# ---- block 1 ----
$ cat src/rtl/velocity_updater_pkg.sv
// Shared constants, record layout and FSM state type for the velocity updater.
// Also hosts the 33-bit to 32-bit clamp used when VU_SATURATE_EN is defined.
package velocity_updater_pkg;

    localparam int REC_W     = 97;
    localparam int COMP_W    = 32;
    localparam int VALID_BIT = 96;
    localparam int X_LSB     = 0;
    localparam int Y_LSB     = 32;
    localparam int Z_LSB     = 64;

    typedef enum logic [1:0] {
        IDLE  = 2'd0,
        RUN   = 2'd1,
        DRAIN = 2'd2,
        DONE  = 2'd3
    } vu_state_t;

    // Top two bits disagreeing means the 33-bit sum left the 32-bit signed range.
    function automatic logic [COMP_W-1:0] clamp33(input logic [COMP_W:0] sum);
        logic [COMP_W-1:0] res;
        case (sum[COMP_W:COMP_W-1])
            2'b01:   res = 32'h7FFF_FFFF;
            2'b10:   res = 32'h8000_0000;
            default: res = sum[COMP_W-1:0];
        endcase
        return res;
    endfunction

endpackage

$ cat src/rtl/velocity_updater_if.sv
// Cache-side bus of one velocity updater: start/done handshake, velocity and
// force read port, velocity write port.
interface velocity_updater_if;
    import velocity_updater_pkg::*;

    logic              ready;
    logic              double_buffer;
    logic [31:0]       raddr;
    logic [REC_W-1:0]  rdata_v;
    logic [REC_W-1:0]  rdata_f;
    logic [31:0]       waddr;
    logic [REC_W-1:0]  wdata_v;
    logic              we;
    logic              done;

    modport master (
        output ready, double_buffer, rdata_v, rdata_f,
        input  raddr, waddr, wdata_v, we, done
    );

    modport slave (
        input  ready, double_buffer, rdata_v, rdata_f,
        output raddr, waddr, wdata_v, we, done
    );

endinterface

$ cat src/rtl/velocity_updater_axis_lane.sv
// One axis of the update v + ((f * DT_M) >>> FRAC_BITS): multiply stage, then add stage.
// VU_SATURATE_EN selects clamping of the sum; otherwise the sum wraps.
module vu_axis_lane
    import velocity_updater_pkg::*;
#(
    parameter int                 FRAC_BITS = 16,
    parameter logic signed [31:0] DT_M      = 32'sh0000_8000
) (
    input  logic              clk,
    input  logic              reset,
    input  logic [COMP_W-1:0] i_v,
    input  logic [COMP_W-1:0] i_f,
    output logic [COMP_W-1:0] o_sum
);

    logic signed [63:0] w_prod;
    logic signed [63:0] r_prod;
    logic [COMP_W-1:0]  r_v;
    logic [COMP_W:0]    w_s33;
    logic [COMP_W:0]    w_sum;
    logic [COMP_W-1:0]  w_res;
    logic [COMP_W-1:0]  r_sum;

    assign w_prod = $signed({{32{i_f[31]}}, i_f}) * $signed({{32{DT_M[31]}}, DT_M});
    assign w_s33  = 33'(r_prod >>> FRAC_BITS);
    assign w_sum  = {r_v[COMP_W-1], r_v} + w_s33;

`ifdef VU_SATURATE_EN
    assign w_res = clamp33(w_sum);
`else
    logic w_unused_msb;
    assign w_unused_msb = w_sum[COMP_W];
    assign w_res        = w_sum[COMP_W-1:0];
`endif

    // Multiply stage registers product and the matching velocity; add stage registers the result.
    always_ff @(posedge clk or negedge reset) begin
        if (!reset) begin
            r_prod <= 64'sd0;
            r_v    <= 32'd0;
            r_sum  <= 32'd0;
        end else begin
            r_prod <= w_prod;
            r_v    <= i_v;
            r_sum  <= w_res;
        end
    end

    assign o_sum = r_sum;

endmodule

$ cat src/rtl/velocity_updater.sv
// Per-cell velocity update walk: reads records, adds force*DT_M in place, raises done.
// Optional clamp of the sum under VU_SATURATE_EN (latency unchanged).
module velocity_updater
    import velocity_updater_pkg::*;
#(
    parameter int                 MAX_PARTICLES = 64,
    parameter int                 FRAC_BITS     = 16,
    parameter logic signed [31:0] DT_M          = 32'sh0000_8000
) (
    input  logic               clk,
    input  logic               reset,
    velocity_updater_if.slave  bus
);

    vu_state_t         r_state;
    vu_state_t         w_next;
    logic              w_start;
    logic              w_stop;
    logic [31:0]       r_raddr;
    logic              r_issue;
    logic              r_v1;
    logic [31:0]       r_a1;
    logic              r_v2;
    logic [31:0]       r_a2;
    logic              r_we;
    logic [31:0]       r_waddr;
    logic              r_done;
    logic              w_s1_live;
    logic              w_term;
    logic              w_last;
    logic [COMP_W-1:0] w_x;
    logic [COMP_W-1:0] w_y;
    logic [COMP_W-1:0] w_z;
    logic              w_unused_fvalid;

    assign w_unused_fvalid = bus.rdata_f[VALID_BIT];
    assign w_s1_live       = r_v1 & bus.rdata_v[VALID_BIT];
    assign w_term          = r_v1 & ~bus.rdata_v[VALID_BIT];
    assign w_last          = (r_raddr[30:0] == 31'(MAX_PARTICLES - 1));

    // Next-state decode; w_start loads slot 0, w_stop ends issuing.
    always_comb begin
        w_next  = r_state;
        w_start = 1'b0;
        w_stop  = 1'b0;
        case (r_state)
            IDLE, DONE: begin
                if (bus.ready) begin
                    w_next  = RUN;
                    w_start = 1'b1;
                end else begin
                    w_next  = r_state;
                end
            end
            RUN: begin
                if (w_term || w_last) begin
                    w_next = DRAIN;
                    w_stop = 1'b1;
                end else begin
                    w_next = RUN;
                end
            end
            DRAIN: begin
                if (!r_v1 && !r_v2) begin
                    w_next = DONE;
                end else begin
                    w_next = DRAIN;
                end
            end
            default: w_next = IDLE;
        endcase
    end

    // Address issue, valid/address pipeline alongside the lanes, and write-port registers.
    always_ff @(posedge clk or negedge reset) begin
        if (!reset) begin
            r_state <= IDLE;
            r_raddr <= 32'd0;
            r_issue <= 1'b0;
            r_v1    <= 1'b0;
            r_a1    <= 32'd0;
            r_v2    <= 1'b0;
            r_a2    <= 32'd0;
            r_we    <= 1'b0;
            r_waddr <= 32'd0;
            r_done  <= 1'b0;
        end else begin
            r_state <= w_next;
            r_done  <= (w_next == DONE);
            if (w_start) begin
                r_raddr <= {bus.double_buffer, 31'd0};
                r_issue <= 1'b1;
            end else if (w_stop) begin
                r_issue <= 1'b0;
            end else if (r_issue) begin
                r_raddr <= {r_raddr[31], r_raddr[30:0] + 31'd1};
            end else begin
                r_raddr <= r_raddr;
            end
            // A terminating record squashes the speculative read issued in the same cycle.
            r_v1 <= r_issue & ~w_term;
            r_a1 <= r_raddr;
            r_v2 <= w_s1_live;
            r_a2 <= r_a1;
            r_we <= r_v2;
            if (r_v2) begin
                r_waddr <= r_a2;
            end else begin
                r_waddr <= r_waddr;
            end
        end
    end

    vu_axis_lane #(.FRAC_BITS(FRAC_BITS), .DT_M(DT_M)) u_lane_x (
        .clk(clk), .reset(reset),
        .i_v(bus.rdata_v[X_LSB +: COMP_W]), .i_f(bus.rdata_f[X_LSB +: COMP_W]), .o_sum(w_x)
    );
    vu_axis_lane #(.FRAC_BITS(FRAC_BITS), .DT_M(DT_M)) u_lane_y (
        .clk(clk), .reset(reset),
        .i_v(bus.rdata_v[Y_LSB +: COMP_W]), .i_f(bus.rdata_f[Y_LSB +: COMP_W]), .o_sum(w_y)
    );
    vu_axis_lane #(.FRAC_BITS(FRAC_BITS), .DT_M(DT_M)) u_lane_z (
        .clk(clk), .reset(reset),
        .i_v(bus.rdata_v[Z_LSB +: COMP_W]), .i_f(bus.rdata_f[Z_LSB +: COMP_W]), .o_sum(w_z)
    );

    assign bus.raddr   = r_raddr;
    assign bus.waddr   = r_waddr;
    assign bus.we      = r_we;
    assign bus.done    = r_done;
    assign bus.wdata_v = {r_we, w_z, w_y, w_x};

endmodule

$ cat src/flat_wrapper.sv
// flat-port wrapper written by rule: the top's interface ports become plain ports
module velocity_updater_flat import velocity_updater_pkg::*;
#(
    parameter int                 MAX_PARTICLES = 64,
    parameter int                 FRAC_BITS     = 16,
    parameter logic signed [31:0] DT_M          = 32'sh0000_8000
)
  (clk, reset, bus_ready, bus_double_buffer, bus_rdata_v, bus_rdata_f, bus_raddr, bus_waddr, bus_wdata_v, bus_we, bus_done);
  velocity_updater_if bus_i ();
  input  logic clk;
  input  logic reset;
  input wire logic [$bits(bus_i.ready)-1:0] bus_ready;
  input wire logic [$bits(bus_i.double_buffer)-1:0] bus_double_buffer;
  input wire logic [$bits(bus_i.rdata_v)-1:0] bus_rdata_v;
  input wire logic [$bits(bus_i.rdata_f)-1:0] bus_rdata_f;
  output wire logic [$bits(bus_i.raddr)-1:0] bus_raddr;
  output wire logic [$bits(bus_i.waddr)-1:0] bus_waddr;
  output wire logic [$bits(bus_i.wdata_v)-1:0] bus_wdata_v;
  output wire logic [$bits(bus_i.we)-1:0] bus_we;
  output wire logic [$bits(bus_i.done)-1:0] bus_done;
  assign bus_i.ready = bus_ready;
  assign bus_i.double_buffer = bus_double_buffer;
  assign bus_i.rdata_v = bus_rdata_v;
  assign bus_i.rdata_f = bus_rdata_f;
  assign bus_raddr = bus_i.raddr;
  assign bus_waddr = bus_i.waddr;
  assign bus_wdata_v = bus_i.wdata_v;
  assign bus_we = bus_i.we;
  assign bus_done = bus_i.done;
  velocity_updater #(.MAX_PARTICLES(MAX_PARTICLES), .FRAC_BITS(FRAC_BITS), .DT_M(DT_M)) u_core (.clk(clk), .reset(reset), .bus(bus_i));
endmodule
$ cat config.mk
export PLATFORM = sky130hd
export DESIGN_NAME = velocity_updater_flat
export DESIGN_NICKNAME = d
export VERILOG_FILES = /design/src/rtl/velocity_updater_pkg.sv /design/src/rtl/velocity_updater_if.sv /design/src/rtl/velocity_updater_axis_lane.sv /design/src/rtl/velocity_updater.sv /design/src/flat_wrapper.sv
export SDC_FILE = /design/constraint.sdc
export NUM_CORES = 1
export LEC_CHECK = 0
export ABC_AREA = 1
export ABC_CLOCK_PERIOD_IN_PS = 4510
export CORE_MARGIN = 3
export CORE_UTILIZATION = 47
export CTS_BUF_LIST = sky130_fd_sc_hd__clkbuf_4 sky130_fd_sc_hd__clkbuf_8
export CTS_CLUSTER_DIAMETER = 30
export CTS_CLUSTER_SIZE = 8
export DETAILED_ROUTE_END_ITERATION = 16
export PLACE_DENSITY = 0.81
export SETUP_SLACK_MARGIN = 0.02
export SLEW_MARGIN = 10
export SYNTH_ARGS = -nofsm -noshare
export SYNTH_HDL_FRONTEND = slang
export SYNTH_HIERARCHICAL = 1
export SYNTH_SLANG_ARGS = --single-unit
$ cat constraint.sdc
create_clock -name clk -period 4.51 [get_ports clk]
set_clock_uncertainty 0.05 [all_clocks]
set_input_delay 1.353 -clock clk [delete_from_list [all_inputs] [get_ports clk]]
set_output_delay 1.353 -clock clk [all_outputs]
set_load 0.02 [all_outputs]
Block 1, routing congestion map:
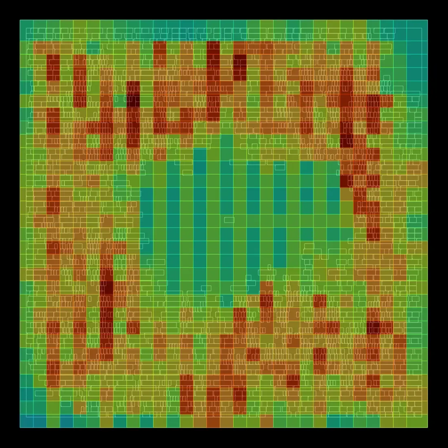
met1 Use GR: 28.9%
total global routing track utilization: 23.9%
met3 usage in global routing: 5.32%
detailed-route wire length per cell: 15.4 um

Block 1, supply network:
Scale: 2 px per um. Pins as bars on the die edge.
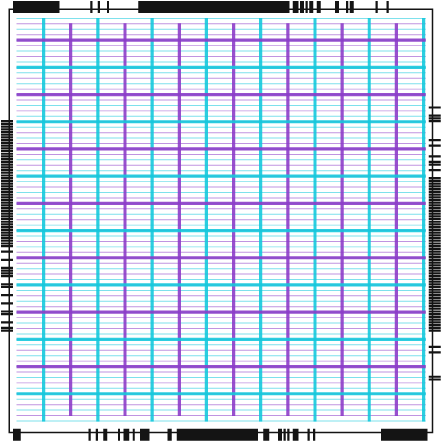
colour	net
purple	VDD
cyan	VSS
met1 rails	75
met5 straps	14
floorplan die width: 211 um
die span in y: 211 um
VDD IR max: 0.441 mV
core region area: 0.0412 mm^2

Block 1, clock wires, drivers and flops:
Scale: 3 px per um.
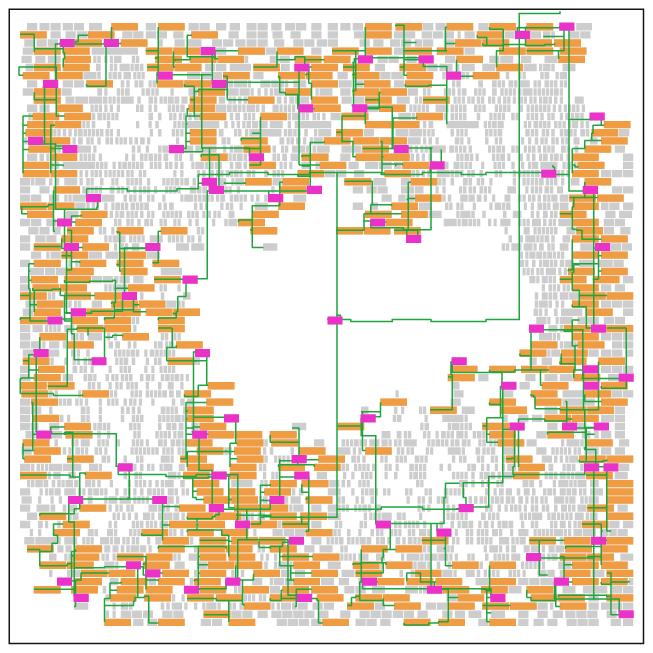
[green] clock wires | length: 5490 um
[orange] flip-flops | count: 420
[magenta] clock drivers | count: 85
flops lie	widely spread
routed clock nets	86

==> run summary <==
impl run done, here's what came out: Top Consumer=sequential cells, outcome=completed, final critical path time including I/O delays and setup=3.29 ns, combinational logic power=0.00319 W, FF+latch count=420, commonest cells after routing, fill and taps aside=sky130_fd_sc_hd__nand2_1, sky130_fd_sc_hd__dfrtp_1, sky130_fd_sc_hd__inv_1, routability congestion estimate from global placement=0.982, routed vias/inst=4.88, Pwr per Cell Area=470 mW/mm^2, CP cell instances=clkdlybuf4s50_1, Log Warnings=31, clock share of power=34.4%, CP Depth=1, Final Power=0.0122 W, maximum number of pins on one net before global-route repair=98, tally of non-filler cells in the final layout=3428, max-slew violation total from the final report=0, met2 track demand over resource in global routing=42.2%, HPWL Detailed=39900 um, Tcrit/Tclk final=73.0%, critical path peak fanout=7, Mapped Cells=2395, end point of the worst hold path=u_core/r_a2[11]$_DFF_PN0_

# ---- block 2 ----
===== config.mk =====
export PLATFORM = sky130hd
export DESIGN_NAME = pc_unit
export DESIGN_NICKNAME = d
export VERILOG_FILES = /design/src/rtl/pc_pkg.sv /design/src/rtl/pc_target.sv /design/src/rtl/pc_unit.sv
export SDC_FILE = /design/constraint.sdc
export NUM_CORES = 1
export LEC_CHECK = 0
export CORE_MARGIN = 5
export CORE_UTILIZATION = 45
export CTS_CLUSTER_SIZE = 28
export DETAILED_ROUTE_END_ITERATION = 8
export PLACE_DENSITY = 0.78
export SETUP_SLACK_MARGIN = 0.02
export SLEW_MARGIN = 0
export SYNTH_ARGS = -nofsm -noshare
export SYNTH_HDL_FRONTEND = slang
export SYNTH_HIERARCHICAL = 1
export SYNTH_SLANG_ARGS = --single-unit
export TNS_END_PERCENT = 20

===== constraint.sdc =====
create_clock -name clk -period 3.65 [get_ports clk]
set_input_delay 1.095 -clock clk [delete_from_list [all_inputs] [get_ports clk]]
set_output_delay 1.095 -clock clk [all_outputs]
set_load 0.005 [all_outputs]

===== src/rtl/pc_pkg.sv =====
// ---------------------------------------------------------------------------
// pc_pkg -- shared definitions for the program-counter unit.
//
// Contents:
//   RESET_VEC_DEF / EXC_VEC_DEF  default reset and exception-entry addresses
//   next_sel_e                   which source the next PC comes from
//   sext_shift()                 branch offset: imm[15:0] << 2, as a signed
//                                18-bit value (callers widen it by
//                                replicating bit 17)
//
// Optional feature macro: PC_EXC_EN (exception entry / return). The EXC and
// ERET selects are only produced when it is defined.
// ---------------------------------------------------------------------------
package pc_pkg;

    localparam logic [31:0] RESET_VEC_DEF = 32'h0000_0000;
    localparam logic [31:0] EXC_VEC_DEF   = 32'h0000_0180;

    typedef enum logic [2:0] {
        SEQ,   // pc + 4
        BR,    // taken conditional branch
        J,     // J / JAL
        JR,    // jump register
        EXC,   // exception entry
        ERET   // exception return
    } next_sel_e;

    // Word offset of a branch: the 16-bit immediate counts instructions, so
    // it is shifted left by two. The result stays signed; bit 17 is the sign.
    function automatic logic [17:0] sext_shift(input logic [15:0] imm16);
        return {imm16, 2'b00};
    endfunction

endpackage : pc_pkg


===== src/rtl/pc_target.sv =====
// ---------------------------------------------------------------------------
// pc_target -- combinational next-PC computation and priority select.
//
// Ports:
//   pc_i        current PC
//   pc_wre_i    PC write enable; low means hold (controls ignored)
//   branch_i    conditional branch;  zero_i  ALU zero flag
//   jump_i      J/JAL;  jr_i  jump register
//   imm_i       instruction bits [25:0]
//   rs_val_i    jump-register target
//   exc_i, eret_i, epc_i   (PC_EXC_EN only) exception entry/return
//   pc_plus4_o  pc_i + 4 (wraps silently)
//   next_pc_o   selected target, meaningful when accept_o is high
//   sel_o       which source was selected
//   accept_o    the PC is updated this cycle
//   misalign_o  a jr was rejected because its target is not word-aligned
//
// Priority: exc (ignores pc_wre) > eret > jr > jump > taken branch > pc+4.
// Optional feature macro: PC_EXC_EN.
// ---------------------------------------------------------------------------
module pc_target
    import pc_pkg::*;
#(
    parameter int unsigned ADDR_W = 32
`ifdef PC_EXC_EN
    ,
    parameter logic [ADDR_W-1:0] EXC_VEC = ADDR_W'(EXC_VEC_DEF)
`endif
) (
    input  logic [ADDR_W-1:0] pc_i,
    input  logic              pc_wre_i,
    input  logic              branch_i,
    input  logic              zero_i,
    input  logic              jump_i,
    input  logic              jr_i,
    input  logic [25:0]       imm_i,
    input  logic [ADDR_W-1:0] rs_val_i,
`ifdef PC_EXC_EN
    input  logic              exc_i,
    input  logic              eret_i,
    input  logic [ADDR_W-1:0] epc_i,
`endif
    output logic [ADDR_W-1:0] pc_plus4_o,
    output logic [ADDR_W-1:0] next_pc_o,
    output next_sel_e         sel_o,
    output logic              accept_o,
    output logic              misalign_o
);

    logic [17:0]       br_off_short;
    logic [ADDR_W-1:0] br_off;
    logic [ADDR_W-1:0] br_target;
    logic [ADDR_W-1:0] j_target;

    assign pc_plus4_o   = pc_i + ADDR_W'(4);
    assign br_off_short = sext_shift(imm_i[15:0]);
    assign br_off       = {{(ADDR_W-18){br_off_short[17]}}, br_off_short};
    assign br_target    = pc_plus4_o + br_off;

    // The jump target keeps the upper bits of pc+4 above bit 27; with a
    // 28-bit PC there are none.
    generate
        if (ADDR_W > 28) begin : g_j_region
            assign j_target = {pc_plus4_o[ADDR_W-1:28], imm_i, 2'b00};
        end else begin : g_j_flat
            assign j_target = {imm_i, 2'b00};
        end
    endgenerate

    always_comb begin
        // NOTE: every output gets a default first so no path through the
        // if/else chain can leave one unassigned and infer a latch.
        next_pc_o  = pc_i;
        sel_o      = SEQ;
        accept_o   = 1'b0;
        misalign_o = 1'b0;
`ifdef PC_EXC_EN
        if (exc_i) begin
            next_pc_o = EXC_VEC;
            sel_o     = EXC;
            accept_o  = 1'b1;
        end else if (pc_wre_i && eret_i) begin
            next_pc_o = epc_i;
            sel_o     = ERET;
            accept_o  = 1'b1;
        end else
`endif
        if (pc_wre_i) begin
            if (jr_i) begin
                sel_o = JR;
                if (rs_val_i[1:0] != 2'b00) begin
                    misalign_o = 1'b1;  // reject: PC holds, not counted
                end else begin
                    next_pc_o = rs_val_i;
                    accept_o  = 1'b1;
                end
            end else if (jump_i) begin
                next_pc_o = j_target;
                sel_o     = J;
                accept_o  = 1'b1;
            end else if (branch_i && zero_i) begin
                next_pc_o = br_target;
                sel_o     = BR;
                accept_o  = 1'b1;
            end else begin
                next_pc_o = pc_plus4_o;
                sel_o     = SEQ;
                accept_o  = 1'b1;
            end
        end
    end

endmodule : pc_target


===== src/rtl/pc_unit.sv =====
// ---------------------------------------------------------------------------
// pc_unit -- program counter with branch/jump/jr redirect, update counter
// and optional exception entry/return.
//
// Ports:
//   clk, rst     clock; synchronous active-high reset
//   pc_wre       PC write enable (low: hold, controls ignored)
//   branch, zero, jump, jr, imm[25:0], rs_val   next-PC controls
//   pc           current PC (registered)
//   pc_plus4     pc + 4 (combinational, JAL link address)
//   redirect     1 for one cycle after a non-sequential update
//   align_err    1 for one cycle after a rejected misaligned jr
//   upd_cnt      number of accepted PC updates (wraps)
//   exc, eret, epc   (PC_EXC_EN only) exception entry/return, saved PC
//
// Optional feature macro: PC_EXC_EN. All state lives here; target selection
// is in pc_target.
// ---------------------------------------------------------------------------
module pc_unit
    import pc_pkg::*;
#(
    parameter int unsigned       ADDR_W    = 32,
    parameter logic [ADDR_W-1:0] RESET_VEC = ADDR_W'(RESET_VEC_DEF)
`ifdef PC_EXC_EN
    ,
    parameter logic [ADDR_W-1:0] EXC_VEC   = ADDR_W'(EXC_VEC_DEF)
`endif
) (
    input  logic              clk,
    input  logic              rst,
    input  logic              pc_wre,
    input  logic              branch,
    input  logic              zero,
    input  logic              jump,
    input  logic              jr,
    input  logic [25:0]       imm,
    input  logic [ADDR_W-1:0] rs_val,
`ifdef PC_EXC_EN
    input  logic              exc,
    input  logic              eret,
    output logic [ADDR_W-1:0] epc,
`endif
    output logic [ADDR_W-1:0] pc,
    output logic [ADDR_W-1:0] pc_plus4,
    output logic              redirect,
    output logic              align_err,
    output logic [31:0]       upd_cnt
);

    logic [ADDR_W-1:0] pc_q, pc_d;
    logic [31:0]       upd_cnt_q, upd_cnt_d;
    logic              redirect_q, redirect_d;
    logic              align_err_q, align_err_d;
`ifdef PC_EXC_EN
    logic [ADDR_W-1:0] epc_q, epc_d;
`endif

    logic [ADDR_W-1:0] next_pc;
    next_sel_e         sel;
    logic              accept;
    logic              misalign;

    pc_target #(
        .ADDR_W (ADDR_W)
`ifdef PC_EXC_EN
        ,
        .EXC_VEC(EXC_VEC)
`endif
    ) u_target (
        .pc_i      (pc_q),
        .pc_wre_i  (pc_wre),
        .branch_i  (branch),
        .zero_i    (zero),
        .jump_i    (jump),
        .jr_i      (jr),
        .imm_i     (imm),
        .rs_val_i  (rs_val),
`ifdef PC_EXC_EN
        .exc_i     (exc),
        .eret_i    (eret),
        .epc_i     (epc_q),
`endif
        .pc_plus4_o(pc_plus4),
        .next_pc_o (next_pc),
        .sel_o     (sel),
        .accept_o  (accept),
        .misalign_o(misalign)
    );

    always_comb begin
        pc_d        = pc_q;
        upd_cnt_d   = upd_cnt_q;
        redirect_d  = accept && (sel != SEQ);
        align_err_d = misalign;
`ifdef PC_EXC_EN
        epc_d       = epc_q;
`endif
        if (accept) begin
            pc_d      = next_pc;
            upd_cnt_d = upd_cnt_q + 32'd1;
`ifdef PC_EXC_EN
            if (sel == EXC) begin
                epc_d = pc_q;
            end
`endif
        end
    end

    // NOTE: state registers use non-blocking assignments so every register
    // samples the pre-edge values regardless of statement order.
    always_ff @(posedge clk) begin
        if (rst) begin
            pc_q        <= RESET_VEC;
            upd_cnt_q   <= '0;
            redirect_q  <= 1'b0;
            align_err_q <= 1'b0;
`ifdef PC_EXC_EN
            epc_q       <= '0;
`endif
        end else begin
            pc_q        <= pc_d;
            upd_cnt_q   <= upd_cnt_d;
            redirect_q  <= redirect_d;
            align_err_q <= align_err_d;
`ifdef PC_EXC_EN
            epc_q       <= epc_d;
`endif
        end
    end

    assign pc        = pc_q;
    assign upd_cnt   = upd_cnt_q;
    assign redirect  = redirect_q;
    assign align_err = align_err_q;
`ifdef PC_EXC_EN
    assign epc       = epc_q;
`endif

endmodule : pc_unit


Block 2, close-up of the layout:
Window x 85 to 105, y 85 to 105 um. Cells in grey, sequential cells in the stronger grey; small squares are vias.
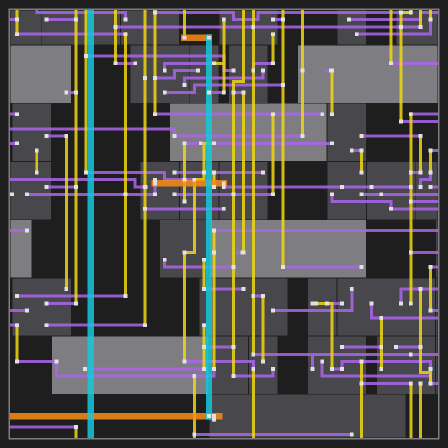
colour	layer
yellow	metal 2
cyan	metal 4
purple	metal 1
orange	metal 3
most frequent	or4_1 (5), a21oi_1 (4), dfxtp_1 (4)
cells with their middle in the window	31
netlist names of flops here include	upd_cnt (4)
sequential cells in the window	4

Block 2, routing congestion map:
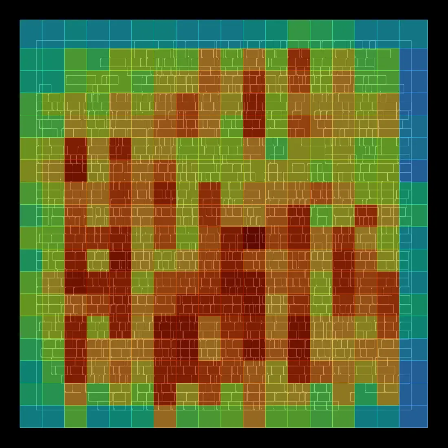
GRT Max-Usage Layer: met2
met1 Use GR: 37.9%
met3 usage in global routing: 6.99%
met2 track demand over resource in global routing: 47.9%
detailed-route wire length per cell: 19.2 um

Block 2, clock wires, drivers and flops:
Scale: 4 px per um.
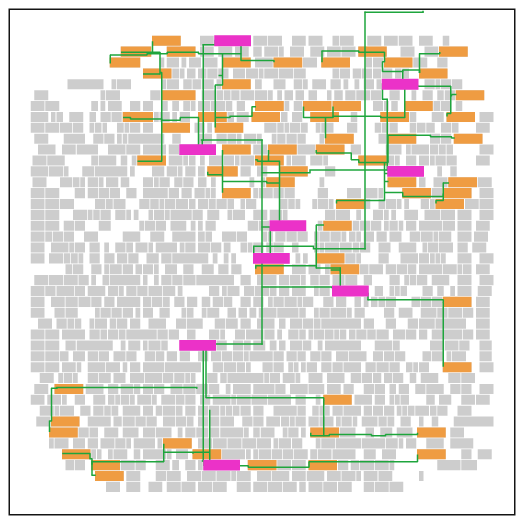
[magenta] clock drivers | count: 9
[green] clock wires | length: 1100 um
[orange] flip-flops | count: 66
routed clock nets	10
flops lie	widely spread
power in the clock group: 0.000840 W
worst clock skew: 0.0125 ns
Clock Latency Late Sink: 0.35 ns
clock share of power: 35.4%

==> run summary <==
impl run done, here's what came out: outcome=complete, but fails checks, violations in the final reports=setup timing, static leakage=4.31 nW, instance area at placement=0.00906 mm^2, sinks on the clock net=66, sequential share of power=31.8%, tally of non-filler cells in the final layout=1319, critical path peak fanout=3, core utilization at floorplan=45.7%, final setup vio count=3, final core utilization=75.7%, crit path setup slack, layout=-0.0549 ns, Log Warnings=35, end point of the worst hold path=upd_cnt[22]$_SDFFE_PP0P_, Non-Filler Cell Area, Final=0.0100 mm^2, clk tree area frac=2.78%, number of combinational gates with multiple inputs=671, max-slew violation total from the final report=0, endpoints failing hold=0, unique cell type count in the Yosys netlist=80, most common library cells after synthesis=sky130_fd_sc_hd__nor2_1, sky130_fd_sc_hd__nand2_1, sky130_fd_sc_hd__dfxtp_1, sky130_fd_sc_hd__a21oi_1, sky130_fd_sc_hd__ha_1, sequential cell area=0.00133 mm^2, fraction of layout cells with a size suffix above 1=27.8%, power drawn by the sequential cells=0.000755 W, number of placement rows=42, max-cap viol count=0, net switching power of the design=0.000773 W, relative slew slack=42.5%, core region area=0.0132 mm^2, combinational logic power=0.000776 W, largest area contributor in the synthesized netlist=sky130_fd_sc_hd__dfxtp_1, met2 WL post-DR=11600 um

# ---- block 3 ----
Block 3, routing congestion map:
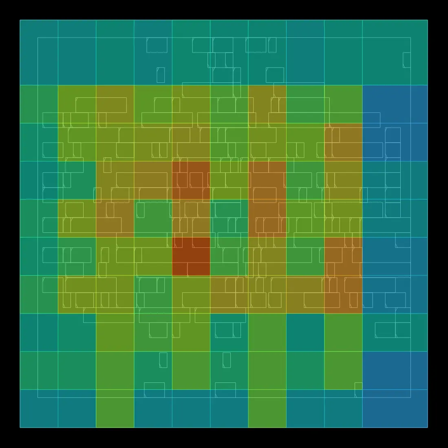
Block 3, clock wires, drivers and flops:
Scale: 8 px per um.
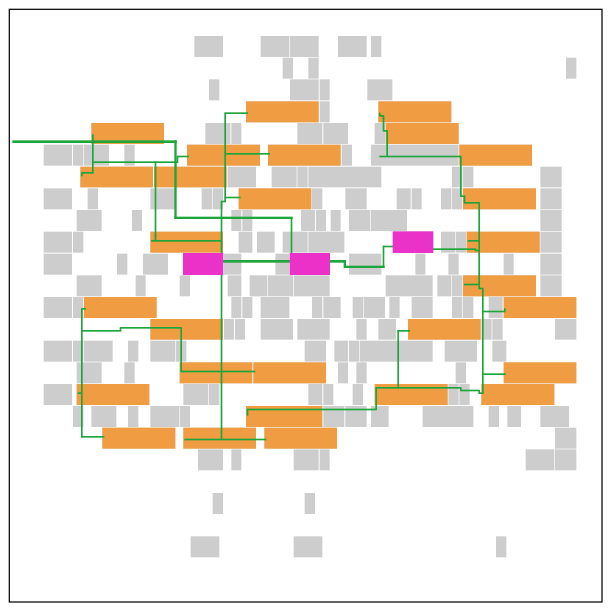
==> src/rtl/serial_comp_pkg.sv <==
// serial_comp_pkg
// Shared definitions for the serial magnitude comparator.
//   state_e    : controller state encoding (IDLE, CMP, DONE)
//   DEF_WIDTH  : default operand width in bits
//   PAIRS_W    : width of the pairs-examined counter output
package serial_comp_pkg;

  localparam int DEF_WIDTH = 8;
  localparam int PAIRS_W   = 5;

  typedef enum logic [1:0] {
    IDLE = 2'd0,
    CMP  = 2'd1,
    DONE = 2'd2
  } state_e;

endpackage

==> src/rtl/serial_comp_ctrl_if.sv <==
// serial_comp_ctrl_if
// Request/result bundle between a requester and the serial comparator.
//   start        : request to compare a and b (requester -> comparator)
//   a, b         : unsigned operands, WIDTH bits (requester -> comparator)
//   busy         : comparison in progress or reporting (comparator -> requester)
//   done         : one-cycle result-valid pulse (comparator -> requester)
//   L, E, M      : a<b, a==b, a>b flags of the last result
//   pairs        : number of 2-bit pairs examined for the last result
// Modports: master = requester side, slave = comparator side.
interface serial_comp_ctrl_if
  import serial_comp_pkg::*;
#(
  parameter int WIDTH = DEF_WIDTH
);

  logic               start;
  logic [WIDTH-1:0]   a;
  logic [WIDTH-1:0]   b;
  logic               busy;
  logic               done;
  logic               L;
  logic               E;
  logic               M;
  logic [PAIRS_W-1:0] pairs;

  modport master (
    output start, a, b,
    input  busy, done, L, E, M, pairs
  );

  modport slave (
    input  start, a, b,
    output busy, done, L, E, M, pairs
  );

endinterface

==> src/rtl/comp2_slice.sv <==
// comp2_slice
// Combinational unsigned compare of two 2-bit values.
//   x_i, y_i : 2-bit operands
//   lt_o     : x < y
//   eq_o     : x == y
//   gt_o     : x > y
// Exactly one of lt_o/eq_o/gt_o is high for any known input.
module comp2_slice (
  input  logic [1:0] x_i,
  input  logic [1:0] y_i,
  output logic       lt_o,
  output logic       eq_o,
  output logic       gt_o
);

  assign lt_o = (x_i <  y_i);
  assign eq_o = (x_i == y_i);
  assign gt_o = (x_i >  y_i);

endmodule

==> src/rtl/serial_comp_ctrl.sv <==
// serial_comp_ctrl
// Serial magnitude comparator: compares two unsigned WIDTH-bit operands one
// 2-bit pair per cycle, most significant pair first, stopping at the first
// pair that differs.
//   clk   : clock, all state on the rising edge
//   rst_n : asynchronous active-low reset
//   bus   : serial_comp_ctrl_if.slave (start/a/b in; busy/done/L/E/M/pairs out)
// Parameter WIDTH must be even, 2..32.
module serial_comp_ctrl
  import serial_comp_pkg::*;
#(
  parameter int WIDTH = DEF_WIDTH
) (
  input  logic               clk,
  input  logic               rst_n,
  serial_comp_ctrl_if.slave  bus
);

  localparam int HALF  = WIDTH / 2;
  localparam int IDX_W = (HALF > 1) ? $clog2(HALF) : 1;
  localparam logic [IDX_W-1:0]   LAST_IDX = IDX_W'(HALF - 1);
  localparam logic [PAIRS_W-1:0] HALF_CNT = PAIRS_W'(HALF);

  generate
    if ((WIDTH % 2) != 0 || WIDTH < 2 || WIDTH > 32) begin : g_bad_width
      $error("serial_comp_ctrl: WIDTH must be even and within 2..32");
    end
  endgenerate

  state_e             state_q;
  logic [WIDTH-1:0]   a_q;
  logic [WIDTH-1:0]   b_q;
  logic [IDX_W-1:0]   idx_q;
  logic               busy_q;
  logic               done_q;
  logic               l_q;
  logic               e_q;
  logic               m_q;
  logic [PAIRS_W-1:0] pairs_q;

  logic [1:0]         pair_a;
  logic [1:0]         pair_b;
  logic               s_lt;
  logic               s_eq;
  logic               s_gt;
  logic [PAIRS_W-1:0] pairs_d;

  // Select pair idx_q (bits [2i+1:2i]) of each captured operand.
  assign pair_a = 2'(a_q >> {idx_q, 1'b0});
  assign pair_b = 2'(b_q >> {idx_q, 1'b0});

  // Pairs examined so far, counting the one being evaluated this cycle.
  assign pairs_d = HALF_CNT - PAIRS_W'(idx_q);

  comp2_slice u_slice (
    .x_i  (pair_a),
    .y_i  (pair_b),
    .lt_o (s_lt),
    .eq_o (s_eq),
    .gt_o (s_gt)
  );

  always_ff @(posedge clk or negedge rst_n) begin
    if (!rst_n) begin
      state_q <= IDLE;
      a_q     <= '0;
      b_q     <= '0;
      idx_q   <= '0;
      busy_q  <= 1'b0;
      done_q  <= 1'b0;
      l_q     <= 1'b0;
      e_q     <= 1'b0;
      m_q     <= 1'b0;
      pairs_q <= '0;
    end else begin
      done_q <= 1'b0;
      case (state_q)
        IDLE: begin
          if (bus.start) begin
            a_q     <= bus.a;
            b_q     <= bus.b;
            idx_q   <= LAST_IDX;
            state_q <= CMP;
            busy_q  <= 1'b1;
          end
        end
        CMP: begin
          if (s_eq && (idx_q != '0)) begin
            idx_q <= idx_q - 1'b1;
          end else begin
            // Either a differing pair (early exit) or equal down to pair 0.
            l_q     <= s_lt;
            e_q     <= s_eq;
            m_q     <= s_gt;
            pairs_q <= pairs_d;
            done_q  <= 1'b1;
            state_q <= DONE;
          end
        end
        DONE: begin
          state_q <= IDLE;
          busy_q  <= 1'b0;
        end
        default: begin
          state_q <= IDLE;
          busy_q  <= 1'b0;
        end
      endcase
    end
  end

  assign bus.busy  = busy_q;
  assign bus.done  = done_q;
  assign bus.L     = l_q;
  assign bus.E     = e_q;
  assign bus.M     = m_q;
  assign bus.pairs = pairs_q;

endmodule

==> src/flat_wrapper.sv <==
// flat-port wrapper written by rule: the top's interface ports become plain ports
module serial_comp_ctrl_flat import serial_comp_pkg::*;
#(
  parameter int WIDTH = DEF_WIDTH
)
  (clk, rst_n, bus_start, bus_a, bus_b, bus_busy, bus_done, bus_L, bus_E, bus_M, bus_pairs);
  serial_comp_ctrl_if #(.WIDTH(WIDTH)) bus_i ();
  input  logic clk;
  input  logic rst_n;
  input wire logic [$bits(bus_i.start)-1:0] bus_start;
  input wire logic [$bits(bus_i.a)-1:0] bus_a;
  input wire logic [$bits(bus_i.b)-1:0] bus_b;
  output wire logic [$bits(bus_i.busy)-1:0] bus_busy;
  output wire logic [$bits(bus_i.done)-1:0] bus_done;
  output wire logic [$bits(bus_i.L)-1:0] bus_L;
  output wire logic [$bits(bus_i.E)-1:0] bus_E;
  output wire logic [$bits(bus_i.M)-1:0] bus_M;
  output wire logic [$bits(bus_i.pairs)-1:0] bus_pairs;
  assign bus_i.start = bus_start;
  assign bus_i.a = bus_a;
  assign bus_i.b = bus_b;
  assign bus_busy = bus_i.busy;
  assign bus_done = bus_i.done;
  assign bus_L = bus_i.L;
  assign bus_E = bus_i.E;
  assign bus_M = bus_i.M;
  assign bus_pairs = bus_i.pairs;
  serial_comp_ctrl #(.WIDTH(WIDTH)) u_core (.clk(clk), .rst_n(rst_n), .bus(bus_i));
endmodule
==> config.mk <==
export PLATFORM = sky130hd
export DESIGN_NAME = serial_comp_ctrl_flat
export DESIGN_NICKNAME = d
export VERILOG_FILES = /design/src/rtl/serial_comp_pkg.sv /design/src/rtl/serial_comp_ctrl_if.sv /design/src/rtl/comp2_slice.sv /design/src/rtl/serial_comp_ctrl.sv /design/src/flat_wrapper.sv
export SDC_FILE = /design/constraint.sdc
export NUM_CORES = 1
export LEC_CHECK = 0
export ABC_AREA = 1
export CORE_MARGIN = 3
export CORE_UTILIZATION = 30
export DETAILED_ROUTE_END_ITERATION = 12
export PLACE_DENSITY = 0.57
export SLEW_MARGIN = 20
export SYNTH_ARGS = -nofsm -noshare
export SYNTH_HDL_FRONTEND = slang
export SYNTH_SLANG_ARGS = --single-unit
export TNS_END_PERCENT = 5
==> constraint.sdc <==
create_clock -name clk -period 1.55 [get_ports clk]
set_clock_uncertainty 0.05 [all_clocks]
set_input_delay 0.155 -clock clk [delete_from_list [all_inputs] [get_ports clk]]
set_output_delay 0.155 -clock clk [all_outputs]
set_load 0.05 [all_outputs]
==> run summary <==
impl run done, here's what came out: die span in y=73.9 um, fraction of layout cells with a size suffix above 1=32.3%, VDD IR max=0.740 mV, combinational logic power=0.00254 W, Combinational Area=608 um^2, final setup vio count=11, maximum number of pins on one net before global-route repair=29, clock root cell=sky130_fd_sc_hd__clkbuf_8, routed wire length on met3=157 um, simple-gate share of the synthesized area=19.1%, core utilization at floorplan=31.3%, outcome=complete, but fails checks, largest family of logic cells by area=simple AND/OR/NAND/NOR gates, sequential cell area=702 um^2, met2 WL post-DR=1110 um, violations in the final reports=setup timing, routability congestion estimate from global placement=0.840, type of the worst setup path=flop to flop, Chip Area=0.00546 mm^2, Syn Std Cell Area=0.00138 mm^2, Plain + repair buffers=34, combinational group share of total power=57.1%, crit path setup slack, layout=-0.169 ns, max-slew violation total from the final report=0, asr flop ratio synth=100%, Flops after synth=28, hold-fix buffer count after cts=0, total cells reported by yosys after synthesis=153, power drawn by the sequential cells=0.00134 W, NonClk Buf Share=16.5%, Num CTS Buffers=3, critical path peak fanout=8, flop share of the area=38.0%, combinational share of cell area=32.9%, static leakage=0.920 nW, global-route wire length before repair=3950 um, type of the worst min-delay path=primary input to asynchronous set/reset pin, vias in the first global route=911
About 'routing congestion map' of block 3:
detailed-route wire length per cell: 10.3 um
GRT Max-Usage Layer: met2
met2 track demand over resource in global routing: 14.6%
final core utilization: 41.8%

About 'clock wires, drivers and flops' of block 3:
[orange] flip-flops | count: 28
[magenta] clock drivers | count: 3
[green] clock wires | length: 333 um
routed clock nets	4
Clock Latency Late Sink: 0.27 ns
power in the clock group: 0.000572 W


# ---- block 4 ----
Block 4, cells coloured by class:
Scale: 12 px per um. Fill, decap, tap and diode cells in grey.
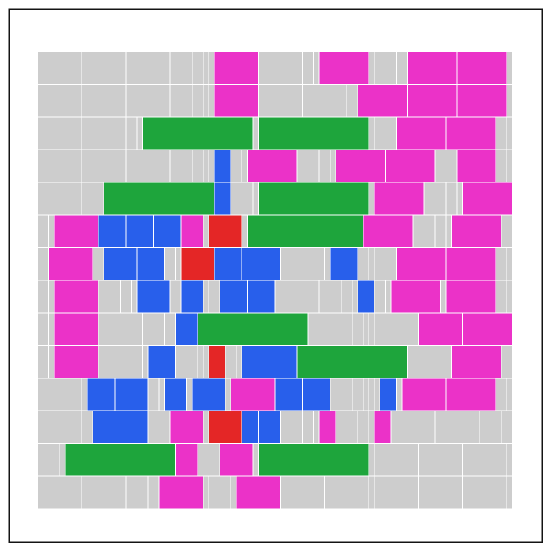
==> src/rtl/sign_extender_4_to_16.sv <==
// Registered immediate-field extender: widens a 4-bit field to 16 bits using one
// of four extension modes, with a one-cycle valid-qualified pipeline stage.
module sign_extender_4_to_16 #(
  parameter int IN_W  = 4,
  parameter int OUT_W = 16
) (
  input  logic             clk,
  input  logic             rst_n,
  input  logic [IN_W-1:0]  in,
  input  logic [1:0]       mode,
  input  logic             in_valid,
  output logic [OUT_W-1:0] out,
  output logic             out_valid,
  output logic             out_neg
);

  typedef enum logic [1:0] {
    MODE_SEXT      = 2'b00,
    MODE_ZEXT      = 2'b01,
    MODE_SEXT_SHL1 = 2'b10,
    MODE_SEXT_SHL4 = 2'b11
  } mode_e;

  mode_e            mode_sel;
  logic             sign;
  logic [OUT_W-1:0] sext;
  logic [OUT_W-1:0] zext;
  logic [OUT_W-1:0] ext;

  assign mode_sel = mode_e'(mode);
  assign sign     = in[IN_W-1];
  assign sext     = {{(OUT_W-IN_W){sign}}, in};
  assign zext     = {{(OUT_W-IN_W){1'b0}}, in};

  // Shifted modes reuse the sign-extended word, so the vacated high bits stay
  // sign copies and the vacated low bits fill with zero.
  always_comb begin
    // NOTE: default first so every path assigns ext and no latch is inferred.
    ext = sext;
    case (mode_sel)
      MODE_SEXT:      ext = sext;
      MODE_ZEXT:      ext = zext;
      MODE_SEXT_SHL1: ext = {sext[OUT_W-2:0], 1'b0};
      MODE_SEXT_SHL4: ext = {sext[OUT_W-5:0], 4'b0000};
      default:        ext = sext;
    endcase
  end

  // in/mode are only looked at when in_valid is high; otherwise out holds.
  always_ff @(posedge clk or negedge rst_n) begin
    if (!rst_n) begin
      out       <= '0;
      out_neg   <= 1'b0;
      out_valid <= 1'b0;
    end else begin
      // NOTE: non-blocking assignments keep every register sampling pre-edge values.
      out_valid <= in_valid;
      if (in_valid) begin
        out     <= ext;
        out_neg <= ext[OUT_W-1];
      end
    end
  end

endmodule

==> config.mk <==
export PLATFORM = sky130hd
export DESIGN_NAME = sign_extender_4_to_16
export DESIGN_NICKNAME = d
export VERILOG_FILES = /design/src/rtl/sign_extender_4_to_16.sv
export SDC_FILE = /design/constraint.sdc
export NUM_CORES = 1
export LEC_CHECK = 0
export CAP_MARGIN = 20
export CORE_MARGIN = 2
export CORE_UTILIZATION = 30
export DETAILED_ROUTE_END_ITERATION = 16
export GPL_TIMING_DRIVEN = 0
export PLACE_DENSITY = 0.71
export RECOVER_POWER = 100
export SETUP_SLACK_MARGIN = 0.05
export SKIP_LAST_GASP = 1
export SLEW_MARGIN = 10
export SYNTH_ARGS = -nofsm -noshare
export SYNTH_HDL_FRONTEND = slang
export SYNTH_SLANG_ARGS = --single-unit
==> constraint.sdc <==
create_clock -name clk -period 1.15 [get_ports clk]
set_input_delay 0.23 -clock clk [delete_from_list [all_inputs] [get_ports clk]]
set_output_delay 0.23 -clock clk [all_outputs]
set_load 0.005 [all_outputs]
==> run summary <==
impl run done, here's what came out: outcome=complete, but fails checks, count of clock buffers in the final design=4, number of placement rows=14, Antenna Violating Nets Remaining=0, total cell area reported by yosys after synthesis=487 um^2, vias in the first global route=404, # IOs=27, most frequent logic cell in the layout=sky130_fd_sc_hd__buf_6, MUX area fraction=0%, asr flop ratio synth=100%, CP cell instances=buf_6, buf_6, buf_6, FF+latch count=9, setup slack after placement=-0.232 ns, met2 track demand over resource in global routing=19.7%, most frequent CP cell=sky130_fd_sc_hd__buf_6, termination of the worst setup path=out[15], Top delay family on crit path=flip-flops, violations in the final reports=setup timing, commonest cells after routing, fill and taps aside=sky130_fd_sc_hd__buf_6, sky130_fd_sc_hd__dfrtp_1, sky130_fd_sc_hd__nand2b_1, sky130_fd_sc_hd__clkdlybuf4s50_1, sky130_fd_sc_hd__clkdlybuf4s15_1, minimum setup slack among reg-to-reg paths=0.13 ns, worst setup path startpoint=out[14]$_DFFE_PN0P_, crit path setup slack, layout=-0.106 ns, clock share of power=25.9%, total cells reported by yosys after synthesis=48, CP Depth=3, vias post-DR=438, NonClk Buf Share=47.6%, Mapped Cells=48, routability congestion estimate from global placement=0.729, Critical Path Max Stage Delay=0.43 ns, met2 WL post-DR=479 um, max-slew violation total from the final report=0, Yosys warning total=0, Top Consumer=sequential cells, final setup vio count=9, detailed-route wire length per cell=10.4 um, power drawn by the sequential cells=0.000364 W
About 'cells coloured by class' of block 4:
colour	class	cells	share of their area
blue	combinational and other logic	28	21%
magenta	other buffers and delay cells	41	49%
green	flops	9	27%
red	clock drivers and dummy loads	4	3.1%
Non-Filler Cell Area, Final: 860 um^2
flop share of the area: 26.3%
core region area: 0.00151 mm^2
final core utilization: 57.1%


# ---- block 5 ----
==> config.mk <==
export PLATFORM = sky130hd
export DESIGN_NAME = csr_irq_timer
export DESIGN_NICKNAME = d
export VERILOG_FILES = /design/src/rtl/csr_irq_timer.sv
export SDC_FILE = /design/constraint.sdc
export NUM_CORES = 1
export LEC_CHECK = 0
export CORE_MARGIN = 1
export CORE_UTILIZATION = 45
export DETAILED_ROUTE_END_ITERATION = 10
export PLACE_DENSITY_LB_ADDON = 0.12
export SETUP_SLACK_MARGIN = 0.05
export SKIP_CTS_REPAIR_TIMING = 1
export SYNTH_ARGS = -nofsm -noshare
export SYNTH_HDL_FRONTEND = slang
export SYNTH_SLANG_ARGS = --single-unit
==> constraint.sdc <==
create_clock -name clk -period 4 [get_ports clk]
set_clock_uncertainty 0.05 [all_clocks]
set_input_delay 1.2 -clock clk [delete_from_list [all_inputs] [get_ports clk]]
set_output_delay 1.2 -clock clk [all_outputs]
set_load 0.1 [all_outputs]
==> src/rtl/csr_irq_timer.sv <==
// csr_irq_timer: exception/interrupt CSR unit (CRMD, PRMD, ECFG, ESTAT, ERA,
// EENTRY, SAVEn, TID, TCFG, TVAL, TICLR) with a one-shot/periodic countdown timer.
// Define CSR_STABLE_CNT_EN to add the 64-bit stable counter and its cnt_* ports.
module csr_irq_timer #(
   parameter int NUM_HWI  = 8,
   parameter int TIMER_W  = 32,
   parameter int NUM_SAVE = 4
) (
   input  logic               clk,
   input  logic               rst,
   input  logic [13:0]        csr_addr,
   input  logic               csr_we,
   input  logic [31:0]        csr_wmask,
   input  logic [31:0]        csr_wdata,
   output logic [31:0]        csr_rdata,
   input  logic [NUM_HWI-1:0] hw_int_in,
   input  logic               ipi_in,
   input  logic               wb_exception,
   input  logic [5:0]         wb_ecode,
   input  logic [8:0]         wb_esubcode,
   input  logic [31:0]        wb_pc,
   input  logic               ertn_flush,
   output logic [31:0]        exception_entry,
   output logic [31:0]        ertn_entry,
`ifdef CSR_STABLE_CNT_EN
   output logic [31:0]        cnt_lo,
   output logic [31:0]        cnt_hi,
   output logic [31:0]        cnt_id,
`endif
   output logic               int_pending
);

   localparam logic [13:0] ADDR_CRMD   = 14'h000;
   localparam logic [13:0] ADDR_PRMD   = 14'h001;
   localparam logic [13:0] ADDR_ECFG   = 14'h004;
   localparam logic [13:0] ADDR_ESTAT  = 14'h005;
   localparam logic [13:0] ADDR_ERA    = 14'h006;
   localparam logic [13:0] ADDR_EENTRY = 14'h00C;
   localparam logic [13:0] ADDR_SAVE0  = 14'h030;
   localparam logic [13:0] ADDR_TID    = 14'h040;
   localparam logic [13:0] ADDR_TCFG   = 14'h041;
   localparam logic [13:0] ADDR_TVAL   = 14'h042;
   localparam logic [13:0] ADDR_TICLR  = 14'h044;
   localparam logic [13:0] SAVE_END    = 14'(ADDR_SAVE0 + NUM_SAVE);

   // Software-writable bits of each register; everything else is RO or reserved.
   localparam logic [31:0] CRMD_WMASK   = 32'h0000_01FF;
   localparam logic [31:0] PRMD_WMASK   = 32'h0000_0007;
   localparam logic [31:0] ECFG_WMASK   = 32'h0000_1BFF;
   localparam logic [31:0] ESTAT_WMASK  = 32'h0000_0003;
   localparam logic [31:0] EENTRY_WMASK = 32'hFFFF_FFC0;
   localparam logic [31:0] TCFG_WMASK   = 32'((33'd1 << TIMER_W) - 33'd1);

   localparam logic [0:0] TIMER_IDLE = 1'b0;
   localparam logic [0:0] TIMER_RUN  = 1'b1;

   function automatic logic [31:0] wr_merge(input logic [31:0] old_v, input logic [31:0] wmask,
                                            input logic [31:0] wdata, input logic [31:0] rw_mask);
      logic [31:0] m;
      m = wmask & rw_mask;
      return (old_v & ~m) | (wdata & m);
   endfunction

   logic [31:0]        crmd_q, crmd_d, prmd_q, prmd_d, ecfg_q, ecfg_d, era_q, era_d;
   logic [31:0]        eentry_q, eentry_d, tid_q, tid_d, tcfg_q, tcfg_d, tcfg_new;
   logic [12:0]        is_q, is_d;
   logic [5:0]         ecode_q, ecode_d;
   logic [8:0]         esubcode_q, esubcode_d;
   logic [1:0]         is_sw_d;
   logic [7:0]         hw_ext;
   logic [31:0]        estat_rd, estat_wr;
   logic [TIMER_W-1:0] tval_q, tval_d;
   logic [0:0]         timer_state_q, timer_state_d;
   logic               tcfg_wr, ticlr_clr, expire, save_hit;
   logic [3:0]         save_idx;
   logic [31:0]        save_q [NUM_SAVE];

   assign estat_rd  = {1'b0, esubcode_q, ecode_q, 3'b000, is_q};
   assign tcfg_wr   = csr_we && (csr_addr == ADDR_TCFG);
   assign tcfg_new  = wr_merge(tcfg_q, csr_wmask, csr_wdata, TCFG_WMASK);
   assign ticlr_clr = csr_we && (csr_addr == ADDR_TICLR) && csr_wdata[0] && csr_wmask[0];
   assign save_hit  = (csr_addr >= ADDR_SAVE0) && (csr_addr < SAVE_END);
   assign save_idx  = csr_addr[3:0];

   assign exception_entry = {eentry_q[31:6], 6'b0};
   assign ertn_entry      = era_q;
   assign int_pending     = (|(is_q & ecfg_q[12:0])) & crmd_q[2];

   // Next state of the control/status registers: exception > ERTN > CSR write.
   always_comb begin
      // NOTE: every always_comb output gets a default first so no path infers a latch.
      crmd_d     = crmd_q;
      prmd_d     = prmd_q;
      era_d      = era_q;
      ecode_d    = ecode_q;
      esubcode_d = esubcode_q;
      is_sw_d    = is_q[1:0];
      estat_wr   = wr_merge(estat_rd, csr_wmask, csr_wdata, ESTAT_WMASK);
      ecfg_d     = ecfg_q;
      eentry_d   = eentry_q;
      tid_d      = tid_q;
      tcfg_d     = tcfg_wr ? tcfg_new : tcfg_q;
      hw_ext     = '0;
      hw_ext[NUM_HWI-1:0] = hw_int_in;
      if (wb_exception) begin
         prmd_d[2:0] = crmd_q[2:0];
         crmd_d[2:0] = 3'b000;
         era_d       = wb_pc;
         ecode_d     = wb_ecode;
         esubcode_d  = wb_esubcode;
      end else if (ertn_flush) begin
         crmd_d[2:0] = prmd_q[2:0];
      end else if (csr_we) begin
         case (csr_addr)
            ADDR_CRMD:  crmd_d  = wr_merge(crmd_q, csr_wmask, csr_wdata, CRMD_WMASK);
            ADDR_PRMD:  prmd_d  = wr_merge(prmd_q, csr_wmask, csr_wdata, PRMD_WMASK);
            ADDR_ESTAT: is_sw_d = estat_wr[1:0];
            ADDR_ERA:   era_d   = csr_wdata & csr_wmask | era_q & ~csr_wmask;
            default: ;
         endcase
      end
      if (csr_we) begin
         case (csr_addr)
            ADDR_ECFG:   ecfg_d   = wr_merge(ecfg_q, csr_wmask, csr_wdata, ECFG_WMASK);
            ADDR_EENTRY: eentry_d = wr_merge(eentry_q, csr_wmask, csr_wdata, EENTRY_WMASK);
            ADDR_TID:    tid_d    = wr_merge(tid_q, csr_wmask, csr_wdata, 32'hFFFF_FFFF);
            default: ;
         endcase
      end
      // IS[12:2] follow the hardware sources only; a TICLR in the expiry cycle loses.
      is_d = {ipi_in, expire | (is_q[11] & ~ticlr_clr), 1'b0, hw_ext, is_sw_d};
   end

   // Timer FSM: a TCFG write (re)starts or stops it, otherwise count down and expire.
   always_comb begin
      timer_state_d = timer_state_q;
      tval_d        = tval_q;
      expire        = 1'b0;
      if (tcfg_wr) begin
         if (tcfg_new[0]) begin
            tval_d        = {tcfg_new[TIMER_W-1:2], 2'b00};
            timer_state_d = TIMER_RUN;
         end else begin
            timer_state_d = TIMER_IDLE;
         end
      end else if (timer_state_q == TIMER_RUN) begin
         if (tval_q != '0) begin
            tval_d = tval_q - TIMER_W'(1);
         end else begin
            expire = 1'b1;
            if (tcfg_q[1]) begin
               tval_d = {tcfg_q[TIMER_W-1:2], 2'b00};
            end else begin
               tval_d        = '1;
               timer_state_d = TIMER_IDLE;
            end
         end
      end
   end

   // Register update with synchronous reset.
   always_ff @(posedge clk) begin
      // NOTE: state is updated with non-blocking assignments so every register samples pre-edge values.
      if (rst) begin
         crmd_q        <= 32'h0000_0008;
         prmd_q        <= '0;
         ecfg_q        <= '0;
         era_q         <= '0;
         eentry_q      <= '0;
         tid_q         <= '0;
         tcfg_q        <= '0;
         is_q          <= '0;
         ecode_q       <= '0;
         esubcode_q    <= '0;
         tval_q        <= '0;
         timer_state_q <= TIMER_IDLE;
      end else begin
         crmd_q        <= crmd_d;
         prmd_q        <= prmd_d;
         ecfg_q        <= ecfg_d;
         era_q         <= era_d;
         eentry_q      <= eentry_d;
         tid_q         <= tid_d;
         tcfg_q        <= tcfg_d;
         is_q          <= is_d;
         ecode_q       <= ecode_d;
         esubcode_q    <= esubcode_d;
         tval_q        <= tval_d;
         timer_state_q <= timer_state_d;
      end
   end

   // SAVE scratch registers.
   always_ff @(posedge clk) begin
      // NOTE: this small array is architecturally reset to zero, so it is a flop bank, not a RAM.
      for (int i = 0; i < NUM_SAVE; i++) begin
         if (rst) begin
            save_q[i] <= '0;
         end else if (csr_we && save_hit && (save_idx == 4'(i))) begin
            save_q[i] <= wr_merge(save_q[i], csr_wmask, csr_wdata, 32'hFFFF_FFFF);
         end
      end
   end

   // Combinational CSR read of the pre-write register values.
   always_comb begin
      csr_rdata = '0;
      case (csr_addr)
         ADDR_CRMD:   csr_rdata = crmd_q;
         ADDR_PRMD:   csr_rdata = prmd_q;
         ADDR_ECFG:   csr_rdata = ecfg_q;
         ADDR_ESTAT:  csr_rdata = estat_rd;
         ADDR_ERA:    csr_rdata = era_q;
         ADDR_EENTRY: csr_rdata = eentry_q;
         ADDR_TID:    csr_rdata = tid_q;
         ADDR_TCFG:   csr_rdata = tcfg_q;
         ADDR_TVAL:   csr_rdata = 32'(tval_q);
         default: ;
      endcase
      for (int i = 0; i < NUM_SAVE; i++) begin
         if (save_hit && (save_idx == 4'(i))) csr_rdata = save_q[i];
      end
   end

`ifdef CSR_STABLE_CNT_EN
   logic [63:0] cnt_q;

   // Free-running stable counter, wraps naturally.
   always_ff @(posedge clk) begin
      if (rst) cnt_q <= '0;
      else     cnt_q <= cnt_q + 64'd1;
   end

   assign cnt_lo = cnt_q[31:0];
   assign cnt_hi = cnt_q[63:32];
   assign cnt_id = tid_q;
`endif

endmodule

Block 5, cells coloured by class:
Scale: 2 px per um. Fill, decap, tap and diode cells in grey.
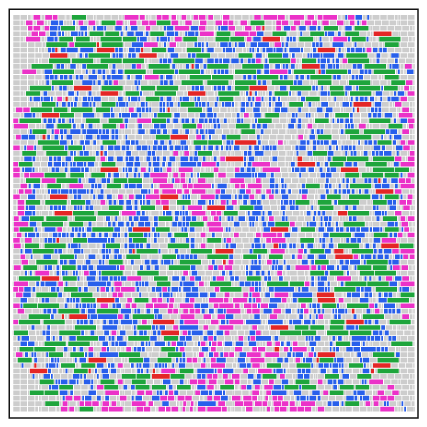
colour	class	cells	share of their area
red	clock drivers and dummy loads	72	5.0%
magenta	other buffers and delay cells	471	20%
blue	combinational and other logic	1593	42%
green	flops	334	32%

==> run summary <==
impl run done, here's what came out: final critical path time including I/O delays and setup=4.70 ns, floorplan die width=204 um, static leakage=9.73 nW, Yosys warning total=0, Clock H-tree levels=2, violations in the final reports=setup timing, type of the worst min-delay path=flop to flop, WL met1=30800 um, # Taps=525, clock-pin slew on the worst setup and hold paths=0.06 ns, top layer used by detailed routing=met4, final setup vio count=32, critical path peak fanout=6, HPWL Detailed=53900 um, Top delay family on crit path=simple AND/OR/NAND/NOR gates, endpoints failing hold=0, Syn Std Cell Area=0.0183 mm^2, RSZ-0062 raised after global routing=yes, total cell area reported by yosys after synthesis=0.0183 mm^2, remaining design rule violation count=0, CP endpoint kind=output pin, Top cell area share=22.5%, FF+latch count=334, count of clock buffers in the final design=57, outcome=complete, but fails checks, CP Depth=10, detailed-route wire length per cell=26.0 um, crit path setup slack, layout=-0.702 ns, sequential fraction of the synthesis area=43.6%, most frequent CP cell=sky130_fd_sc_hd__buf_6

# ---- block 6 ----
Block 6, routing congestion map:
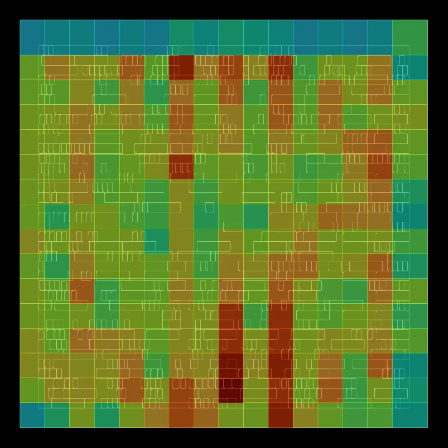
File: src/rtl/alu_pkg.sv
// Shared definitions for the ALU arbiter: op codes, op legality and FSM states.
package alu_pkg;

    localparam logic [2:0] OP_AND = 3'b000;
    localparam logic [2:0] OP_OR  = 3'b001;
    localparam logic [2:0] OP_ADD = 3'b010;
    localparam logic [2:0] OP_LUI = 3'b011;
    localparam logic [2:0] OP_SUB = 3'b110;
    localparam logic [2:0] OP_SLT = 3'b111;

    typedef enum logic [1:0] {
        IDLE = 2'd0,
        EXEC = 2'd1,
        RESP = 2'd2
    } state_e;

    // 3'b100 and 3'b101 have no ALU function behind them.
    function automatic logic is_legal_op(input logic [2:0] op);
        logic legal;
        case (op)
            OP_AND, OP_OR, OP_ADD, OP_LUI, OP_SUB, OP_SLT: legal = 1'b1;
            default:                                     legal = 1'b0;
        endcase
        return legal;
    endfunction

endpackage

File: src/rtl/alu_arbiter_rr_pick.sv
// Round-robin picker: first valid requester at or after the pointer, with wrap.
module rr_pick #(
    parameter int NREQ = 2,
    parameter int IDW  = $clog2(NREQ)
) (
    input  logic [NREQ-1:0] valid_i,
    input  logic [IDW-1:0]  ptr_i,
    output logic [NREQ-1:0] grant_o,
    output logic [IDW-1:0]  idx_o
);

    logic found;
    int   j;

    // Scan NREQ slots starting at the pointer; the first valid slot wins.
    always_comb begin
        grant_o = '0;
        idx_o   = '0;
        found   = 1'b0;
        j       = 0;
        for (int k = 0; k < NREQ; k++) begin
            j = int'(ptr_i) + k;
            if (j >= NREQ) begin
                j = j - NREQ;
            end
            if (!found && valid_i[j]) begin
                found      = 1'b1;
                grant_o[j] = 1'b1;
                idx_o      = IDW'(j);
            end
        end
    end

endmodule

File: src/rtl/alu_arbiter.sv
// Shares one combinational ALU between NREQ requesters. A transaction walks
// IDLE (grant + latch) -> EXEC (ALU evaluates latched operands) -> RESP
// (registered result held until accepted).
module alu_arbiter
    import alu_pkg::*;
#(
    parameter int WIDTH = 32,
    parameter int NREQ  = 2,
    parameter int IDW   = $clog2(NREQ)
) (
    input  logic                  clk,
    input  logic                  reset,
    input  logic [NREQ-1:0]       req_valid,
    output logic [NREQ-1:0]       req_ready,
    input  logic [3*NREQ-1:0]     req_op,
    input  logic [WIDTH*NREQ-1:0] req_a,
    input  logic [WIDTH*NREQ-1:0] req_b,
    output logic                  rsp_valid,
    input  logic                  rsp_ready,
    output logic [IDW-1:0]        rsp_id,
    output logic [WIDTH-1:0]      rsp_result,
    output logic                  rsp_zero,
    output logic                  rsp_err,
    output logic [WIDTH-1:0]      alu_reg1,
    output logic [WIDTH-1:0]      alu_reg2,
    output logic [2:0]            alu_op,
    input  logic [WIDTH-1:0]      alu_result,
    input  logic                  alu_zero,
    output logic                  busy
);

    state_e           state_q, state_d;
    logic [IDW-1:0]   ptr_q, ptr_d;
    logic [IDW-1:0]   id_q, id_d;
    logic [2:0]       op_q, op_d;
    logic [WIDTH-1:0] a_q, a_d;
    logic [WIDTH-1:0] b_q, b_d;
    logic [WIDTH-1:0] res_q, res_d;
    logic             zero_q, zero_d;
    logic             err_q, err_d;

    logic [NREQ-1:0]  pick_grant;
    logic [IDW-1:0]   pick_idx;
    logic             pick_any;
    logic             accept;
    logic [2:0]       op_sel;
    logic [WIDTH-1:0] a_sel;
    logic [WIDTH-1:0] b_sel;

    rr_pick #(
        .NREQ (NREQ),
        .IDW  (IDW)
    ) u_pick (
        .valid_i (req_valid),
        .ptr_i   (ptr_q),
        .grant_o (pick_grant),
        .idx_o   (pick_idx)
    );

    assign pick_any = |pick_grant;
    // Valid is held until ready, so a grant in IDLE is the handshake.
    assign accept   = (state_q == IDLE) && pick_any;

    // Ready only while idle; suppressed while reset is held so nothing
    // appears to be accepted during reset.
    assign req_ready  = (state_q == IDLE && !reset) ? pick_grant : '0;
    assign rsp_valid  = (state_q == RESP);
    assign rsp_id     = id_q;
    assign rsp_result = res_q;
    assign rsp_zero   = zero_q;
    assign rsp_err    = err_q;
    assign alu_reg1   = a_q;
    assign alu_reg2   = b_q;
    assign alu_op     = op_q;
    assign busy       = (state_q != IDLE);

    // Select the winning requester's payload slice.
    always_comb begin
        op_sel = '0;
        a_sel  = '0;
        b_sel  = '0;
        for (int i = 0; i < NREQ; i++) begin
            if (pick_idx == IDW'(i)) begin
                op_sel = req_op[3*i +: 3];
                a_sel  = req_a[WIDTH*i +: WIDTH];
                b_sel  = req_b[WIDTH*i +: WIDTH];
            end
        end
    end

    // Next-state logic for the transaction FSM.
    always_comb begin
        state_d = state_q;
        case (state_q)
            IDLE:    if (pick_any) state_d = EXEC;
            EXEC:    state_d = RESP;
            RESP:    if (rsp_ready) state_d = IDLE;
            default: state_d = IDLE;
        endcase
    end

    // Next values for the latched request, captured response and pointer.
    always_comb begin
        ptr_d  = ptr_q;
        id_d   = id_q;
        op_d   = op_q;
        a_d    = a_q;
        b_d    = b_q;
        res_d  = res_q;
        zero_d = zero_q;
        err_d  = err_q;
        if (accept) begin
            id_d = pick_idx;
            op_d = op_sel;
            a_d  = a_sel;
            b_d  = b_sel;
        end
        if (state_q == EXEC) begin
            if (is_legal_op(op_q)) begin
                res_d  = alu_result;
                zero_d = alu_zero;
                err_d  = 1'b0;
            end else begin
                res_d  = '0;
                zero_d = 1'b0;
                err_d  = 1'b1;
            end
        end
        if (state_q == RESP && rsp_ready) begin
            // The requester just served drops to lowest priority.
            ptr_d = (id_q == IDW'(NREQ - 1)) ? '0 : id_q + IDW'(1);
        end
    end

    // FSM state register.
    always_ff @(posedge clk or posedge reset) begin
        if (reset) begin
            state_q <= IDLE;
        end else begin
            state_q <= state_d;
        end
    end

    // Request, response and pointer registers; reset drops any in-flight work.
    always_ff @(posedge clk or posedge reset) begin
        if (reset) begin
            ptr_q  <= '0;
            id_q   <= '0;
            op_q   <= 3'b000;
            a_q    <= '0;
            b_q    <= '0;
            res_q  <= '0;
            zero_q <= 1'b0;
            err_q  <= 1'b0;
        end else begin
            ptr_q  <= ptr_d;
            id_q   <= id_d;
            op_q   <= op_d;
            a_q    <= a_d;
            b_q    <= b_d;
            res_q  <= res_d;
            zero_q <= zero_d;
            err_q  <= err_d;
        end
    end

endmodule

File: config.mk
export PLATFORM = sky130hd
export DESIGN_NAME = alu_arbiter
export DESIGN_NICKNAME = d
export VERILOG_FILES = /design/src/rtl/alu_pkg.sv /design/src/rtl/alu_arbiter_rr_pick.sv /design/src/rtl/alu_arbiter.sv
export SDC_FILE = /design/constraint.sdc
export NUM_CORES = 1
export LEC_CHECK = 0
export ABC_AREA = 1
export CELL_PAD_IN_SITES_DETAIL_PLACEMENT = 0
export CELL_PAD_IN_SITES_GLOBAL_PLACEMENT = 1
export CORE_MARGIN = 5
export CORE_UTILIZATION = 46
export DETAILED_ROUTE_END_ITERATION = 12
export DONT_BUFFER_PORTS = 1
export GPL_ROUTABILITY_DRIVEN = 0
export PLACE_DENSITY_LB_ADDON = 0.1
export SETUP_SLACK_MARGIN = 0.15
export SLEW_MARGIN = 25
export SYNTH_ARGS = -nofsm -noshare
export SYNTH_HDL_FRONTEND = slang
export SYNTH_SLANG_ARGS = --single-unit
File: constraint.sdc
create_clock -name clk -period 9.92 [get_ports clk]
set_input_delay 2.48 -clock clk [delete_from_list [all_inputs] [get_ports clk]]
set_output_delay 2.48 -clock clk [all_outputs]
set_load 0.1 [all_outputs]
==> run summary <==
impl run done, here's what came out: RSZ-0062 raised after global routing=no, top post-synthesis cells by area=sky130_fd_sc_hd__dfrtp_1, sky130_fd_sc_hd__nand2_1, sky130_fd_sc_hd__nand3_1, CP cell instances=inv_1, nand2_2, buf_4, nand2_2, buf_4, inv_2, nor3_2, clkbuf_16, simple-gate share of the synthesized area=41.2%, number of combinational gates with multiple inputs=521, top layer used by detailed routing=met4, Worst EP required=7.44 ns, largest family of logic cells by area=simple AND/OR/NAND/NOR gates, outcome=completed, worst endpoint data arrival time=4.04 ns, Post-Route Hold Slack=0.598 ns, Top delay family on crit path=buffers and inverters, CP Depth=8, Critical Path Max Stage Delay=0.51 ns, clock tree from TritonCTS=yes, Cells after DPL=777, sinks on the clock net=105, combinational share of cell area=40.0%, kind of start point of the critical path=primary input, count of clock buffers in the final design=12, Antenna Violating Nets Remaining=0, type of the worst setup path=primary input to output pin, Flops after synth=105, Chip Area=0.0128 mm^2, NonClk Buf Share=1.87%, quantity of I/O buffers inserted on ports=0, met2 WL post-DR=7310 um, endpoints failing hold=0, flop share of the area=50.3%, Yosys warning total=0
About 'routing congestion map' of block 6:
detailed-route wire length per cell: 17.6 um
GRT Max-Usage Layer: met2
total global routing track utilization: 21.5%
met3 usage in global routing: 6.90%
final core utilization: 50.4%


# ---- block 7 ----
### src/rtl/cpu_debug_ctrl.sv
// Bring-up/debug controller: core reset sequencing, run/halt/step gating,
// write breakpoint and a small watched data memory.
module cpu_debug_ctrl #(
  parameter int DATA_W     = 32,
  parameter int DEPTH      = 16,
  parameter int RST_CYCLES = 8,
  parameter int LED_W      = 4,
  parameter int CNT_W      = 16
) (
  input  logic              CLK100MHZ,
  input  logic              RESET,
  input  logic              RUN_EN,
  input  logic              STEP_REQ,
  input  logic              BRK_EN,
  input  logic [31:0]       BRK_ADDR,
  input  logic [31:0]       WATCH_ADDR,
  output logic              CPU_RST_N,
  output logic              CPU_CK_EN,
  input  logic [31:0]       DMEM_ADDR,
  input  logic              DMEM_READ_WRN,
  input  logic [DATA_W-1:0] DMEM_WDATA,
  output logic [DATA_W-1:0] DMEM_RDATA,
  output logic [LED_W-1:0]  LED,
  output logic [CNT_W-1:0]  WR_COUNT,
  output logic              BRK_HIT,
  output logic [1:0]        STATE
);

  localparam int AW   = (DEPTH > 1) ? $clog2(DEPTH) : 1;
  localparam int HC_W = $clog2(RST_CYCLES) + 1;

  typedef enum logic [1:0] {
    S_HOLD = 2'd0,
    S_HALT = 2'd1,
    S_RUN  = 2'd2,
    S_STEP = 2'd3
  } state_t;

  state_t            state_q, state_d;
  logic [HC_W-1:0]   hold_q, hold_d;
  logic              step_prev_q, step_prev_d;
  logic              brk_hit_q, brk_hit_d;
  logic [CNT_W-1:0]  wr_cnt_q, wr_cnt_d;
  logic [DATA_W-1:0] mem_q [DEPTH];
  logic [DATA_W-1:0] mem_d [DEPTH];

  logic ck_en;
  logic wr_req;
  logic wr_in_range;
  logic wr_commit;
  logic brk_now;
  logic step_edge;
  logic brk_clear;
  logic rd_in_range;
  logic watch_in_range;
  logic [DATA_W-1:0] watch_word;

  assign ck_en       = (state_q == S_RUN) || (state_q == S_STEP);
  assign wr_req      = ~DMEM_READ_WRN & ck_en;
  assign wr_in_range = DMEM_ADDR < 32'(DEPTH);
  assign wr_commit   = wr_req & wr_in_range;
  assign brk_now     = BRK_EN & wr_req & (DMEM_ADDR == BRK_ADDR);
  assign step_edge   = STEP_REQ & ~step_prev_q;

  always_comb begin
    state_d     = state_q;
    hold_d      = hold_q;
    step_prev_d = STEP_REQ;
    brk_clear   = 1'b0;
    unique case (state_q)
      S_HOLD: begin
        hold_d = hold_q + 1'b1;
        if (hold_q == HC_W'(RST_CYCLES - 1)) begin
          state_d = S_HALT;
        end
      end
      S_HALT: begin
        if (RUN_EN && !brk_hit_q) begin
          state_d = S_RUN;
        end else if (step_edge) begin
          state_d   = S_STEP;
          brk_clear = 1'b1;
        end
      end
      S_RUN: begin
        if (brk_now || !RUN_EN) begin
          state_d = S_HALT;
        end
      end
      S_STEP: begin
        state_d = S_HALT;
      end
      default: state_d = S_HOLD;
    endcase
    if (!RUN_EN && state_q != S_RUN) begin
      brk_clear = 1'b1;
    end
  end

  // A hit in the same cycle as a clear keeps the flag set.
  always_comb begin
    brk_hit_d = brk_hit_q;
    if (brk_now) begin
      brk_hit_d = 1'b1;
    end else if (brk_clear) begin
      brk_hit_d = 1'b0;
    end
  end

  always_comb begin
    wr_cnt_d = wr_cnt_q;
    for (int i = 0; i < DEPTH; i++) begin
      mem_d[i] = mem_q[i];
    end
    if (wr_commit) begin
      mem_d[DMEM_ADDR[AW-1:0]] = DMEM_WDATA;
      wr_cnt_d = wr_cnt_q + 1'b1;
    end
  end

  always_ff @(posedge CLK100MHZ or posedge RESET) begin
    if (RESET) begin
      state_q     <= S_HOLD;
      hold_q      <= '0;
      step_prev_q <= 1'b1;
      brk_hit_q   <= 1'b0;
      wr_cnt_q    <= '0;
      for (int i = 0; i < DEPTH; i++) begin
        mem_q[i] <= '0;
      end
    end else begin
      state_q     <= state_d;
      hold_q      <= hold_d;
      step_prev_q <= step_prev_d;
      brk_hit_q   <= brk_hit_d;
      wr_cnt_q    <= wr_cnt_d;
      for (int i = 0; i < DEPTH; i++) begin
        mem_q[i] <= mem_d[i];
      end
    end
  end

  assign rd_in_range    = DMEM_ADDR < 32'(DEPTH);
  assign watch_in_range = WATCH_ADDR < 32'(DEPTH);
  assign watch_word     = watch_in_range ? mem_q[WATCH_ADDR[AW-1:0]]
                                         : '0;

  assign DMEM_RDATA = rd_in_range ? mem_q[DMEM_ADDR[AW-1:0]] : '0;
  assign LED        = watch_word[LED_W-1:0];
  assign WR_COUNT   = wr_cnt_q;
  assign BRK_HIT    = brk_hit_q;
  assign STATE      = state_q;
  assign CPU_CK_EN  = ck_en;
  assign CPU_RST_N  = (state_q != S_HOLD);

endmodule

### config.mk
export PLATFORM = sky130hd
export DESIGN_NAME = cpu_debug_ctrl
export DESIGN_NICKNAME = d
export VERILOG_FILES = /design/src/rtl/cpu_debug_ctrl.sv
export SDC_FILE = /design/constraint.sdc
export NUM_CORES = 1
export LEC_CHECK = 0
export CAP_MARGIN = 10
export CORE_MARGIN = 1
export CORE_UTILIZATION = 30
export DETAILED_ROUTE_END_ITERATION = 10
export HOLD_SLACK_MARGIN = 0.03
export SETUP_SLACK_MARGIN = 0.5
export SYNTH_ARGS = -nofsm -noshare
export SYNTH_HDL_FRONTEND = slang
export SYNTH_SLANG_ARGS = --single-unit
### constraint.sdc
create_clock -name CLK100MHZ -period 30.7 [get_ports CLK100MHZ]
set_input_delay 4.605 -clock CLK100MHZ [delete_from_list [all_inputs] [get_ports CLK100MHZ]]
set_output_delay 4.605 -clock CLK100MHZ [all_outputs]
set_load 0.005 [all_outputs]
Block 7, cells coloured by class:
Scale: 1.5 px per um. Fill, decap, tap and diode cells in grey.
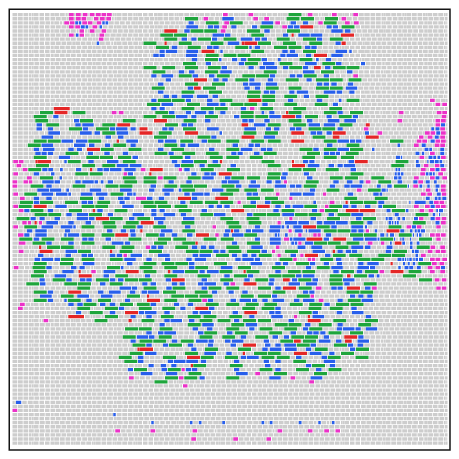
colour	class	cells	share of their area
green	flops	536	46%
red	clock drivers and dummy loads	103	6.4%
magenta	other buffers and delay cells	224	7.5%
blue	combinational and other logic	894	40%

Block 7, supply network:
Scale: 1 px per um. Pins as bars on the die edge.
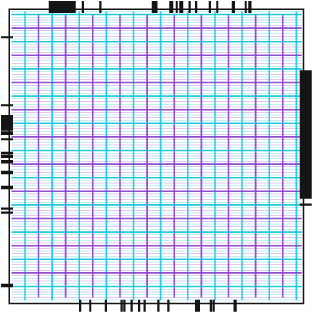
colour	net
cyan	VSS
purple	VDD
signal pins	191
met5 straps	21

Block 7, routing congestion map:
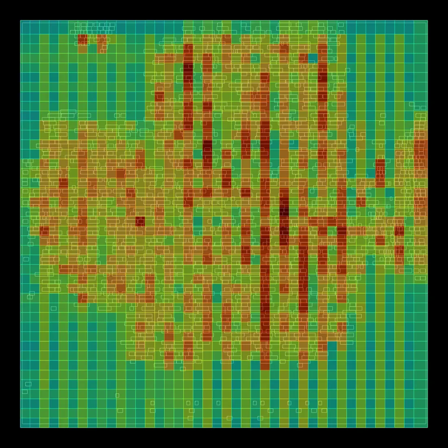
detailed-route wire length per cell: 23.1 um
met2 track demand over resource in global routing: 26.3%
final core utilization: 36.2%

==> run summary <==
impl run done, here's what came out: power drawn by the sequential cells=0.000716 W, outcome=completed, routed wire length on met3=3590 um, most common library cells after synthesis=sky130_fd_sc_hd__dfrtp_1, sky130_fd_sc_hd__mux2_2, sky130_fd_sc_hd__mux4_2, sky130_fd_sc_hd__clkbuf_1, sky130_fd_sc_hd__buf_2, termination of the worst setup path=DMEM_RDATA[16], sw frac=23.1%, minimum setup slack among reg-to-reg paths=27.15 ns, MUX area fraction=38.7%, R2R depth=5, power in the clock group=0.000683 W, fill count=7902, drt total wl=66800 um, clock root cell=sky130_fd_sc_hd__clkbuf_16, endpoints failing hold=0, Flops after synth=536, final-stage net count=1849, Final Power=0.00150 W, end point of the worst hold path=WR_COUNT[15]$_DFFE_PP0P_, syn avg cell area=16.2 um^2, Clock H-tree levels=2, CP Depth=6, number of DRC markers in iteration 0=839, flop share of the area=44.3%, met3 usage in global routing=2.45%, CP endpoint kind=output pin, setup slack after placement=17.98 ns, number of combinational gates with multiple inputs=888, most frequent logic cell in the layout=sky130_fd_sc_hd__dfrtp_1, clk tree area frac=6.11%, routed vias/inst=5.02, worst setup path startpoint=DMEM_ADDR[1], nets in the synthesized netlist=1699, number of flip-flops under the largest register name=512, sequential share of power=47.9%

# ---- block 8 ----
Block 8, cells coloured by class:
Scale: 3 px per um. Fill, decap, tap and diode cells in grey.
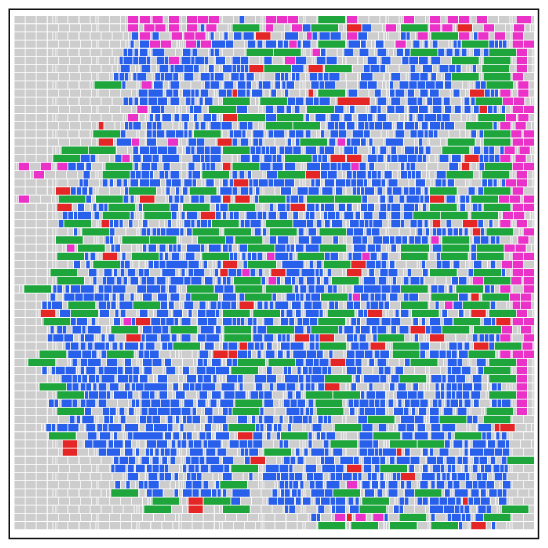
Block 8, supply network:
Scale: 2 px per um. Pins as bars on the die edge.
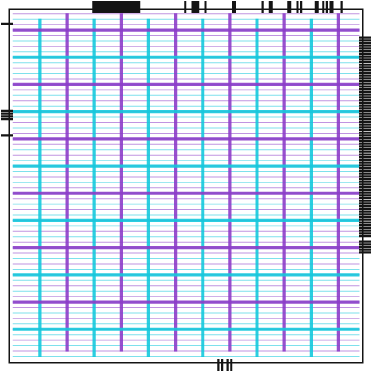
Block 8, routing congestion map:
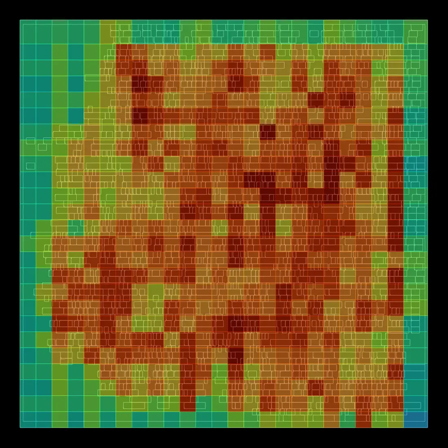
==> config.mk <==
export PLATFORM = sky130hd
export DESIGN_NAME = muldiv_unit_flat
export DESIGN_NICKNAME = d
export VERILOG_FILES = /design/src/rtl/muldiv_unit_if.sv /design/src/rtl/muldiv_unit.sv /design/src/flat_wrapper.sv
export SDC_FILE = /design/constraint.sdc
export NUM_CORES = 1
export LEC_CHECK = 0
export CAP_MARGIN = 10
export CORE_MARGIN = 1
export CORE_UTILIZATION = 55
export CTS_BUF_LIST = sky130_fd_sc_hd__clkbuf_4 sky130_fd_sc_hd__clkbuf_8
export DETAILED_ROUTE_END_ITERATION = 7
export PLACE_DENSITY = 0.83
export SKIP_CTS_REPAIR_TIMING = 1
export SYNTH_ARGS = -nofsm -noshare
export SYNTH_HDL_FRONTEND = slang
export SYNTH_SLANG_ARGS = --single-unit
==> constraint.sdc <==
create_clock -name clk -period 5.9 [get_ports clk]
set_input_delay 0.59 -clock clk [delete_from_list [all_inputs] [get_ports clk]]
set_output_delay 0.59 -clock clk [all_outputs]
set_load 0.02 [all_outputs]
==> src/rtl/muldiv_unit_if.sv <==
// rtl/muldiv_unit_if.sv - request/result bundle between the execute stage and muldiv_unit
interface muldiv_unit_if #(
  parameter int WIDTH = 32
);
  logic             start;
  logic [2:0]       op;
  logic [WIDTH-1:0] a;
  logic [WIDTH-1:0] b;
  logic             busy;
  logic             done;
  logic [WIDTH-1:0] hi;
  logic [WIDTH-1:0] lo;
  logic             divzero;

  modport master (
    output start, op, a, b,
    input  busy, done, hi, lo, divzero
  );

  modport slave (
    input  start, op, a, b,
    output busy, done, hi, lo, divzero
  );
endinterface

==> src/rtl/muldiv_unit.sv <==
// rtl/muldiv_unit.sv - iterative shift-add multiplier / restoring divider with HI/LO registers
// Signed ops run on magnitudes; signs are reapplied in FIX.
module muldiv_unit #(
  parameter int WIDTH = 32,
  parameter int CNT_W = $clog2(WIDTH + 1)
) (
  input  logic         clk,
  input  logic         reset_n,
  muldiv_unit_if.slave bus
);
  typedef enum logic [1:0] {IDLE, ITER, FIX} state_t;
  state_t state, state_next;

  logic [2*WIDTH-1:0] acc;
  logic [WIDTH-1:0]   opnd;
  logic [WIDTH-1:0]   rem;
  logic [WIDTH-1:0]   hi_r;
  logic [WIDTH-1:0]   lo_r;
  logic [CNT_W-1:0]   cnt;
  logic               is_div;
  logic               neg_res;
  logic               neg_rem;
  logic               dvsr_zero;
  logic               done_r;
  logic               divzero_r;

  logic               is_signed;
  logic               md_req;
  logic [WIDTH-1:0]   a_mag;
  logic [WIDTH-1:0]   b_mag;
  logic [WIDTH:0]     sum;
  logic [WIDTH:0]     shifted;
  logic [WIDTH-1:0]   diff;
  logic               fits;
  logic [WIDTH-1:0]   quo;
  logic [2*WIDTH-1:0] prod;

  assign is_signed = bus.op[0];
  assign md_req    = bus.start && !bus.op[2];
  assign a_mag     = (is_signed && bus.a[WIDTH-1]) ? -bus.a : bus.a;
  assign b_mag     = (is_signed && bus.b[WIDTH-1]) ? -bus.b : bus.b;

  // Multiply: acc holds {partial product, remaining multiplier bits}; opnd is the multiplicand.
  assign sum = {1'b0, acc[2*WIDTH-1:WIDTH]} + {1'b0, (acc[0] ? opnd : {WIDTH{1'b0}})};

  // Divide: acc low half shifts dividend bits out and quotient bits in; opnd is the divisor.
  assign shifted = {rem, acc[WIDTH-1]};
  assign fits    = shifted >= {1'b0, opnd};
  assign diff    = shifted[WIDTH-1:0] - opnd;

  assign quo  = neg_res ? -acc[WIDTH-1:0] : acc[WIDTH-1:0];
  assign prod = neg_res ? -acc : acc;

  always_ff @(posedge clk or negedge reset_n) begin
    if (!reset_n) state <= IDLE;
    else          state <= state_next;
  end

  always_comb begin
    state_next = state;
    case (state)
      IDLE:    if (md_req) state_next = ITER;
      ITER:    if (cnt == CNT_W'(WIDTH - 1)) state_next = FIX;
      FIX:     state_next = IDLE;
      default: state_next = IDLE;
    endcase
  end

  always_ff @(posedge clk or negedge reset_n) begin
    if (!reset_n) begin
      acc       <= '0;
      opnd      <= '0;
      rem       <= '0;
      hi_r      <= '0;
      lo_r      <= '0;
      cnt       <= '0;
      is_div    <= 1'b0;
      neg_res   <= 1'b0;
      neg_rem   <= 1'b0;
      dvsr_zero <= 1'b0;
      done_r    <= 1'b0;
      divzero_r <= 1'b0;
    end else begin
      done_r <= 1'b0;
      case (state)
        IDLE: begin
          if (md_req) begin
            is_div    <= bus.op[1];
            neg_res   <= is_signed && (bus.a[WIDTH-1] ^ bus.b[WIDTH-1]);
            neg_rem   <= is_signed && bus.a[WIDTH-1];
            dvsr_zero <= (bus.b == '0);
            acc       <= {{WIDTH{1'b0}}, (bus.op[1] ? a_mag : b_mag)};
            opnd      <= bus.op[1] ? b_mag : a_mag;
            rem       <= '0;
            cnt       <= '0;
          end else if (bus.start && bus.op == 3'b100) begin
            hi_r <= bus.a;
          end else if (bus.start && bus.op == 3'b101) begin
            lo_r <= bus.a;
          end
        end
        ITER: begin
          cnt <= cnt + 1'b1;
          if (is_div) begin
            acc[WIDTH-1:0] <= {acc[WIDTH-2:0], fits};
            rem            <= fits ? diff : shifted[WIDTH-1:0];
          end else begin
            acc <= {sum, acc[WIDTH-1:1]};
          end
        end
        FIX: begin
          done_r <= 1'b1;
          if (is_div) begin
            // Divide by zero: quotient forced to all ones; remainder path already yields a.
            lo_r      <= dvsr_zero ? {WIDTH{1'b1}} : quo;
            hi_r      <= neg_rem ? -rem : rem;
            divzero_r <= dvsr_zero;
          end else begin
            {hi_r, lo_r} <= prod;
            divzero_r    <= 1'b0;
          end
        end
        default: ;
      endcase
    end
  end

  assign bus.busy    = (state != IDLE);
  assign bus.done    = done_r;
  assign bus.hi      = hi_r;
  assign bus.lo      = lo_r;
  assign bus.divzero = divzero_r;
endmodule

==> src/flat_wrapper.sv <==
// flat-port wrapper written by rule: the top's interface ports become plain ports
module muldiv_unit_flat 
#(
  parameter int WIDTH = 32,
  parameter int CNT_W = $clog2(WIDTH + 1)
)
  (clk, reset_n, bus_start, bus_op, bus_a, bus_b, bus_busy, bus_done, bus_hi, bus_lo, bus_divzero);
  muldiv_unit_if #(.WIDTH(WIDTH)) bus_i ();
  input  logic clk;
  input  logic reset_n;
  input wire logic [$bits(bus_i.start)-1:0] bus_start;
  input wire logic [$bits(bus_i.op)-1:0] bus_op;
  input wire logic [$bits(bus_i.a)-1:0] bus_a;
  input wire logic [$bits(bus_i.b)-1:0] bus_b;
  output wire logic [$bits(bus_i.busy)-1:0] bus_busy;
  output wire logic [$bits(bus_i.done)-1:0] bus_done;
  output wire logic [$bits(bus_i.hi)-1:0] bus_hi;
  output wire logic [$bits(bus_i.lo)-1:0] bus_lo;
  output wire logic [$bits(bus_i.divzero)-1:0] bus_divzero;
  assign bus_i.start = bus_start;
  assign bus_i.op = bus_op;
  assign bus_i.a = bus_a;
  assign bus_i.b = bus_b;
  assign bus_busy = bus_i.busy;
  assign bus_done = bus_i.done;
  assign bus_hi = bus_i.hi;
  assign bus_lo = bus_i.lo;
  assign bus_divzero = bus_i.divzero;
  muldiv_unit #(.WIDTH(WIDTH), .CNT_W(CNT_W)) u_core (.clk(clk), .reset_n(reset_n), .bus(bus_i));
endmodule
==> run summary <==
impl run done, here's what came out: top layer used by detailed routing=met4, termination of the worst setup path=u_core.acc[63]$_DFFE_PN0P_, sequential share of power=27.8%, Mapped Cells=2057, HPWL Detailed=44500 um, fill count=2476, power drawn by the sequential cells=0.00289 W, fraction of layout cells with a size suffix above 1=6.39%, top post-synthesis cells by area=sky130_fd_sc_hd__dfrtp_1, sky130_fd_sc_hd__o21ai_0, sky130_fd_sc_hd__xnor2_1, Plain + repair buffers=153, max-cap viol count=0, Cells after DPL=2461, layout-stage area growth over the synthesis result=13.8%, # Taps=390, antenna violations before repair=0, highest attainable clock frequency=229 MHz, Critical Path Max Stage Delay=0.85 ns, total cell area reported by yosys after synthesis=0.0166 mm^2, outcome=completed, critical path peak fanout=31, nets in the synthesized netlist=2198, # IOs=137
About 'cells coloured by class' of block 8:
colour	class	cells	share of their area
blue	combinational and other logic	1712	59%
magenta	other buffers and delay cells	153	8.1%
red	clock drivers and dummy loads	72	4.8%
green	flops	206	28%
core region area: 0.0297 mm^2
number of placement rows: 63
Non-Filler Cell Area, Final: 0.0189 mm^2
final core utilization: 63.8%

About 'supply network' of block 8:
colour	net
purple	VDD
cyan	VSS
rows	63
met5 straps	12
met4 straps	12

About 'routing congestion map' of block 8:
met3 usage in global routing: 7.99%
met1 Use GR: 53.6%
total global routing track utilization: 37.7%
met2 track demand over resource in global routing: 55.3%


# ---- block 9 ----
File: config.mk
export PLATFORM = sky130hd
export DESIGN_NAME = operand_fetch_stage
export DESIGN_NICKNAME = d
export VERILOG_FILES = /design/src/rtl/vcpu32_pkg.sv /design/src/rtl/operand_fetch_stage_scoreboard.sv /design/src/rtl/operand_fetch_stage.sv
export SDC_FILE = /design/constraint.sdc
export NUM_CORES = 1
export LEC_CHECK = 0
export CAP_MARGIN = 30
export CORE_MARGIN = 10
export CORE_UTILIZATION = 40
export CTS_CLUSTER_DIAMETER = 30
export DETAILED_ROUTE_END_ITERATION = 12
export PLACE_DENSITY_LB_ADDON = 0.2
export SLEW_MARGIN = 20
export SYNTH_ARGS = -nofsm -noshare
export SYNTH_HDL_FRONTEND = slang
export SYNTH_SLANG_ARGS = --single-unit
File: constraint.sdc
create_clock -name clk -period 4 [get_ports clk]
set_input_delay 0.6 -clock clk [delete_from_list [all_inputs] [get_ports clk]]
set_output_delay 0.6 -clock clk [all_outputs]
set_load 0.02 [all_outputs]
File: src/rtl/vcpu32_pkg.sv
// Shared VCPU-32 pipeline definitions: datapath widths, operand-select codes and
// the opaque execute-control field type.
package vcpu32_pkg;

    localparam int VCPU_DATA_W = 32;
    localparam int VCPU_AW     = 4;
    localparam int VCPU_CTL_W  = 16;

    typedef enum logic [1:0] {
        SEL_RF,
        SEL_EX,
        SEL_WB1,
        SEL_WB2
    } opsel_e;

    typedef logic [VCPU_CTL_W-1:0] ctl_t;

endpackage

File: src/rtl/operand_fetch_stage_scoreboard.sv
// Per-register 2-bit pending-write counters for the operand fetch interlock.
// One increment port (issue) and two decrement ports (writeback), net change per cycle.
module scoreboard_16x2
    import vcpu32_pkg::*;
#(
    parameter int AW = VCPU_AW
) (
    input  logic                       clk,
    input  logic                       rst_n,
    input  logic                       i_inc_en,
    input  logic [AW-1:0]              i_inc_addr,
    input  logic                       i_dec1_en,
    input  logic [AW-1:0]              i_dec1_addr,
    input  logic                       i_dec2_en,
    input  logic [AW-1:0]              i_dec2_addr,
    output logic [(1<<AW)-1:0][1:0]    o_pend
);

    localparam int NREG = 1 << AW;

    logic [NREG-1:0][1:0] r_pend;
    logic [NREG-1:0][1:0] w_pend_nxt;

    // Decrements below zero are stray writebacks; the counter floors at 0.
    function automatic logic [1:0] pend_next(
        input logic [1:0] cur,
        input logic       inc,
        input logic [1:0] dec
    );
        logic [2:0] up;
        up = {1'b0, cur} + {2'b00, inc};
        if (up <= {1'b0, dec}) return 2'd0;
        up = up - {1'b0, dec};
        if (up > 3'd3) return 2'd3;
        return up[1:0];
    endfunction

    always_comb begin
        w_pend_nxt = r_pend;
        for (int r = 0; r < NREG; r++) begin
            w_pend_nxt[r] = pend_next(
                r_pend[r],
                i_inc_en && (i_inc_addr == AW'(r)),
                {1'b0, i_dec1_en && (i_dec1_addr == AW'(r))} +
                {1'b0, i_dec2_en && (i_dec2_addr == AW'(r))});
        end
    end

    always_ff @(posedge clk or negedge rst_n) begin
        if (!rst_n) begin
            r_pend <= '0;
        end else begin
            r_pend <= w_pend_nxt;
        end
    end

    assign o_pend = r_pend;

endmodule

File: src/rtl/operand_fetch_stage.sv
// VCPU-32 operand fetch: register-file read, RAW interlock via scoreboard and a
// valid/ready output register. Define OPERAND_BYPASS_EN to enable ex/wb forwarding.
module operand_fetch_stage
    import vcpu32_pkg::*;
#(
    parameter int DATA_W = VCPU_DATA_W,
    parameter int AW     = VCPU_AW
) (
    input  logic              clk,
    input  logic              rst_n,
    input  logic              id_valid,
    output logic              id_ready,
    input  logic [AW-1:0]     id_ra,
    input  logic [AW-1:0]     id_rb,
    input  logic [AW-1:0]     id_rc,
    input  logic              id_use_a,
    input  logic              id_use_b,
    input  logic              id_use_c,
    input  logic [AW-1:0]     id_rd,
    input  logic              id_rd_we,
    input  ctl_t              id_ctl,
    output logic [AW-1:0]     rf_raddr_1,
    output logic [AW-1:0]     rf_raddr_2,
    output logic [AW-1:0]     rf_raddr_3,
    input  logic [DATA_W-1:0] rf_rdata_1,
    input  logic [DATA_W-1:0] rf_rdata_2,
    input  logic [DATA_W-1:0] rf_rdata_3,
    input  logic              ex_fwd_valid,
    input  logic [AW-1:0]     ex_fwd_rd,
    input  logic [DATA_W-1:0] ex_fwd_data,
    input  logic              wb_we_1,
    input  logic [AW-1:0]     wb_addr_1,
    input  logic [DATA_W-1:0] wb_data_1,
    input  logic              wb_we_2,
    input  logic [AW-1:0]     wb_addr_2,
    input  logic [DATA_W-1:0] wb_data_2,
    output logic              of_valid,
    input  logic              of_ready,
    output logic [DATA_W-1:0] of_a,
    output logic [DATA_W-1:0] of_b,
    output logic [DATA_W-1:0] of_c,
    output logic [AW-1:0]     of_rd,
    output logic              of_rd_we,
    output ctl_t              of_ctl
);

    localparam int NREG = 1 << AW;

    logic [NREG-1:0][1:0] w_pend;
    opsel_e               w_sel_a, w_sel_b, w_sel_c;
    logic [DATA_W-1:0]    w_op_a, w_op_b, w_op_c;
    logic                 w_hazard, w_full_cnt, w_stall_out, w_accept;

    logic                 r_vld_p1;
    logic [DATA_W-1:0]    r_a_p1, r_b_p1, r_c_p1;
    logic [AW-1:0]        r_rd_p1;
    logic                 r_rd_we_p1;
    ctl_t                 r_ctl_p1;

    assign rf_raddr_1 = id_ra;
    assign rf_raddr_2 = id_rb;
    assign rf_raddr_3 = id_rc;

`ifdef OPERAND_BYPASS_EN
    // Youngest result wins: execute, then writeback port 1, then port 2.
    function automatic opsel_e pick_src(
        input logic [AW-1:0] src,
        input logic          ex_v,
        input logic [AW-1:0] ex_rd,
        input logic          we1,
        input logic [AW-1:0] a1,
        input logic          we2,
        input logic [AW-1:0] a2
    );
        if (ex_v && (ex_rd == src)) return SEL_EX;
        if (we1 && (a1 == src))     return SEL_WB1;
        if (we2 && (a2 == src))     return SEL_WB2;
        return SEL_RF;
    endfunction

    function automatic logic [DATA_W-1:0] mux_op(
        input opsel_e            sel,
        input logic [DATA_W-1:0] rf,
        input logic [DATA_W-1:0] ex,
        input logic [DATA_W-1:0] wb1,
        input logic [DATA_W-1:0] wb2
    );
        case (sel)
            SEL_EX:  return ex;
            SEL_WB1: return wb1;
            SEL_WB2: return wb2;
            default: return rf;
        endcase
    endfunction

    assign w_sel_a = pick_src(id_ra, ex_fwd_valid, ex_fwd_rd, wb_we_1, wb_addr_1, wb_we_2, wb_addr_2);
    assign w_sel_b = pick_src(id_rb, ex_fwd_valid, ex_fwd_rd, wb_we_1, wb_addr_1, wb_we_2, wb_addr_2);
    assign w_sel_c = pick_src(id_rc, ex_fwd_valid, ex_fwd_rd, wb_we_1, wb_addr_1, wb_we_2, wb_addr_2);

    assign w_op_a = mux_op(w_sel_a, rf_rdata_1, ex_fwd_data, wb_data_1, wb_data_2);
    assign w_op_b = mux_op(w_sel_b, rf_rdata_2, ex_fwd_data, wb_data_1, wb_data_2);
    assign w_op_c = mux_op(w_sel_c, rf_rdata_3, ex_fwd_data, wb_data_1, wb_data_2);
`else
    logic w_unused_fwd;

    assign w_sel_a = SEL_RF;
    assign w_sel_b = SEL_RF;
    assign w_sel_c = SEL_RF;

    assign w_op_a = rf_rdata_1;
    assign w_op_b = rf_rdata_2;
    assign w_op_c = rf_rdata_3;

    assign w_unused_fwd = ^{ex_fwd_valid, ex_fwd_rd, ex_fwd_data, wb_data_1, wb_data_2};
`endif

    // A forwarded source is satisfied regardless of how many writes are pending.
    assign w_hazard = (id_use_a && (w_pend[id_ra] != 2'd0) && (w_sel_a == SEL_RF)) ||
                      (id_use_b && (w_pend[id_rb] != 2'd0) && (w_sel_b == SEL_RF)) ||
                      (id_use_c && (w_pend[id_rc] != 2'd0) && (w_sel_c == SEL_RF));

    assign w_full_cnt  = id_rd_we && (w_pend[id_rd] == 2'd3);
    assign w_stall_out = r_vld_p1 && !of_ready;
    assign id_ready    = !w_hazard && !w_stall_out && !w_full_cnt;
    assign w_accept    = id_valid && id_ready;

    scoreboard_16x2 #(
        .AW (AW)
    ) u_scoreboard (
        .clk         (clk),
        .rst_n       (rst_n),
        .i_inc_en    (w_accept && id_rd_we),
        .i_inc_addr  (id_rd),
        .i_dec1_en   (wb_we_1),
        .i_dec1_addr (wb_addr_1),
        .i_dec2_en   (wb_we_2),
        .i_dec2_addr (wb_addr_2),
        .o_pend      (w_pend)
    );

    // ---- p0 -> p1: operand register feeding execute ----
    always_ff @(posedge clk or negedge rst_n) begin
        if (!rst_n) begin
            r_vld_p1   <= 1'b0;
            r_a_p1     <= '0;
            r_b_p1     <= '0;
            r_c_p1     <= '0;
            r_rd_p1    <= '0;
            r_rd_we_p1 <= 1'b0;
            r_ctl_p1   <= '0;
        end else if (w_accept) begin
            r_vld_p1   <= 1'b1;
            r_a_p1     <= w_op_a;
            r_b_p1     <= w_op_b;
            r_c_p1     <= w_op_c;
            r_rd_p1    <= id_rd;
            r_rd_we_p1 <= id_rd_we;
            r_ctl_p1   <= id_ctl;
        end else if (of_ready) begin
            r_vld_p1   <= 1'b0;
        end
    end

    assign of_valid = r_vld_p1;
    assign of_a     = r_a_p1;
    assign of_b     = r_b_p1;
    assign of_c     = r_c_p1;
    assign of_rd    = r_rd_p1;
    assign of_rd_we = r_rd_we_p1;
    assign of_ctl   = r_ctl_p1;

endmodule

Block 9, sequential cells coloured by netlist name:
Scale: 3 px per um. Other sequential cells in the stronger grey, the rest of the logic in the fainter grey.
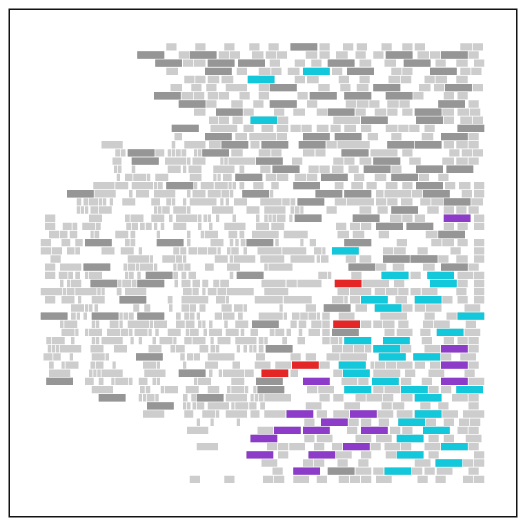
colour	name in the netlist	flops
cyan	of_c	32
red	of_rd	4
purple	of_ctl	16
not coloured	98

Block 9, supply network:
Scale: 2 px per um. Pins as bars on the die edge.
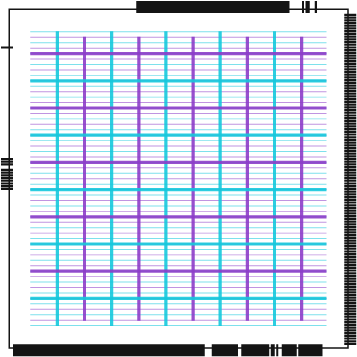
colour	net
cyan	VSS
purple	VDD
met5 straps	10
met1 rails	55
rows	54
signal pins	378

==> run summary <==
impl run done, here's what came out: endpoints failing hold=0, number of cells upsized or downsized after cts=0, CP Depth=14, Top cell area share=42.5%, number of placement rows=54, most frequent logic cell in the layout=sky130_fd_sc_hd__clkdlybuf4s50_1, number of DRC markers in iteration 0=418, most frequently used flop master after synthesis=sky130_fd_sc_hd__dfrtp_1, Plain + repair buffers=296, max-slew violation total from the final report=0, Critical Path Max Stage Delay=0.55 ns, routed wire length on met3=2290 um, sequential share of power=34.9%, sequential fraction of the synthesis area=42.5%, instance area at placement=0.0119 mm^2, maximum number of buffers from clock root to sink=2, sinks on the clock net=150, tally of non-filler cells in the final layout=1303, fraction of layout cells with a size suffix above 1=18.0%, Log Warnings=131, quantity of I/O buffers inserted on ports=276, inverters=70, slowest CP cell=sky130_fd_sc_hd__mux4_1, setup slack after placement=-0.277 ns, global-route wire length before repair=41700 um, Antenna Violating Nets Remaining=0, routability congestion estimate from global placement=0.838, combinational share of cell area=36.4%, top post-synthesis cells by area=sky130_fd_sc_hd__dfrtp_1, sky130_fd_sc_hd__mux2_2, sky130_fd_sc_hd__ha_1, outcome=completed, Tcrit/Tclk final=94.6%, r2r startpoint=u_scoreboard.o_pend[31]$_DFF_PN0_, Combinational Area=0.00455 mm^2, crit path setup slack, layout=0.214 ns, met2 track demand over resource in global routing=31.8%, total cell area reported by yosys after synthesis=0.00884 mm^2, antenna violations before repair=5, number of buffers inserted by post-CTS setup repair=0, internal cell power=0.00390 W, most frequent CP cell=sky130_fd_sc_hd__ha_1, Flops after synth=150

# ---- block 10 ----
Block 10, sequential cells coloured by netlist name:
Scale: 4 px per um. Other sequential cells in the stronger grey, the rest of the logic in the fainter grey.
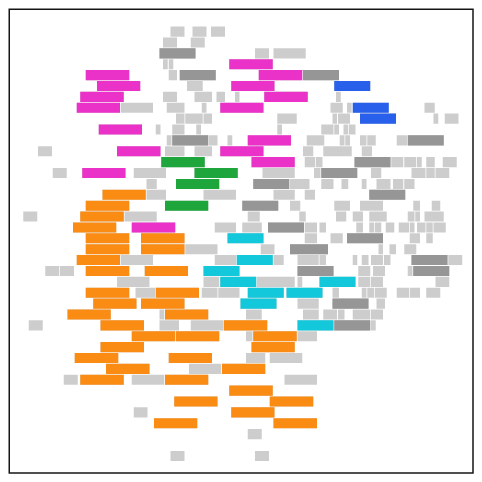
[src/rtl/huff_serializer.sv]
`default_nettype none
// ============================================================================
// Module   : huff_serializer
// Brief    : Buffered variable-length codeword to serial bitstream converter
//            with frame start/end marking and downstream backpressure.
// Revision : 1.0 - initial release
// ============================================================================
module huff_serializer #(
    parameter int MAX_LEN   = 9,
    parameter int LEN_W     = 4,
    parameter int DEPTH     = 4,
    parameter bit MSB_FIRST = 1'b1
) (
    input  logic               clk,
    input  logic               rst,
    input  logic               in_valid,
    output logic               in_ready,
    input  logic [MAX_LEN-1:0] in_code,
    input  logic [LEN_W-1:0]   in_len,
    input  logic               in_last,
    output logic               out_bit,
    output logic               out_valid,
    input  logic               out_ready,
    output logic               out_start,
    output logic               out_done,
    output logic               err_len,
    output logic               busy
);

    localparam int AW    = (DEPTH > 1) ? $clog2(DEPTH) : 1;
    localparam int CNT_W = AW + 1;

    // The load step is folded into the IDLE->SHIFT edge so the first bit
    // appears one cycle after the entry lands in the FIFO.
    typedef enum logic [0:0] {
        IDLE  = 1'b0,
        SHIFT = 1'b1
    } state_t;

    logic [MAX_LEN-1:0] fifo_code_q [DEPTH];
    logic [LEN_W-1:0]   fifo_len_q  [DEPTH];
    logic               fifo_last_q [DEPTH];

    logic [AW-1:0]      wr_ptr_q, wr_ptr_d;
    logic [AW-1:0]      rd_ptr_q, rd_ptr_d;
    logic [CNT_W-1:0]   count_q, count_d;
    logic               in_ready_q, in_ready_d;
    logic               err_len_q, err_len_d;
    state_t             state_q, state_d;
    logic [MAX_LEN-1:0] code_q, code_d;
    logic [LEN_W-1:0]   len_q, len_d;
    logic [LEN_W-1:0]   cnt_q, cnt_d;
    logic               first_q, first_d;
    logic               last_q, last_d;
    logic               start_pend_q, start_pend_d;

    logic               w_accept;
    logic               w_len_ok;
    logic               w_push;
    logic               w_pop;
    logic               w_empty;
    logic               w_shifting;
    logic               w_xfer;
    logic               w_last_bit;
    logic [LEN_W-1:0]   w_idx;
    logic [MAX_LEN-1:0] w_sel;

    always_comb begin
        w_accept   = in_valid & in_ready_q;
        w_len_ok   = (in_len != '0) && (in_len <= LEN_W'(MAX_LEN));
        w_push     = w_accept & w_len_ok;
        w_empty    = (count_q == '0);
        w_shifting = (state_q == SHIFT);
        w_xfer     = w_shifting & out_ready;
        w_last_bit = (cnt_q == '0);
        w_pop      = ~w_empty & (~w_shifting | (w_xfer & w_last_bit));
    end

    always_comb begin
        wr_ptr_d   = wr_ptr_q;
        rd_ptr_d   = rd_ptr_q;
        count_d    = count_q;
        err_len_d  = w_accept & ~w_len_ok;
        if (w_push) begin
            wr_ptr_d = wr_ptr_q + AW'(1);
        end
        if (w_pop) begin
            rd_ptr_d = rd_ptr_q + AW'(1);
        end
        case ({w_push, w_pop})
            2'b10:   count_d = count_q + CNT_W'(1);
            2'b01:   count_d = count_q - CNT_W'(1);
            default: count_d = count_q;
        endcase
        in_ready_d = (count_d != CNT_W'(DEPTH));
    end

    always_comb begin
        state_d      = state_q;
        code_d       = code_q;
        len_d        = len_q;
        cnt_d        = cnt_q;
        first_d      = first_q;
        last_d       = last_q;
        start_pend_d = start_pend_q;
        if (w_pop) begin
            state_d      = SHIFT;
            code_d       = fifo_code_q[rd_ptr_q];
            len_d        = fifo_len_q[rd_ptr_q];
            cnt_d        = fifo_len_q[rd_ptr_q] - LEN_W'(1);
            first_d      = start_pend_q;
            last_d       = fifo_last_q[rd_ptr_q];
            start_pend_d = fifo_last_q[rd_ptr_q];
        end else if (w_xfer) begin
            if (w_last_bit) begin
                state_d = IDLE;
            end else begin
                cnt_d = cnt_q - LEN_W'(1);
            end
        end
    end

    always_ff @(posedge clk) begin
        if (w_push) begin
            fifo_code_q[wr_ptr_q] <= in_code;
            fifo_len_q[wr_ptr_q]  <= in_len;
            fifo_last_q[wr_ptr_q] <= in_last;
        end
    end

    always_ff @(posedge clk or posedge rst) begin
        if (rst) begin
            wr_ptr_q     <= '0;
            rd_ptr_q     <= '0;
            count_q      <= '0;
            in_ready_q   <= 1'b0;
            err_len_q    <= 1'b0;
            state_q      <= IDLE;
            code_q       <= '0;
            len_q        <= '0;
            cnt_q        <= '0;
            first_q      <= 1'b0;
            last_q       <= 1'b0;
            start_pend_q <= 1'b1;
        end else begin
            wr_ptr_q     <= wr_ptr_d;
            rd_ptr_q     <= rd_ptr_d;
            count_q      <= count_d;
            in_ready_q   <= in_ready_d;
            err_len_q    <= err_len_d;
            state_q      <= state_d;
            code_q       <= code_d;
            len_q        <= len_d;
            cnt_q        <= cnt_d;
            first_q      <= first_d;
            last_q       <= last_d;
            start_pend_q <= start_pend_d;
        end
    end

    // The counter always runs len-1 down to 0; bit order only changes which
    // code bit that count selects.
    generate
        if (MSB_FIRST) begin : g_msb
            assign w_idx = cnt_q;
        end else begin : g_lsb
            assign w_idx = len_q - LEN_W'(1) - cnt_q;
        end
    endgenerate

    assign w_sel     = code_q >> w_idx;
    assign out_bit   = w_shifting & w_sel[0];
    assign out_valid = w_shifting;
    assign out_start = w_shifting & first_q & (cnt_q == (len_q - LEN_W'(1)));
    assign out_done  = w_shifting & last_q & w_last_bit;
    assign in_ready  = in_ready_q;
    assign err_len   = err_len_q;
    assign busy      = ~w_empty | w_shifting;

endmodule
`default_nettype wire

[config.mk]
export PLATFORM = sky130hd
export DESIGN_NAME = huff_serializer
export DESIGN_NICKNAME = d
export VERILOG_FILES = /design/src/rtl/huff_serializer.sv
export SDC_FILE = /design/constraint.sdc
export NUM_CORES = 1
export LEC_CHECK = 0
export CAP_MARGIN = 30
export CORE_MARGIN = 2
export CORE_UTILIZATION = 30
export CTS_BUF_LIST = sky130_fd_sc_hd__clkbuf_8
export DETAILED_ROUTE_END_ITERATION = 6
export PLACE_DENSITY = 0.57
export REMOVE_ABC_BUFFERS = 1
export SETUP_SLACK_MARGIN = 0.5
export SLEW_MARGIN = 0
export SYNTH_ARGS = -nofsm -noshare
export SYNTH_HDL_FRONTEND = slang
export SYNTH_SLANG_ARGS = --single-unit
[constraint.sdc]
create_clock -name clk -period 5.75 [get_ports clk]
set_input_delay 1.15 -clock clk [delete_from_list [all_inputs] [get_ports clk]]
set_output_delay 1.15 -clock clk [all_outputs]
set_load 0.005 [all_outputs]
==> run summary <==
impl run done, here's what came out: met1 Use GR=14.5%, termination of the worst setup path=out_start, simple-gate share of the synthesized area=5.76%, number of cells upsized or downsized after cts=0, CP endpoint kind=output pin, combinational group share of total power=31.0%, worst clock skew=0.0155 ns, Critical Path Max Stage Delay=0.65 ns, fraction of layout cells with a size suffix above 1=18.5%, most frequently used flop master after synthesis=sky130_fd_sc_hd__edfxtp_1, instance area at placement=0.00413 mm^2, endpoints failing hold=0, outcome=completed, unique cell type count in the Yosys netlist=49, combinational share of cell area=27.1%, core region area=0.0121 mm^2, adder and majority cell fraction of the synthesized area=2.88%, CP cell instances=xnor2_1, xnor2_1, a2111oi_0, clkdlybuf4s50_1, number of flip-flops under the largest register name=36, FF+latch count=86, met2 track demand over resource in global routing=17.8%, routed vias/inst=4.57, setup slack after placement=1.72 ns
## Picture notes: 'sequential cells coloured by netlist name' of block 10
colour	name in the netlist	flops
green	fifo_last_q	4
blue	count_q	3
orange	fifo_code_q	36
cyan	code_q	9
magenta	fifo_len_q	16
flop share of the area: 56.8%
sequential cell area: 0.00243 mm^2
final core utilization: 35.5%
power drawn by the sequential cells: 0.000947 W


# ---- block 11 ----
### config.mk
export PLATFORM = sky130hd
export DESIGN_NAME = fetch_ctrl
export DESIGN_NICKNAME = d
export VERILOG_FILES = /design/src/rtl/fetch_pkg.sv /design/src/rtl/fetch_queue.sv /design/src/rtl/fetch_ctrl.sv
export SDC_FILE = /design/constraint.sdc
export NUM_CORES = 1
export LEC_CHECK = 0
export CORE_ASPECT_RATIO = 1.5
export CORE_MARGIN = 2
export CORE_UTILIZATION = 50
export CTS_CLUSTER_DIAMETER = 200
export DETAILED_ROUTE_END_ITERATION = 10
export PLACE_DENSITY = 0.81
export SLEW_MARGIN = 20
export SYNTH_ARGS = -nofsm -noshare
export SYNTH_HDL_FRONTEND = slang
export SYNTH_SLANG_ARGS = --single-unit
### constraint.sdc
create_clock -name clk -period 7.55 [get_ports clk]
set_clock_uncertainty 0.1 [all_clocks]
set_input_delay 1.51 -clock clk [delete_from_list [all_inputs] [get_ports clk]]
set_output_delay 1.51 -clock clk [all_outputs]
set_load 0.02 [all_outputs]
### src/rtl/fetch_pkg.sv
// Shared types and constants for the instruction-fetch sequencer.
package fetch_pkg;

  localparam int unsigned INST_W   = 32;
  localparam int unsigned PC_STEP  = 4;
  localparam logic [31:0] INST_NOP = 32'h0000_0013;

  // One prefetched instruction together with the address it came from.
  typedef struct packed {
    logic [31:0]       pc;
    logic [INST_W-1:0] inst;
  } fetch_entry_t;

  typedef enum logic {
    RUN   = 1'b0,
    FAULT = 1'b1
  } fetch_state_t;

endpackage

### src/rtl/fetch_queue.sv
// Prefetch FIFO of fetch_entry_t. Entries shift toward slot 0 on pop, so the
// head is always a flop output. Empty slots are held at zero so an empty
// queue presents an all-zero head.
module fetch_queue
  import fetch_pkg::*;
#(
  parameter int unsigned DEPTH = 2,
  localparam int unsigned CNT_W = $clog2(DEPTH) + 1
) (
  input  logic             clk,
  input  logic             rst,
  input  logic             push_i,
  input  fetch_entry_t     push_data_i,
  input  logic             pop_i,
  input  logic             flush_i,
  output fetch_entry_t     head_o,
  output logic             valid_o,
  output logic [CNT_W-1:0] count_o
);

  localparam int unsigned IDX_W = $clog2(DEPTH);

  fetch_entry_t     ent_q [DEPTH];
  fetch_entry_t     ent_d [DEPTH];
  logic [CNT_W-1:0] cnt_q, cnt_d;
  logic [CNT_W-1:0] base;
  logic             valid_q, valid_d;
  logic             do_pop, do_push;

  // Next queue contents: flush wins, otherwise shift out the head then append.
  always_comb begin
    ent_d   = ent_q;
    cnt_d   = cnt_q;
    base    = cnt_q;
    do_pop  = 1'b0;
    do_push = 1'b0;
    if (flush_i) begin
      ent_d = '{default: '0};
      cnt_d = '0;
    end else begin
      do_pop  = pop_i && (cnt_q != '0);
      do_push = push_i && ((cnt_q < CNT_W'(DEPTH)) || do_pop);
      if (do_pop) begin
        for (int unsigned i = 0; i < DEPTH - 1; i++) begin
          ent_d[IDX_W'(i)] = ent_q[IDX_W'(i + 1)];
        end
        ent_d[IDX_W'(DEPTH - 1)] = '0;
      end
      base = cnt_q - CNT_W'(do_pop);
      if (do_push) begin
        ent_d[base[IDX_W-1:0]] = push_data_i;
      end
      cnt_d = base + CNT_W'(do_push);
    end
    valid_d = (cnt_d != '0);
  end

  // Queue storage, occupancy and registered head-valid.
  always_ff @(posedge clk or posedge rst) begin
    if (rst) begin
      ent_q   <= '{default: '0};
      cnt_q   <= '0;
      valid_q <= 1'b0;
    end else begin
      ent_q   <= ent_d;
      cnt_q   <= cnt_d;
      valid_q <= valid_d;
    end
  end

  assign head_o  = ent_q[0];
  assign valid_o = valid_q;
  assign count_o = cnt_q;

endmodule

### src/rtl/fetch_ctrl.sv
// Instruction-fetch sequencer: owns the fetch PC, captures {pc, inst} from a
// combinational instruction memory into a prefetch queue and hands the head to
// decode over valid/ready. Redirects flush the queue; a misaligned redirect
// target parks the block in FAULT until an aligned redirect or reset.
// Optional performance counters are built when FETCH_PERF_CNT_EN is defined.
module fetch_ctrl
  import fetch_pkg::*;
#(
  parameter logic [31:0] RESET_PC    = 32'h0000_0000,
  parameter int unsigned QUEUE_DEPTH = 2,
  parameter int unsigned IMEM_BYTES  = 4096
) (
  input  logic              clk,
  input  logic              reset,
  output logic [31:0]       imem_addr,
  input  logic [INST_W-1:0] imem_inst,
  input  logic              redirect_valid,
  input  logic [31:0]       redirect_pc,
  output logic              if_valid,
  input  logic              if_ready,
  output logic [INST_W-1:0] if_inst,
  output logic [31:0]       if_pc,
  output logic              if_fault
`ifdef FETCH_PERF_CNT_EN
  ,
  output logic [31:0]       perf_fetched,
  output logic [31:0]       perf_stall
`endif
);

  localparam int unsigned CNT_W = $clog2(QUEUE_DEPTH) + 1;

  // Elaboration-time sanity of the configuration.
  if ((QUEUE_DEPTH < 2) || ((QUEUE_DEPTH & (QUEUE_DEPTH - 1)) != 0)) begin : g_bad_depth
    $error("fetch_ctrl: QUEUE_DEPTH must be a power of two >= 2");
  end
  if ((IMEM_BYTES < 4) || ((IMEM_BYTES & (IMEM_BYTES - 1)) != 0)) begin : g_bad_imem
    $error("fetch_ctrl: IMEM_BYTES must be a power of two >= 4 so fetch wraps cleanly");
  end

  fetch_state_t     state_q, state_d;
  logic [31:0]      fetch_pc_q, fetch_pc_d;
  logic             fault_q, fault_d;
  logic             push, pop;
  logic             q_valid;
  logic [CNT_W-1:0] q_count;
  fetch_entry_t     q_head;
  fetch_entry_t     q_in;

  assign q_in = '{pc: fetch_pc_q, inst: imem_inst};

  fetch_queue #(
    .DEPTH (QUEUE_DEPTH)
  ) u_queue (
    .clk         (clk),
    .rst         (reset),
    .push_i      (push),
    .push_data_i (q_in),
    .pop_i       (pop),
    .flush_i     (redirect_valid),
    .head_o      (q_head),
    .valid_o     (q_valid),
    .count_o     (q_count)
  );

  // Next state, fetch PC and queue control; redirect overrides everything.
  always_comb begin
    state_d    = state_q;
    fetch_pc_d = fetch_pc_q;
    push       = 1'b0;
    pop        = 1'b0;
    unique case (state_q)
      RUN: begin
        pop  = q_valid && if_ready && !redirect_valid;
        push = !redirect_valid && ((q_count < CNT_W'(QUEUE_DEPTH)) || pop);
        if (push) begin
          fetch_pc_d = fetch_pc_q + 32'(PC_STEP);
        end
      end
      FAULT: begin
        state_d = FAULT;
      end
    endcase
    if (redirect_valid) begin
      fetch_pc_d = redirect_pc;
      state_d    = (redirect_pc[1:0] != 2'b00) ? FAULT : RUN;
    end
    fault_d = (state_d == FAULT);
  end

  // State, fetch PC and fault flag registers.
  always_ff @(posedge clk or posedge reset) begin
    if (reset) begin
      state_q    <= RUN;
      fetch_pc_q <= RESET_PC;
      fault_q    <= 1'b0;
    end else begin
      state_q    <= state_d;
      fetch_pc_q <= fetch_pc_d;
      fault_q    <= fault_d;
    end
  end

  // In FAULT the fetch PC holds the faulting target, so it drives memory in both states.
  assign imem_addr = fetch_pc_q;
  assign if_valid  = q_valid;
  assign if_inst   = q_head.inst;
  assign if_pc     = q_head.pc;
  assign if_fault  = fault_q;

`ifdef FETCH_PERF_CNT_EN
  logic [31:0] perf_fetched_q, perf_stall_q;

  // Delivered-instruction and decode-stall counters, wrapping.
  always_ff @(posedge clk or posedge reset) begin
    if (reset) begin
      perf_fetched_q <= '0;
      perf_stall_q   <= '0;
    end else begin
      if (pop) begin
        perf_fetched_q <= perf_fetched_q + 32'd1;
      end
      if (q_valid && !if_ready) begin
        perf_stall_q <= perf_stall_q + 32'd1;
      end
    end
  end

  assign perf_fetched = perf_fetched_q;
  assign perf_stall   = perf_stall_q;
`endif

endmodule

Block 11, routing congestion map:
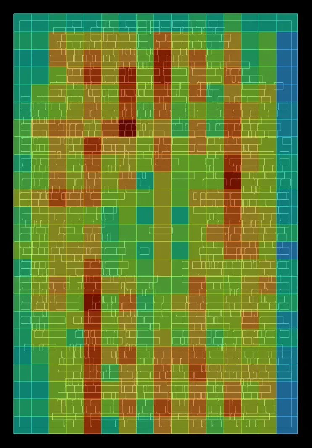
met1 Use GR: 27.0%
detailed-route wire length per cell: 16.2 um
GRT Max-Usage Layer: met2
met2 track demand over resource in global routing: 34.0%

==> run summary <==
impl run done, here's what came out: number of optimization iterations in the first detailed-route pass=5, static leakage=4.03 nW, Clock Latency Late Sink=0.42 ns, buffer-and-inverter tally for the worst setup path=3, quantity of I/O buffers inserted on ports=165, maximum number of pins on one net before global-route repair=133, worst r2r dst=u_queue.ent_q[0]$_DFF_PP0_, most common library cells after synthesis=sky130_fd_sc_hd__dfrtp_1, sky130_fd_sc_hd__nand2_1, sky130_fd_sc_hd__buf_4, sky130_fd_sc_hd__nor2_1, XOR/XNOR share of the synthesized area=2.91%, CP endpoint kind=flop, fraction of layout cells with a size suffix above 1=11.9%, total cell area reported by yosys after synthesis=0.00873 mm^2, sw frac=27.3%, most frequently used flop master after synthesis=sky130_fd_sc_hd__dfrtp_1, type of the worst setup path=primary input to flop, outcome=completed, RSZ-0062 raised after global routing=no, maximum number of buffers from clock root to sink=2, Clock H-tree levels=4, flop share of the area=39.2%, hold-critical path depth=2, number of placement rows=59, sequential cell area=0.00410 mm^2, met2 WL post-DR=9290 um, top cell category=sequential cells, highest attainable clock frequency=237 MHz, top layer used by detailed routing=met4

# ---- block 12 ----
Block 12, routing congestion map:
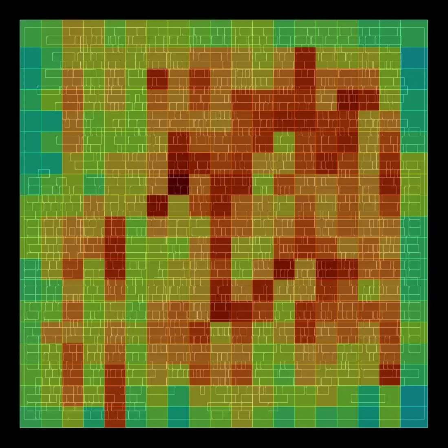
Block 12, supply network:
Scale: 3 px per um. Pins as bars on the die edge.
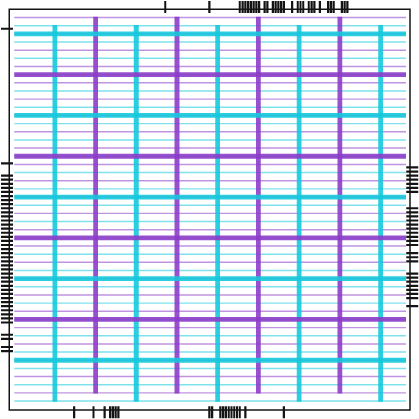
[config.mk]
export PLATFORM = sky130hd
export DESIGN_NAME = vtpg_mon
export DESIGN_NICKNAME = d
export VERILOG_FILES = /design/src/rtl/vtpg_pkg.sv /design/src/rtl/vtpg_pix_chk.sv /design/src/rtl/vtpg_mon.sv
export SDC_FILE = /design/constraint.sdc
export NUM_CORES = 1
export LEC_CHECK = 0
export CAP_MARGIN = 25
export CORE_UTILIZATION = 60
export CTS_CLUSTER_DIAMETER = 200
export DETAILED_ROUTE_END_ITERATION = 8
export PLACE_DENSITY = 0.87
export SLEW_MARGIN = 20
export SYNTH_ARGS = -nofsm -noshare
export SYNTH_HDL_FRONTEND = slang
export SYNTH_SLANG_ARGS = --single-unit
export TNS_END_PERCENT = 50
[constraint.sdc]
create_clock -name clk -period 5.15 [get_ports clk]
set_input_delay 0.7725 -clock clk [delete_from_list [all_inputs] [get_ports clk]]
set_output_delay 0.7725 -clock clk [all_outputs]
set_load 0.005 [all_outputs]
[src/rtl/vtpg_pkg.sv]
// Shared constants for the video timing/pattern generator interface, so the
// generator and the monitor agree on default widths and the pixel-check
// state encoding.
package vtpg_pkg;

    localparam int H_BITS_DEF   = 12;
    localparam int V_BITS_DEF   = 12;
    localparam int PW_DEF       = 8;
    localparam int ERR_BITS_DEF = 16;

    // Pixel ramp checker state: UNSYNC until the first valid pixel seeds
    // the expected value, SYNC afterwards.
    typedef enum logic {
        UNSYNC = 1'b0,
        SYNC   = 1'b1
    } pix_state_t;

endpackage

[src/rtl/vtpg_pix_chk.sv]
// Grey-ramp pixel checker: every valid pixel must carry R=G=B and R must be
// one more (mod 2^PW) than the previous valid pixel. A mismatch pulses
// o_pix_err one cycle later, bumps a saturating counter and resyncs the
// expected value to the received R.
module vtpg_pix_chk
    import vtpg_pkg::*;
#(
    parameter int PW       = PW_DEF,
    parameter int ERR_BITS = ERR_BITS_DEF
) (
    input  logic                i_clk,
    input  logic                i_rst_n,
    input  logic                i_vld,
    input  logic [3*PW-1:0]     i_rgb,
    output logic                o_pix_err,
    output logic [ERR_BITS-1:0] o_err_cnt,
    output pix_state_t          o_state
);

    localparam logic [PW-1:0]       PX_ONE  = PW'(1);
    localparam logic [ERR_BITS-1:0] ERR_ONE = ERR_BITS'(1);

    logic [PW-1:0]       w_r;
    logic [PW-1:0]       w_g;
    logic [PW-1:0]       w_b;
    pix_state_t          r_state;
    pix_state_t          w_state_nxt;
    logic [PW-1:0]       r_exp;
    logic [PW-1:0]       w_exp_nxt;
    logic [ERR_BITS-1:0] r_err_cnt;
    logic [ERR_BITS-1:0] w_err_nxt;
    logic                r_pix_err;
    logic                w_mismatch;

    assign w_r = i_rgb[3*PW-1:2*PW];
    assign w_g = i_rgb[2*PW-1:PW];
    assign w_b = i_rgb[PW-1:0];

    // State, expected value, error pulse and error count registers.
    always_ff @(posedge i_clk) begin
        if (!i_rst_n) begin
            r_state   <= UNSYNC;
            r_exp     <= '0;
            r_err_cnt <= '0;
            r_pix_err <= 1'b0;
        end else begin
            r_state   <= w_state_nxt;
            r_exp     <= w_exp_nxt;
            r_err_cnt <= w_err_nxt;
            r_pix_err <= w_mismatch;
        end
    end

    // Next-state logic; blanking cycles (i_vld low) leave everything as is.
    always_comb begin
        w_state_nxt = r_state;
        w_exp_nxt   = r_exp;
        w_err_nxt   = r_err_cnt;
        w_mismatch  = 1'b0;
        case (r_state)
            UNSYNC: begin
                if (i_vld) begin
                    w_exp_nxt   = w_r + PX_ONE;
                    w_state_nxt = SYNC;
                end
            end
            SYNC: begin
                if (i_vld) begin
                    if ((w_r != r_exp) || (w_g != w_r) || (w_b != w_r)) begin
                        w_mismatch = 1'b1;
                        w_exp_nxt  = w_r + PX_ONE;
                        if (r_err_cnt != '1) begin
                            w_err_nxt = r_err_cnt + ERR_ONE;
                        end
                    end else begin
                        w_exp_nxt = r_exp + PX_ONE;
                    end
                end
            end
            default: w_state_nxt = UNSYNC;
        endcase
    end

    assign o_pix_err = r_pix_err;
    assign o_err_cnt = r_err_cnt;
    assign o_state   = r_state;

endmodule

[src/rtl/vtpg_mon.sv]
// Receive-side monitor for the video timing/pattern generator bus. Measures
// horizontal/vertical timing from the syncs, reports it once per frame,
// flags lock when two consecutive frames measure identically, and checks
// the grey-ramp pixel content.
// Bus semantics: rgb_vld qualifies rgb in the cycle it is high; there is no
// backpressure, the sink must accept every valid pixel.
module vtpg_mon
    import vtpg_pkg::*;
#(
    parameter int H_BITS   = H_BITS_DEF,
    parameter int V_BITS   = V_BITS_DEF,
    parameter int PW       = PW_DEF,
    parameter int ERR_BITS = ERR_BITS_DEF
) (
    input  logic                clk,
    input  logic                rst_n,
    input  logic                hs,
    input  logic                vs,
    input  logic                rgb_vld,
    input  logic [3*PW-1:0]     rgb,
    output logic [H_BITS-1:0]   h_total,
    output logic [H_BITS-1:0]   hs_width,
    output logic [H_BITS-1:0]   hact_width,
    output logic [V_BITS-1:0]   v_total,
    output logic [V_BITS-1:0]   vs_width,
    output logic [V_BITS-1:0]   vact_lines,
    output logic                meas_vld,
    output logic                locked,
    output logic                pix_err,
    output logic [ERR_BITS-1:0] err_cnt,
    output pix_state_t          dbg_pix_state
);

    localparam logic [H_BITS-1:0] H_ONE  = H_BITS'(1);
    localparam logic [V_BITS-1:0] V_ONE  = V_BITS'(1);
    localparam int                MEAS_W = 3 * H_BITS + 3 * V_BITS;

    logic              r_hs_q, r_vs_q, r_vld_q;
    logic              w_hs_rise, w_hs_fall, w_vs_rise, w_vs_fall, w_vld_fall;
    logic [H_BITS-1:0] r_h_pos, r_h_total, r_hs_width, r_px, r_hact_width;
    logic              r_hs_seen, r_line_act;
    logic [V_BITS-1:0] r_v_pos, r_vact, r_v_total, r_vs_width, r_vact_lines;
    logic              r_vs_seen, r_meas_vld, r_locked, r_snap_vld;
    logic [MEAS_W-1:0] w_meas, r_snap;

    assign w_hs_rise  = hs & ~r_hs_q;
    assign w_hs_fall  = ~hs & r_hs_q;
    assign w_vs_rise  = vs & ~r_vs_q;
    assign w_vs_fall  = ~vs & r_vs_q;
    assign w_vld_fall = ~rgb_vld & r_vld_q;

    // Registered copies of the inputs for edge detection.
    always_ff @(posedge clk) begin
        if (!rst_n) begin
            r_hs_q  <= 1'b0;
            r_vs_q  <= 1'b0;
            r_vld_q <= 1'b0;
        end else begin
            r_hs_q  <= hs;
            r_vs_q  <= vs;
            r_vld_q <= rgb_vld;
        end
    end

    // Horizontal position; line length latched on every hs rise but the first.
    always_ff @(posedge clk) begin
        if (!rst_n) begin
            r_h_pos    <= '0;
            r_h_total  <= '0;
            r_hs_width <= '0;
            r_hs_seen  <= 1'b0;
        end else begin
            if (w_hs_rise) begin
                r_h_pos   <= H_ONE;
                r_hs_seen <= 1'b1;
                if (r_hs_seen) begin
                    r_h_total <= r_h_pos;
                end
            end else if (r_h_pos != '1) begin
                r_h_pos <= r_h_pos + H_ONE;
            end
            if (w_hs_fall) begin
                r_hs_width <= r_h_pos;
            end
        end
    end

    // Valid pixels per line and line activity. The vld fall is seen one
    // cycle after the last pixel, so r_px already includes that pixel.
    // A pixel coinciding with an hs rise belongs to the new line.
    always_ff @(posedge clk) begin
        if (!rst_n) begin
            r_px         <= '0;
            r_hact_width <= '0;
            r_line_act   <= 1'b0;
        end else begin
            if (w_hs_rise) begin
                r_px <= rgb_vld ? H_ONE : '0;
            end else if (rgb_vld && (r_px != '1)) begin
                r_px <= r_px + H_ONE;
            end
            if (w_vld_fall) begin
                r_hact_width <= r_px;
            end
            if (rgb_vld) begin
                r_line_act <= 1'b1;
            end else if (w_hs_rise) begin
                r_line_act <= 1'b0;
            end
        end
    end

    // Vertical position in lines, active-line count and per-frame report.
    always_ff @(posedge clk) begin
        if (!rst_n) begin
            r_v_pos      <= '0;
            r_vact       <= '0;
            r_v_total    <= '0;
            r_vs_width   <= '0;
            r_vact_lines <= '0;
            r_vs_seen    <= 1'b0;
            r_meas_vld   <= 1'b0;
        end else begin
            r_meas_vld <= 1'b0;
            if (w_vs_rise) begin
                r_v_pos   <= V_ONE;
                r_vact    <= '0;
                r_vs_seen <= 1'b1;
                if (r_vs_seen) begin
                    r_v_total    <= r_v_pos;
                    r_vact_lines <= r_vact + {{(V_BITS-1){1'b0}}, r_line_act};
                    r_meas_vld   <= 1'b1;
                end
            end else if (w_hs_rise) begin
                if (r_v_pos != '1) begin
                    r_v_pos <= r_v_pos + V_ONE;
                end
                if (r_line_act && (r_vact != '1)) begin
                    r_vact <= r_vact + V_ONE;
                end
            end
            if (w_vs_fall) begin
                r_vs_width <= r_v_pos;
            end
        end
    end

    assign w_meas = {r_h_total, r_hs_width, r_hact_width,
                     r_v_total, r_vs_width, r_vact_lines};

    // Lock: compare each fresh frame report with the previous one.
    always_ff @(posedge clk) begin
        if (!rst_n) begin
            r_snap     <= '0;
            r_snap_vld <= 1'b0;
            r_locked   <= 1'b0;
        end else if (r_meas_vld) begin
            r_snap     <= w_meas;
            r_snap_vld <= 1'b1;
            if (r_snap_vld) begin
                r_locked <= (w_meas == r_snap);
            end
        end
    end

    vtpg_pix_chk #(
        .PW       (PW),
        .ERR_BITS (ERR_BITS)
    ) u_pix_chk (
        .i_clk     (clk),
        .i_rst_n   (rst_n),
        .i_vld     (rgb_vld),
        .i_rgb     (rgb),
        .o_pix_err (pix_err),
        .o_err_cnt (err_cnt),
        .o_state   (dbg_pix_state)
    );

    assign h_total    = r_h_total;
    assign hs_width   = r_hs_width;
    assign hact_width = r_hact_width;
    assign v_total    = r_v_total;
    assign vs_width   = r_vs_width;
    assign vact_lines = r_vact_lines;
    assign meas_vld   = r_meas_vld;
    assign locked     = r_locked;

endmodule

==> run summary <==
impl run done, here's what came out: routability congestion estimate from global placement=0.918, sequential fraction of the synthesis area=44.1%, largest area contributor in the synthesized netlist=sky130_fd_sc_hd__dfxtp_1, Top Consumer=the clock network, top layer used by detailed routing=met4, final critical path time including I/O delays and setup=3.02 ns, met2 WL post-DR=12400 um, most common library cells after synthesis=sky130_fd_sc_hd__dfxtp_1, sky130_fd_sc_hd__nand2_1, sky130_fd_sc_hd__nor2_1, sky130_fd_sc_hd__mux2i_1, sky130_fd_sc_hd__a21oi_1, total cells reported by yosys after synthesis=1209, instance area at placement=0.0116 mm^2, outcome=completed, VDD IR max=0.250 mV, CP cell instances=clkdlybuf4s50_1, or4_1, a222oi_1, and4_1, nor3_1, mux2i_1, count of clock buffers in the final design=27, Mapped Cells=1209
Notes on 'routing congestion map' of block 12 above:
detailed-route wire length per cell: 17.5 um
met1 Use GR: 39.1%
met3 usage in global routing: 5.82%

Notes on 'supply network' of block 12 above:
colour	net
purple	VDD
cyan	VSS
rows	47
met5 straps	9


# ---- block 13 ----
Block 13, clock wires, drivers and flops:
Scale: 4 px per um.
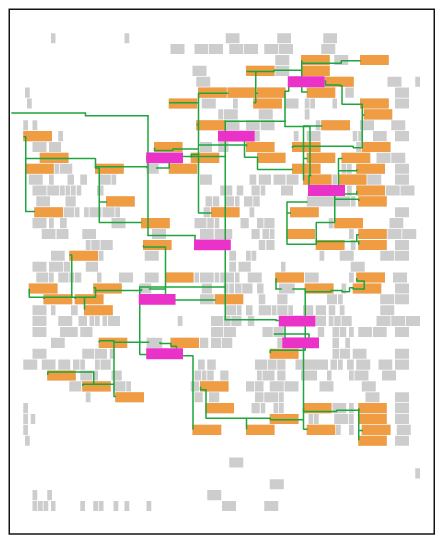
Block 13, routing congestion map:
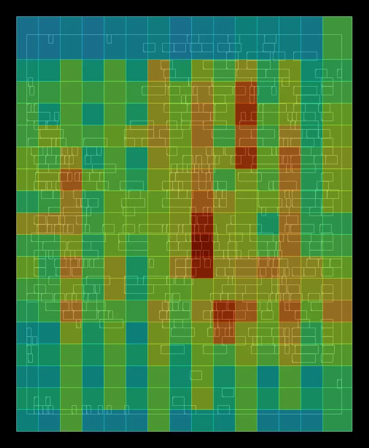
$ cat src/rtl/control_sequencer.sv
// Multi-cycle instruction sequencer driving every datapath control input from registers.
// Optional macro SINGLE_STEP_EN adds a step input that gates each FETCH.
module control_sequencer #(
    parameter logic [3:0]  ALU_PASS_OP = 4'hF,
    parameter int unsigned IMM_WIDTH   = 8
) (
    input  logic        clock,
    input  logic        reset,
`ifdef SINGLE_STEP_EN
    input  logic        step,
`endif
    input  logic [15:0] current_instruction,
    input  logic [15:0] zeroflag,
    output logic        program_counter_increment,
    output logic [3:0]  alu_op,
    output logic [15:0] alu_a_altern,
    output logic [15:0] alu_b_altern,
    output logic [3:0]  alu_a_select,
    output logic [3:0]  alu_b_select,
    output logic        alu_a_source,
    output logic        alu_b_source,
    output logic [3:0]  alu_out_select,
    output logic [1:0]  alu_load_src,
    output logic        alu_store_to_mem,
    output logic        alu_store_to_stk,
    output logic [3:0]  vga_color_select,
    output logic [3:0]  vga_coord_select,
    output logic        plot,
    output logic        halted,
    output logic [15:0] retired
);

    typedef enum logic [1:0] {StFetch, StExec, StMemwait, StHalted} state_e;

    localparam logic [3:0] OpLoadi = 4'h8;
    localparam logic [3:0] OpLd    = 4'h9;
    localparam logic [3:0] OpLds   = 4'hA;
    localparam logic [3:0] OpSt    = 4'hB;
    localparam logic [3:0] OpSts   = 4'hC;
    localparam logic [3:0] OpBrz   = 4'hD;
    localparam logic [3:0] OpPlot  = 4'hE;
    localparam logic [3:0] OpHalt  = 4'hF;

    state_e      state_q, state_d;
    logic [15:0] ir_q, ir_d;
    logic [15:0] retired_d;
    logic        advance;

    logic        inc_d, a_source_d, store_mem_d, store_stk_d, plot_d, halted_d;
    logic [3:0]  alu_op_d, a_select_d, b_select_d, out_select_d, color_d, coord_d;
    logic [1:0]  load_src_d;
    logic [15:0] a_altern_d;
    logic [3:0]  op, fd, fa, fb;

`ifdef SINGLE_STEP_EN
    assign advance = step;
`else
    assign advance = 1'b1;
`endif

    // Outputs are decoded for the state being entered so they are registered
    // and settled a half cycle before the datapath commits on the negedge.
    always_comb begin
        state_d      = state_q;
        ir_d         = ir_q;
        retired_d    = retired_q_int();
        inc_d        = 1'b0;
        a_source_d   = 1'b0;
        store_mem_d  = 1'b0;
        store_stk_d  = 1'b0;
        plot_d       = 1'b0;
        alu_op_d     = 4'h0;
        a_select_d   = 4'h0;
        b_select_d   = 4'h0;
        out_select_d = 4'h0;
        color_d      = 4'h0;
        coord_d      = 4'h0;
        load_src_d   = 2'b00;
        a_altern_d   = 16'h0000;

        case (state_q)
            StFetch: begin
                if (advance) begin
                    ir_d    = current_instruction;
                    state_d = StExec;
                end
            end
            StExec: begin
                if (ir_q[15:12] == OpLd || ir_q[15:12] == OpLds) begin
                    state_d = StMemwait;
                end else if (ir_q[15:12] == OpHalt) begin
                    state_d = StHalted;
                end else begin
                    state_d   = StFetch;
                    retired_d = retired + 16'd1;
                end
            end
            StMemwait: begin
                state_d   = StFetch;
                retired_d = retired + 16'd1;
            end
            default: state_d = StHalted;
        endcase

        op = ir_d[15:12];
        fd = ir_d[11:8];
        fa = ir_d[7:4];
        fb = ir_d[3:0];

        if (state_d == StExec) begin
            unique case (op)
                4'h0, 4'h1, 4'h2, 4'h3, 4'h4, 4'h5, 4'h6, 4'h7: begin
                    alu_op_d     = {1'b0, op[2:0]};
                    a_select_d   = fa;
                    b_select_d   = fb;
                    out_select_d = fd;
                    load_src_d   = 2'b01;
                    inc_d        = 1'b1;
                end
                OpLoadi: begin
                    alu_op_d     = ALU_PASS_OP;
                    a_source_d   = 1'b1;
                    a_altern_d   = 16'(ir_d[IMM_WIDTH-1:0]);
                    out_select_d = fd;
                    load_src_d   = 2'b01;
                    inc_d        = 1'b1;
                end
                OpLd, OpLds: begin
                    alu_op_d     = ALU_PASS_OP;
                    a_select_d   = fa;
                    out_select_d = fd;
                end
                OpSt, OpSts: begin
                    alu_op_d     = ALU_PASS_OP;
                    a_select_d   = fa;
                    out_select_d = fd;
                    store_mem_d  = (op == OpSt);
                    store_stk_d  = (op == OpSts);
                    inc_d        = 1'b1;
                end
                OpBrz: begin
                    // Taken branch writes rb straight into r0; no increment on top.
                    if (zeroflag[fa]) begin
                        alu_op_d   = ALU_PASS_OP;
                        a_select_d = fb;
                        b_select_d = fb;
                        load_src_d = 2'b01;
                    end else begin
                        inc_d = 1'b1;
                    end
                end
                OpPlot: begin
                    plot_d  = 1'b1;
                    color_d = fd;
                    coord_d = fa;
                    inc_d   = 1'b1;
                end
                OpHalt: begin
                end
            endcase
        end else if (state_d == StMemwait) begin
            alu_op_d     = ALU_PASS_OP;
            a_select_d   = fa;
            out_select_d = fd;
            load_src_d   = (op == OpLds) ? 2'b11 : 2'b10;
            inc_d        = 1'b1;
        end

        halted_d = (state_d == StHalted);
    end

    function automatic logic [15:0] retired_q_int();
        return retired;
    endfunction

    always_ff @(posedge clock) begin
        if (reset) begin
            state_q                   <= StFetch;
            ir_q                      <= 16'h0000;
            retired                   <= 16'h0000;
            program_counter_increment <= 1'b0;
            alu_op                    <= 4'h0;
            alu_a_altern              <= 16'h0000;
            alu_b_altern              <= 16'h0000;
            alu_a_select              <= 4'h0;
            alu_b_select              <= 4'h0;
            alu_a_source              <= 1'b0;
            alu_b_source              <= 1'b0;
            alu_out_select            <= 4'h0;
            alu_load_src              <= 2'b00;
            alu_store_to_mem          <= 1'b0;
            alu_store_to_stk          <= 1'b0;
            vga_color_select          <= 4'h0;
            vga_coord_select          <= 4'h0;
            plot                      <= 1'b0;
            halted                    <= 1'b0;
        end else begin
            state_q                   <= state_d;
            ir_q                      <= ir_d;
            retired                   <= retired_d;
            program_counter_increment <= inc_d;
            alu_op                    <= alu_op_d;
            alu_a_altern              <= a_altern_d;
            alu_b_altern              <= 16'h0000;
            alu_a_select              <= a_select_d;
            alu_b_select              <= b_select_d;
            alu_a_source              <= a_source_d;
            alu_b_source              <= 1'b0;
            alu_out_select            <= out_select_d;
            alu_load_src              <= load_src_d;
            alu_store_to_mem          <= store_mem_d;
            alu_store_to_stk          <= store_stk_d;
            vga_color_select          <= color_d;
            vga_coord_select          <= coord_d;
            plot                      <= plot_d;
            halted                    <= halted_d;
        end
    end

endmodule

$ cat config.mk
export PLATFORM = sky130hd
export DESIGN_NAME = control_sequencer
export DESIGN_NICKNAME = d
export VERILOG_FILES = /design/src/rtl/control_sequencer.sv
export SDC_FILE = /design/constraint.sdc
export NUM_CORES = 1
export LEC_CHECK = 0
export CORE_ASPECT_RATIO = 1.25
export CORE_MARGIN = 3
export CORE_UTILIZATION = 25
export DETAILED_ROUTE_END_ITERATION = 7
export MAX_ROUTING_LAYER = met4
export PLACE_DENSITY = 0.51
export SYNTH_ARGS = -nofsm -noshare
export SYNTH_HDL_FRONTEND = slang
export SYNTH_SLANG_ARGS = --single-unit
$ cat constraint.sdc
create_clock -name clock -period 4.2 [get_ports clock]
set_input_delay 0.42 -clock clock [delete_from_list [all_inputs] [get_ports clock]]
set_output_delay 0.42 -clock clock [all_outputs]
set_load 0.02 [all_outputs]
==> run summary <==
impl run done, here's what came out: buffer-and-inverter tally for the worst setup path=0, hold-fix buffer count after cts=0, type of the worst setup path=flop to flop, power drawn by the sequential cells=0.000750 W, final setup vio count=0, largest registers=ir_q: 16 flops, retired: 16 flops, alu_a_altern: 8 flops, final core utilization=36.8%, static leakage=1.72 nW, clock-pin slew on the worst setup and hold paths=0.06 ns, commonest cells after routing, fill and taps aside=sky130_fd_sc_hd__clkdlybuf4s50_1, sky130_fd_sc_hd__dfxtp_1, sky130_fd_sc_hd__nor2_1, vias post-DR=2578, sequential cell area=0.00148 mm^2, number of placement rows=44, die span in y=131 um, most common library cells after synthesis=sky130_fd_sc_hd__dfxtp_1, sky130_fd_sc_hd__nor2_1, sky130_fd_sc_hd__buf_4, sky130_fd_sc_hd__nand2_1, sky130_fd_sc_hd__a21oi_1, outcome=completed, global-route wire length before repair=13200 um, CP Depth=7, Top Consumer=the clock network, XOR/XNOR share of the synthesized area=5.34%, top post-synthesis cells by area=sky130_fd_sc_hd__dfxtp_1, sky130_fd_sc_hd__nor2_1, sky130_fd_sc_hd__buf_4, number of combinational gates with multiple inputs=245, Syn Std Cell Area=0.00312 mm^2, Top delay family on crit path=AND-OR/OR-AND gates, number of DRC markers in iteration 0=116
About 'clock wires, drivers and flops' of block 13:
[orange] flip-flops | count: 74
[green] clock wires | length: 945 um
[magenta] clock drivers | count: 9
flops lie	widely spread
routed clock nets	10
clock share of power: 43.9%
Clock Latency Late Sink: 0.33 ns

About 'routing congestion map' of block 13:
met2 track demand over resource in global routing: 20.4%
total global routing track utilization: 12.7%
met1 Use GR: 14.6%
GRT Max-Usage Layer: met2
detailed-route wire length per cell: 14.1 um


# ---- block 14 ----
Block 14, clock wires, drivers and flops:
Scale: 12 px per um.
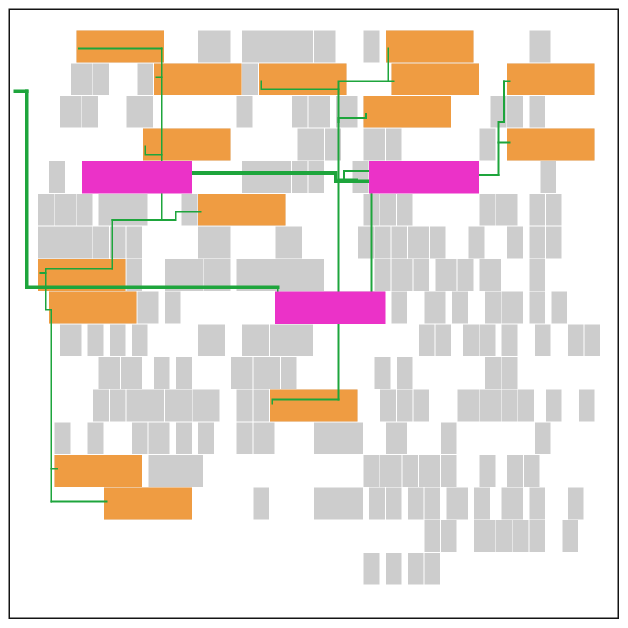
### src/rtl/tdm_mux_pkg.sv
// Shared definitions for the tdm_mux channel selector.
// Optional parity output is controlled by the TDM_MUX_PARITY_EN macro.
package tdm_mux_pkg;

    localparam logic MODE_MANUAL = 1'b0;
    localparam logic MODE_AUTO   = 1'b1;

    // Event priority within one clock cycle, highest first (lowest number wins).
    localparam int PRIO_RST      = 0;
    localparam int PRIO_BLANK    = 1;
    localparam int PRIO_MODE_CHG = 2;
    localparam int PRIO_HOLD     = 3;
    localparam int PRIO_ADVANCE  = 4;

    // Smallest r with (1 << r) >= n; returns 0 for n <= 1.
    function automatic int clog2(input int n);
        int r;
        r = 0;
        for (int i = 0; i < 31; i++) begin
            if ((1 << i) < n) begin
                r = i + 1;
            end
        end
        return r;
    endfunction

endpackage

### src/rtl/tdm_mux_if.sv
// Channel-data and output bundle for tdm_mux.
// The master side drives din/en/mode/sel/hold and observes the registered outputs.
// With TDM_MUX_PARITY_EN defined the bundle also carries z_par.
interface tdm_mux_if #(
    parameter int WIDTH = 4,
    parameter int NCH   = 4
);
    localparam int SELW = tdm_mux_pkg::clog2(NCH);

    logic [NCH*WIDTH-1:0] din;
    logic                 en;
    logic                 mode;
    logic [SELW-1:0]      sel;
    logic                 hold;

    logic [WIDTH-1:0]     z;
    logic                 z_valid;
    logic [SELW-1:0]      ch;
    logic                 frame_start;

`ifdef TDM_MUX_PARITY_EN
    logic                 z_par;

    modport master (
        output din, en, mode, sel, hold,
        input  z, z_valid, ch, frame_start, z_par
    );

    modport slave (
        input  din, en, mode, sel, hold,
        output z, z_valid, ch, frame_start, z_par
    );
`else
    modport master (
        output din, en, mode, sel, hold,
        input  z, z_valid, ch, frame_start
    );

    modport slave (
        input  din, en, mode, sel, hold,
        output z, z_valid, ch, frame_start
    );
`endif

endinterface

### src/rtl/tdm_mux_scan_ctr.sv
// Auto-scan position tracker for tdm_mux.
//
//   register  | meaning
//   ----------+-----------------------------------------------------------
//   r_ch_q    | channel the scan is currently presenting
//   r_dwell_q | cycles already spent on r_ch_q (0..DWELL-1)
//   r_first_q | next auto sample is the first of a frame (channel 0)
//   r_mode_d  | mode seen last cycle, used to spot manual->auto entry
//
// o_ch_cur/o_first_cur are the values the current cycle runs with: the
// registered scan state, or the entry load on a manual->auto transition.
module tdm_scan_ctr
    import tdm_mux_pkg::*;
#(
    parameter int NCH   = 4,
    parameter int DWELL = 4
) (
    input  logic                    clk,
    input  logic                    rst,
    input  logic                    i_en,
    input  logic                    i_mode,
    input  logic [clog2(NCH)-1:0]   i_sel,
    input  logic                    i_hold,
    output logic [clog2(NCH)-1:0]   o_ch_cur,
    output logic                    o_first_cur
);
    localparam int SELW = clog2(NCH);
    localparam int DW   = clog2(DWELL + 1);

    localparam logic [SELW-1:0] CH_LAST    = SELW'(NCH - 1);
    localparam logic [DW-1:0]   DWELL_LAST = DW'(DWELL - 1);

    logic [SELW-1:0] r_ch_q;
    logic [DW-1:0]   r_dwell_q;
    logic            r_first_q;
    logic            r_mode_d;

    logic            w_entry;
    logic [SELW-1:0] w_ch_cur;
    logic [DW-1:0]   w_dwell_cur;
    logic            w_first_cur;

    logic [SELW-1:0] w_ch_n;
    logic [DW-1:0]   w_dwell_n;
    logic            w_first_n;

    // Effective scan state for this cycle, including the manual->auto entry load.
    always_comb begin
        w_entry     = (i_mode == MODE_AUTO) && (r_mode_d == MODE_MANUAL);
        w_ch_cur    = r_ch_q;
        w_dwell_cur = r_dwell_q;
        w_first_cur = r_first_q;
        if (w_entry) begin
            w_ch_cur    = (int'(i_sel) < NCH) ? i_sel : '0;
            w_dwell_cur = '0;
            w_first_cur = (w_ch_cur == '0);
        end
    end

    // Next scan state: blank reloads, auto steps unless held, manual freezes.
    always_comb begin
        w_ch_n    = r_ch_q;
        w_dwell_n = r_dwell_q;
        w_first_n = r_first_q;
        if (i_en) begin
            w_ch_n    = '0;
            w_dwell_n = '0;
            w_first_n = 1'b1;
        end else if (i_mode == MODE_AUTO) begin
            w_ch_n    = w_ch_cur;
            w_dwell_n = w_dwell_cur;
            w_first_n = 1'b0;
            if (!i_hold) begin
                if (w_dwell_cur == DWELL_LAST) begin
                    w_dwell_n = '0;
                    if (w_ch_cur == CH_LAST) begin
                        w_ch_n    = '0;
                        w_first_n = 1'b1;
                    end else begin
                        w_ch_n = w_ch_cur + 1'b1;
                    end
                end else begin
                    w_dwell_n = w_dwell_cur + 1'b1;
                end
            end
        end
    end

    // Scan state registers.
    always_ff @(posedge clk) begin
        if (rst) begin
            r_ch_q    <= '0;
            r_dwell_q <= '0;
            r_first_q <= 1'b1;
            r_mode_d  <= MODE_MANUAL;
        end else begin
            r_ch_q    <= w_ch_n;
            r_dwell_q <= w_dwell_n;
            r_first_q <= w_first_n;
            r_mode_d  <= i_mode;
        end
    end

    assign o_ch_cur    = w_ch_cur;
    assign o_first_cur = w_first_cur;

endmodule

### src/rtl/tdm_mux.sv
// Registered N-channel selector with manual select and auto time-division scan.
// Define TDM_MUX_PARITY_EN to add the registered z_par output.
module tdm_mux
    import tdm_mux_pkg::*;
#(
    parameter int WIDTH = 4,
    parameter int NCH   = 4,
    parameter int DWELL = 4
) (
    input  logic     clk,
    input  logic     rst,
    tdm_mux_if.slave bus
);
    localparam int SELW  = clog2(NCH);
    localparam int NSLOT = 1 << SELW;

    logic [WIDTH-1:0] w_chan [NSLOT];

    logic [SELW-1:0]  w_ch_cur;
    logic             w_first_cur;
    logic             w_sel_ok;

    logic [WIDTH-1:0] w_z_n;
    logic             w_z_valid_n;
    logic [SELW-1:0]  w_ch_n;
    logic             w_frame_start_n;

    logic [WIDTH-1:0] r_z;
    logic             r_z_valid;
    logic [SELW-1:0]  r_ch;
    logic             r_frame_start;

    // Unused slots of a non-power-of-two channel count read as zero.
    for (genvar k = 0; k < NSLOT; k++) begin : g_chan
        if (k < NCH) begin : g_real
            assign w_chan[k] = bus.din[k*WIDTH +: WIDTH];
        end else begin : g_pad
            assign w_chan[k] = '0;
        end
    end

    tdm_scan_ctr #(
        .NCH   (NCH),
        .DWELL (DWELL)
    ) u_scan (
        .clk         (clk),
        .rst         (rst),
        .i_en        (bus.en),
        .i_mode      (bus.mode),
        .i_sel       (bus.sel),
        .i_hold      (bus.hold),
        .o_ch_cur    (w_ch_cur),
        .o_first_cur (w_first_cur)
    );

    // Next output word: blank beats mode; manual out-of-range select is not valid data.
    always_comb begin
        w_sel_ok        = (int'(bus.sel) < NCH);
        w_z_n           = '0;
        w_z_valid_n     = 1'b0;
        w_ch_n          = r_ch;
        w_frame_start_n = 1'b0;
        if (!bus.en) begin
            if (bus.mode == MODE_AUTO) begin
                w_z_n           = w_chan[w_ch_cur];
                w_z_valid_n     = 1'b1;
                w_ch_n          = w_ch_cur;
                w_frame_start_n = w_first_cur;
            end else begin
                w_ch_n = bus.sel;
                if (w_sel_ok) begin
                    w_z_n       = w_chan[bus.sel];
                    w_z_valid_n = 1'b1;
                end
            end
        end
    end

    // Output register.
    always_ff @(posedge clk) begin
        if (rst) begin
            r_z           <= '0;
            r_z_valid     <= 1'b0;
            r_ch          <= '0;
            r_frame_start <= 1'b0;
        end else begin
            r_z           <= w_z_n;
            r_z_valid     <= w_z_valid_n;
            r_ch          <= w_ch_n;
            r_frame_start <= w_frame_start_n;
        end
    end

    assign bus.z           = r_z;
    assign bus.z_valid     = r_z_valid;
    assign bus.ch          = r_ch;
    assign bus.frame_start = r_frame_start;

`ifdef TDM_MUX_PARITY_EN
    logic r_z_par;

    // Parity tracks z in the same register stage and is forced low when z is not valid.
    always_ff @(posedge clk) begin
        if (rst) begin
            r_z_par <= 1'b0;
        end else begin
            r_z_par <= (^w_z_n) & w_z_valid_n;
        end
    end

    assign bus.z_par = r_z_par;
`endif

endmodule
### src/flat_wrapper.sv
// flat-port wrapper written by rule: the top's interface ports become plain ports
module tdm_mux_flat import tdm_mux_pkg::*;
#(
    parameter int WIDTH = 4,
    parameter int NCH   = 4,
    parameter int DWELL = 4
)
  (clk, rst, bus_din, bus_en, bus_mode, bus_sel, bus_hold, bus_z, bus_z_valid, bus_ch, bus_frame_start);
  tdm_mux_if #(.WIDTH(WIDTH), .NCH(NCH)) bus_i ();
  input  logic clk;
  input  logic rst;
  input wire logic [$bits(bus_i.din)-1:0] bus_din;
  input wire logic [$bits(bus_i.en)-1:0] bus_en;
  input wire logic [$bits(bus_i.mode)-1:0] bus_mode;
  input wire logic [$bits(bus_i.sel)-1:0] bus_sel;
  input wire logic [$bits(bus_i.hold)-1:0] bus_hold;
  output wire logic [$bits(bus_i.z)-1:0] bus_z;
  output wire logic [$bits(bus_i.z_valid)-1:0] bus_z_valid;
  output wire logic [$bits(bus_i.ch)-1:0] bus_ch;
  output wire logic [$bits(bus_i.frame_start)-1:0] bus_frame_start;
  assign bus_i.din = bus_din;
  assign bus_i.en = bus_en;
  assign bus_i.mode = bus_mode;
  assign bus_i.sel = bus_sel;
  assign bus_i.hold = bus_hold;
  assign bus_z = bus_i.z;
  assign bus_z_valid = bus_i.z_valid;
  assign bus_ch = bus_i.ch;
  assign bus_frame_start = bus_i.frame_start;
  tdm_mux #(.WIDTH(WIDTH), .NCH(NCH), .DWELL(DWELL)) u_core (.clk(clk), .rst(rst), .bus(bus_i));
endmodule
### config.mk
export PLATFORM = sky130hd
export DESIGN_NAME = tdm_mux_flat
export DESIGN_NICKNAME = d
export VERILOG_FILES = /design/src/rtl/tdm_mux_pkg.sv /design/src/rtl/tdm_mux_if.sv /design/src/rtl/tdm_mux_scan_ctr.sv /design/src/rtl/tdm_mux.sv /design/src/flat_wrapper.sv
export SDC_FILE = /design/constraint.sdc
export NUM_CORES = 1
export LEC_CHECK = 0
export ABC_AREA = 1
export CAP_MARGIN = 30
export CORE_UTILIZATION = 45
export CTS_BUF_LIST = sky130_fd_sc_hd__clkbuf_16
export DETAILED_ROUTE_END_ITERATION = 8
export DONT_BUFFER_PORTS = 1
export GPL_TIMING_DRIVEN = 0
export PLACE_DENSITY = 0.61
export SYNTH_ARGS = -nofsm -noshare
export SYNTH_HDL_FRONTEND = slang
export SYNTH_HIERARCHICAL = 1
export SYNTH_SLANG_ARGS = --single-unit
### constraint.sdc
create_clock -name clk -period 2.9 [get_ports clk]
set_input_delay 0.435 -clock clk [delete_from_list [all_inputs] [get_ports clk]]
set_output_delay 0.435 -clock clk [all_outputs]
set_load 0.02 [all_outputs]
==> run summary <==
impl run done, here's what came out: outcome=completed, GRT Max-Usage Layer=met2, type of the worst setup path=flop to flop, instance area at placement=0.00110 mm^2, most frequent logic cell in the layout=sky130_fd_sc_hd__nand2_1, routability congestion estimate from global placement=0.790, combinational group share of total power=17.1%, # Taps=28, drt total wl=2330 um, Cells after DPL=204, CP endpoint kind=flop, maximum number of pins on one net before global-route repair=11, nets in the synthesized netlist=201, flop share of the area=25.5%, quantity of I/O buffers inserted on ports=0, hold-fix buffer count after cts=0
## Picture notes: 'clock wires, drivers and flops' of block 14
[magenta] clock drivers | count: 3
[orange] flip-flops | count: 15
[green] clock wires | length: 215 um
routed clock nets	4
flops lie	widely spread


# ---- block 15 ----
Block 15, routing congestion map:
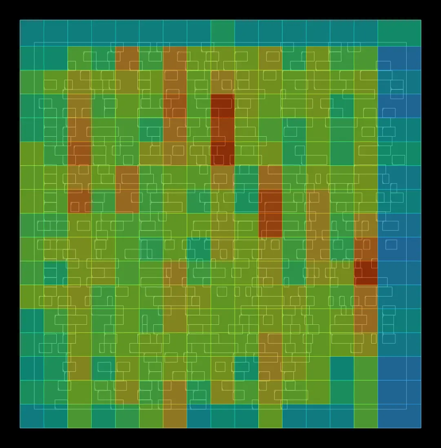
Block 15, clock wires, drivers and flops:
Scale: 4 px per um.
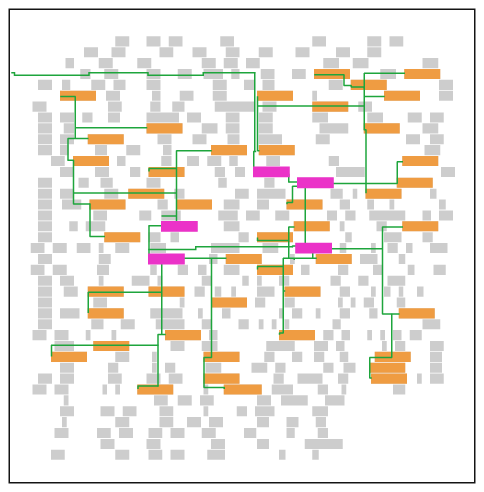
Block 15, sequential cells coloured by netlist name:
Scale: 4 px per um. Other sequential cells in the stronger grey, the rest of the logic in the fainter grey.
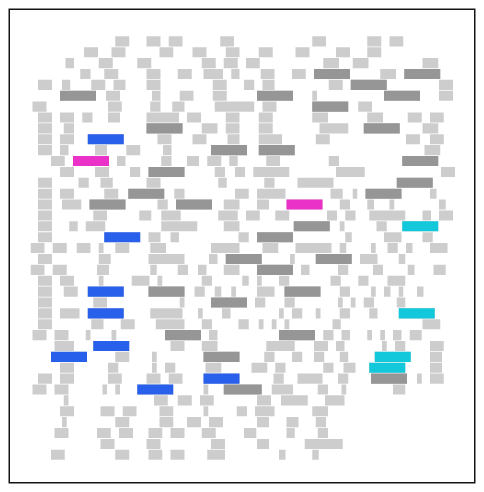
### src/rtl/ifa_bus_arbiter.sv
`default_nettype none
// ============================================================================
// ifa_bus_arbiter : round-robin arbiter and START/WAIT sequencer for ifa bus
// Revision 1.0
// ============================================================================
module ifa_bus_arbiter #(
  parameter int NREQ    = 4,
  parameter int AW      = 8,
  parameter int DW      = 8,
  parameter int TIMEOUT = 15
) (
  input  logic              clk,
  input  logic              rst,
  input  logic [NREQ-1:0]   req_i,
  input  logic [NREQ*AW-1:0] addr_i,
  input  logic [NREQ*2-1:0] mode_i,
  input  logic [NREQ*DW-1:0] wdata_i,
  output logic [NREQ-1:0]   gnt_o,
  output logic [NREQ-1:0]   done_o,
  output logic              err_o,
  output logic [DW-1:0]     rdata_o,
  output logic              bus_req,
  output logic              bus_start,
  output logic [AW-1:0]     bus_addr,
  output logic [1:0]        bus_mode,
  output logic [DW-1:0]     bus_wdata,
  output logic              bus_data_oe,
  input  logic              bus_rdy,
  input  logic [DW-1:0]     bus_rdata
);

  localparam int PW = $clog2(NREQ);
  localparam int TW = $clog2(TIMEOUT + 1);
  localparam logic [PW:0]   C_NREQ  = (PW+1)'(NREQ);
  localparam logic [TW-1:0] C_TLAST = TW'(TIMEOUT - 1);

  localparam logic [1:0] C_IDLE  = 2'd0;
  localparam logic [1:0] C_START = 2'd1;
  localparam logic [1:0] C_WAIT  = 2'd2;

  logic [1:0]      state_q, state_d;
  logic [PW-1:0]   ptr_q;
  logic [PW-1:0]   idx_q;
  logic [TW-1:0]   timer_q;
  logic [NREQ-1:0] gnt_q;
  logic [NREQ-1:0] done_q;
  logic            err_q;
  logic [DW-1:0]   rdata_q;
  logic [AW-1:0]   addr_q;
  logic [1:0]      mode_q;
  logic [DW-1:0]   wdata_q;

  logic [NREQ-1:0] w_req_m;
  logic            w_found;
  logic [PW-1:0]   w_win;
  logic [PW:0]     w_j;
  logic [NREQ-1:0] w_win_oh;
  logic [AW-1:0]   w_sel_addr;
  logic [1:0]      w_sel_mode;
  logic [DW-1:0]   w_sel_wdata;
  logic [PW:0]     w_inc;
  logic [PW-1:0]   w_ptr_next;
  logic            w_exit;

  // The requester completing this cycle is masked so it can drop req_i on done_o.
  assign w_req_m = req_i & ~done_q;

  always_comb begin
    w_found = 1'b0;
    w_win   = '0;
    w_j     = '0;
    for (int k = NREQ - 1; k >= 0; k--) begin
      w_j = {1'b0, ptr_q} + (PW+1)'(k);
      if (w_j >= C_NREQ) w_j = w_j - C_NREQ;
      if (w_req_m[w_j[PW-1:0]]) begin
        w_found = 1'b1;
        w_win   = w_j[PW-1:0];
      end
    end
  end

  always_comb begin
    w_win_oh    = '0;
    w_sel_addr  = '0;
    w_sel_mode  = '0;
    w_sel_wdata = '0;
    for (int i = 0; i < NREQ; i++) begin
      if (w_win == PW'(i)) begin
        w_win_oh[i] = 1'b1;
        w_sel_addr  = addr_i[i*AW +: AW];
        w_sel_mode  = mode_i[i*2 +: 2];
        w_sel_wdata = wdata_i[i*DW +: DW];
      end
    end
  end

  assign w_inc      = {1'b0, idx_q} + (PW+1)'(1);
  assign w_ptr_next = (w_inc == C_NREQ) ? '0 : w_inc[PW-1:0];
  assign w_exit     = (state_q == C_WAIT) && (bus_rdy || (timer_q == C_TLAST));

  always_ff @(posedge clk or posedge rst) begin
    if (rst) state_q <= C_IDLE;
    else     state_q <= state_d;
  end

  always_comb begin
    state_d = state_q;
    case (state_q)
      C_IDLE:  if (w_found) state_d = C_START;
      C_START: state_d = C_WAIT;
      C_WAIT:  if (w_exit) state_d = C_IDLE;
      default: state_d = C_IDLE;
    endcase
  end

  always_comb begin
    bus_req   = 1'b0;
    bus_start = 1'b0;
    case (state_q)
      C_START: begin
        bus_req   = 1'b1;
        bus_start = 1'b1;
      end
      C_WAIT:  bus_req = 1'b1;
      default: ;
    endcase
    bus_data_oe = bus_req & mode_q[0];
  end

  always_ff @(posedge clk or posedge rst) begin
    if (rst) begin
      ptr_q   <= '0;
      idx_q   <= '0;
      timer_q <= '0;
      gnt_q   <= '0;
      done_q  <= '0;
      err_q   <= 1'b0;
      rdata_q <= '0;
      addr_q  <= '0;
      mode_q  <= '0;
      wdata_q <= '0;
    end else begin
      done_q <= '0;
      err_q  <= 1'b0;
      case (state_q)
        C_IDLE: begin
          if (w_found) begin
            gnt_q   <= w_win_oh;
            idx_q   <= w_win;
            addr_q  <= w_sel_addr;
            mode_q  <= w_sel_mode;
            wdata_q <= w_sel_wdata;
          end
        end
        C_START: timer_q <= '0;
        C_WAIT: begin
          if (w_exit) begin
            done_q  <= gnt_q;
            err_q   <= ~bus_rdy;
            if (bus_rdy && !mode_q[0]) rdata_q <= bus_rdata;
            gnt_q   <= '0;
            ptr_q   <= w_ptr_next;
            addr_q  <= '0;
            mode_q  <= '0;
            wdata_q <= '0;
          end else begin
            timer_q <= timer_q + TW'(1);
          end
        end
        default: ;
      endcase
    end
  end

  assign gnt_o     = gnt_q;
  assign done_o    = done_q;
  assign err_o     = err_q;
  assign rdata_o   = rdata_q;
  assign bus_addr  = addr_q;
  assign bus_mode  = mode_q;
  assign bus_wdata = wdata_q;

endmodule
`default_nettype wire

### config.mk
export PLATFORM = sky130hd
export DESIGN_NAME = ifa_bus_arbiter
export DESIGN_NICKNAME = d
export VERILOG_FILES = /design/src/rtl/ifa_bus_arbiter.sv
export SDC_FILE = /design/constraint.sdc
export NUM_CORES = 1
export LEC_CHECK = 0
export CAP_MARGIN = 10
export CELL_PAD_IN_SITES_DETAIL_PLACEMENT = 2
export CELL_PAD_IN_SITES_GLOBAL_PLACEMENT = 2
export CORE_AREA = 4 4 112 114
export CTS_CLUSTER_DIAMETER = 30
export CTS_CLUSTER_SIZE = 12
export DETAILED_ROUTE_END_ITERATION = 6
export DIE_AREA = 0 0 116 118
export PLACE_DENSITY_LB_ADDON = 0.1
export SLEW_MARGIN = 20
export SYNTH_ARGS = -nofsm -noshare
export SYNTH_HDL_FRONTEND = slang
export SYNTH_SLANG_ARGS = --single-unit
### constraint.sdc
create_clock -name clk -period 1.9 [get_ports clk]
set_input_delay 0.57 -clock clk [delete_from_list [all_inputs] [get_ports clk]]
set_output_delay 0.57 -clock clk [all_outputs]
set_load 0.02 [all_outputs]
==> run summary <==
impl run done, here's what came out: outcome=complete, but fails checks, violations in the final reports=setup timing, maximum number of buffers from clock root to sink=2, total negative slack=-0.903 ns, top cell category=non-clock buffers, FF+latch count=45, R2R depth=7, combinational logic power=0.00387 W, crit path setup slack, layout=-0.0950 ns, routability congestion estimate from global placement=0.772, commonest cells after routing, fill and taps aside=sky130_fd_sc_hd__clkdlybuf4s50_1, sky130_fd_sc_hd__dfrtp_1, sky130_fd_sc_hd__buf_4, final setup vio count=19, Antenna Violating Nets Remaining=0, kind of start point of the critical path=primary input, fraction of layout cells with a size suffix above 1=28.0%, NonClk Buf Share=37.6%, final critical path time including I/O delays and setup=2.00 ns, number of optimization iterations in the first detailed-route pass=4
Notes on 'routing congestion map' of block 15 above:
met2 track demand over resource in global routing: 25.4%
total global routing track utilization: 13.8%

Notes on 'clock wires, drivers and flops' of block 15 above:
[green] clock wires | length: 707 um
[magenta] clock drivers | count: 5
[orange] flip-flops | count: 45
routed clock nets	6

Notes on 'sequential cells coloured by netlist name' of block 15 above:
colour	name in the netlist	flops
cyan	timer_q	4
magenta	bus_mode	2
blue	bus_wdata	8
not coloured	31


# ---- block 16 ----
<file path="src/rtl/ifd_pkg.sv">
// Shared definitions for the instruction fetch/decode front end:
// opcode values, execution-unit select codes, FSM states and the
// split instruction word.
package ifd_pkg;

   // Matrix ALU opcodes
   localparam logic [7:0] OP_MMULT    = 8'h00;
   localparam logic [7:0] OP_MADD     = 8'h01;
   localparam logic [7:0] OP_MSUB     = 8'h02;
   localparam logic [7:0] OP_MTRANS   = 8'h03;
   localparam logic [7:0] OP_MSCALE   = 8'h04;
   localparam logic [7:0] OP_MSCALEIMM = 8'h05;

   // Integer ALU opcodes
   localparam logic [7:0] OP_IADD     = 8'h10;
   localparam logic [7:0] OP_ISUB     = 8'h11;
   localparam logic [7:0] OP_IMUL     = 8'h12;
   localparam logic [7:0] OP_IDIV     = 8'h13;

   // End of program
   localparam logic [7:0] OP_STOP     = 8'hFF;

   // Execution unit select codes
   localparam logic [3:0] UNIT_NONE   = 4'h0;
   localparam logic [3:0] UNIT_MATRIX = 4'h2;
   localparam logic [3:0] UNIT_INT    = 4'h3;

   typedef enum logic [2:0] {
      IDLE,
      FETCH,
      CAPTURE,
      CHECK,
      ISSUE,
      HALT
   } ifd_state_e;

   // Instruction word layout: opcode::dest::src1::src2
   typedef struct packed {
      logic [7:0] opcode;
      logic [7:0] dest;
      logic [7:0] src1;
      logic [7:0] src2;
   } ifd_instr_t;

endpackage

</file>
<file path="src/rtl/ifd_opcode_decode.sv">
// Combinational opcode classifier: execution unit, legality and Stop.
module ifd_opcode_decode
   import ifd_pkg::*;
(
   input  logic [7:0] opcode_i,
   output logic [3:0] unit_sel_o,
   output logic       legal_o,
   output logic       is_stop_o
);

   // Map each opcode to its unit; anything not listed is illegal
   always_comb begin
      unit_sel_o = UNIT_NONE;
      legal_o    = 1'b0;
      is_stop_o  = 1'b0;
      case (opcode_i)
         OP_MMULT, OP_MADD, OP_MSUB, OP_MTRANS, OP_MSCALE, OP_MSCALEIMM: begin
            unit_sel_o = UNIT_MATRIX;
            legal_o    = 1'b1;
         end
         OP_IADD, OP_ISUB, OP_IMUL, OP_IDIV: begin
            unit_sel_o = UNIT_INT;
            legal_o    = 1'b1;
         end
         OP_STOP: begin
            legal_o    = 1'b1;
            is_stop_o  = 1'b1;
         end
         default: ;
      endcase
   end

endmodule

</file>
<file path="src/rtl/instr_fetch_decode.sv">
// Instruction fetch/decode front end. Reads one 32-bit word at a time from
// instruction memory, splits it into fields, classifies the opcode and
// hands it to the issue logic over a valid/ready handshake. Halts on Stop,
// on an illegal opcode, or when the last program word has been issued.
// Optional build macro IFD_PERF_CNT_EN adds IssueCount/StallCount outputs.
module instr_fetch_decode
   import ifd_pkg::*;
#(
   parameter logic [3:0]  INSTR_SEL   = 4'h8,
   parameter int unsigned INSTR_DEPTH = 10,
   parameter int unsigned PC_W        = 12
) (
   input  logic            Clk,
   input  logic            nReset,
   input  logic            Start,
   output logic [15:0]     Address,
   output logic            nRead,
   input  logic [255:0]    InstrData,
   output logic            InstrValid,
   input  logic            InstrReady,
   output logic [7:0]      Opcode,
   output logic [7:0]      Dest,
   output logic [7:0]      Src1,
   output logic [7:0]      Src2,
   output logic [3:0]      UnitSel,
   output logic [PC_W-1:0] Pc,
   output logic            Halted,
   output logic            Illegal,
   output logic            Overrun
`ifdef IFD_PERF_CNT_EN
   ,
   output logic [15:0]     IssueCount,
   output logic [15:0]     StallCount
`endif
);

   ifd_state_e      state_q, state_d;
   logic [PC_W-1:0] pc_q, pc_d;
   ifd_instr_t      instr_q, instr_d;
   logic [3:0]      unit_q, unit_d;
   logic            legal_q, legal_d;
   logic            stop_q, stop_d;
   logic            halted_q, halted_d;
   logic            illegal_q, illegal_d;
   logic            overrun_q, overrun_d;
   logic [15:0]     addr_q, addr_d;
   logic            nread_q, nread_d;

   logic [3:0]      dec_unit;
   logic            dec_legal;
   logic            dec_stop;
   logic            start_ok;
   logic            accept;
   logic            last_pc;
   logic            unused_data;

   // Only the low word of the wide memory bus carries the instruction
   assign unused_data = ^InstrData[255:32];

   // Start is honoured only when the engine is not mid-instruction
   assign start_ok = Start && ((state_q == IDLE) || (state_q == HALT));
   assign accept   = (state_q == ISSUE) && InstrReady;
   assign last_pc  = (pc_q == PC_W'(INSTR_DEPTH - 1));

   // Classify straight off the memory bus so the class is registered
   // together with the fields in CAPTURE
   ifd_opcode_decode u_decode (
      .opcode_i   (InstrData[31:24]),
      .unit_sel_o (dec_unit),
      .legal_o    (dec_legal),
      .is_stop_o  (dec_stop)
   );

   // FSM state register
   always_ff @(posedge Clk or negedge nReset) begin
      if (!nReset) state_q <= IDLE;
      else         state_q <= state_d;
   end

   // FSM next-state logic
   always_comb begin
      state_d = state_q;
      case (state_q)
         IDLE, HALT: if (Start) state_d = FETCH;
         FETCH:      state_d = CAPTURE;
         CAPTURE:    state_d = CHECK;
         CHECK:      state_d = (stop_q || !legal_q) ? HALT : ISSUE;
         ISSUE:      if (InstrReady) state_d = last_pc ? HALT : FETCH;
         default:    state_d = IDLE;
      endcase
   end

   // Next values for PC, captured fields, sticky flags and the memory bus
   always_comb begin
      pc_d      = pc_q;
      instr_d   = instr_q;
      unit_d    = unit_q;
      legal_d   = legal_q;
      stop_d    = stop_q;
      halted_d  = halted_q;
      illegal_d = illegal_q;
      overrun_d = overrun_q;
      if (start_ok) begin
         pc_d      = '0;
         halted_d  = 1'b0;
         illegal_d = 1'b0;
         overrun_d = 1'b0;
      end
      case (state_q)
         CAPTURE: begin
            instr_d = InstrData[31:0];
            unit_d  = dec_unit;
            legal_d = dec_legal;
            stop_d  = dec_stop;
         end
         CHECK: begin
            if (!legal_q) begin
               illegal_d = 1'b1;
               halted_d  = 1'b1;
            end else if (stop_q) begin
               halted_d  = 1'b1;
            end
         end
         ISSUE: begin
            if (InstrReady) begin
               if (last_pc) begin
                  overrun_d = 1'b1;
                  halted_d  = 1'b1;
               end else begin
                  pc_d = pc_q + 1'b1;
               end
            end
         end
         default: ;
      endcase
      // The bus registers follow the state being entered, so the read
      // strobe and address are glitch-free for exactly the FETCH cycle
      addr_d  = (state_d == FETCH) ? {INSTR_SEL, pc_d} : 16'h0000;
      nread_d = (state_d != FETCH);
   end

   // Datapath and flag registers; reset also abandons any pending read
   always_ff @(posedge Clk or negedge nReset) begin
      if (!nReset) begin
         pc_q      <= '0;
         instr_q   <= '0;
         unit_q    <= UNIT_NONE;
         legal_q   <= 1'b0;
         stop_q    <= 1'b0;
         halted_q  <= 1'b0;
         illegal_q <= 1'b0;
         overrun_q <= 1'b0;
         addr_q    <= 16'h0000;
         nread_q   <= 1'b1;
      end else begin
         pc_q      <= pc_d;
         instr_q   <= instr_d;
         unit_q    <= unit_d;
         legal_q   <= legal_d;
         stop_q    <= stop_d;
         halted_q  <= halted_d;
         illegal_q <= illegal_d;
         overrun_q <= overrun_d;
         addr_q    <= addr_d;
         nread_q   <= nread_d;
      end
   end

   // FSM outputs and registered fields onto the ports
   always_comb begin
      InstrValid = (state_q == ISSUE);
      Address    = addr_q;
      nRead      = nread_q;
      Opcode     = instr_q.opcode;
      Dest       = instr_q.dest;
      Src1       = instr_q.src1;
      Src2       = instr_q.src2;
      UnitSel    = unit_q;
      Pc         = pc_q;
      Halted     = halted_q;
      Illegal    = illegal_q;
      Overrun    = overrun_q;
   end

`ifdef IFD_PERF_CNT_EN
   logic [15:0] issue_cnt_q, issue_cnt_d;
   logic [15:0] stall_cnt_q, stall_cnt_d;

   // Saturating counts of accepted instructions and back-pressured cycles
   always_comb begin
      issue_cnt_d = issue_cnt_q;
      stall_cnt_d = stall_cnt_q;
      if (start_ok) begin
         issue_cnt_d = 16'h0000;
         stall_cnt_d = 16'h0000;
      end else if (state_q == ISSUE) begin
         if (InstrReady && (issue_cnt_q != 16'hFFFF)) issue_cnt_d = issue_cnt_q + 16'h0001;
         if (!InstrReady && (stall_cnt_q != 16'hFFFF)) stall_cnt_d = stall_cnt_q + 16'h0001;
      end
   end

   // Performance counter registers
   always_ff @(posedge Clk or negedge nReset) begin
      if (!nReset) begin
         issue_cnt_q <= 16'h0000;
         stall_cnt_q <= 16'h0000;
      end else begin
         issue_cnt_q <= issue_cnt_d;
         stall_cnt_q <= stall_cnt_d;
      end
   end

   assign IssueCount = issue_cnt_q;
   assign StallCount = stall_cnt_q;
`endif

endmodule

</file>
<file path="config.mk">
export PLATFORM = sky130hd
export DESIGN_NAME = instr_fetch_decode
export DESIGN_NICKNAME = d
export VERILOG_FILES = /design/src/rtl/ifd_pkg.sv /design/src/rtl/ifd_opcode_decode.sv /design/src/rtl/instr_fetch_decode.sv
export SDC_FILE = /design/constraint.sdc
export NUM_CORES = 1
export LEC_CHECK = 0
export CORE_AREA = 2 2 129 131
export DETAILED_ROUTE_END_ITERATION = 6
export DIE_AREA = 0 0 131 133
export PLACE_DENSITY_LB_ADDON = 0.15
export SKIP_CTS_REPAIR_TIMING = 1
export SLEW_MARGIN = 20
export SYNTH_ARGS = -nofsm -noshare
export SYNTH_HDL_FRONTEND = slang
export SYNTH_SLANG_ARGS = --single-unit
export TNS_END_PERCENT = 30
</file>
<file path="constraint.sdc">
create_clock -name Clk -period 2 [get_ports Clk]
set_input_delay 0.5 -clock Clk [delete_from_list [all_inputs] [get_ports Clk]]
set_output_delay 0.5 -clock Clk [all_outputs]
set_load 0.02 [all_outputs]
</file>
==> run summary <==
impl run done, here's what came out: top post-synthesis cells by area=sky130_fd_sc_hd__dfrtp_1, sky130_fd_sc_hd__mux2_1, sky130_fd_sc_hd__nor2_1, number of optimization iterations in the first detailed-route pass=4, clk tree area frac=7.40%, flop share of the area=36.0%, worst r2r dst=Pc[0]$_DFF_PN0_, tally of non-filler cells in the final layout=592, power drawn by the sequential cells=0.00208 W, combinational group share of total power=40.3%, Cells after DPL=575, outcome=completed, total negative slack=0 ns, simple-gate share of the synthesized area=13.5%, core region area=0.0162 mm^2, Clock Latency Late Sink=0.34 ns, highest attainable clock frequency=517 MHz, Critical Path Max Stage Delay=0.65 ns, final-stage net count=629, maximum number of buffers from clock root to sink=2, Clock H-tree levels=3, Post-Route Hold Slack=0.482 ns, routed vias/inst=3.78, drt total wl=8860 um, core utilization at floorplan=18.0%, WL met1=4720 um, number of combinational gates with multiple inputs=150, number of placement rows=47, most frequent logic cell in the layout=sky130_fd_sc_hd__clkdlybuf4s50_1, crit path setup slack, layout=0.0652 ns, met1 Use GR=16.1%, Plain + repair buffers=131, max-slew violation total from the final report=0, vias in the first global route=2337
Block 16, cells coloured by class:
Scale: 4 px per um. Fill, decap, tap and diode cells in grey.
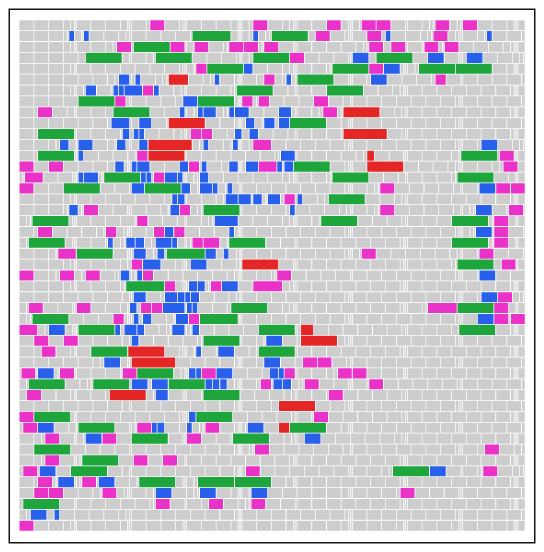
colour	class	cells	share of their area
green	flops	68	38%
blue	combinational and other logic	157	25%
red	clock drivers and dummy loads	16	7.9%
magenta	other buffers and delay cells	131	29%


# ---- block 17 ----
Block 17, cells coloured by class:
Scale: 2 px per um. Fill, decap, tap and diode cells in grey.
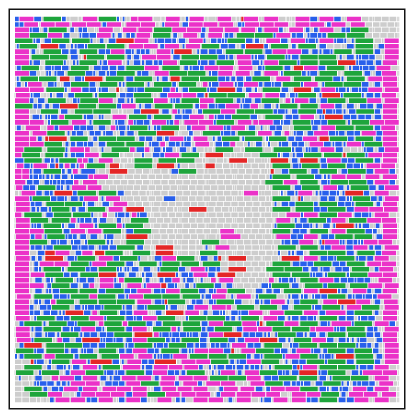
Block 17, sequential cells coloured by netlist name:
Scale: 2 px per um. Other sequential cells in the stronger grey, the rest of the logic in the fainter grey.
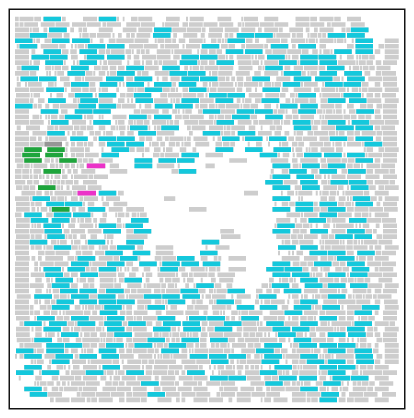
Block 17, supply network:
Scale: 2 px per um. Pins as bars on the die edge.
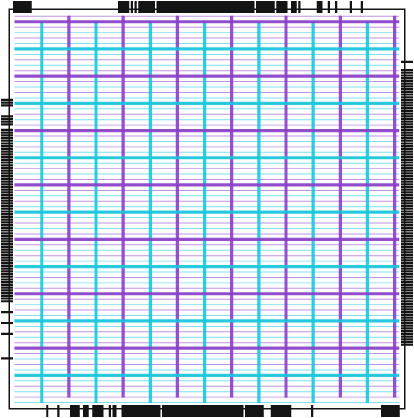
File: config.mk
export PLATFORM = sky130hd
export DESIGN_NAME = pal_cfg_loader
export DESIGN_NICKNAME = d
export VERILOG_FILES = /design/src/rtl/pal_cfg_loader_pkg.sv /design/src/rtl/pal_cfg_shiftreg.sv /design/src/rtl/pal_cfg_loader.sv
export SDC_FILE = /design/constraint.sdc
export NUM_CORES = 1
export LEC_CHECK = 0
export ABC_CLOCK_PERIOD_IN_PS = 1900
export CAP_MARGIN = 20
export CORE_AREA = 2 2 195 197
export DETAILED_ROUTE_END_ITERATION = 10
export DIE_AREA = 0 0 197 199
export PLACE_DENSITY = 0.81
export SLEW_MARGIN = 20
export SYNTH_ARGS = -nofsm -noshare
export SYNTH_HDL_FRONTEND = slang
export SYNTH_HIERARCHICAL = 1
export SYNTH_SLANG_ARGS = --single-unit
File: constraint.sdc
create_clock -name clk -period 1.9 [get_ports clk]
set_input_delay 0.19 -clock clk [delete_from_list [all_inputs] [get_ports clk]]
set_output_delay 0.19 -clock clk [all_outputs]
set_load 0.05 [all_outputs]
File: src/rtl/pal_cfg_loader_pkg.sv
// Shared definitions for the PAL configuration loader: default fabric
// dimensions, bitstream length helper and loader FSM state encoding.
package pal_cfg_loader_pkg;

    localparam int PAL_NUM_INPUTS_DEF        = 8;
    localparam int PAL_NUM_OUTPUTS_DEF       = 8;
    localparam int PAL_NUM_INTERM_STAGES_DEF = 16;

    // AND plane holds true+complement of every input per product term,
    // OR plane holds one bit per (product term, output) pair.
    function automatic int pal_bitstream_len(input int n_in, input int n_out, input int n_terms);
        return 2 * n_in * n_terms + n_terms * n_out;
    endfunction

    typedef enum logic [1:0] {
        ST_IDLE = 2'd0,
        ST_LOAD = 2'd1,
        ST_DONE = 2'd2
    } pal_cfg_state_e;

endpackage

File: src/rtl/pal_cfg_shiftreg.sv
// LSB-first serial-in / parallel-out shift register holding the PAL bitstream.
// New bits enter at the top so the first bit sent ends up at q[0].
module pal_cfg_shiftreg #(
    parameter int LEN = 384
) (
    input  logic           clk,
    input  logic           rst_n,
    input  logic           shift_en,
    input  logic           clr,
    input  logic           din,
    output logic [LEN-1:0] q
);

    logic [LEN-1:0] sr_q, sr_d;
    logic [LEN-1:0] shifted;

    // A one-bit register has nothing to shift down, so it just loads din.
    generate
        if (LEN == 1) begin : g_len1
            assign shifted = din;
        end else begin : g_lenn
            assign shifted = {din, sr_q[LEN-1:1]};
        end
    endgenerate

    // Next value: clear wins over shift, otherwise hold.
    always_comb begin
        sr_d = sr_q;
        if (clr)
            sr_d = '0;
        else if (shift_en)
            sr_d = shifted;
    end

    // Bitstream storage.
    always_ff @(posedge clk or negedge rst_n) begin
        if (!rst_n)
            sr_q <= '0;
        else
            sr_q <= sr_d;
    end

    assign q = sr_q;

endmodule

File: src/rtl/pal_cfg_loader.sv
// PAL serial configuration receiver. Samples cfg_bit on every clk edge while
// cfg_en is high, assembles the bitstream and only exposes it once complete.
// Optional feature macro: PAL_CFG_READBACK_EN (serial readback in DONE; when
// enabled, extra bits after completion advance the readback pointer instead
// of flagging overflow).
module pal_cfg_loader
    import pal_cfg_loader_pkg::*;
#(
    parameter int NUM_INPUTS        = PAL_NUM_INPUTS_DEF,
    parameter int NUM_OUTPUTS       = PAL_NUM_OUTPUTS_DEF,
    parameter int NUM_INTERM_STAGES = PAL_NUM_INTERM_STAGES_DEF,
    localparam int BITSTREAM_LEN    = pal_bitstream_len(NUM_INPUTS, NUM_OUTPUTS, NUM_INTERM_STAGES),
    localparam int CNT_W            = $clog2(BITSTREAM_LEN + 1)
) (
    input  logic                     clk,
    input  logic                     rst_n,
    input  logic                     cfg_en,
    input  logic                     cfg_bit,
    input  logic                     cfg_clr,
    output logic [BITSTREAM_LEN-1:0] cfg_out,
    output logic                     cfg_valid,
    output logic [CNT_W-1:0]         bit_cnt,
    output logic                     cfg_overflow,
    output logic                     readback_bit
);

    localparam int LEN = BITSTREAM_LEN;

    pal_cfg_state_e   state_q, state_d;
    logic [CNT_W-1:0] cnt_q, cnt_d;
    logic             ovf_q, ovf_d;
    logic             shift_en;
    logic [LEN-1:0]   sr;

`ifdef PAL_CFG_READBACK_EN
    localparam int RB_W = (LEN > 1) ? $clog2(LEN) : 1;
    logic [RB_W-1:0] rb_ptr_q, rb_ptr_d;
`endif

    pal_cfg_shiftreg #(.LEN(LEN)) u_sr (
        .clk      (clk),
        .rst_n    (rst_n),
        .shift_en (shift_en),
        .clr      (cfg_clr),
        .din      (cfg_bit),
        .q        (sr)
    );

    // Next-state, counter and flag logic; cfg_clr overrides everything.
    always_comb begin
        state_d  = state_q;
        cnt_d    = cnt_q;
        ovf_d    = ovf_q;
        shift_en = 1'b0;
`ifdef PAL_CFG_READBACK_EN
        rb_ptr_d = rb_ptr_q;
`endif
        if (cfg_clr) begin
            state_d = ST_IDLE;
            cnt_d   = '0;
            ovf_d   = 1'b0;
`ifdef PAL_CFG_READBACK_EN
            rb_ptr_d = '0;
`endif
        end else begin
            case (state_q)
                ST_IDLE: if (cfg_en) begin
                    shift_en = 1'b1;
                    cnt_d    = CNT_W'(1);
                    state_d  = (LEN == 1) ? ST_DONE : ST_LOAD;
                end
                ST_LOAD: if (cfg_en) begin
                    shift_en = 1'b1;
                    cnt_d    = cnt_q + CNT_W'(1);
                    if (cnt_q == CNT_W'(LEN - 1))
                        state_d = ST_DONE;
                end
                ST_DONE: if (cfg_en) begin
`ifdef PAL_CFG_READBACK_EN
                    rb_ptr_d = (rb_ptr_q == RB_W'(LEN - 1)) ? '0 : rb_ptr_q + RB_W'(1);
`else
                    ovf_d = 1'b1;
`endif
                end
                default: state_d = ST_IDLE;
            endcase
        end
    end

    // Control state registers.
    always_ff @(posedge clk or negedge rst_n) begin
        if (!rst_n) begin
            state_q <= ST_IDLE;
            cnt_q   <= '0;
            ovf_q   <= 1'b0;
        end else begin
            state_q <= state_d;
            cnt_q   <= cnt_d;
            ovf_q   <= ovf_d;
        end
    end

`ifdef PAL_CFG_READBACK_EN
    // Readback pointer, walks the stored stream in transmit order.
    always_ff @(posedge clk or negedge rst_n) begin
        if (!rst_n)
            rb_ptr_q <= '0;
        else
            rb_ptr_q <= rb_ptr_d;
    end

    assign readback_bit = (state_q == ST_DONE) ? sr[rb_ptr_q] : 1'b0;
`else
    assign readback_bit = 1'b0;
`endif

    // Valid comes straight from the state so it rises on the last-bit edge.
    assign cfg_valid    = (state_q == ST_DONE);
    assign cfg_out      = cfg_valid ? sr : '0;
    assign bit_cnt      = cnt_q;
    assign cfg_overflow = ovf_q;

endmodule

==> run summary <==
impl run done, here's what came out: outcome=complete, but fails checks, violations in the final reports=setup timing, drt total wl=53400 um, fraction of layout cells with a size suffix above 1=33.8%, worst endpoint data arrival time=1.90 ns, commonest cells after routing, fill and taps aside=sky130_fd_sc_hd__buf_12, sky130_fd_sc_hd__dfrtp_1, sky130_fd_sc_hd__nor2_1, # IOs=401, Flops after synth=396, slew at the pin closest to its max-slew limit=0.998 ns, simple-gate share of the synthesized area=20.9%, met2 WL post-DR=27600 um, GRT Max-Usage Layer=met2, floorplan die width=197 um, AND-OR/OR-AND share of the synthesized area=0.557%, Yosys warning total=6, buffer-and-inverter tally for the worst setup path=5, final core utilization=79.3%, type of the worst setup path=flop to output pin, Antenna Violating Nets Remaining=0, total global routing track utilization=27.1%, power drawn by the sequential cells=0.00845 W, routed wire length on met3=3140 um, Log Warnings=32, met3 usage in global routing=5.24%, crit path setup slack, layout=-0.191 ns, XOR/XNOR share of the synthesized area=0.184%, GR Overflow Total=0, net switching power of the design=0.00386 W, final setup vio count=406, worst clock skew=0.0152 ns, Plain + repair buffers=482, Top cell area share=51.9%, met1 Use GR=33.5%, Clock H-tree levels=2, core region area=0.0371 mm^2, most frequently used flop master after synthesis=sky130_fd_sc_hd__dfrtp_1
Notes on 'cells coloured by class' of block 17 above:
colour	class	cells	share of their area
blue	combinational and other logic	1206	30%
magenta	other buffers and delay cells	482	31%
green	flops	396	34%
red	clock drivers and dummy loads	74	4.9%

Notes on 'sequential cells coloured by netlist name' of block 17 above:
colour	name in the netlist	flops
green	bit_cnt	9
cyan	u_sr/q	384
magenta	state_q	2
not coloured	1

Notes on 'supply network' of block 17 above:
colour	net
cyan	VSS
purple	VDD
met1 rails	72
met5 straps	14
signal pins	401
met4 straps	14


# ---- block 18 ----
`config.mk`:
```
export PLATFORM = sky130hd
export DESIGN_NAME = fir_mac_sched_flat
export DESIGN_NICKNAME = d
export VERILOG_FILES = /design/src/rtl/fir_pkg.sv /design/src/rtl/fir_mac_sched_if.sv /design/src/rtl/fir_addr_gen.sv /design/src/rtl/fir_mac_sched.sv /design/src/flat_wrapper.sv
export SDC_FILE = /design/constraint.sdc
export NUM_CORES = 1
export LEC_CHECK = 0
export ABC_AREA = 1
export CAP_MARGIN = 20
export CORE_ASPECT_RATIO = 1.25
export CORE_MARGIN = 4
export CORE_UTILIZATION = 50
export DETAILED_ROUTE_END_ITERATION = 8
export PLACE_DENSITY = 0.85
export SLEW_MARGIN = 20
export SYNTH_ARGS = -nofsm -noshare
export SYNTH_HDL_FRONTEND = slang
export SYNTH_SLANG_ARGS = --single-unit
export TNS_END_PERCENT = 5
```
`constraint.sdc`:
```
create_clock -name clk -period 3.53 [get_ports clk]
set_input_delay 0.353 -clock clk [delete_from_list [all_inputs] [get_ports clk]]
set_output_delay 0.353 -clock clk [all_outputs]
set_load 0.02 [all_outputs]
```
`src/rtl/fir_pkg.sv`:
```
// rtl/fir_pkg.sv - shared types, defaults and width helper for the FIR MAC sequencer
package fir_pkg;

    localparam int TAPS_DEF = 16;
    localparam int DW_DEF   = 16;

    typedef enum logic [2:0] {
        IDLE,
        WRITE,
        RUN,
        DRAIN,
        DONE
    } fir_sched_state_t;

    // Address width for a TAPS-deep RAM/ROM, never narrower than one bit.
    function automatic int aw_of(input int taps);
        return (taps <= 2) ? 1 : $clog2(taps);
    endfunction

endpackage

```
`src/rtl/fir_mac_sched_if.sv`:
```
// rtl/fir_mac_sched_if.sv - strobe input and delay-line/ROM/MAC control bundle
interface fir_mac_sched_if #(
    parameter int DW = 16,
    parameter int AW = 4
);
    logic          st_in;
    logic [DW-1:0] din;
    logic          ovr_clr;
    logic          dl_we;
    logic [AW-1:0] dl_waddr;
    logic [DW-1:0] dl_wdata;
    logic [AW-1:0] dl_raddr;
    logic [AW-1:0] cf_raddr;
    logic          mac_clr;
    logic          mac_en;
    logic          mac_last;
    logic          dout_vld;
    logic          busy;
    logic          warm;
    logic          overrun;

    modport master (
        input  st_in, din, ovr_clr,
        output dl_we, dl_waddr, dl_wdata, dl_raddr, cf_raddr,
               mac_clr, mac_en, mac_last, dout_vld, busy, warm, overrun
    );

    modport slave (
        output st_in, din, ovr_clr,
        input  dl_we, dl_waddr, dl_wdata, dl_raddr, cf_raddr,
               mac_clr, mac_en, mac_last, dout_vld, busy, warm, overrun
    );
endinterface

```
`src/rtl/fir_addr_gen.sv`:
```
// rtl/fir_addr_gen.sv - modular write-pointer increment and (wr_ptr - k) mod TAPS
module fir_addr_gen #(
    parameter int TAPS = 16,
    parameter int AW   = 4
) (
    input  logic [AW-1:0] wr_ptr,
    input  logic [AW-1:0] k,
    output logic [AW-1:0] wr_ptr_inc,
    output logic [AW-1:0] rd_addr
);
    logic [AW:0] diff;

    assign wr_ptr_inc = (wr_ptr == AW'(TAPS - 1)) ? '0 : wr_ptr + AW'(1);

    // One extra bit catches the borrow; adding TAPS back handles any TAPS, not just powers of 2.
    assign diff    = {1'b0, wr_ptr} - {1'b0, k};
    assign rd_addr = diff[AW] ? AW'(diff + (AW+1)'(TAPS)) : diff[AW-1:0];
endmodule

```
`src/rtl/fir_mac_sched.sv`:
```
// rtl/fir_mac_sched.sv - single-MAC FIR sequencer; FIR_SMPL_HOLD_EN adds a one-entry strobe hold
module fir_mac_sched
    import fir_pkg::*;
#(
    parameter int TAPS = TAPS_DEF,
    parameter int DW   = DW_DEF,
    parameter int AW   = aw_of(TAPS)
) (
    input  logic                  clk,
    input  logic                  reset,
    fir_mac_sched_if.master       bus
);
    localparam logic [AW-1:0] K_LAST   = AW'(TAPS - 1);
    localparam logic [AW:0]   FILL_MAX = (AW+1)'(TAPS);
    localparam logic [AW:0]   FILL_PRE = (AW+1)'(TAPS - 1);

    fir_sched_state_t state, state_nxt;
    logic [AW-1:0]    wr_ptr, wr_ptr_inc, k, rd_addr;
    logic [AW:0]      fill;
    logic [DW-1:0]    sample;
    logic             mac_en_q, mac_last_q, overrun_q;
    logic             run, k_last, busy_i, accept, reload, ovr_set;

    assign run    = (state == RUN);
    assign k_last = (k == K_LAST);
    assign busy_i = (state == WRITE) || run || (state == DRAIN);

`ifdef FIR_SMPL_HOLD_EN
    logic          hold_vld;
    logic [DW-1:0] hold_data;

    assign reload  = (state == DONE) && hold_vld;
    assign accept  = bus.st_in && ((state == IDLE) || ((state == DONE) && !hold_vld));
    assign ovr_set = bus.st_in && hold_vld && (busy_i || (state == DONE));
`else
    assign reload  = 1'b0;
    assign accept  = bus.st_in && ((state == IDLE) || (state == DONE));
    assign ovr_set = bus.st_in && busy_i;
`endif

    fir_addr_gen #(.TAPS(TAPS), .AW(AW)) u_addr (
        .wr_ptr     (wr_ptr),
        .k          (k),
        .wr_ptr_inc (wr_ptr_inc),
        .rd_addr    (rd_addr)
    );

    always_comb begin
        state_nxt = state;
        case (state)
            IDLE:    if (accept) state_nxt = WRITE;
            WRITE:   state_nxt = RUN;
            RUN:     if (k_last) state_nxt = DRAIN;
            DRAIN:   state_nxt = DONE;
            DONE:    state_nxt = (accept || reload) ? WRITE : IDLE;
            default: state_nxt = IDLE;
        endcase
    end

    always_ff @(posedge clk) begin
        if (!reset) begin
            state      <= IDLE;
            wr_ptr     <= '0;
            k          <= '0;
            fill       <= '0;
            sample     <= '0;
            mac_en_q   <= 1'b0;
            mac_last_q <= 1'b0;
            overrun_q  <= 1'b0;
`ifdef FIR_SMPL_HOLD_EN
            hold_vld   <= 1'b0;
            hold_data  <= '0;
`endif
        end else begin
            state      <= state_nxt;
            // MAC controls trail the addresses by the 1-cycle RAM/ROM read latency.
            mac_en_q   <= run;
            mac_last_q <= run && k_last;
            k          <= (run && !k_last) ? k + AW'(1) : '0;
            if (accept) sample <= bus.din;
`ifdef FIR_SMPL_HOLD_EN
            else if (reload) sample <= hold_data;
            if (reload) hold_vld <= 1'b0;
            else if (bus.st_in && busy_i && !hold_vld) begin
                hold_vld  <= 1'b1;
                hold_data <= bus.din;
            end
`endif
            if (state == DONE) begin
                wr_ptr <= wr_ptr_inc;
                if (fill != FILL_MAX) fill <= fill + (AW+1)'(1);
            end
            if (ovr_set)          overrun_q <= 1'b1;
            else if (bus.ovr_clr) overrun_q <= 1'b0;
        end
    end

    assign bus.dl_we    = (state == WRITE);
    assign bus.dl_waddr = (state == WRITE) ? wr_ptr : '0;
    assign bus.dl_wdata = (state == WRITE) ? sample : '0;
    assign bus.dl_raddr = run ? rd_addr : '0;
    assign bus.cf_raddr = run ? k : '0;
    assign bus.mac_clr  = (state == WRITE);
    assign bus.mac_en   = mac_en_q;
    assign bus.mac_last = mac_last_q;
    assign bus.dout_vld = (state == DONE);
    assign bus.busy     = busy_i;
    // Warm already shows in the DONE cycle that completes the TAPS-th sample.
    assign bus.warm     = (fill == FILL_MAX) || ((state == DONE) && (fill == FILL_PRE));
    assign bus.overrun  = overrun_q;
endmodule

```
`src/flat_wrapper.sv`:
```
// flat-port wrapper written by rule: the top's interface ports become plain ports
module fir_mac_sched_flat import fir_pkg::*;
#(
    parameter int TAPS = TAPS_DEF,
    parameter int DW   = DW_DEF,
    parameter int AW   = aw_of(TAPS)
)
  (clk, reset, bus_st_in, bus_din, bus_ovr_clr, bus_dl_we, bus_dl_waddr, bus_dl_wdata, bus_dl_raddr, bus_cf_raddr, bus_mac_clr, bus_mac_en, bus_mac_last, bus_dout_vld, bus_busy, bus_warm, bus_overrun);
  fir_mac_sched_if #(.DW(DW), .AW(AW)) bus_i ();
  input  logic clk;
  input  logic reset;
  input wire logic [$bits(bus_i.st_in)-1:0] bus_st_in;
  input wire logic [$bits(bus_i.din)-1:0] bus_din;
  input wire logic [$bits(bus_i.ovr_clr)-1:0] bus_ovr_clr;
  output wire logic [$bits(bus_i.dl_we)-1:0] bus_dl_we;
  output wire logic [$bits(bus_i.dl_waddr)-1:0] bus_dl_waddr;
  output wire logic [$bits(bus_i.dl_wdata)-1:0] bus_dl_wdata;
  output wire logic [$bits(bus_i.dl_raddr)-1:0] bus_dl_raddr;
  output wire logic [$bits(bus_i.cf_raddr)-1:0] bus_cf_raddr;
  output wire logic [$bits(bus_i.mac_clr)-1:0] bus_mac_clr;
  output wire logic [$bits(bus_i.mac_en)-1:0] bus_mac_en;
  output wire logic [$bits(bus_i.mac_last)-1:0] bus_mac_last;
  output wire logic [$bits(bus_i.dout_vld)-1:0] bus_dout_vld;
  output wire logic [$bits(bus_i.busy)-1:0] bus_busy;
  output wire logic [$bits(bus_i.warm)-1:0] bus_warm;
  output wire logic [$bits(bus_i.overrun)-1:0] bus_overrun;
  assign bus_i.st_in = bus_st_in;
  assign bus_i.din = bus_din;
  assign bus_i.ovr_clr = bus_ovr_clr;
  assign bus_dl_we = bus_i.dl_we;
  assign bus_dl_waddr = bus_i.dl_waddr;
  assign bus_dl_wdata = bus_i.dl_wdata;
  assign bus_dl_raddr = bus_i.dl_raddr;
  assign bus_cf_raddr = bus_i.cf_raddr;
  assign bus_mac_clr = bus_i.mac_clr;
  assign bus_mac_en = bus_i.mac_en;
  assign bus_mac_last = bus_i.mac_last;
  assign bus_dout_vld = bus_i.dout_vld;
  assign bus_busy = bus_i.busy;
  assign bus_warm = bus_i.warm;
  assign bus_overrun = bus_i.overrun;
  fir_mac_sched #(.TAPS(TAPS), .DW(DW), .AW(AW)) u_core (.clk(clk), .reset(reset), .bus(bus_i));
endmodule
```
Block 18, cells coloured by class:
Scale: 6 px per um. Fill, decap, tap and diode cells in grey.
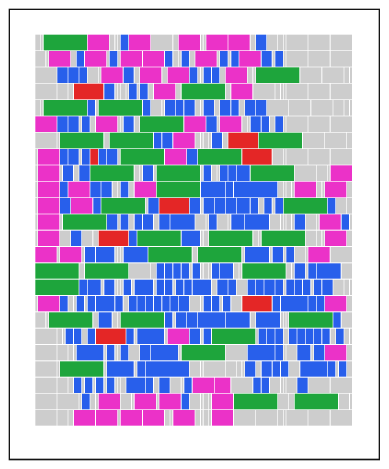
colour	class	cells	share of their area
blue	combinational and other logic	199	43%
magenta	other buffers and delay cells	56	23%
green	flops	35	29%
red	clock drivers and dummy loads	8	4.2%

Block 18, routing congestion map:
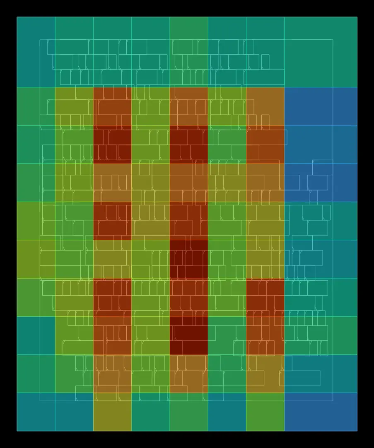
met2 track demand over resource in global routing: 31.9%
met1 Use GR: 20.1%
GRT Max-Usage Layer: met2

==> run summary <==
impl run done, here's what came out: outcome=completed, inverters=44, top cell category=multi-input combinational cells, flip-flops with a built-in enable=0, NonClk Buf Share=22.9%, syn avg cell area=7.37 um^2, floorplan die width=61.4 um, MUX area fraction=0%, net switching power of the design=0.000528 W, max-cap viol count=0, flop share of the area=28.8%, most common cell in the netlist=sky130_fd_sc_hd__nor2_1, sinks on the clock net=35, vias post-DR=1630, Top delay family on crit path=simple AND/OR/NAND/NOR gates, commonest cells after routing, fill and taps aside=sky130_fd_sc_hd__clkdlybuf4s50_1, sky130_fd_sc_hd__nor2_1, sky130_fd_sc_hd__inv_1, Antenna Violating Nets Remaining=0, clock-pin slew on the worst setup and hold paths=0.07 ns, Final Power=0.00139 W, clock root cell=sky130_fd_sc_hd__clkbuf_8, fraction of layout cells with a size suffix above 1=8.39%, sw frac=38.0%, clock tree from TritonCTS=yes, # Taps=39, tally of non-filler cells in the final layout=337, hold-fix buffer count after cts=0, total negative slack=0 ns, remaining design rule violation count=0, core region area=0.00345 mm^2, unique cell type count in the Yosys netlist=26, total cell area reported by yosys after synthesis=0.00178 mm^2, Cells after DPL=329, met2 WL post-DR=2040 um, endpoints failing hold=0, clk tree area frac=4.11%, sequential share of power=36.9%, maximum number of buffers from clock root to sink=2, simple-gate share of the synthesized area=25.9%, Mapped Cells=242, power drawn by the sequential cells=0.000513 W, RSZ-0062 raised after global routing=no, Log Warnings=27, Post-Route Hold Slack=0.451 ns, final-stage net count=326, highest attainable clock frequency=373 MHz
Block 18, clock wires, drivers and flops:
Scale: 8 px per um.
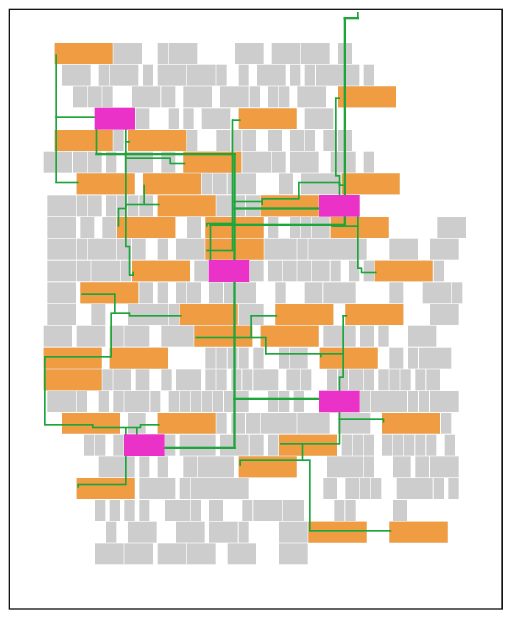
[magenta] clock drivers | count: 5
[green] clock wires | length: 442 um
[orange] flip-flops | count: 35
routed clock nets	6
Clock Latency Late Sink: 0.29 ns
clock share of power: 22.7%
power in the clock group: 0.000315 W
worst clock skew: 0.00348 ns


# ---- block 19 ----
$ cat src/rtl/irom_pkg.sv
// irom_pkg: constants shared by the irom_arbiter slice.
//   - FSM state encodings
//   - HTRANS encodings (IDLE / NONSEQ / SEQ)
//   - requester port IDs (fetch = 0, loader = 1)
package irom_pkg;

  localparam logic [2:0] S_IDLE    = 3'd0;
  localparam logic [2:0] S_F_ISSUE = 3'd1;
  localparam logic [2:0] S_F_DRAIN = 3'd2;
  localparam logic [2:0] S_L_ISSUE = 3'd3;
  localparam logic [2:0] S_L_WAIT  = 3'd4;
  localparam logic [2:0] S_RESP    = 3'd5;

  localparam logic [1:0] HTRANS_IDLE   = 2'b00;
  localparam logic [1:0] HTRANS_NONSEQ = 2'b10;
  localparam logic [1:0] HTRANS_SEQ    = 2'b11;

  localparam logic PORT_FETCH  = 1'b0;
  localparam logic PORT_LOADER = 1'b1;

endpackage

$ cat src/rtl/irom_rr_arb.sv
// irom_rr_arb: two-way round-robin arbiter.
// Ports:
//   HCLK, HRESET  clock, synchronous active-high reset
//   req[1:0]      request vector (bit 0 = fetch, bit 1 = loader)
//   advance       grant is being taken this cycle; pointer moves past the winner
//   grant[1:0]    one-hot grant (zero when nothing requests)
module irom_rr_arb
  import irom_pkg::*;
(
  input  logic       HCLK,
  input  logic       HRESET,
  input  logic [1:0] req,
  input  logic       advance,
  output logic [1:0] grant
);

  // ptr names the port that wins a tie
  logic ptr;

  always_comb begin
    grant = req;
    if (req == 2'b11) grant = (ptr == PORT_LOADER) ? 2'b10 : 2'b01;
  end

  always_ff @(posedge HCLK) begin
    if (HRESET) begin
      ptr <= PORT_FETCH;
    end else if (advance && (grant != 2'b00)) begin
      ptr <= grant[0] ? PORT_LOADER : PORT_FETCH;
    end
  end

endmodule

$ cat src/rtl/irom_arbiter.sv
// irom_arbiter: shares the byte-wide irom port between an instruction-fetch
// requester (4 pipelined byte reads -> one 32-bit little-endian word) and a
// loader/debug requester (single byte read or write).
// Ports:
//   HCLK, HRESET                    clock, synchronous active-high reset
//   f_req/f_addr                    fetch request and byte address
//   f_done/f_rdata/f_err            fetch completion pulse, word, reject flag
//   l_req/l_we/l_addr/l_wdata       loader request
//   l_done/l_rdata/l_err            loader completion pulse, byte, reject flag
//   HADDR/HTRANS/HWRITE/HWDATA      ROM bus outputs
//   HRDATA                          ROM read data (only [7:0] used)
// Build option: IROM_ARB_LOADER_WRITE_EN enables loader writes; without it
// every loader write is rejected and HWRITE stays 0.
//
// state     | meaning
// ----------+-----------------------------------------------
// S_IDLE    | sample requests, arbitrate, range-check
// S_F_ISSUE | four fetch beats (beat counter), capture bytes 0..2
// S_F_DRAIN | capture byte 3
// S_L_ISSUE | loader beat (read or write)
// S_L_WAIT  | capture loader read byte
// S_RESP    | done/rdata/err visible, back to idle
module irom_arbiter
  import irom_pkg::*;
#(
  parameter logic [63:0] ROM_START = 64'h0,
  parameter int unsigned ROM_SIZE  = 256
) (
  input  logic        HCLK,
  input  logic        HRESET,
  input  logic        f_req,
  input  logic [63:0] f_addr,
  output logic        f_done,
  output logic [31:0] f_rdata,
  output logic        f_err,
  input  logic        l_req,
  input  logic        l_we,
  input  logic [63:0] l_addr,
  input  logic [7:0]  l_wdata,
  output logic        l_done,
  output logic [7:0]  l_rdata,
  output logic        l_err,
  output logic [63:0] HADDR,
  output logic [1:0]  HTRANS,
  output logic        HWRITE,
  output logic [63:0] HWDATA,
  input  logic [63:0] HRDATA
);

`ifdef IROM_ARB_LOADER_WRITE_EN
  localparam logic WR_EN = 1'b1;
`else
  localparam logic WR_EN = 1'b0;
`endif

  // 65-bit window bounds so f_addr+3 cannot wrap past 2^64
  localparam logic [64:0] WIN_LO = {1'b0, ROM_START};
  localparam logic [64:0] WIN_HI = {1'b0, ROM_START} + 65'(ROM_SIZE);

  logic [2:0]  state;
  logic [1:0]  beat;
  logic [63:0] addr_q;
  logic        we_q;
  logic [7:0]  wdata_q;
  logic [23:0] asm_q;
  logic [1:0]  grant;
  logic        f_legal, l_ok;
  logic        hrdata_unused;

  assign hrdata_unused = ^HRDATA[63:8];

  assign f_legal = ({1'b0, f_addr} >= WIN_LO) && (({1'b0, f_addr} + 65'd3) < WIN_HI);
  assign l_ok    = ({1'b0, l_addr} >= WIN_LO) && ({1'b0, l_addr} < WIN_HI) && (WR_EN || !l_we);

  irom_rr_arb u_arb (
    .HCLK    (HCLK),
    .HRESET  (HRESET),
    .req     ({l_req, f_req}),
    .advance (state == S_IDLE),
    .grant   (grant)
  );

  always_ff @(posedge HCLK) begin
    if (HRESET) begin
      state   <= S_IDLE;
      beat    <= 2'd0;
      addr_q  <= 64'd0;
      we_q    <= 1'b0;
      wdata_q <= 8'd0;
      asm_q   <= 24'd0;
      f_done  <= 1'b0;
      f_rdata <= 32'd0;
      f_err   <= 1'b0;
      l_done  <= 1'b0;
      l_rdata <= 8'd0;
      l_err   <= 1'b0;
    end else begin
      // response registers are one-cycle pulses, zero outside RESP
      f_done  <= 1'b0;
      f_rdata <= 32'd0;
      f_err   <= 1'b0;
      l_done  <= 1'b0;
      l_rdata <= 8'd0;
      l_err   <= 1'b0;
      case (state)
        S_IDLE: begin
          beat <= 2'd0;
          if (grant[0]) begin
            addr_q <= f_addr;
            if (f_legal) begin
              state <= S_F_ISSUE;
            end else begin
              state  <= S_RESP;
              f_done <= 1'b1;
              f_err  <= 1'b1;
            end
          end else if (grant[1]) begin
            addr_q  <= l_addr;
            we_q    <= l_we;
            wdata_q <= l_wdata;
            if (l_ok) begin
              state <= S_L_ISSUE;
            end else begin
              state  <= S_RESP;
              l_done <= 1'b1;
              l_err  <= 1'b1;
            end
          end
        end
        S_F_ISSUE: begin
          // HRDATA lags HADDR by one cycle: beat k collects byte k-1
          if (beat != 2'd0) asm_q <= {HRDATA[7:0], asm_q[23:8]};
          beat <= beat + 2'd1;
          if (beat == 2'd3) state <= S_F_DRAIN;
        end
        S_F_DRAIN: begin
          state   <= S_RESP;
          f_done  <= 1'b1;
          f_rdata <= {HRDATA[7:0], asm_q};
        end
        S_L_ISSUE: begin
          if (WR_EN && we_q) begin
            state  <= S_RESP;
            l_done <= 1'b1;
          end else begin
            state <= S_L_WAIT;
          end
        end
        S_L_WAIT: begin
          state   <= S_RESP;
          l_done  <= 1'b1;
          l_rdata <= HRDATA[7:0];
        end
        default: state <= S_IDLE;
      endcase
    end
  end

  // bus is quiet (all zero) except in issue beats
  always_comb begin
    HADDR  = 64'd0;
    HTRANS = HTRANS_IDLE;
    HWRITE = 1'b0;
    HWDATA = 64'd0;
    case (state)
      S_F_ISSUE: begin
        HADDR  = addr_q + {62'd0, beat};
        HTRANS = (beat == 2'd0) ? HTRANS_NONSEQ : HTRANS_SEQ;
      end
      S_L_ISSUE: begin
        HADDR  = addr_q;
        HTRANS = HTRANS_NONSEQ;
        if (WR_EN && we_q) begin
          HWRITE = 1'b1;
          HWDATA = {56'd0, wdata_q};
        end
      end
      default: ;
    endcase
  end

endmodule

$ cat config.mk
export PLATFORM = sky130hd
export DESIGN_NAME = irom_arbiter
export DESIGN_NICKNAME = d
export VERILOG_FILES = /design/src/rtl/irom_pkg.sv /design/src/rtl/irom_rr_arb.sv /design/src/rtl/irom_arbiter.sv
export SDC_FILE = /design/constraint.sdc
export NUM_CORES = 1
export LEC_CHECK = 0
export ABC_AREA = 1
export CAP_MARGIN = 20
export CORE_MARGIN = 4
export CORE_UTILIZATION = 49
export CTS_CLUSTER_DIAMETER = 120
export DETAILED_ROUTE_END_ITERATION = 8
export PLACE_DENSITY = 0.86
export SYNTH_ARGS = -nofsm -noshare
export SYNTH_HDL_FRONTEND = slang
export SYNTH_SLANG_ARGS = --single-unit
$ cat constraint.sdc
create_clock -name HCLK -period 8.1 [get_ports HCLK]
set_clock_uncertainty 0.1 [all_clocks]
set_input_delay 1.62 -clock HCLK [delete_from_list [all_inputs] [get_ports HCLK]]
set_output_delay 1.62 -clock HCLK [all_outputs]
set_load 0.02 [all_outputs]
Block 19, cells coloured by class:
Scale: 3 px per um. Fill, decap, tap and diode cells in grey.
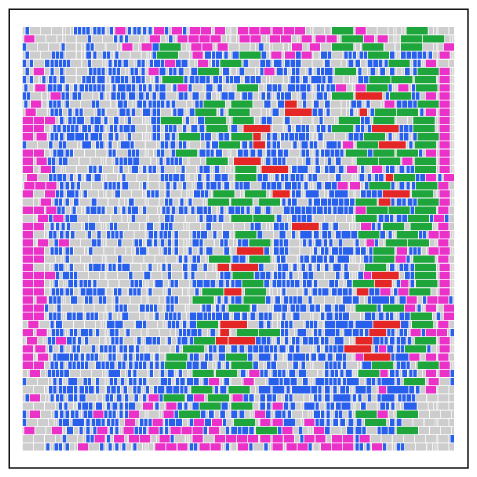
colour	class	cells	share of their area
red	clock drivers and dummy loads	32	4.7%
blue	combinational and other logic	1543	54%
magenta	other buffers and delay cells	257	20%
green	flops	138	21%
number of placement rows: 52
flop share of the area: 20.8%
final core utilization: 65.2%

Block 19, supply network:
Scale: 2 px per um. Pins as bars on the die edge.
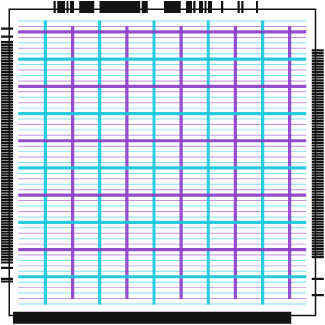
colour	net
purple	VDD
cyan	VSS
met1 rails	53
met4 straps	10
rows	52
signal pins	380

==> run summary <==
impl run done, here's what came out: MUX area fraction=0%, met2 track demand over resource in global routing=53.7%, XOR/XNOR share of the synthesized area=0.600%, NonClk Buf Share=19.2%, kind of start point of the critical path=flop, largest area contributor in the synthesized netlist=sky130_fd_sc_hd__dfxtp_1, Clock H-tree levels=4, outcome=completed, endpoints failing hold=0, most common library cells after synthesis=sky130_fd_sc_hd__nand2_1, sky130_fd_sc_hd__nor2_1, sky130_fd_sc_hd__inv_1, sky130_fd_sc_hd__dfxtp_1, sky130_fd_sc_hd__o21ai_0, Cells after DPL=2208, final-stage net count=2167, combinational group share of total power=31.5%, termination of the worst setup path=HADDR[49], type of the worst setup path=flop to output pin, Non-Filler Cell Area, Final=0.0133 mm^2, clock tree from TritonCTS=yes, number of cells upsized or downsized after cts=0, end point of the worst hold path=f_rdata[1]$_SDFF_PP0_, buffer-and-inverter tally for the worst setup path=1, sw frac=39.5%, routed wire length on met3=2810 um, Syn Std Cell Area=0.0102 mm^2, worst r2r dst=addr_q[27]$_SDFFE_PP0P_, slew at the pin closest to its max-slew limit=1.10 ns, asr flop ratio synth=0%, Combinational Area=0.00626 mm^2

# ---- block 20 ----
## src/rtl/fetch_stage_pkg.sv

```systemverilog
// Shared Y86-64 fetch definitions: instruction codes, status codes, FSM states,
// the decoded-fetch bundle and small per-icode decode helpers.
package fetch_stage_pkg;

    localparam logic [3:0] I_HALT   = 4'h0;
    localparam logic [3:0] I_NOP    = 4'h1;
    localparam logic [3:0] I_RRMOVQ = 4'h2;
    localparam logic [3:0] I_IRMOVQ = 4'h3;
    localparam logic [3:0] I_RMMOVQ = 4'h4;
    localparam logic [3:0] I_MRMOVQ = 4'h5;
    localparam logic [3:0] I_OPQ    = 4'h6;
    localparam logic [3:0] I_JXX    = 4'h7;
    localparam logic [3:0] I_CALL   = 4'h8;
    localparam logic [3:0] I_RET    = 4'h9;
    localparam logic [3:0] I_PUSHQ  = 4'hA;
    localparam logic [3:0] I_POPQ   = 4'hB;

    localparam logic [3:0] STAT_AOK = 4'd1;
    localparam logic [3:0] STAT_HLT = 4'd2;
    localparam logic [3:0] STAT_ADR = 4'd3;
    localparam logic [3:0] STAT_INS = 4'd4;

    localparam logic [3:0] RNONE = 4'hF;

    typedef enum logic [0:0] {
        ST_RUN    = 1'b0,
        ST_HALTED = 1'b1
    } fetch_state_e;

    typedef struct packed {
        logic [3:0]  icode;
        logic [3:0]  ifun;
        logic [3:0]  ra;
        logic [3:0]  rb;
        logic [3:0]  stat;
        logic [63:0] valc;
        logic [63:0] valp;
        logic        hlt;
        logic        imem_err;
        logic        instr_inv;
    } fetch_out_t;

    function automatic logic need_regids(input logic [3:0] icode);
        case (icode)
            I_RRMOVQ, I_IRMOVQ, I_RMMOVQ, I_MRMOVQ,
            I_OPQ, I_PUSHQ, I_POPQ: need_regids = 1'b1;
            default:                need_regids = 1'b0;
        endcase
    endfunction

    function automatic logic need_valc(input logic [3:0] icode);
        case (icode)
            I_IRMOVQ, I_RMMOVQ, I_MRMOVQ, I_JXX, I_CALL: need_valc = 1'b1;
            default:                                     need_valc = 1'b0;
        endcase
    endfunction

    // Legal function codes per instruction class; icodes above POPQ never match.
    function automatic logic ifun_ok(input logic [3:0] icode, input logic [3:0] ifun);
        case (icode)
            I_OPQ:            ifun_ok = (ifun <= 4'd3);
            I_JXX, I_RRMOVQ:  ifun_ok = (ifun <= 4'd6);
            I_HALT, I_NOP, I_IRMOVQ, I_RMMOVQ, I_MRMOVQ,
            I_CALL, I_RET, I_PUSHQ, I_POPQ: ifun_ok = (ifun == 4'd0);
            default:          ifun_ok = 1'b0;
        endcase
    endfunction

    // Nop bubble presented while halted; valP reports the address being held.
    function automatic fetch_out_t bubble(input logic [63:0] pc);
        fetch_out_t b;
        b.icode     = I_NOP;
        b.ifun      = 4'h0;
        b.ra        = RNONE;
        b.rb        = RNONE;
        b.stat      = STAT_AOK;
        b.valc      = 64'd0;
        b.valp      = pc;
        b.hlt       = 1'b0;
        b.imem_err  = 1'b0;
        b.instr_inv = 1'b0;
        return b;
    endfunction

endpackage

```

## src/rtl/fetch_stage_align.sv

```systemverilog
// Combinational instruction split: field extraction, length, validity and
// status for the 10 bytes presented at the fetch address.
module fetch_align
    import fetch_stage_pkg::*;
(
    input  logic [63:0] pc_i,
    input  logic [79:0] data_i,
    input  logic        err_i,
    output fetch_out_t  dec_o
);

    logic [3:0] icode_s;
    logic [3:0] ifun_s;
    logic       inv_s;
    logic       regids_s;
    logic       valc_n_s;
    logic       hlt_s;

    assign icode_s = data_i[7:4];
    assign ifun_s  = data_i[3:0];

    // Invalid encodings collapse to a 1-byte instruction with no fields.
    assign inv_s    = (icode_s > I_POPQ) || !ifun_ok(icode_s, ifun_s);
    assign regids_s = !inv_s && need_regids(icode_s);
    assign valc_n_s = !inv_s && need_valc(icode_s);
    assign hlt_s    = (icode_s == I_HALT) && !inv_s;

    // Field extraction and status priority: address error beats halt beats invalid.
    always_comb begin
        dec_o.icode     = icode_s;
        dec_o.ifun      = ifun_s;
        dec_o.hlt       = hlt_s;
        dec_o.imem_err  = err_i;
        dec_o.instr_inv = inv_s;

        if (regids_s) begin
            dec_o.ra = data_i[15:12];
            dec_o.rb = data_i[11:8];
        end else begin
            dec_o.ra = RNONE;
            dec_o.rb = RNONE;
        end

        if (!valc_n_s) begin
            dec_o.valc = 64'd0;
        end else if (regids_s) begin
            dec_o.valc = data_i[79:16];
        end else begin
            dec_o.valc = data_i[71:8];
        end

        dec_o.valp = pc_i + 64'd1 + {63'd0, regids_s} + (valc_n_s ? 64'd8 : 64'd0);

        if (err_i) begin
            dec_o.stat = STAT_ADR;
        end else if (hlt_s) begin
            dec_o.stat = STAT_HLT;
        end else if (inv_s) begin
            dec_o.stat = STAT_INS;
        end else begin
            dec_o.stat = STAT_AOK;
        end
    end

endmodule

```

## src/rtl/fetch_stage.sv

```systemverilog
// Y86-64 fetch stage: PC select, predicted-PC register and RUN/HALTED control.
// Optional build macro FETCH_PERF_CNT_EN adds saturating fetch/stall counters.
module fetch_stage
    import fetch_stage_pkg::*;
(
    input  logic        clk,
    input  logic        rst_n,
    input  logic        F_stall,
    input  logic [3:0]  M_icode,
    input  logic        M_Cnd,
    input  logic [63:0] M_valA,
    input  logic [3:0]  W_icode,
    input  logic [63:0] W_valM,
    output logic [63:0] imem_addr,
    input  logic [79:0] imem_data,
    input  logic        imem_err,
    output logic [3:0]  f_icode,
    output logic [3:0]  f_ifun,
    output logic [3:0]  f_stat,
    output logic [3:0]  f_rA,
    output logic [3:0]  f_rB,
    output logic [63:0] f_valC,
    output logic [63:0] f_valP,
    output logic        f_hlt,
    output logic        f_imem_err,
    output logic        f_instr_inv
`ifdef FETCH_PERF_CNT_EN
    ,
    output logic [31:0] fetch_cnt,
    output logic [31:0] stall_cnt
`endif
);

    fetch_state_e state_q, state_d;
    logic [63:0]  pred_pc_q, pred_pc_d;

    logic         mispredict_s;
    logic         ret_s;
    logic         redirect_s;
    logic [63:0]  pc_s;
    logic [63:0]  pred_next_s;
    fetch_out_t   dec_s;
    fetch_out_t   out_s;

    assign mispredict_s = (M_icode == I_JXX) && !M_Cnd;
    assign ret_s        = (W_icode == I_RET);
    assign redirect_s   = mispredict_s || ret_s;

    // PC select: not-taken branch correction beats ret target beats prediction.
    always_comb begin
        if (mispredict_s) begin
            pc_s = M_valA;
        end else if (ret_s) begin
            pc_s = W_valM;
        end else begin
            pc_s = pred_pc_q;
        end
    end

    assign imem_addr = pc_s;

    fetch_align u_align (
        .pc_i   (pc_s),
        .data_i (imem_data),
        .err_i  (imem_err),
        .dec_o  (dec_s)
    );

    assign pred_next_s = ((dec_s.icode == I_JXX) || (dec_s.icode == I_CALL)) ? dec_s.valc
                                                                             : dec_s.valp;

    // A redirect revives fetch even while halted; otherwise HALTED emits a bubble.
    always_comb begin
        if ((state_q == ST_RUN) || redirect_s) begin
            out_s = dec_s;
        end else begin
            out_s = bubble(pc_s);
        end
    end

    assign f_icode     = out_s.icode;
    assign f_ifun      = out_s.ifun;
    assign f_stat      = out_s.stat;
    assign f_rA        = out_s.ra;
    assign f_rB        = out_s.rb;
    assign f_valC      = out_s.valc;
    assign f_valP      = out_s.valp;
    assign f_hlt       = out_s.hlt;
    assign f_imem_err  = out_s.imem_err;
    assign f_instr_inv = out_s.instr_inv;

    // Next state and predicted PC; a stall always freezes predPC.
    always_comb begin
        state_d   = state_q;
        pred_pc_d = pred_pc_q;
        case (state_q)
            ST_RUN: begin
                if (!F_stall) begin
                    pred_pc_d = pred_next_s;
                    if (dec_s.stat != STAT_AOK) begin
                        state_d = ST_HALTED;
                    end else begin
                        state_d = ST_RUN;
                    end
                end else begin
                    state_d = ST_RUN;
                end
            end
            ST_HALTED: begin
                if (redirect_s) begin
                    state_d = ST_RUN;
                    if (!F_stall) begin
                        pred_pc_d = pred_next_s;
                    end else begin
                        pred_pc_d = pred_pc_q;
                    end
                end else begin
                    state_d = ST_HALTED;
                end
            end
            default: begin
                state_d   = ST_RUN;
                pred_pc_d = 64'd0;
            end
        endcase
    end

    // State and predicted-PC registers.
    always_ff @(posedge clk or negedge rst_n) begin
        if (!rst_n) begin
            state_q   <= ST_RUN;
            pred_pc_q <= 64'd0;
        end else begin
            state_q   <= state_d;
            pred_pc_q <= pred_pc_d;
        end
    end

`ifdef FETCH_PERF_CNT_EN
    logic [31:0] fetch_cnt_q;
    logic [31:0] stall_cnt_q;

    // Saturating activity counters.
    always_ff @(posedge clk or negedge rst_n) begin
        if (!rst_n) begin
            fetch_cnt_q <= 32'd0;
            stall_cnt_q <= 32'd0;
        end else begin
            if (!F_stall && (state_q == ST_RUN) && (fetch_cnt_q != 32'hFFFF_FFFF)) begin
                fetch_cnt_q <= fetch_cnt_q + 32'd1;
            end else begin
                fetch_cnt_q <= fetch_cnt_q;
            end
            if (F_stall && (stall_cnt_q != 32'hFFFF_FFFF)) begin
                stall_cnt_q <= stall_cnt_q + 32'd1;
            end else begin
                stall_cnt_q <= stall_cnt_q;
            end
        end
    end

    assign fetch_cnt = fetch_cnt_q;
    assign stall_cnt = stall_cnt_q;
`endif

endmodule

```

## config.mk

```make
export PLATFORM = sky130hd
export DESIGN_NAME = fetch_stage
export DESIGN_NICKNAME = d
export VERILOG_FILES = /design/src/rtl/fetch_stage_pkg.sv /design/src/rtl/fetch_stage_align.sv /design/src/rtl/fetch_stage.sv
export SDC_FILE = /design/constraint.sdc
export NUM_CORES = 1
export LEC_CHECK = 0
export ABC_AREA = 1
export CORE_MARGIN = 5
export CORE_UTILIZATION = 35
export CTS_CLUSTER_DIAMETER = 40
export DETAILED_ROUTE_END_ITERATION = 12
export GPL_ROUTABILITY_DRIVEN = 1
export PLACE_DENSITY = 0.73
export SYNTH_ARGS = -nofsm -noshare
export SYNTH_HDL_FRONTEND = slang
export SYNTH_SLANG_ARGS = --single-unit
export TNS_END_PERCENT = 100
```

## constraint.sdc

```tcl
create_clock -name clk -period 3.31 [get_ports clk]
set_input_delay 0.331 -clock clk [delete_from_list [all_inputs] [get_ports clk]]
set_output_delay 0.331 -clock clk [all_outputs]
set_load 0.1 [all_outputs]
```

Block 20, clock wires, drivers and flops:
Scale: 3 px per um.
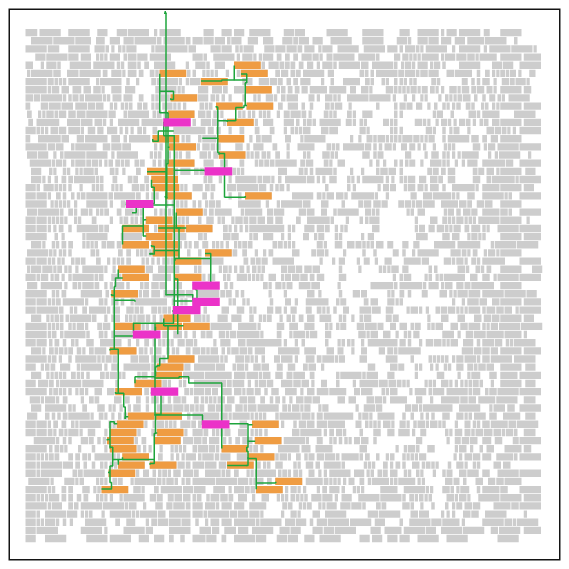
[orange] flip-flops | count: 65
[green] clock wires | length: 897 um
[magenta] clock drivers | count: 9
routed clock nets	10

Block 20, cells coloured by class:
Scale: 2 px per um. Fill, decap, tap and diode cells in grey.
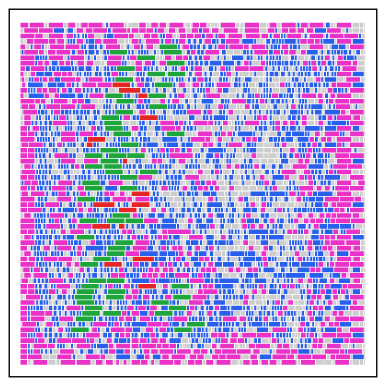
colour	class	cells	share of their area
magenta	other buffers and delay cells	797	44%
red	clock drivers and dummy loads	16	1.6%
blue	combinational and other logic	1901	46%
green	flops	65	7.6%

Block 20, routing congestion map:
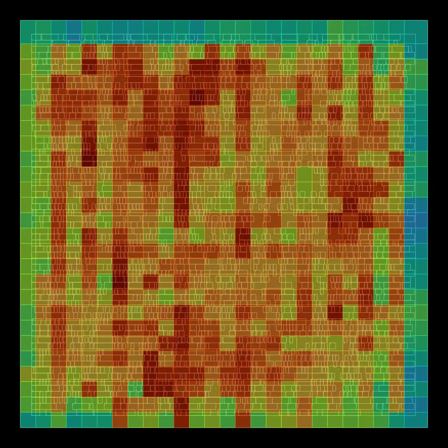
met3 usage in global routing: 8.27%
met1 Use GR: 50.1%
detailed-route wire length per cell: 21.0 um
final core utilization: 74.5%

==> run summary <==
impl run done, here's what came out: Tcrit/Tclk final=98.5%, Top delay family on crit path=simple AND/OR/NAND/NOR gates, XOR/XNOR share of the synthesized area=2.16%, FF+latch count=65, fill count=2377, total global routing track utilization=37.8%, Top Consumer=combinational cells, maximum number of pins on one net before global-route repair=66, type of the worst min-delay path=primary input to asynchronous set/reset pin, worst r2r dst=pred_pc_q[32]$_DFFE_PN0P_, VDD IR max=0.590 mV, outcome=completed, top cell category=non-clock buffers, critical path peak fanout=4, GRT Max-Usage Layer=met2, power in the clock group=0.00112 W, Yosys warning total=0, RSZ-0062 raised after global routing=yes, final critical path time including I/O delays and setup=3.26 ns, vias in the first global route=16400, worst endpoint data arrival time=2.93 ns, clock root cell=sky130_fd_sc_hd__clkbuf_16, Final Power=0.0211 W, most frequently used flop master after synthesis=sky130_fd_sc_hd__dfrtp_1, HPWL Detailed=56300 um, WL met1=26700 um, commonest cells after routing, fill and taps aside=sky130_fd_sc_hd__nand2_1, sky130_fd_sc_hd__buf_4, sky130_fd_sc_hd__buf_12, max-slew violation total from the final report=0, sequential share of power=6.5%, die span in y=183 um, Syn Std Cell Area=0.0105 mm^2, Plain + repair buffers=797, largest family of logic cells by area=simple AND/OR/NAND/NOR gates, top post-synthesis cells by area=sky130_fd_sc_hd__nand2_1, sky130_fd_sc_hd__dfrtp_1, sky130_fd_sc_hd__nand3_1, number of combinational gates with multiple inputs=1699, layout-stage area growth over the synthesis result=110%, # Taps=390, combinational logic power=0.0186 W, NonClk Buf Share=43.3%, count of clock buffers in the final design=10

# ---- block 21 ----
Block 21, cells coloured by class:
Scale: 8 px per um. Fill, decap, tap and diode cells in grey.
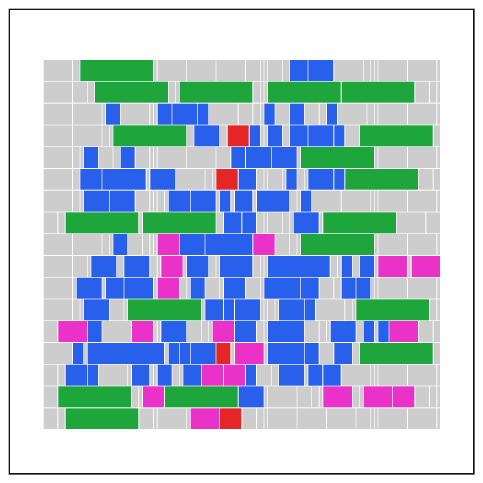
Block 21, clock wires, drivers and flops:
Scale: 10 px per um.
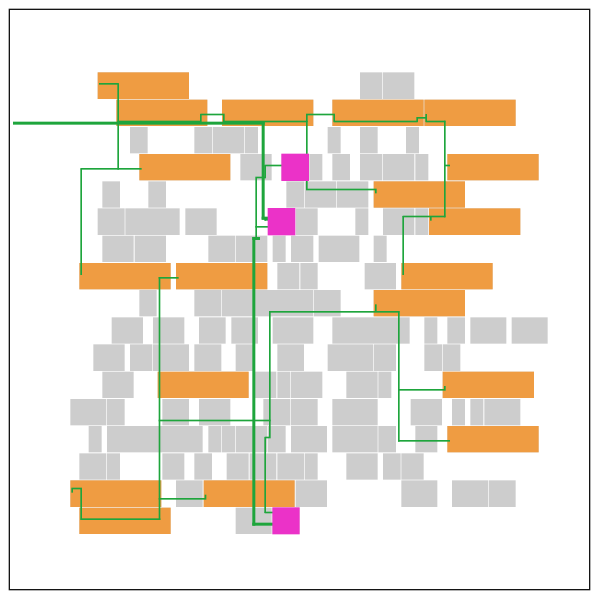
<file path="config.mk">
export PLATFORM = sky130hd
export DESIGN_NAME = reset_sequencer
export DESIGN_NICKNAME = d
export VERILOG_FILES = /design/src/rtl/reset_sequencer.sv
export SDC_FILE = /design/constraint.sdc
export NUM_CORES = 1
export LEC_CHECK = 0
export CORE_MARGIN = 4
export CORE_UTILIZATION = 45
export DETAILED_ROUTE_END_ITERATION = 12
export PLACE_DENSITY = 0.61
export SETUP_SLACK_MARGIN = 0.1
export SLEW_MARGIN = 20
export SYNTH_ARGS = -nofsm -noshare
export SYNTH_HDL_FRONTEND = slang
export SYNTH_SLANG_ARGS = --single-unit
</file>
<file path="constraint.sdc">
create_clock -name clk -period 2.2 [get_ports clk]
set_clock_uncertainty 0.15 [all_clocks]
set_input_delay 0.55 -clock clk [delete_from_list [all_inputs] [get_ports clk]]
set_output_delay 0.55 -clock clk [all_outputs]
set_load 0.01 [all_outputs]
</file>
<file path="src/rtl/reset_sequencer.sv">
// Reset sequencer: releases memory, vector unit and scalar core in a fixed,
// counted order, with a soft-reset path that re-sequences only vpu and core.
module reset_sequencer #(
  parameter int HOLD_CYCLES  = 16,
  parameter int STAGE_GAP    = 4,
  parameter int INIT_TIMEOUT = 1024
) (
  input  logic clk,
  input  logic nrst,
  input  logic mem_init_done,
  input  logic soft_rst_req,
  output logic mem_nrst,
  output logic vpu_nrst,
  output logic core_nrst,
  output logic rst_done,
  output logic init_timeout
);

  localparam int MAX_AB = (HOLD_CYCLES > STAGE_GAP) ? HOLD_CYCLES : STAGE_GAP;
  localparam int MAX_P  = (MAX_AB > INIT_TIMEOUT) ? MAX_AB : INIT_TIMEOUT;
  localparam int CNT_W  = $clog2(MAX_P) + 1;

  localparam logic [CNT_W-1:0] HOLD_LAST = CNT_W'(HOLD_CYCLES - 1);
  localparam logic [CNT_W-1:0] GAP_LAST  = CNT_W'(STAGE_GAP - 1);
  localparam logic [CNT_W-1:0] INIT_LAST = CNT_W'(INIT_TIMEOUT - 1);

  localparam int N_STAGES = 3;

  typedef enum logic [2:0] {
    ST_HOLD      = 3'd0,
    ST_WAIT_MEM  = 3'd1,
    ST_GAP       = 3'd2,
    ST_RUN       = 3'd3,
    ST_SOFT_HOLD = 3'd4
  } state_t;

  state_t state_reg, state_next;
  logic [CNT_W-1:0] cnt_reg, cnt_next;

  // Stage vector, index 0 = memory, 1 = vector unit, 2 = core.
  logic [N_STAGES-1:0] stage_reg;
  logic [N_STAGES-1:0] stage_req;
  logic [N_STAGES-1:0] stage_next;
  logic mem_next, vpu_next, core_next;
  logic done_reg, done_next;
  logic timeout_reg, timeout_next;

  always_ff @(posedge clk or negedge nrst) begin
    if (!nrst) begin
      state_reg   <= ST_HOLD;
      cnt_reg     <= '0;
      stage_reg   <= '0;
      done_reg    <= 1'b0;
      timeout_reg <= 1'b0;
    end else begin
      state_reg   <= state_next;
      cnt_reg     <= cnt_next;
      stage_reg   <= stage_next;
      done_reg    <= done_next & stage_next[N_STAGES-1];
      timeout_reg <= timeout_next;
    end
  end

  always_comb begin : next_state_logic
    state_next = state_reg;
    case (state_reg)
      ST_HOLD:      if (cnt_reg == HOLD_LAST) state_next = ST_WAIT_MEM;
      ST_WAIT_MEM:  if (mem_init_done || (cnt_reg == INIT_LAST)) state_next = ST_GAP;
      ST_GAP:       if (cnt_reg == GAP_LAST) state_next = ST_RUN;
      ST_RUN:       if (soft_rst_req) state_next = ST_SOFT_HOLD;
      ST_SOFT_HOLD: if (cnt_reg == HOLD_LAST) state_next = ST_GAP;
      default:      state_next = ST_HOLD;
    endcase
    cnt_next = (state_next != state_reg) ? '0 : cnt_reg + CNT_W'(1);
  end

  always_comb begin : output_logic
    mem_next     = stage_reg[0];
    vpu_next     = stage_reg[1];
    core_next    = stage_reg[2];
    done_next    = done_reg;
    timeout_next = timeout_reg;
    case (state_reg)
      ST_HOLD: begin
        if (cnt_reg == HOLD_LAST) mem_next = 1'b1;
      end
      ST_WAIT_MEM: begin
        // A done seen on the timeout edge wins, so the flag stays clear.
        if (mem_init_done) begin
          vpu_next = 1'b1;
        end else if (cnt_reg == INIT_LAST) begin
          vpu_next     = 1'b1;
          timeout_next = 1'b1;
        end
      end
      ST_GAP: begin
        if (cnt_reg == GAP_LAST) begin
          core_next = 1'b1;
          done_next = 1'b1;
        end
      end
      ST_RUN: begin
        if (soft_rst_req) begin
          vpu_next  = 1'b0;
          core_next = 1'b0;
          done_next = 1'b0;
        end
      end
      ST_SOFT_HOLD: begin
        if (cnt_reg == HOLD_LAST) vpu_next = 1'b1;
      end
      default: begin
        mem_next  = 1'b0;
        vpu_next  = 1'b0;
        core_next = 1'b0;
        done_next = 1'b0;
      end
    endcase
  end

  assign stage_req = {core_next, vpu_next, mem_next};

  // Each stage may only be released once every earlier stage is released.
  assign stage_next[0] = stage_req[0];
  generate
    for (genvar gi = 1; gi < N_STAGES; gi++) begin : g_order
      assign stage_next[gi] = stage_req[gi] & stage_next[gi-1];
    end
  endgenerate

  assign mem_nrst     = stage_reg[0];
  assign vpu_nrst     = stage_reg[1];
  assign core_nrst    = stage_reg[2];
  assign rst_done     = done_reg;
  assign init_timeout = timeout_reg;

endmodule
</file>
==> run summary <==
impl run done, here's what came out: met2 WL post-DR=1170 um, outcome=completed, total negative slack=0 ns, number of combinational gates with multiple inputs=85, Tcrit/Tclk final=89.7%, # Taps=28, type of the worst setup path=flop to flop, worst setup path startpoint=cnt_reg[0]$_DFF_PN0_, r2r startpoint=cnt_reg[0]$_DFF_PN0_, met3 usage in global routing=3.34%, WL met1=1110 um, power in the clock group=0.000193 W, most frequently used flop master after synthesis=sky130_fd_sc_hd__dfrtp_1, tally of non-filler cells in the final layout=157, endpoints failing hold=0, met2 track demand over resource in global routing=24.2%, combinational logic power=0.000518 W, type of the worst min-delay path=flop to flop, Post-Route Hold Slack=0.347 ns, largest family of logic cells by area=simple AND/OR/NAND/NOR gates, slew at the pin closest to its max-slew limit=0.504 ns, CP endpoint kind=flop, Final Power=0.00125 W, Num CTS Buffers=3, final core utilization=57.8%, number of placement rows=17, detailed-route wire length per cell=15.4 um, clock share of power=15.4%
Notes on 'cells coloured by class' of block 21 above:
colour	class	cells	share of their area
red	clock drivers and dummy loads	4	2.1%
green	flops	19	37%
blue	combinational and other logic	88	49%
magenta	other buffers and delay cells	18	12%

Notes on 'clock wires, drivers and flops' of block 21 above:
[magenta] clock drivers | count: 3
[green] clock wires | length: 291 um
[orange] flip-flops | count: 19
flops lie	widely spread
routed clock nets	4


# ---- block 22 ----
$ cat src/rtl/alu_wide_sequencer.sv
// Drives a 16-bit combinational ALU in two chained passes (low, then high) to execute 32-bit ops.
// Optional feature macro ALU_SEQ_ILLEGAL_CHK_EN: adds rsp_err and short-circuits illegal opcodes.
`timescale 1ns/1ps

module alu_wide_sequencer #(
  parameter int ALU_W  = 16,
  parameter int DATA_W = 32
) (
  input  logic              clk,
  input  logic              rst_n,
  input  logic              req_valid,
  output logic              req_ready,
  input  logic [3:0]        req_op,
  input  logic [DATA_W-1:0] req_a,
  input  logic [DATA_W-1:0] req_b,
  output logic              rsp_valid,
  input  logic              rsp_ready,
  output logic [DATA_W-1:0] rsp_result,
  output logic              rsp_cout,
  output logic              rsp_v,
  output logic              rsp_zero,
`ifdef ALU_SEQ_ILLEGAL_CHK_EN
  output logic              rsp_err,
`endif
  output logic [ALU_W-1:0]  alu_x,
  output logic [ALU_W-1:0]  alu_y,
  output logic              alu_cin,
  output logic [3:0]        alu_opcode,
  input  logic [ALU_W-1:0]  alu_out,
  input  logic              alu_cout,
  input  logic              alu_v
);

  generate
    if (DATA_W != 2 * ALU_W) begin : g_width_check
      $error("DATA_W must equal 2*ALU_W");
    end
  endgenerate

  localparam logic [3:0] OP_AND = 4'b0000;
  localparam logic [3:0] OP_OR  = 4'b0001;
  localparam logic [3:0] OP_ADD = 4'b0010;
  localparam logic [3:0] OP_SUB = 4'b0110;
  localparam logic [3:0] OP_SLT = 4'b0111;

  typedef enum logic [1:0] {
    S_IDLE = 2'd0,
    S_LO   = 2'd1,
    S_HI   = 2'd2,
    S_DONE = 2'd3
  } state_e;

  // SUB and SLT run on the ALU's adder as a + ~b + 1.
  function automatic logic f_is_inv(input logic [3:0] op);
    return (op == OP_SUB) || (op == OP_SLT);
  endfunction

  function automatic logic f_is_arith(input logic [3:0] op);
    return (op == OP_ADD) || f_is_inv(op);
  endfunction

  function automatic logic [3:0] f_alu_op(input logic [3:0] op);
    return f_is_arith(op) ? OP_ADD : op;
  endfunction

`ifdef ALU_SEQ_ILLEGAL_CHK_EN
  function automatic logic f_is_legal(input logic [3:0] op);
    return (op == OP_AND) || (op == OP_OR) || f_is_arith(op);
  endfunction
`endif

  state_e             r_state;
  logic               r_req_ready;
  logic               r_rsp_valid;
  logic [DATA_W-1:0]  r_result;
  logic               r_cout;
  logic               r_v;
  logic [3:0]         r_op;
  logic [ALU_W-1:0]   r_a_hi;
  logic [ALU_W-1:0]   r_b_hi;
  logic [ALU_W-1:0]   r_res_lo;
  logic [ALU_W-1:0]   r_alu_x;
  logic [ALU_W-1:0]   r_alu_y;
  logic               r_alu_cin;
  logic [3:0]         r_alu_op;
`ifdef ALU_SEQ_ILLEGAL_CHK_EN
  logic               r_err;
`endif

  always_ff @(posedge clk or negedge rst_n) begin
    if (!rst_n) begin
      // NOTE: every register, operand latches included, is reset so an aborted op leaves no residue.
      r_state     <= S_IDLE;
      r_req_ready <= 1'b1;
      r_rsp_valid <= 1'b0;
      r_result    <= '0;
      r_cout      <= 1'b0;
      r_v         <= 1'b0;
      r_op        <= '0;
      r_a_hi      <= '0;
      r_b_hi      <= '0;
      r_res_lo    <= '0;
      r_alu_x     <= '0;
      r_alu_y     <= '0;
      r_alu_cin   <= 1'b0;
      r_alu_op    <= '0;
`ifdef ALU_SEQ_ILLEGAL_CHK_EN
      r_err       <= 1'b0;
`endif
    end else begin
      // NOTE: non-blocking assignments so every branch reads pre-edge register values.
      case (r_state)
        S_IDLE: begin
          if (req_valid) begin
            r_op        <= req_op;
            r_a_hi      <= req_a[DATA_W-1:ALU_W];
            r_b_hi      <= req_b[DATA_W-1:ALU_W];
            r_req_ready <= 1'b0;
`ifdef ALU_SEQ_ILLEGAL_CHK_EN
            if (!f_is_legal(req_op)) begin
              r_state     <= S_DONE;
              r_rsp_valid <= 1'b1;
              r_result    <= '0;
              r_cout      <= 1'b0;
              r_v         <= 1'b0;
              r_err       <= 1'b1;
            end else begin
`else
            begin
`endif
              // ALU operands are registered, so the low pass is staged here.
              r_state   <= S_LO;
              r_alu_x   <= req_a[ALU_W-1:0];
              r_alu_y   <= f_is_inv(req_op) ? ~req_b[ALU_W-1:0] : req_b[ALU_W-1:0];
              r_alu_cin <= f_is_inv(req_op);
              r_alu_op  <= f_alu_op(req_op);
            end
          end
        end

        S_LO: begin
          r_res_lo  <= alu_out;
          r_alu_x   <= r_a_hi;
          r_alu_y   <= f_is_inv(r_op) ? ~r_b_hi : r_b_hi;
          r_alu_cin <= f_is_arith(r_op) & alu_cout;
          r_state   <= S_HI;
        end

        S_HI: begin
          if (r_op == OP_SLT) begin
            r_result <= {{(DATA_W-1){1'b0}}, alu_out[ALU_W-1] ^ alu_v};
          end else begin
            r_result <= {alu_out, r_res_lo};
          end
          r_cout      <= f_is_arith(r_op) & alu_cout;
          r_v         <= f_is_arith(r_op) & alu_v;
`ifdef ALU_SEQ_ILLEGAL_CHK_EN
          r_err       <= 1'b0;
`endif
          r_alu_x     <= '0;
          r_alu_y     <= '0;
          r_alu_cin   <= 1'b0;
          r_alu_op    <= '0;
          r_rsp_valid <= 1'b1;
          r_state     <= S_DONE;
        end

        S_DONE: begin
          if (rsp_ready) begin
            r_rsp_valid <= 1'b0;
            r_req_ready <= 1'b1;
            r_state     <= S_IDLE;
          end
        end

        default: begin
          r_state     <= S_IDLE;
          r_req_ready <= 1'b1;
          r_rsp_valid <= 1'b0;
        end
      endcase
    end
  end

  assign req_ready  = r_req_ready;
  assign rsp_valid  = r_rsp_valid;
  assign rsp_result = r_result;
  assign rsp_cout   = r_cout;
  assign rsp_v      = r_v;
  assign rsp_zero   = (r_result == '0);
`ifdef ALU_SEQ_ILLEGAL_CHK_EN
  assign rsp_err    = r_err;
`endif
  assign alu_x      = r_alu_x;
  assign alu_y      = r_alu_y;
  assign alu_cin    = r_alu_cin;
  assign alu_opcode = r_alu_op;

endmodule

$ cat config.mk
export PLATFORM = sky130hd
export DESIGN_NAME = alu_wide_sequencer
export DESIGN_NICKNAME = d
export VERILOG_FILES = /design/src/rtl/alu_wide_sequencer.sv
export SDC_FILE = /design/constraint.sdc
export NUM_CORES = 1
export LEC_CHECK = 0
export CORE_MARGIN = 2
export CORE_UTILIZATION = 33
export CTS_CLUSTER_SIZE = 10
export DETAILED_ROUTE_END_ITERATION = 10
export GPL_TIMING_DRIVEN = 0
export PLACE_DENSITY = 0.56
export SYNTH_ARGS = -nofsm -noshare
export SYNTH_HDL_FRONTEND = slang
export SYNTH_SLANG_ARGS = --single-unit
$ cat constraint.sdc
create_clock -name clk -period 4.25 [get_ports clk]
set_clock_uncertainty 0.2 [all_clocks]
set_input_delay 1.275 -clock clk [delete_from_list [all_inputs] [get_ports clk]]
set_output_delay 1.275 -clock clk [all_outputs]
set_load 0.02 [all_outputs]
Block 22, cells coloured by class:
Scale: 3 px per um. Fill, decap, tap and diode cells in grey.
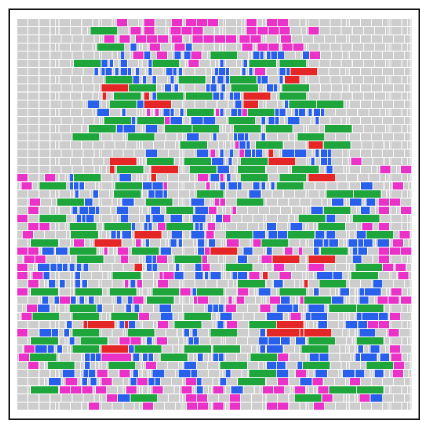
colour	class	cells	share of their area
magenta	other buffers and delay cells	202	24%
blue	combinational and other logic	344	30%
red	clock drivers and dummy loads	32	6.9%
green	flops	127	40%
final core utilization: 48.0%
number of placement rows: 48
flop share of the area: 38.5%
Non-Filler Cell Area, Final: 0.00825 mm^2
core region area: 0.0172 mm^2

==> run summary <==
impl run done, here's what came out: slew at the pin closest to its max-slew limit=0.641 ns, WL met1=7250 um, Top cell area share=54.7%, Critical Path Max Stage Delay=0.61 ns, fraction of layout cells with a size suffix above 1=16.5%, final-stage net count=786, # Taps=225, hold-fix buffer count after cts=0, top post-synthesis cells by area=sky130_fd_sc_hd__dfrtp_1, sky130_fd_sc_hd__mux2_2, sky130_fd_sc_hd__xor2_1, AND-OR/OR-AND share of the synthesized area=15.0%, maximum number of buffers from clock root to sink=2, most frequently used flop master after synthesis=sky130_fd_sc_hd__dfrtp_1, number of optimization iterations in the first detailed-route pass=4, Cells after DPL=898, outcome=completed, static leakage=3.41 nW, CP endpoint kind=output pin


==> gallery <==
Close-up of the layout.
Plate I
Window x 148 to 168, y 148 to 168 um. Cells in grey, sequential cells in the stronger grey; small squares are vias.
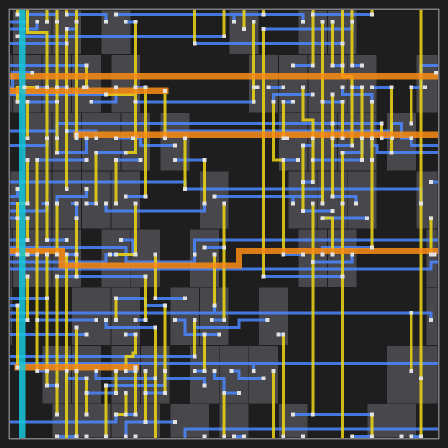
Plate II
Window x 23 to 43, y 23 to 43 um. Cells in grey, sequential cells in the stronger grey; small squares are vias.
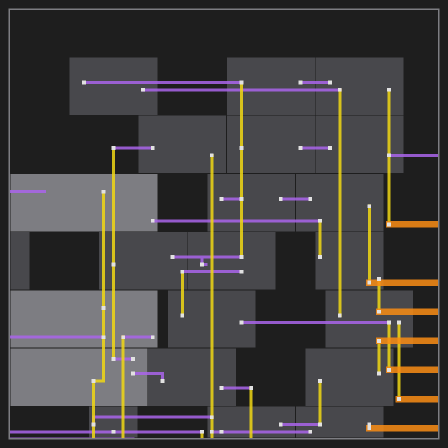
Plate III
Window x 127 to 147, y 127 to 147 um. Cells in grey, sequential cells in the stronger grey; small squares are vias.
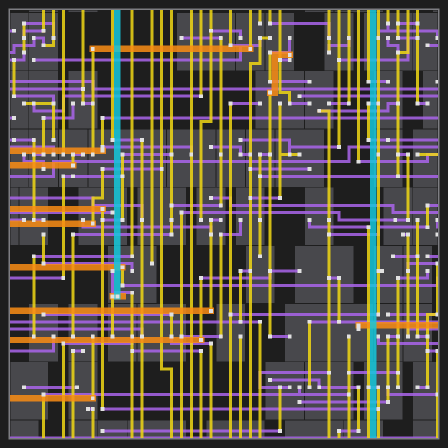
- block 20 = Plate III
- block 1 = Plate I
- block 4 = Plate II

Key to Plate II:
colour	layer
yellow	metal 2
orange	metal 3
purple	metal 1
sequential cells in the window	3
cells with their middle in the window	21
netlist names of flops here include	out (2), out_valid (1)
most frequent	buf_6 (16), dfrtp_1 (2)


==> gallery <==
Supply network.
(a)
Scale: 2 px per um. Pins as bars on the die edge.
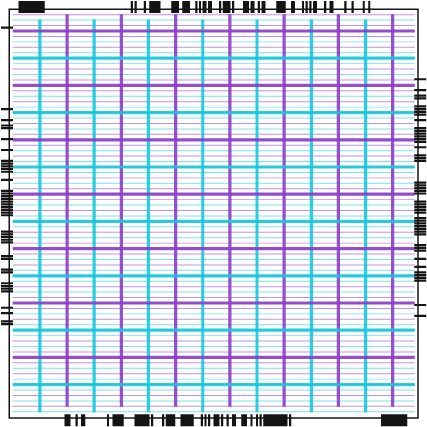
(b)
Scale: 3 px per um. Pins as bars on the die edge.
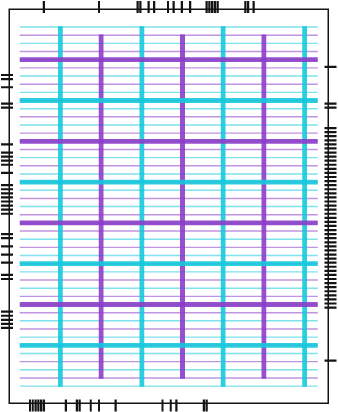
(c)
Scale: 2 px per um. Pins as bars on the die edge.
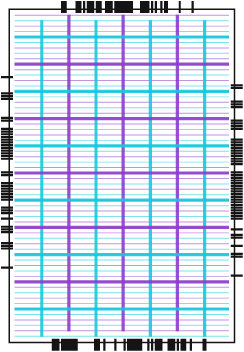
(d)
Scale: 3 px per um. Pins as bars on the die edge.
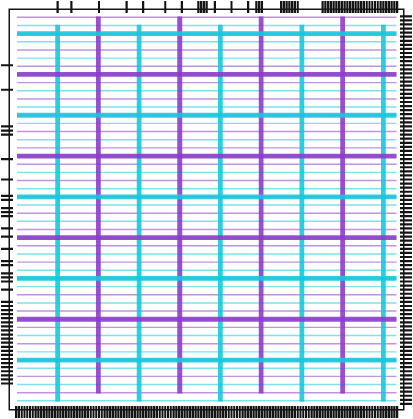
(e)
Scale: 4 px per um. Pins as bars on the die edge.
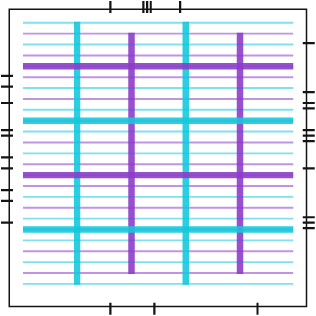
(f)
Scale: 2 px per um. Pins as bars on the die edge.
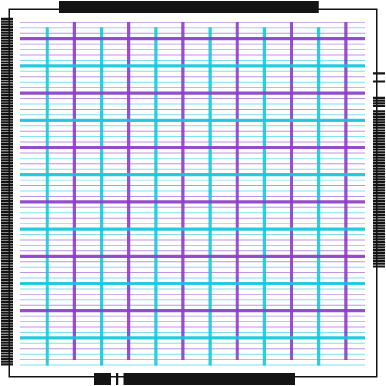
(c) is block 11.
(b) is block 13.
(d) is block 16.
(a) is block 5.
(f) is block 20.
(e) is block 3.
The one with the fewest pins is (e).
The one with the most pins is (f).

Power is estimated from default activity; no workload was simulated.
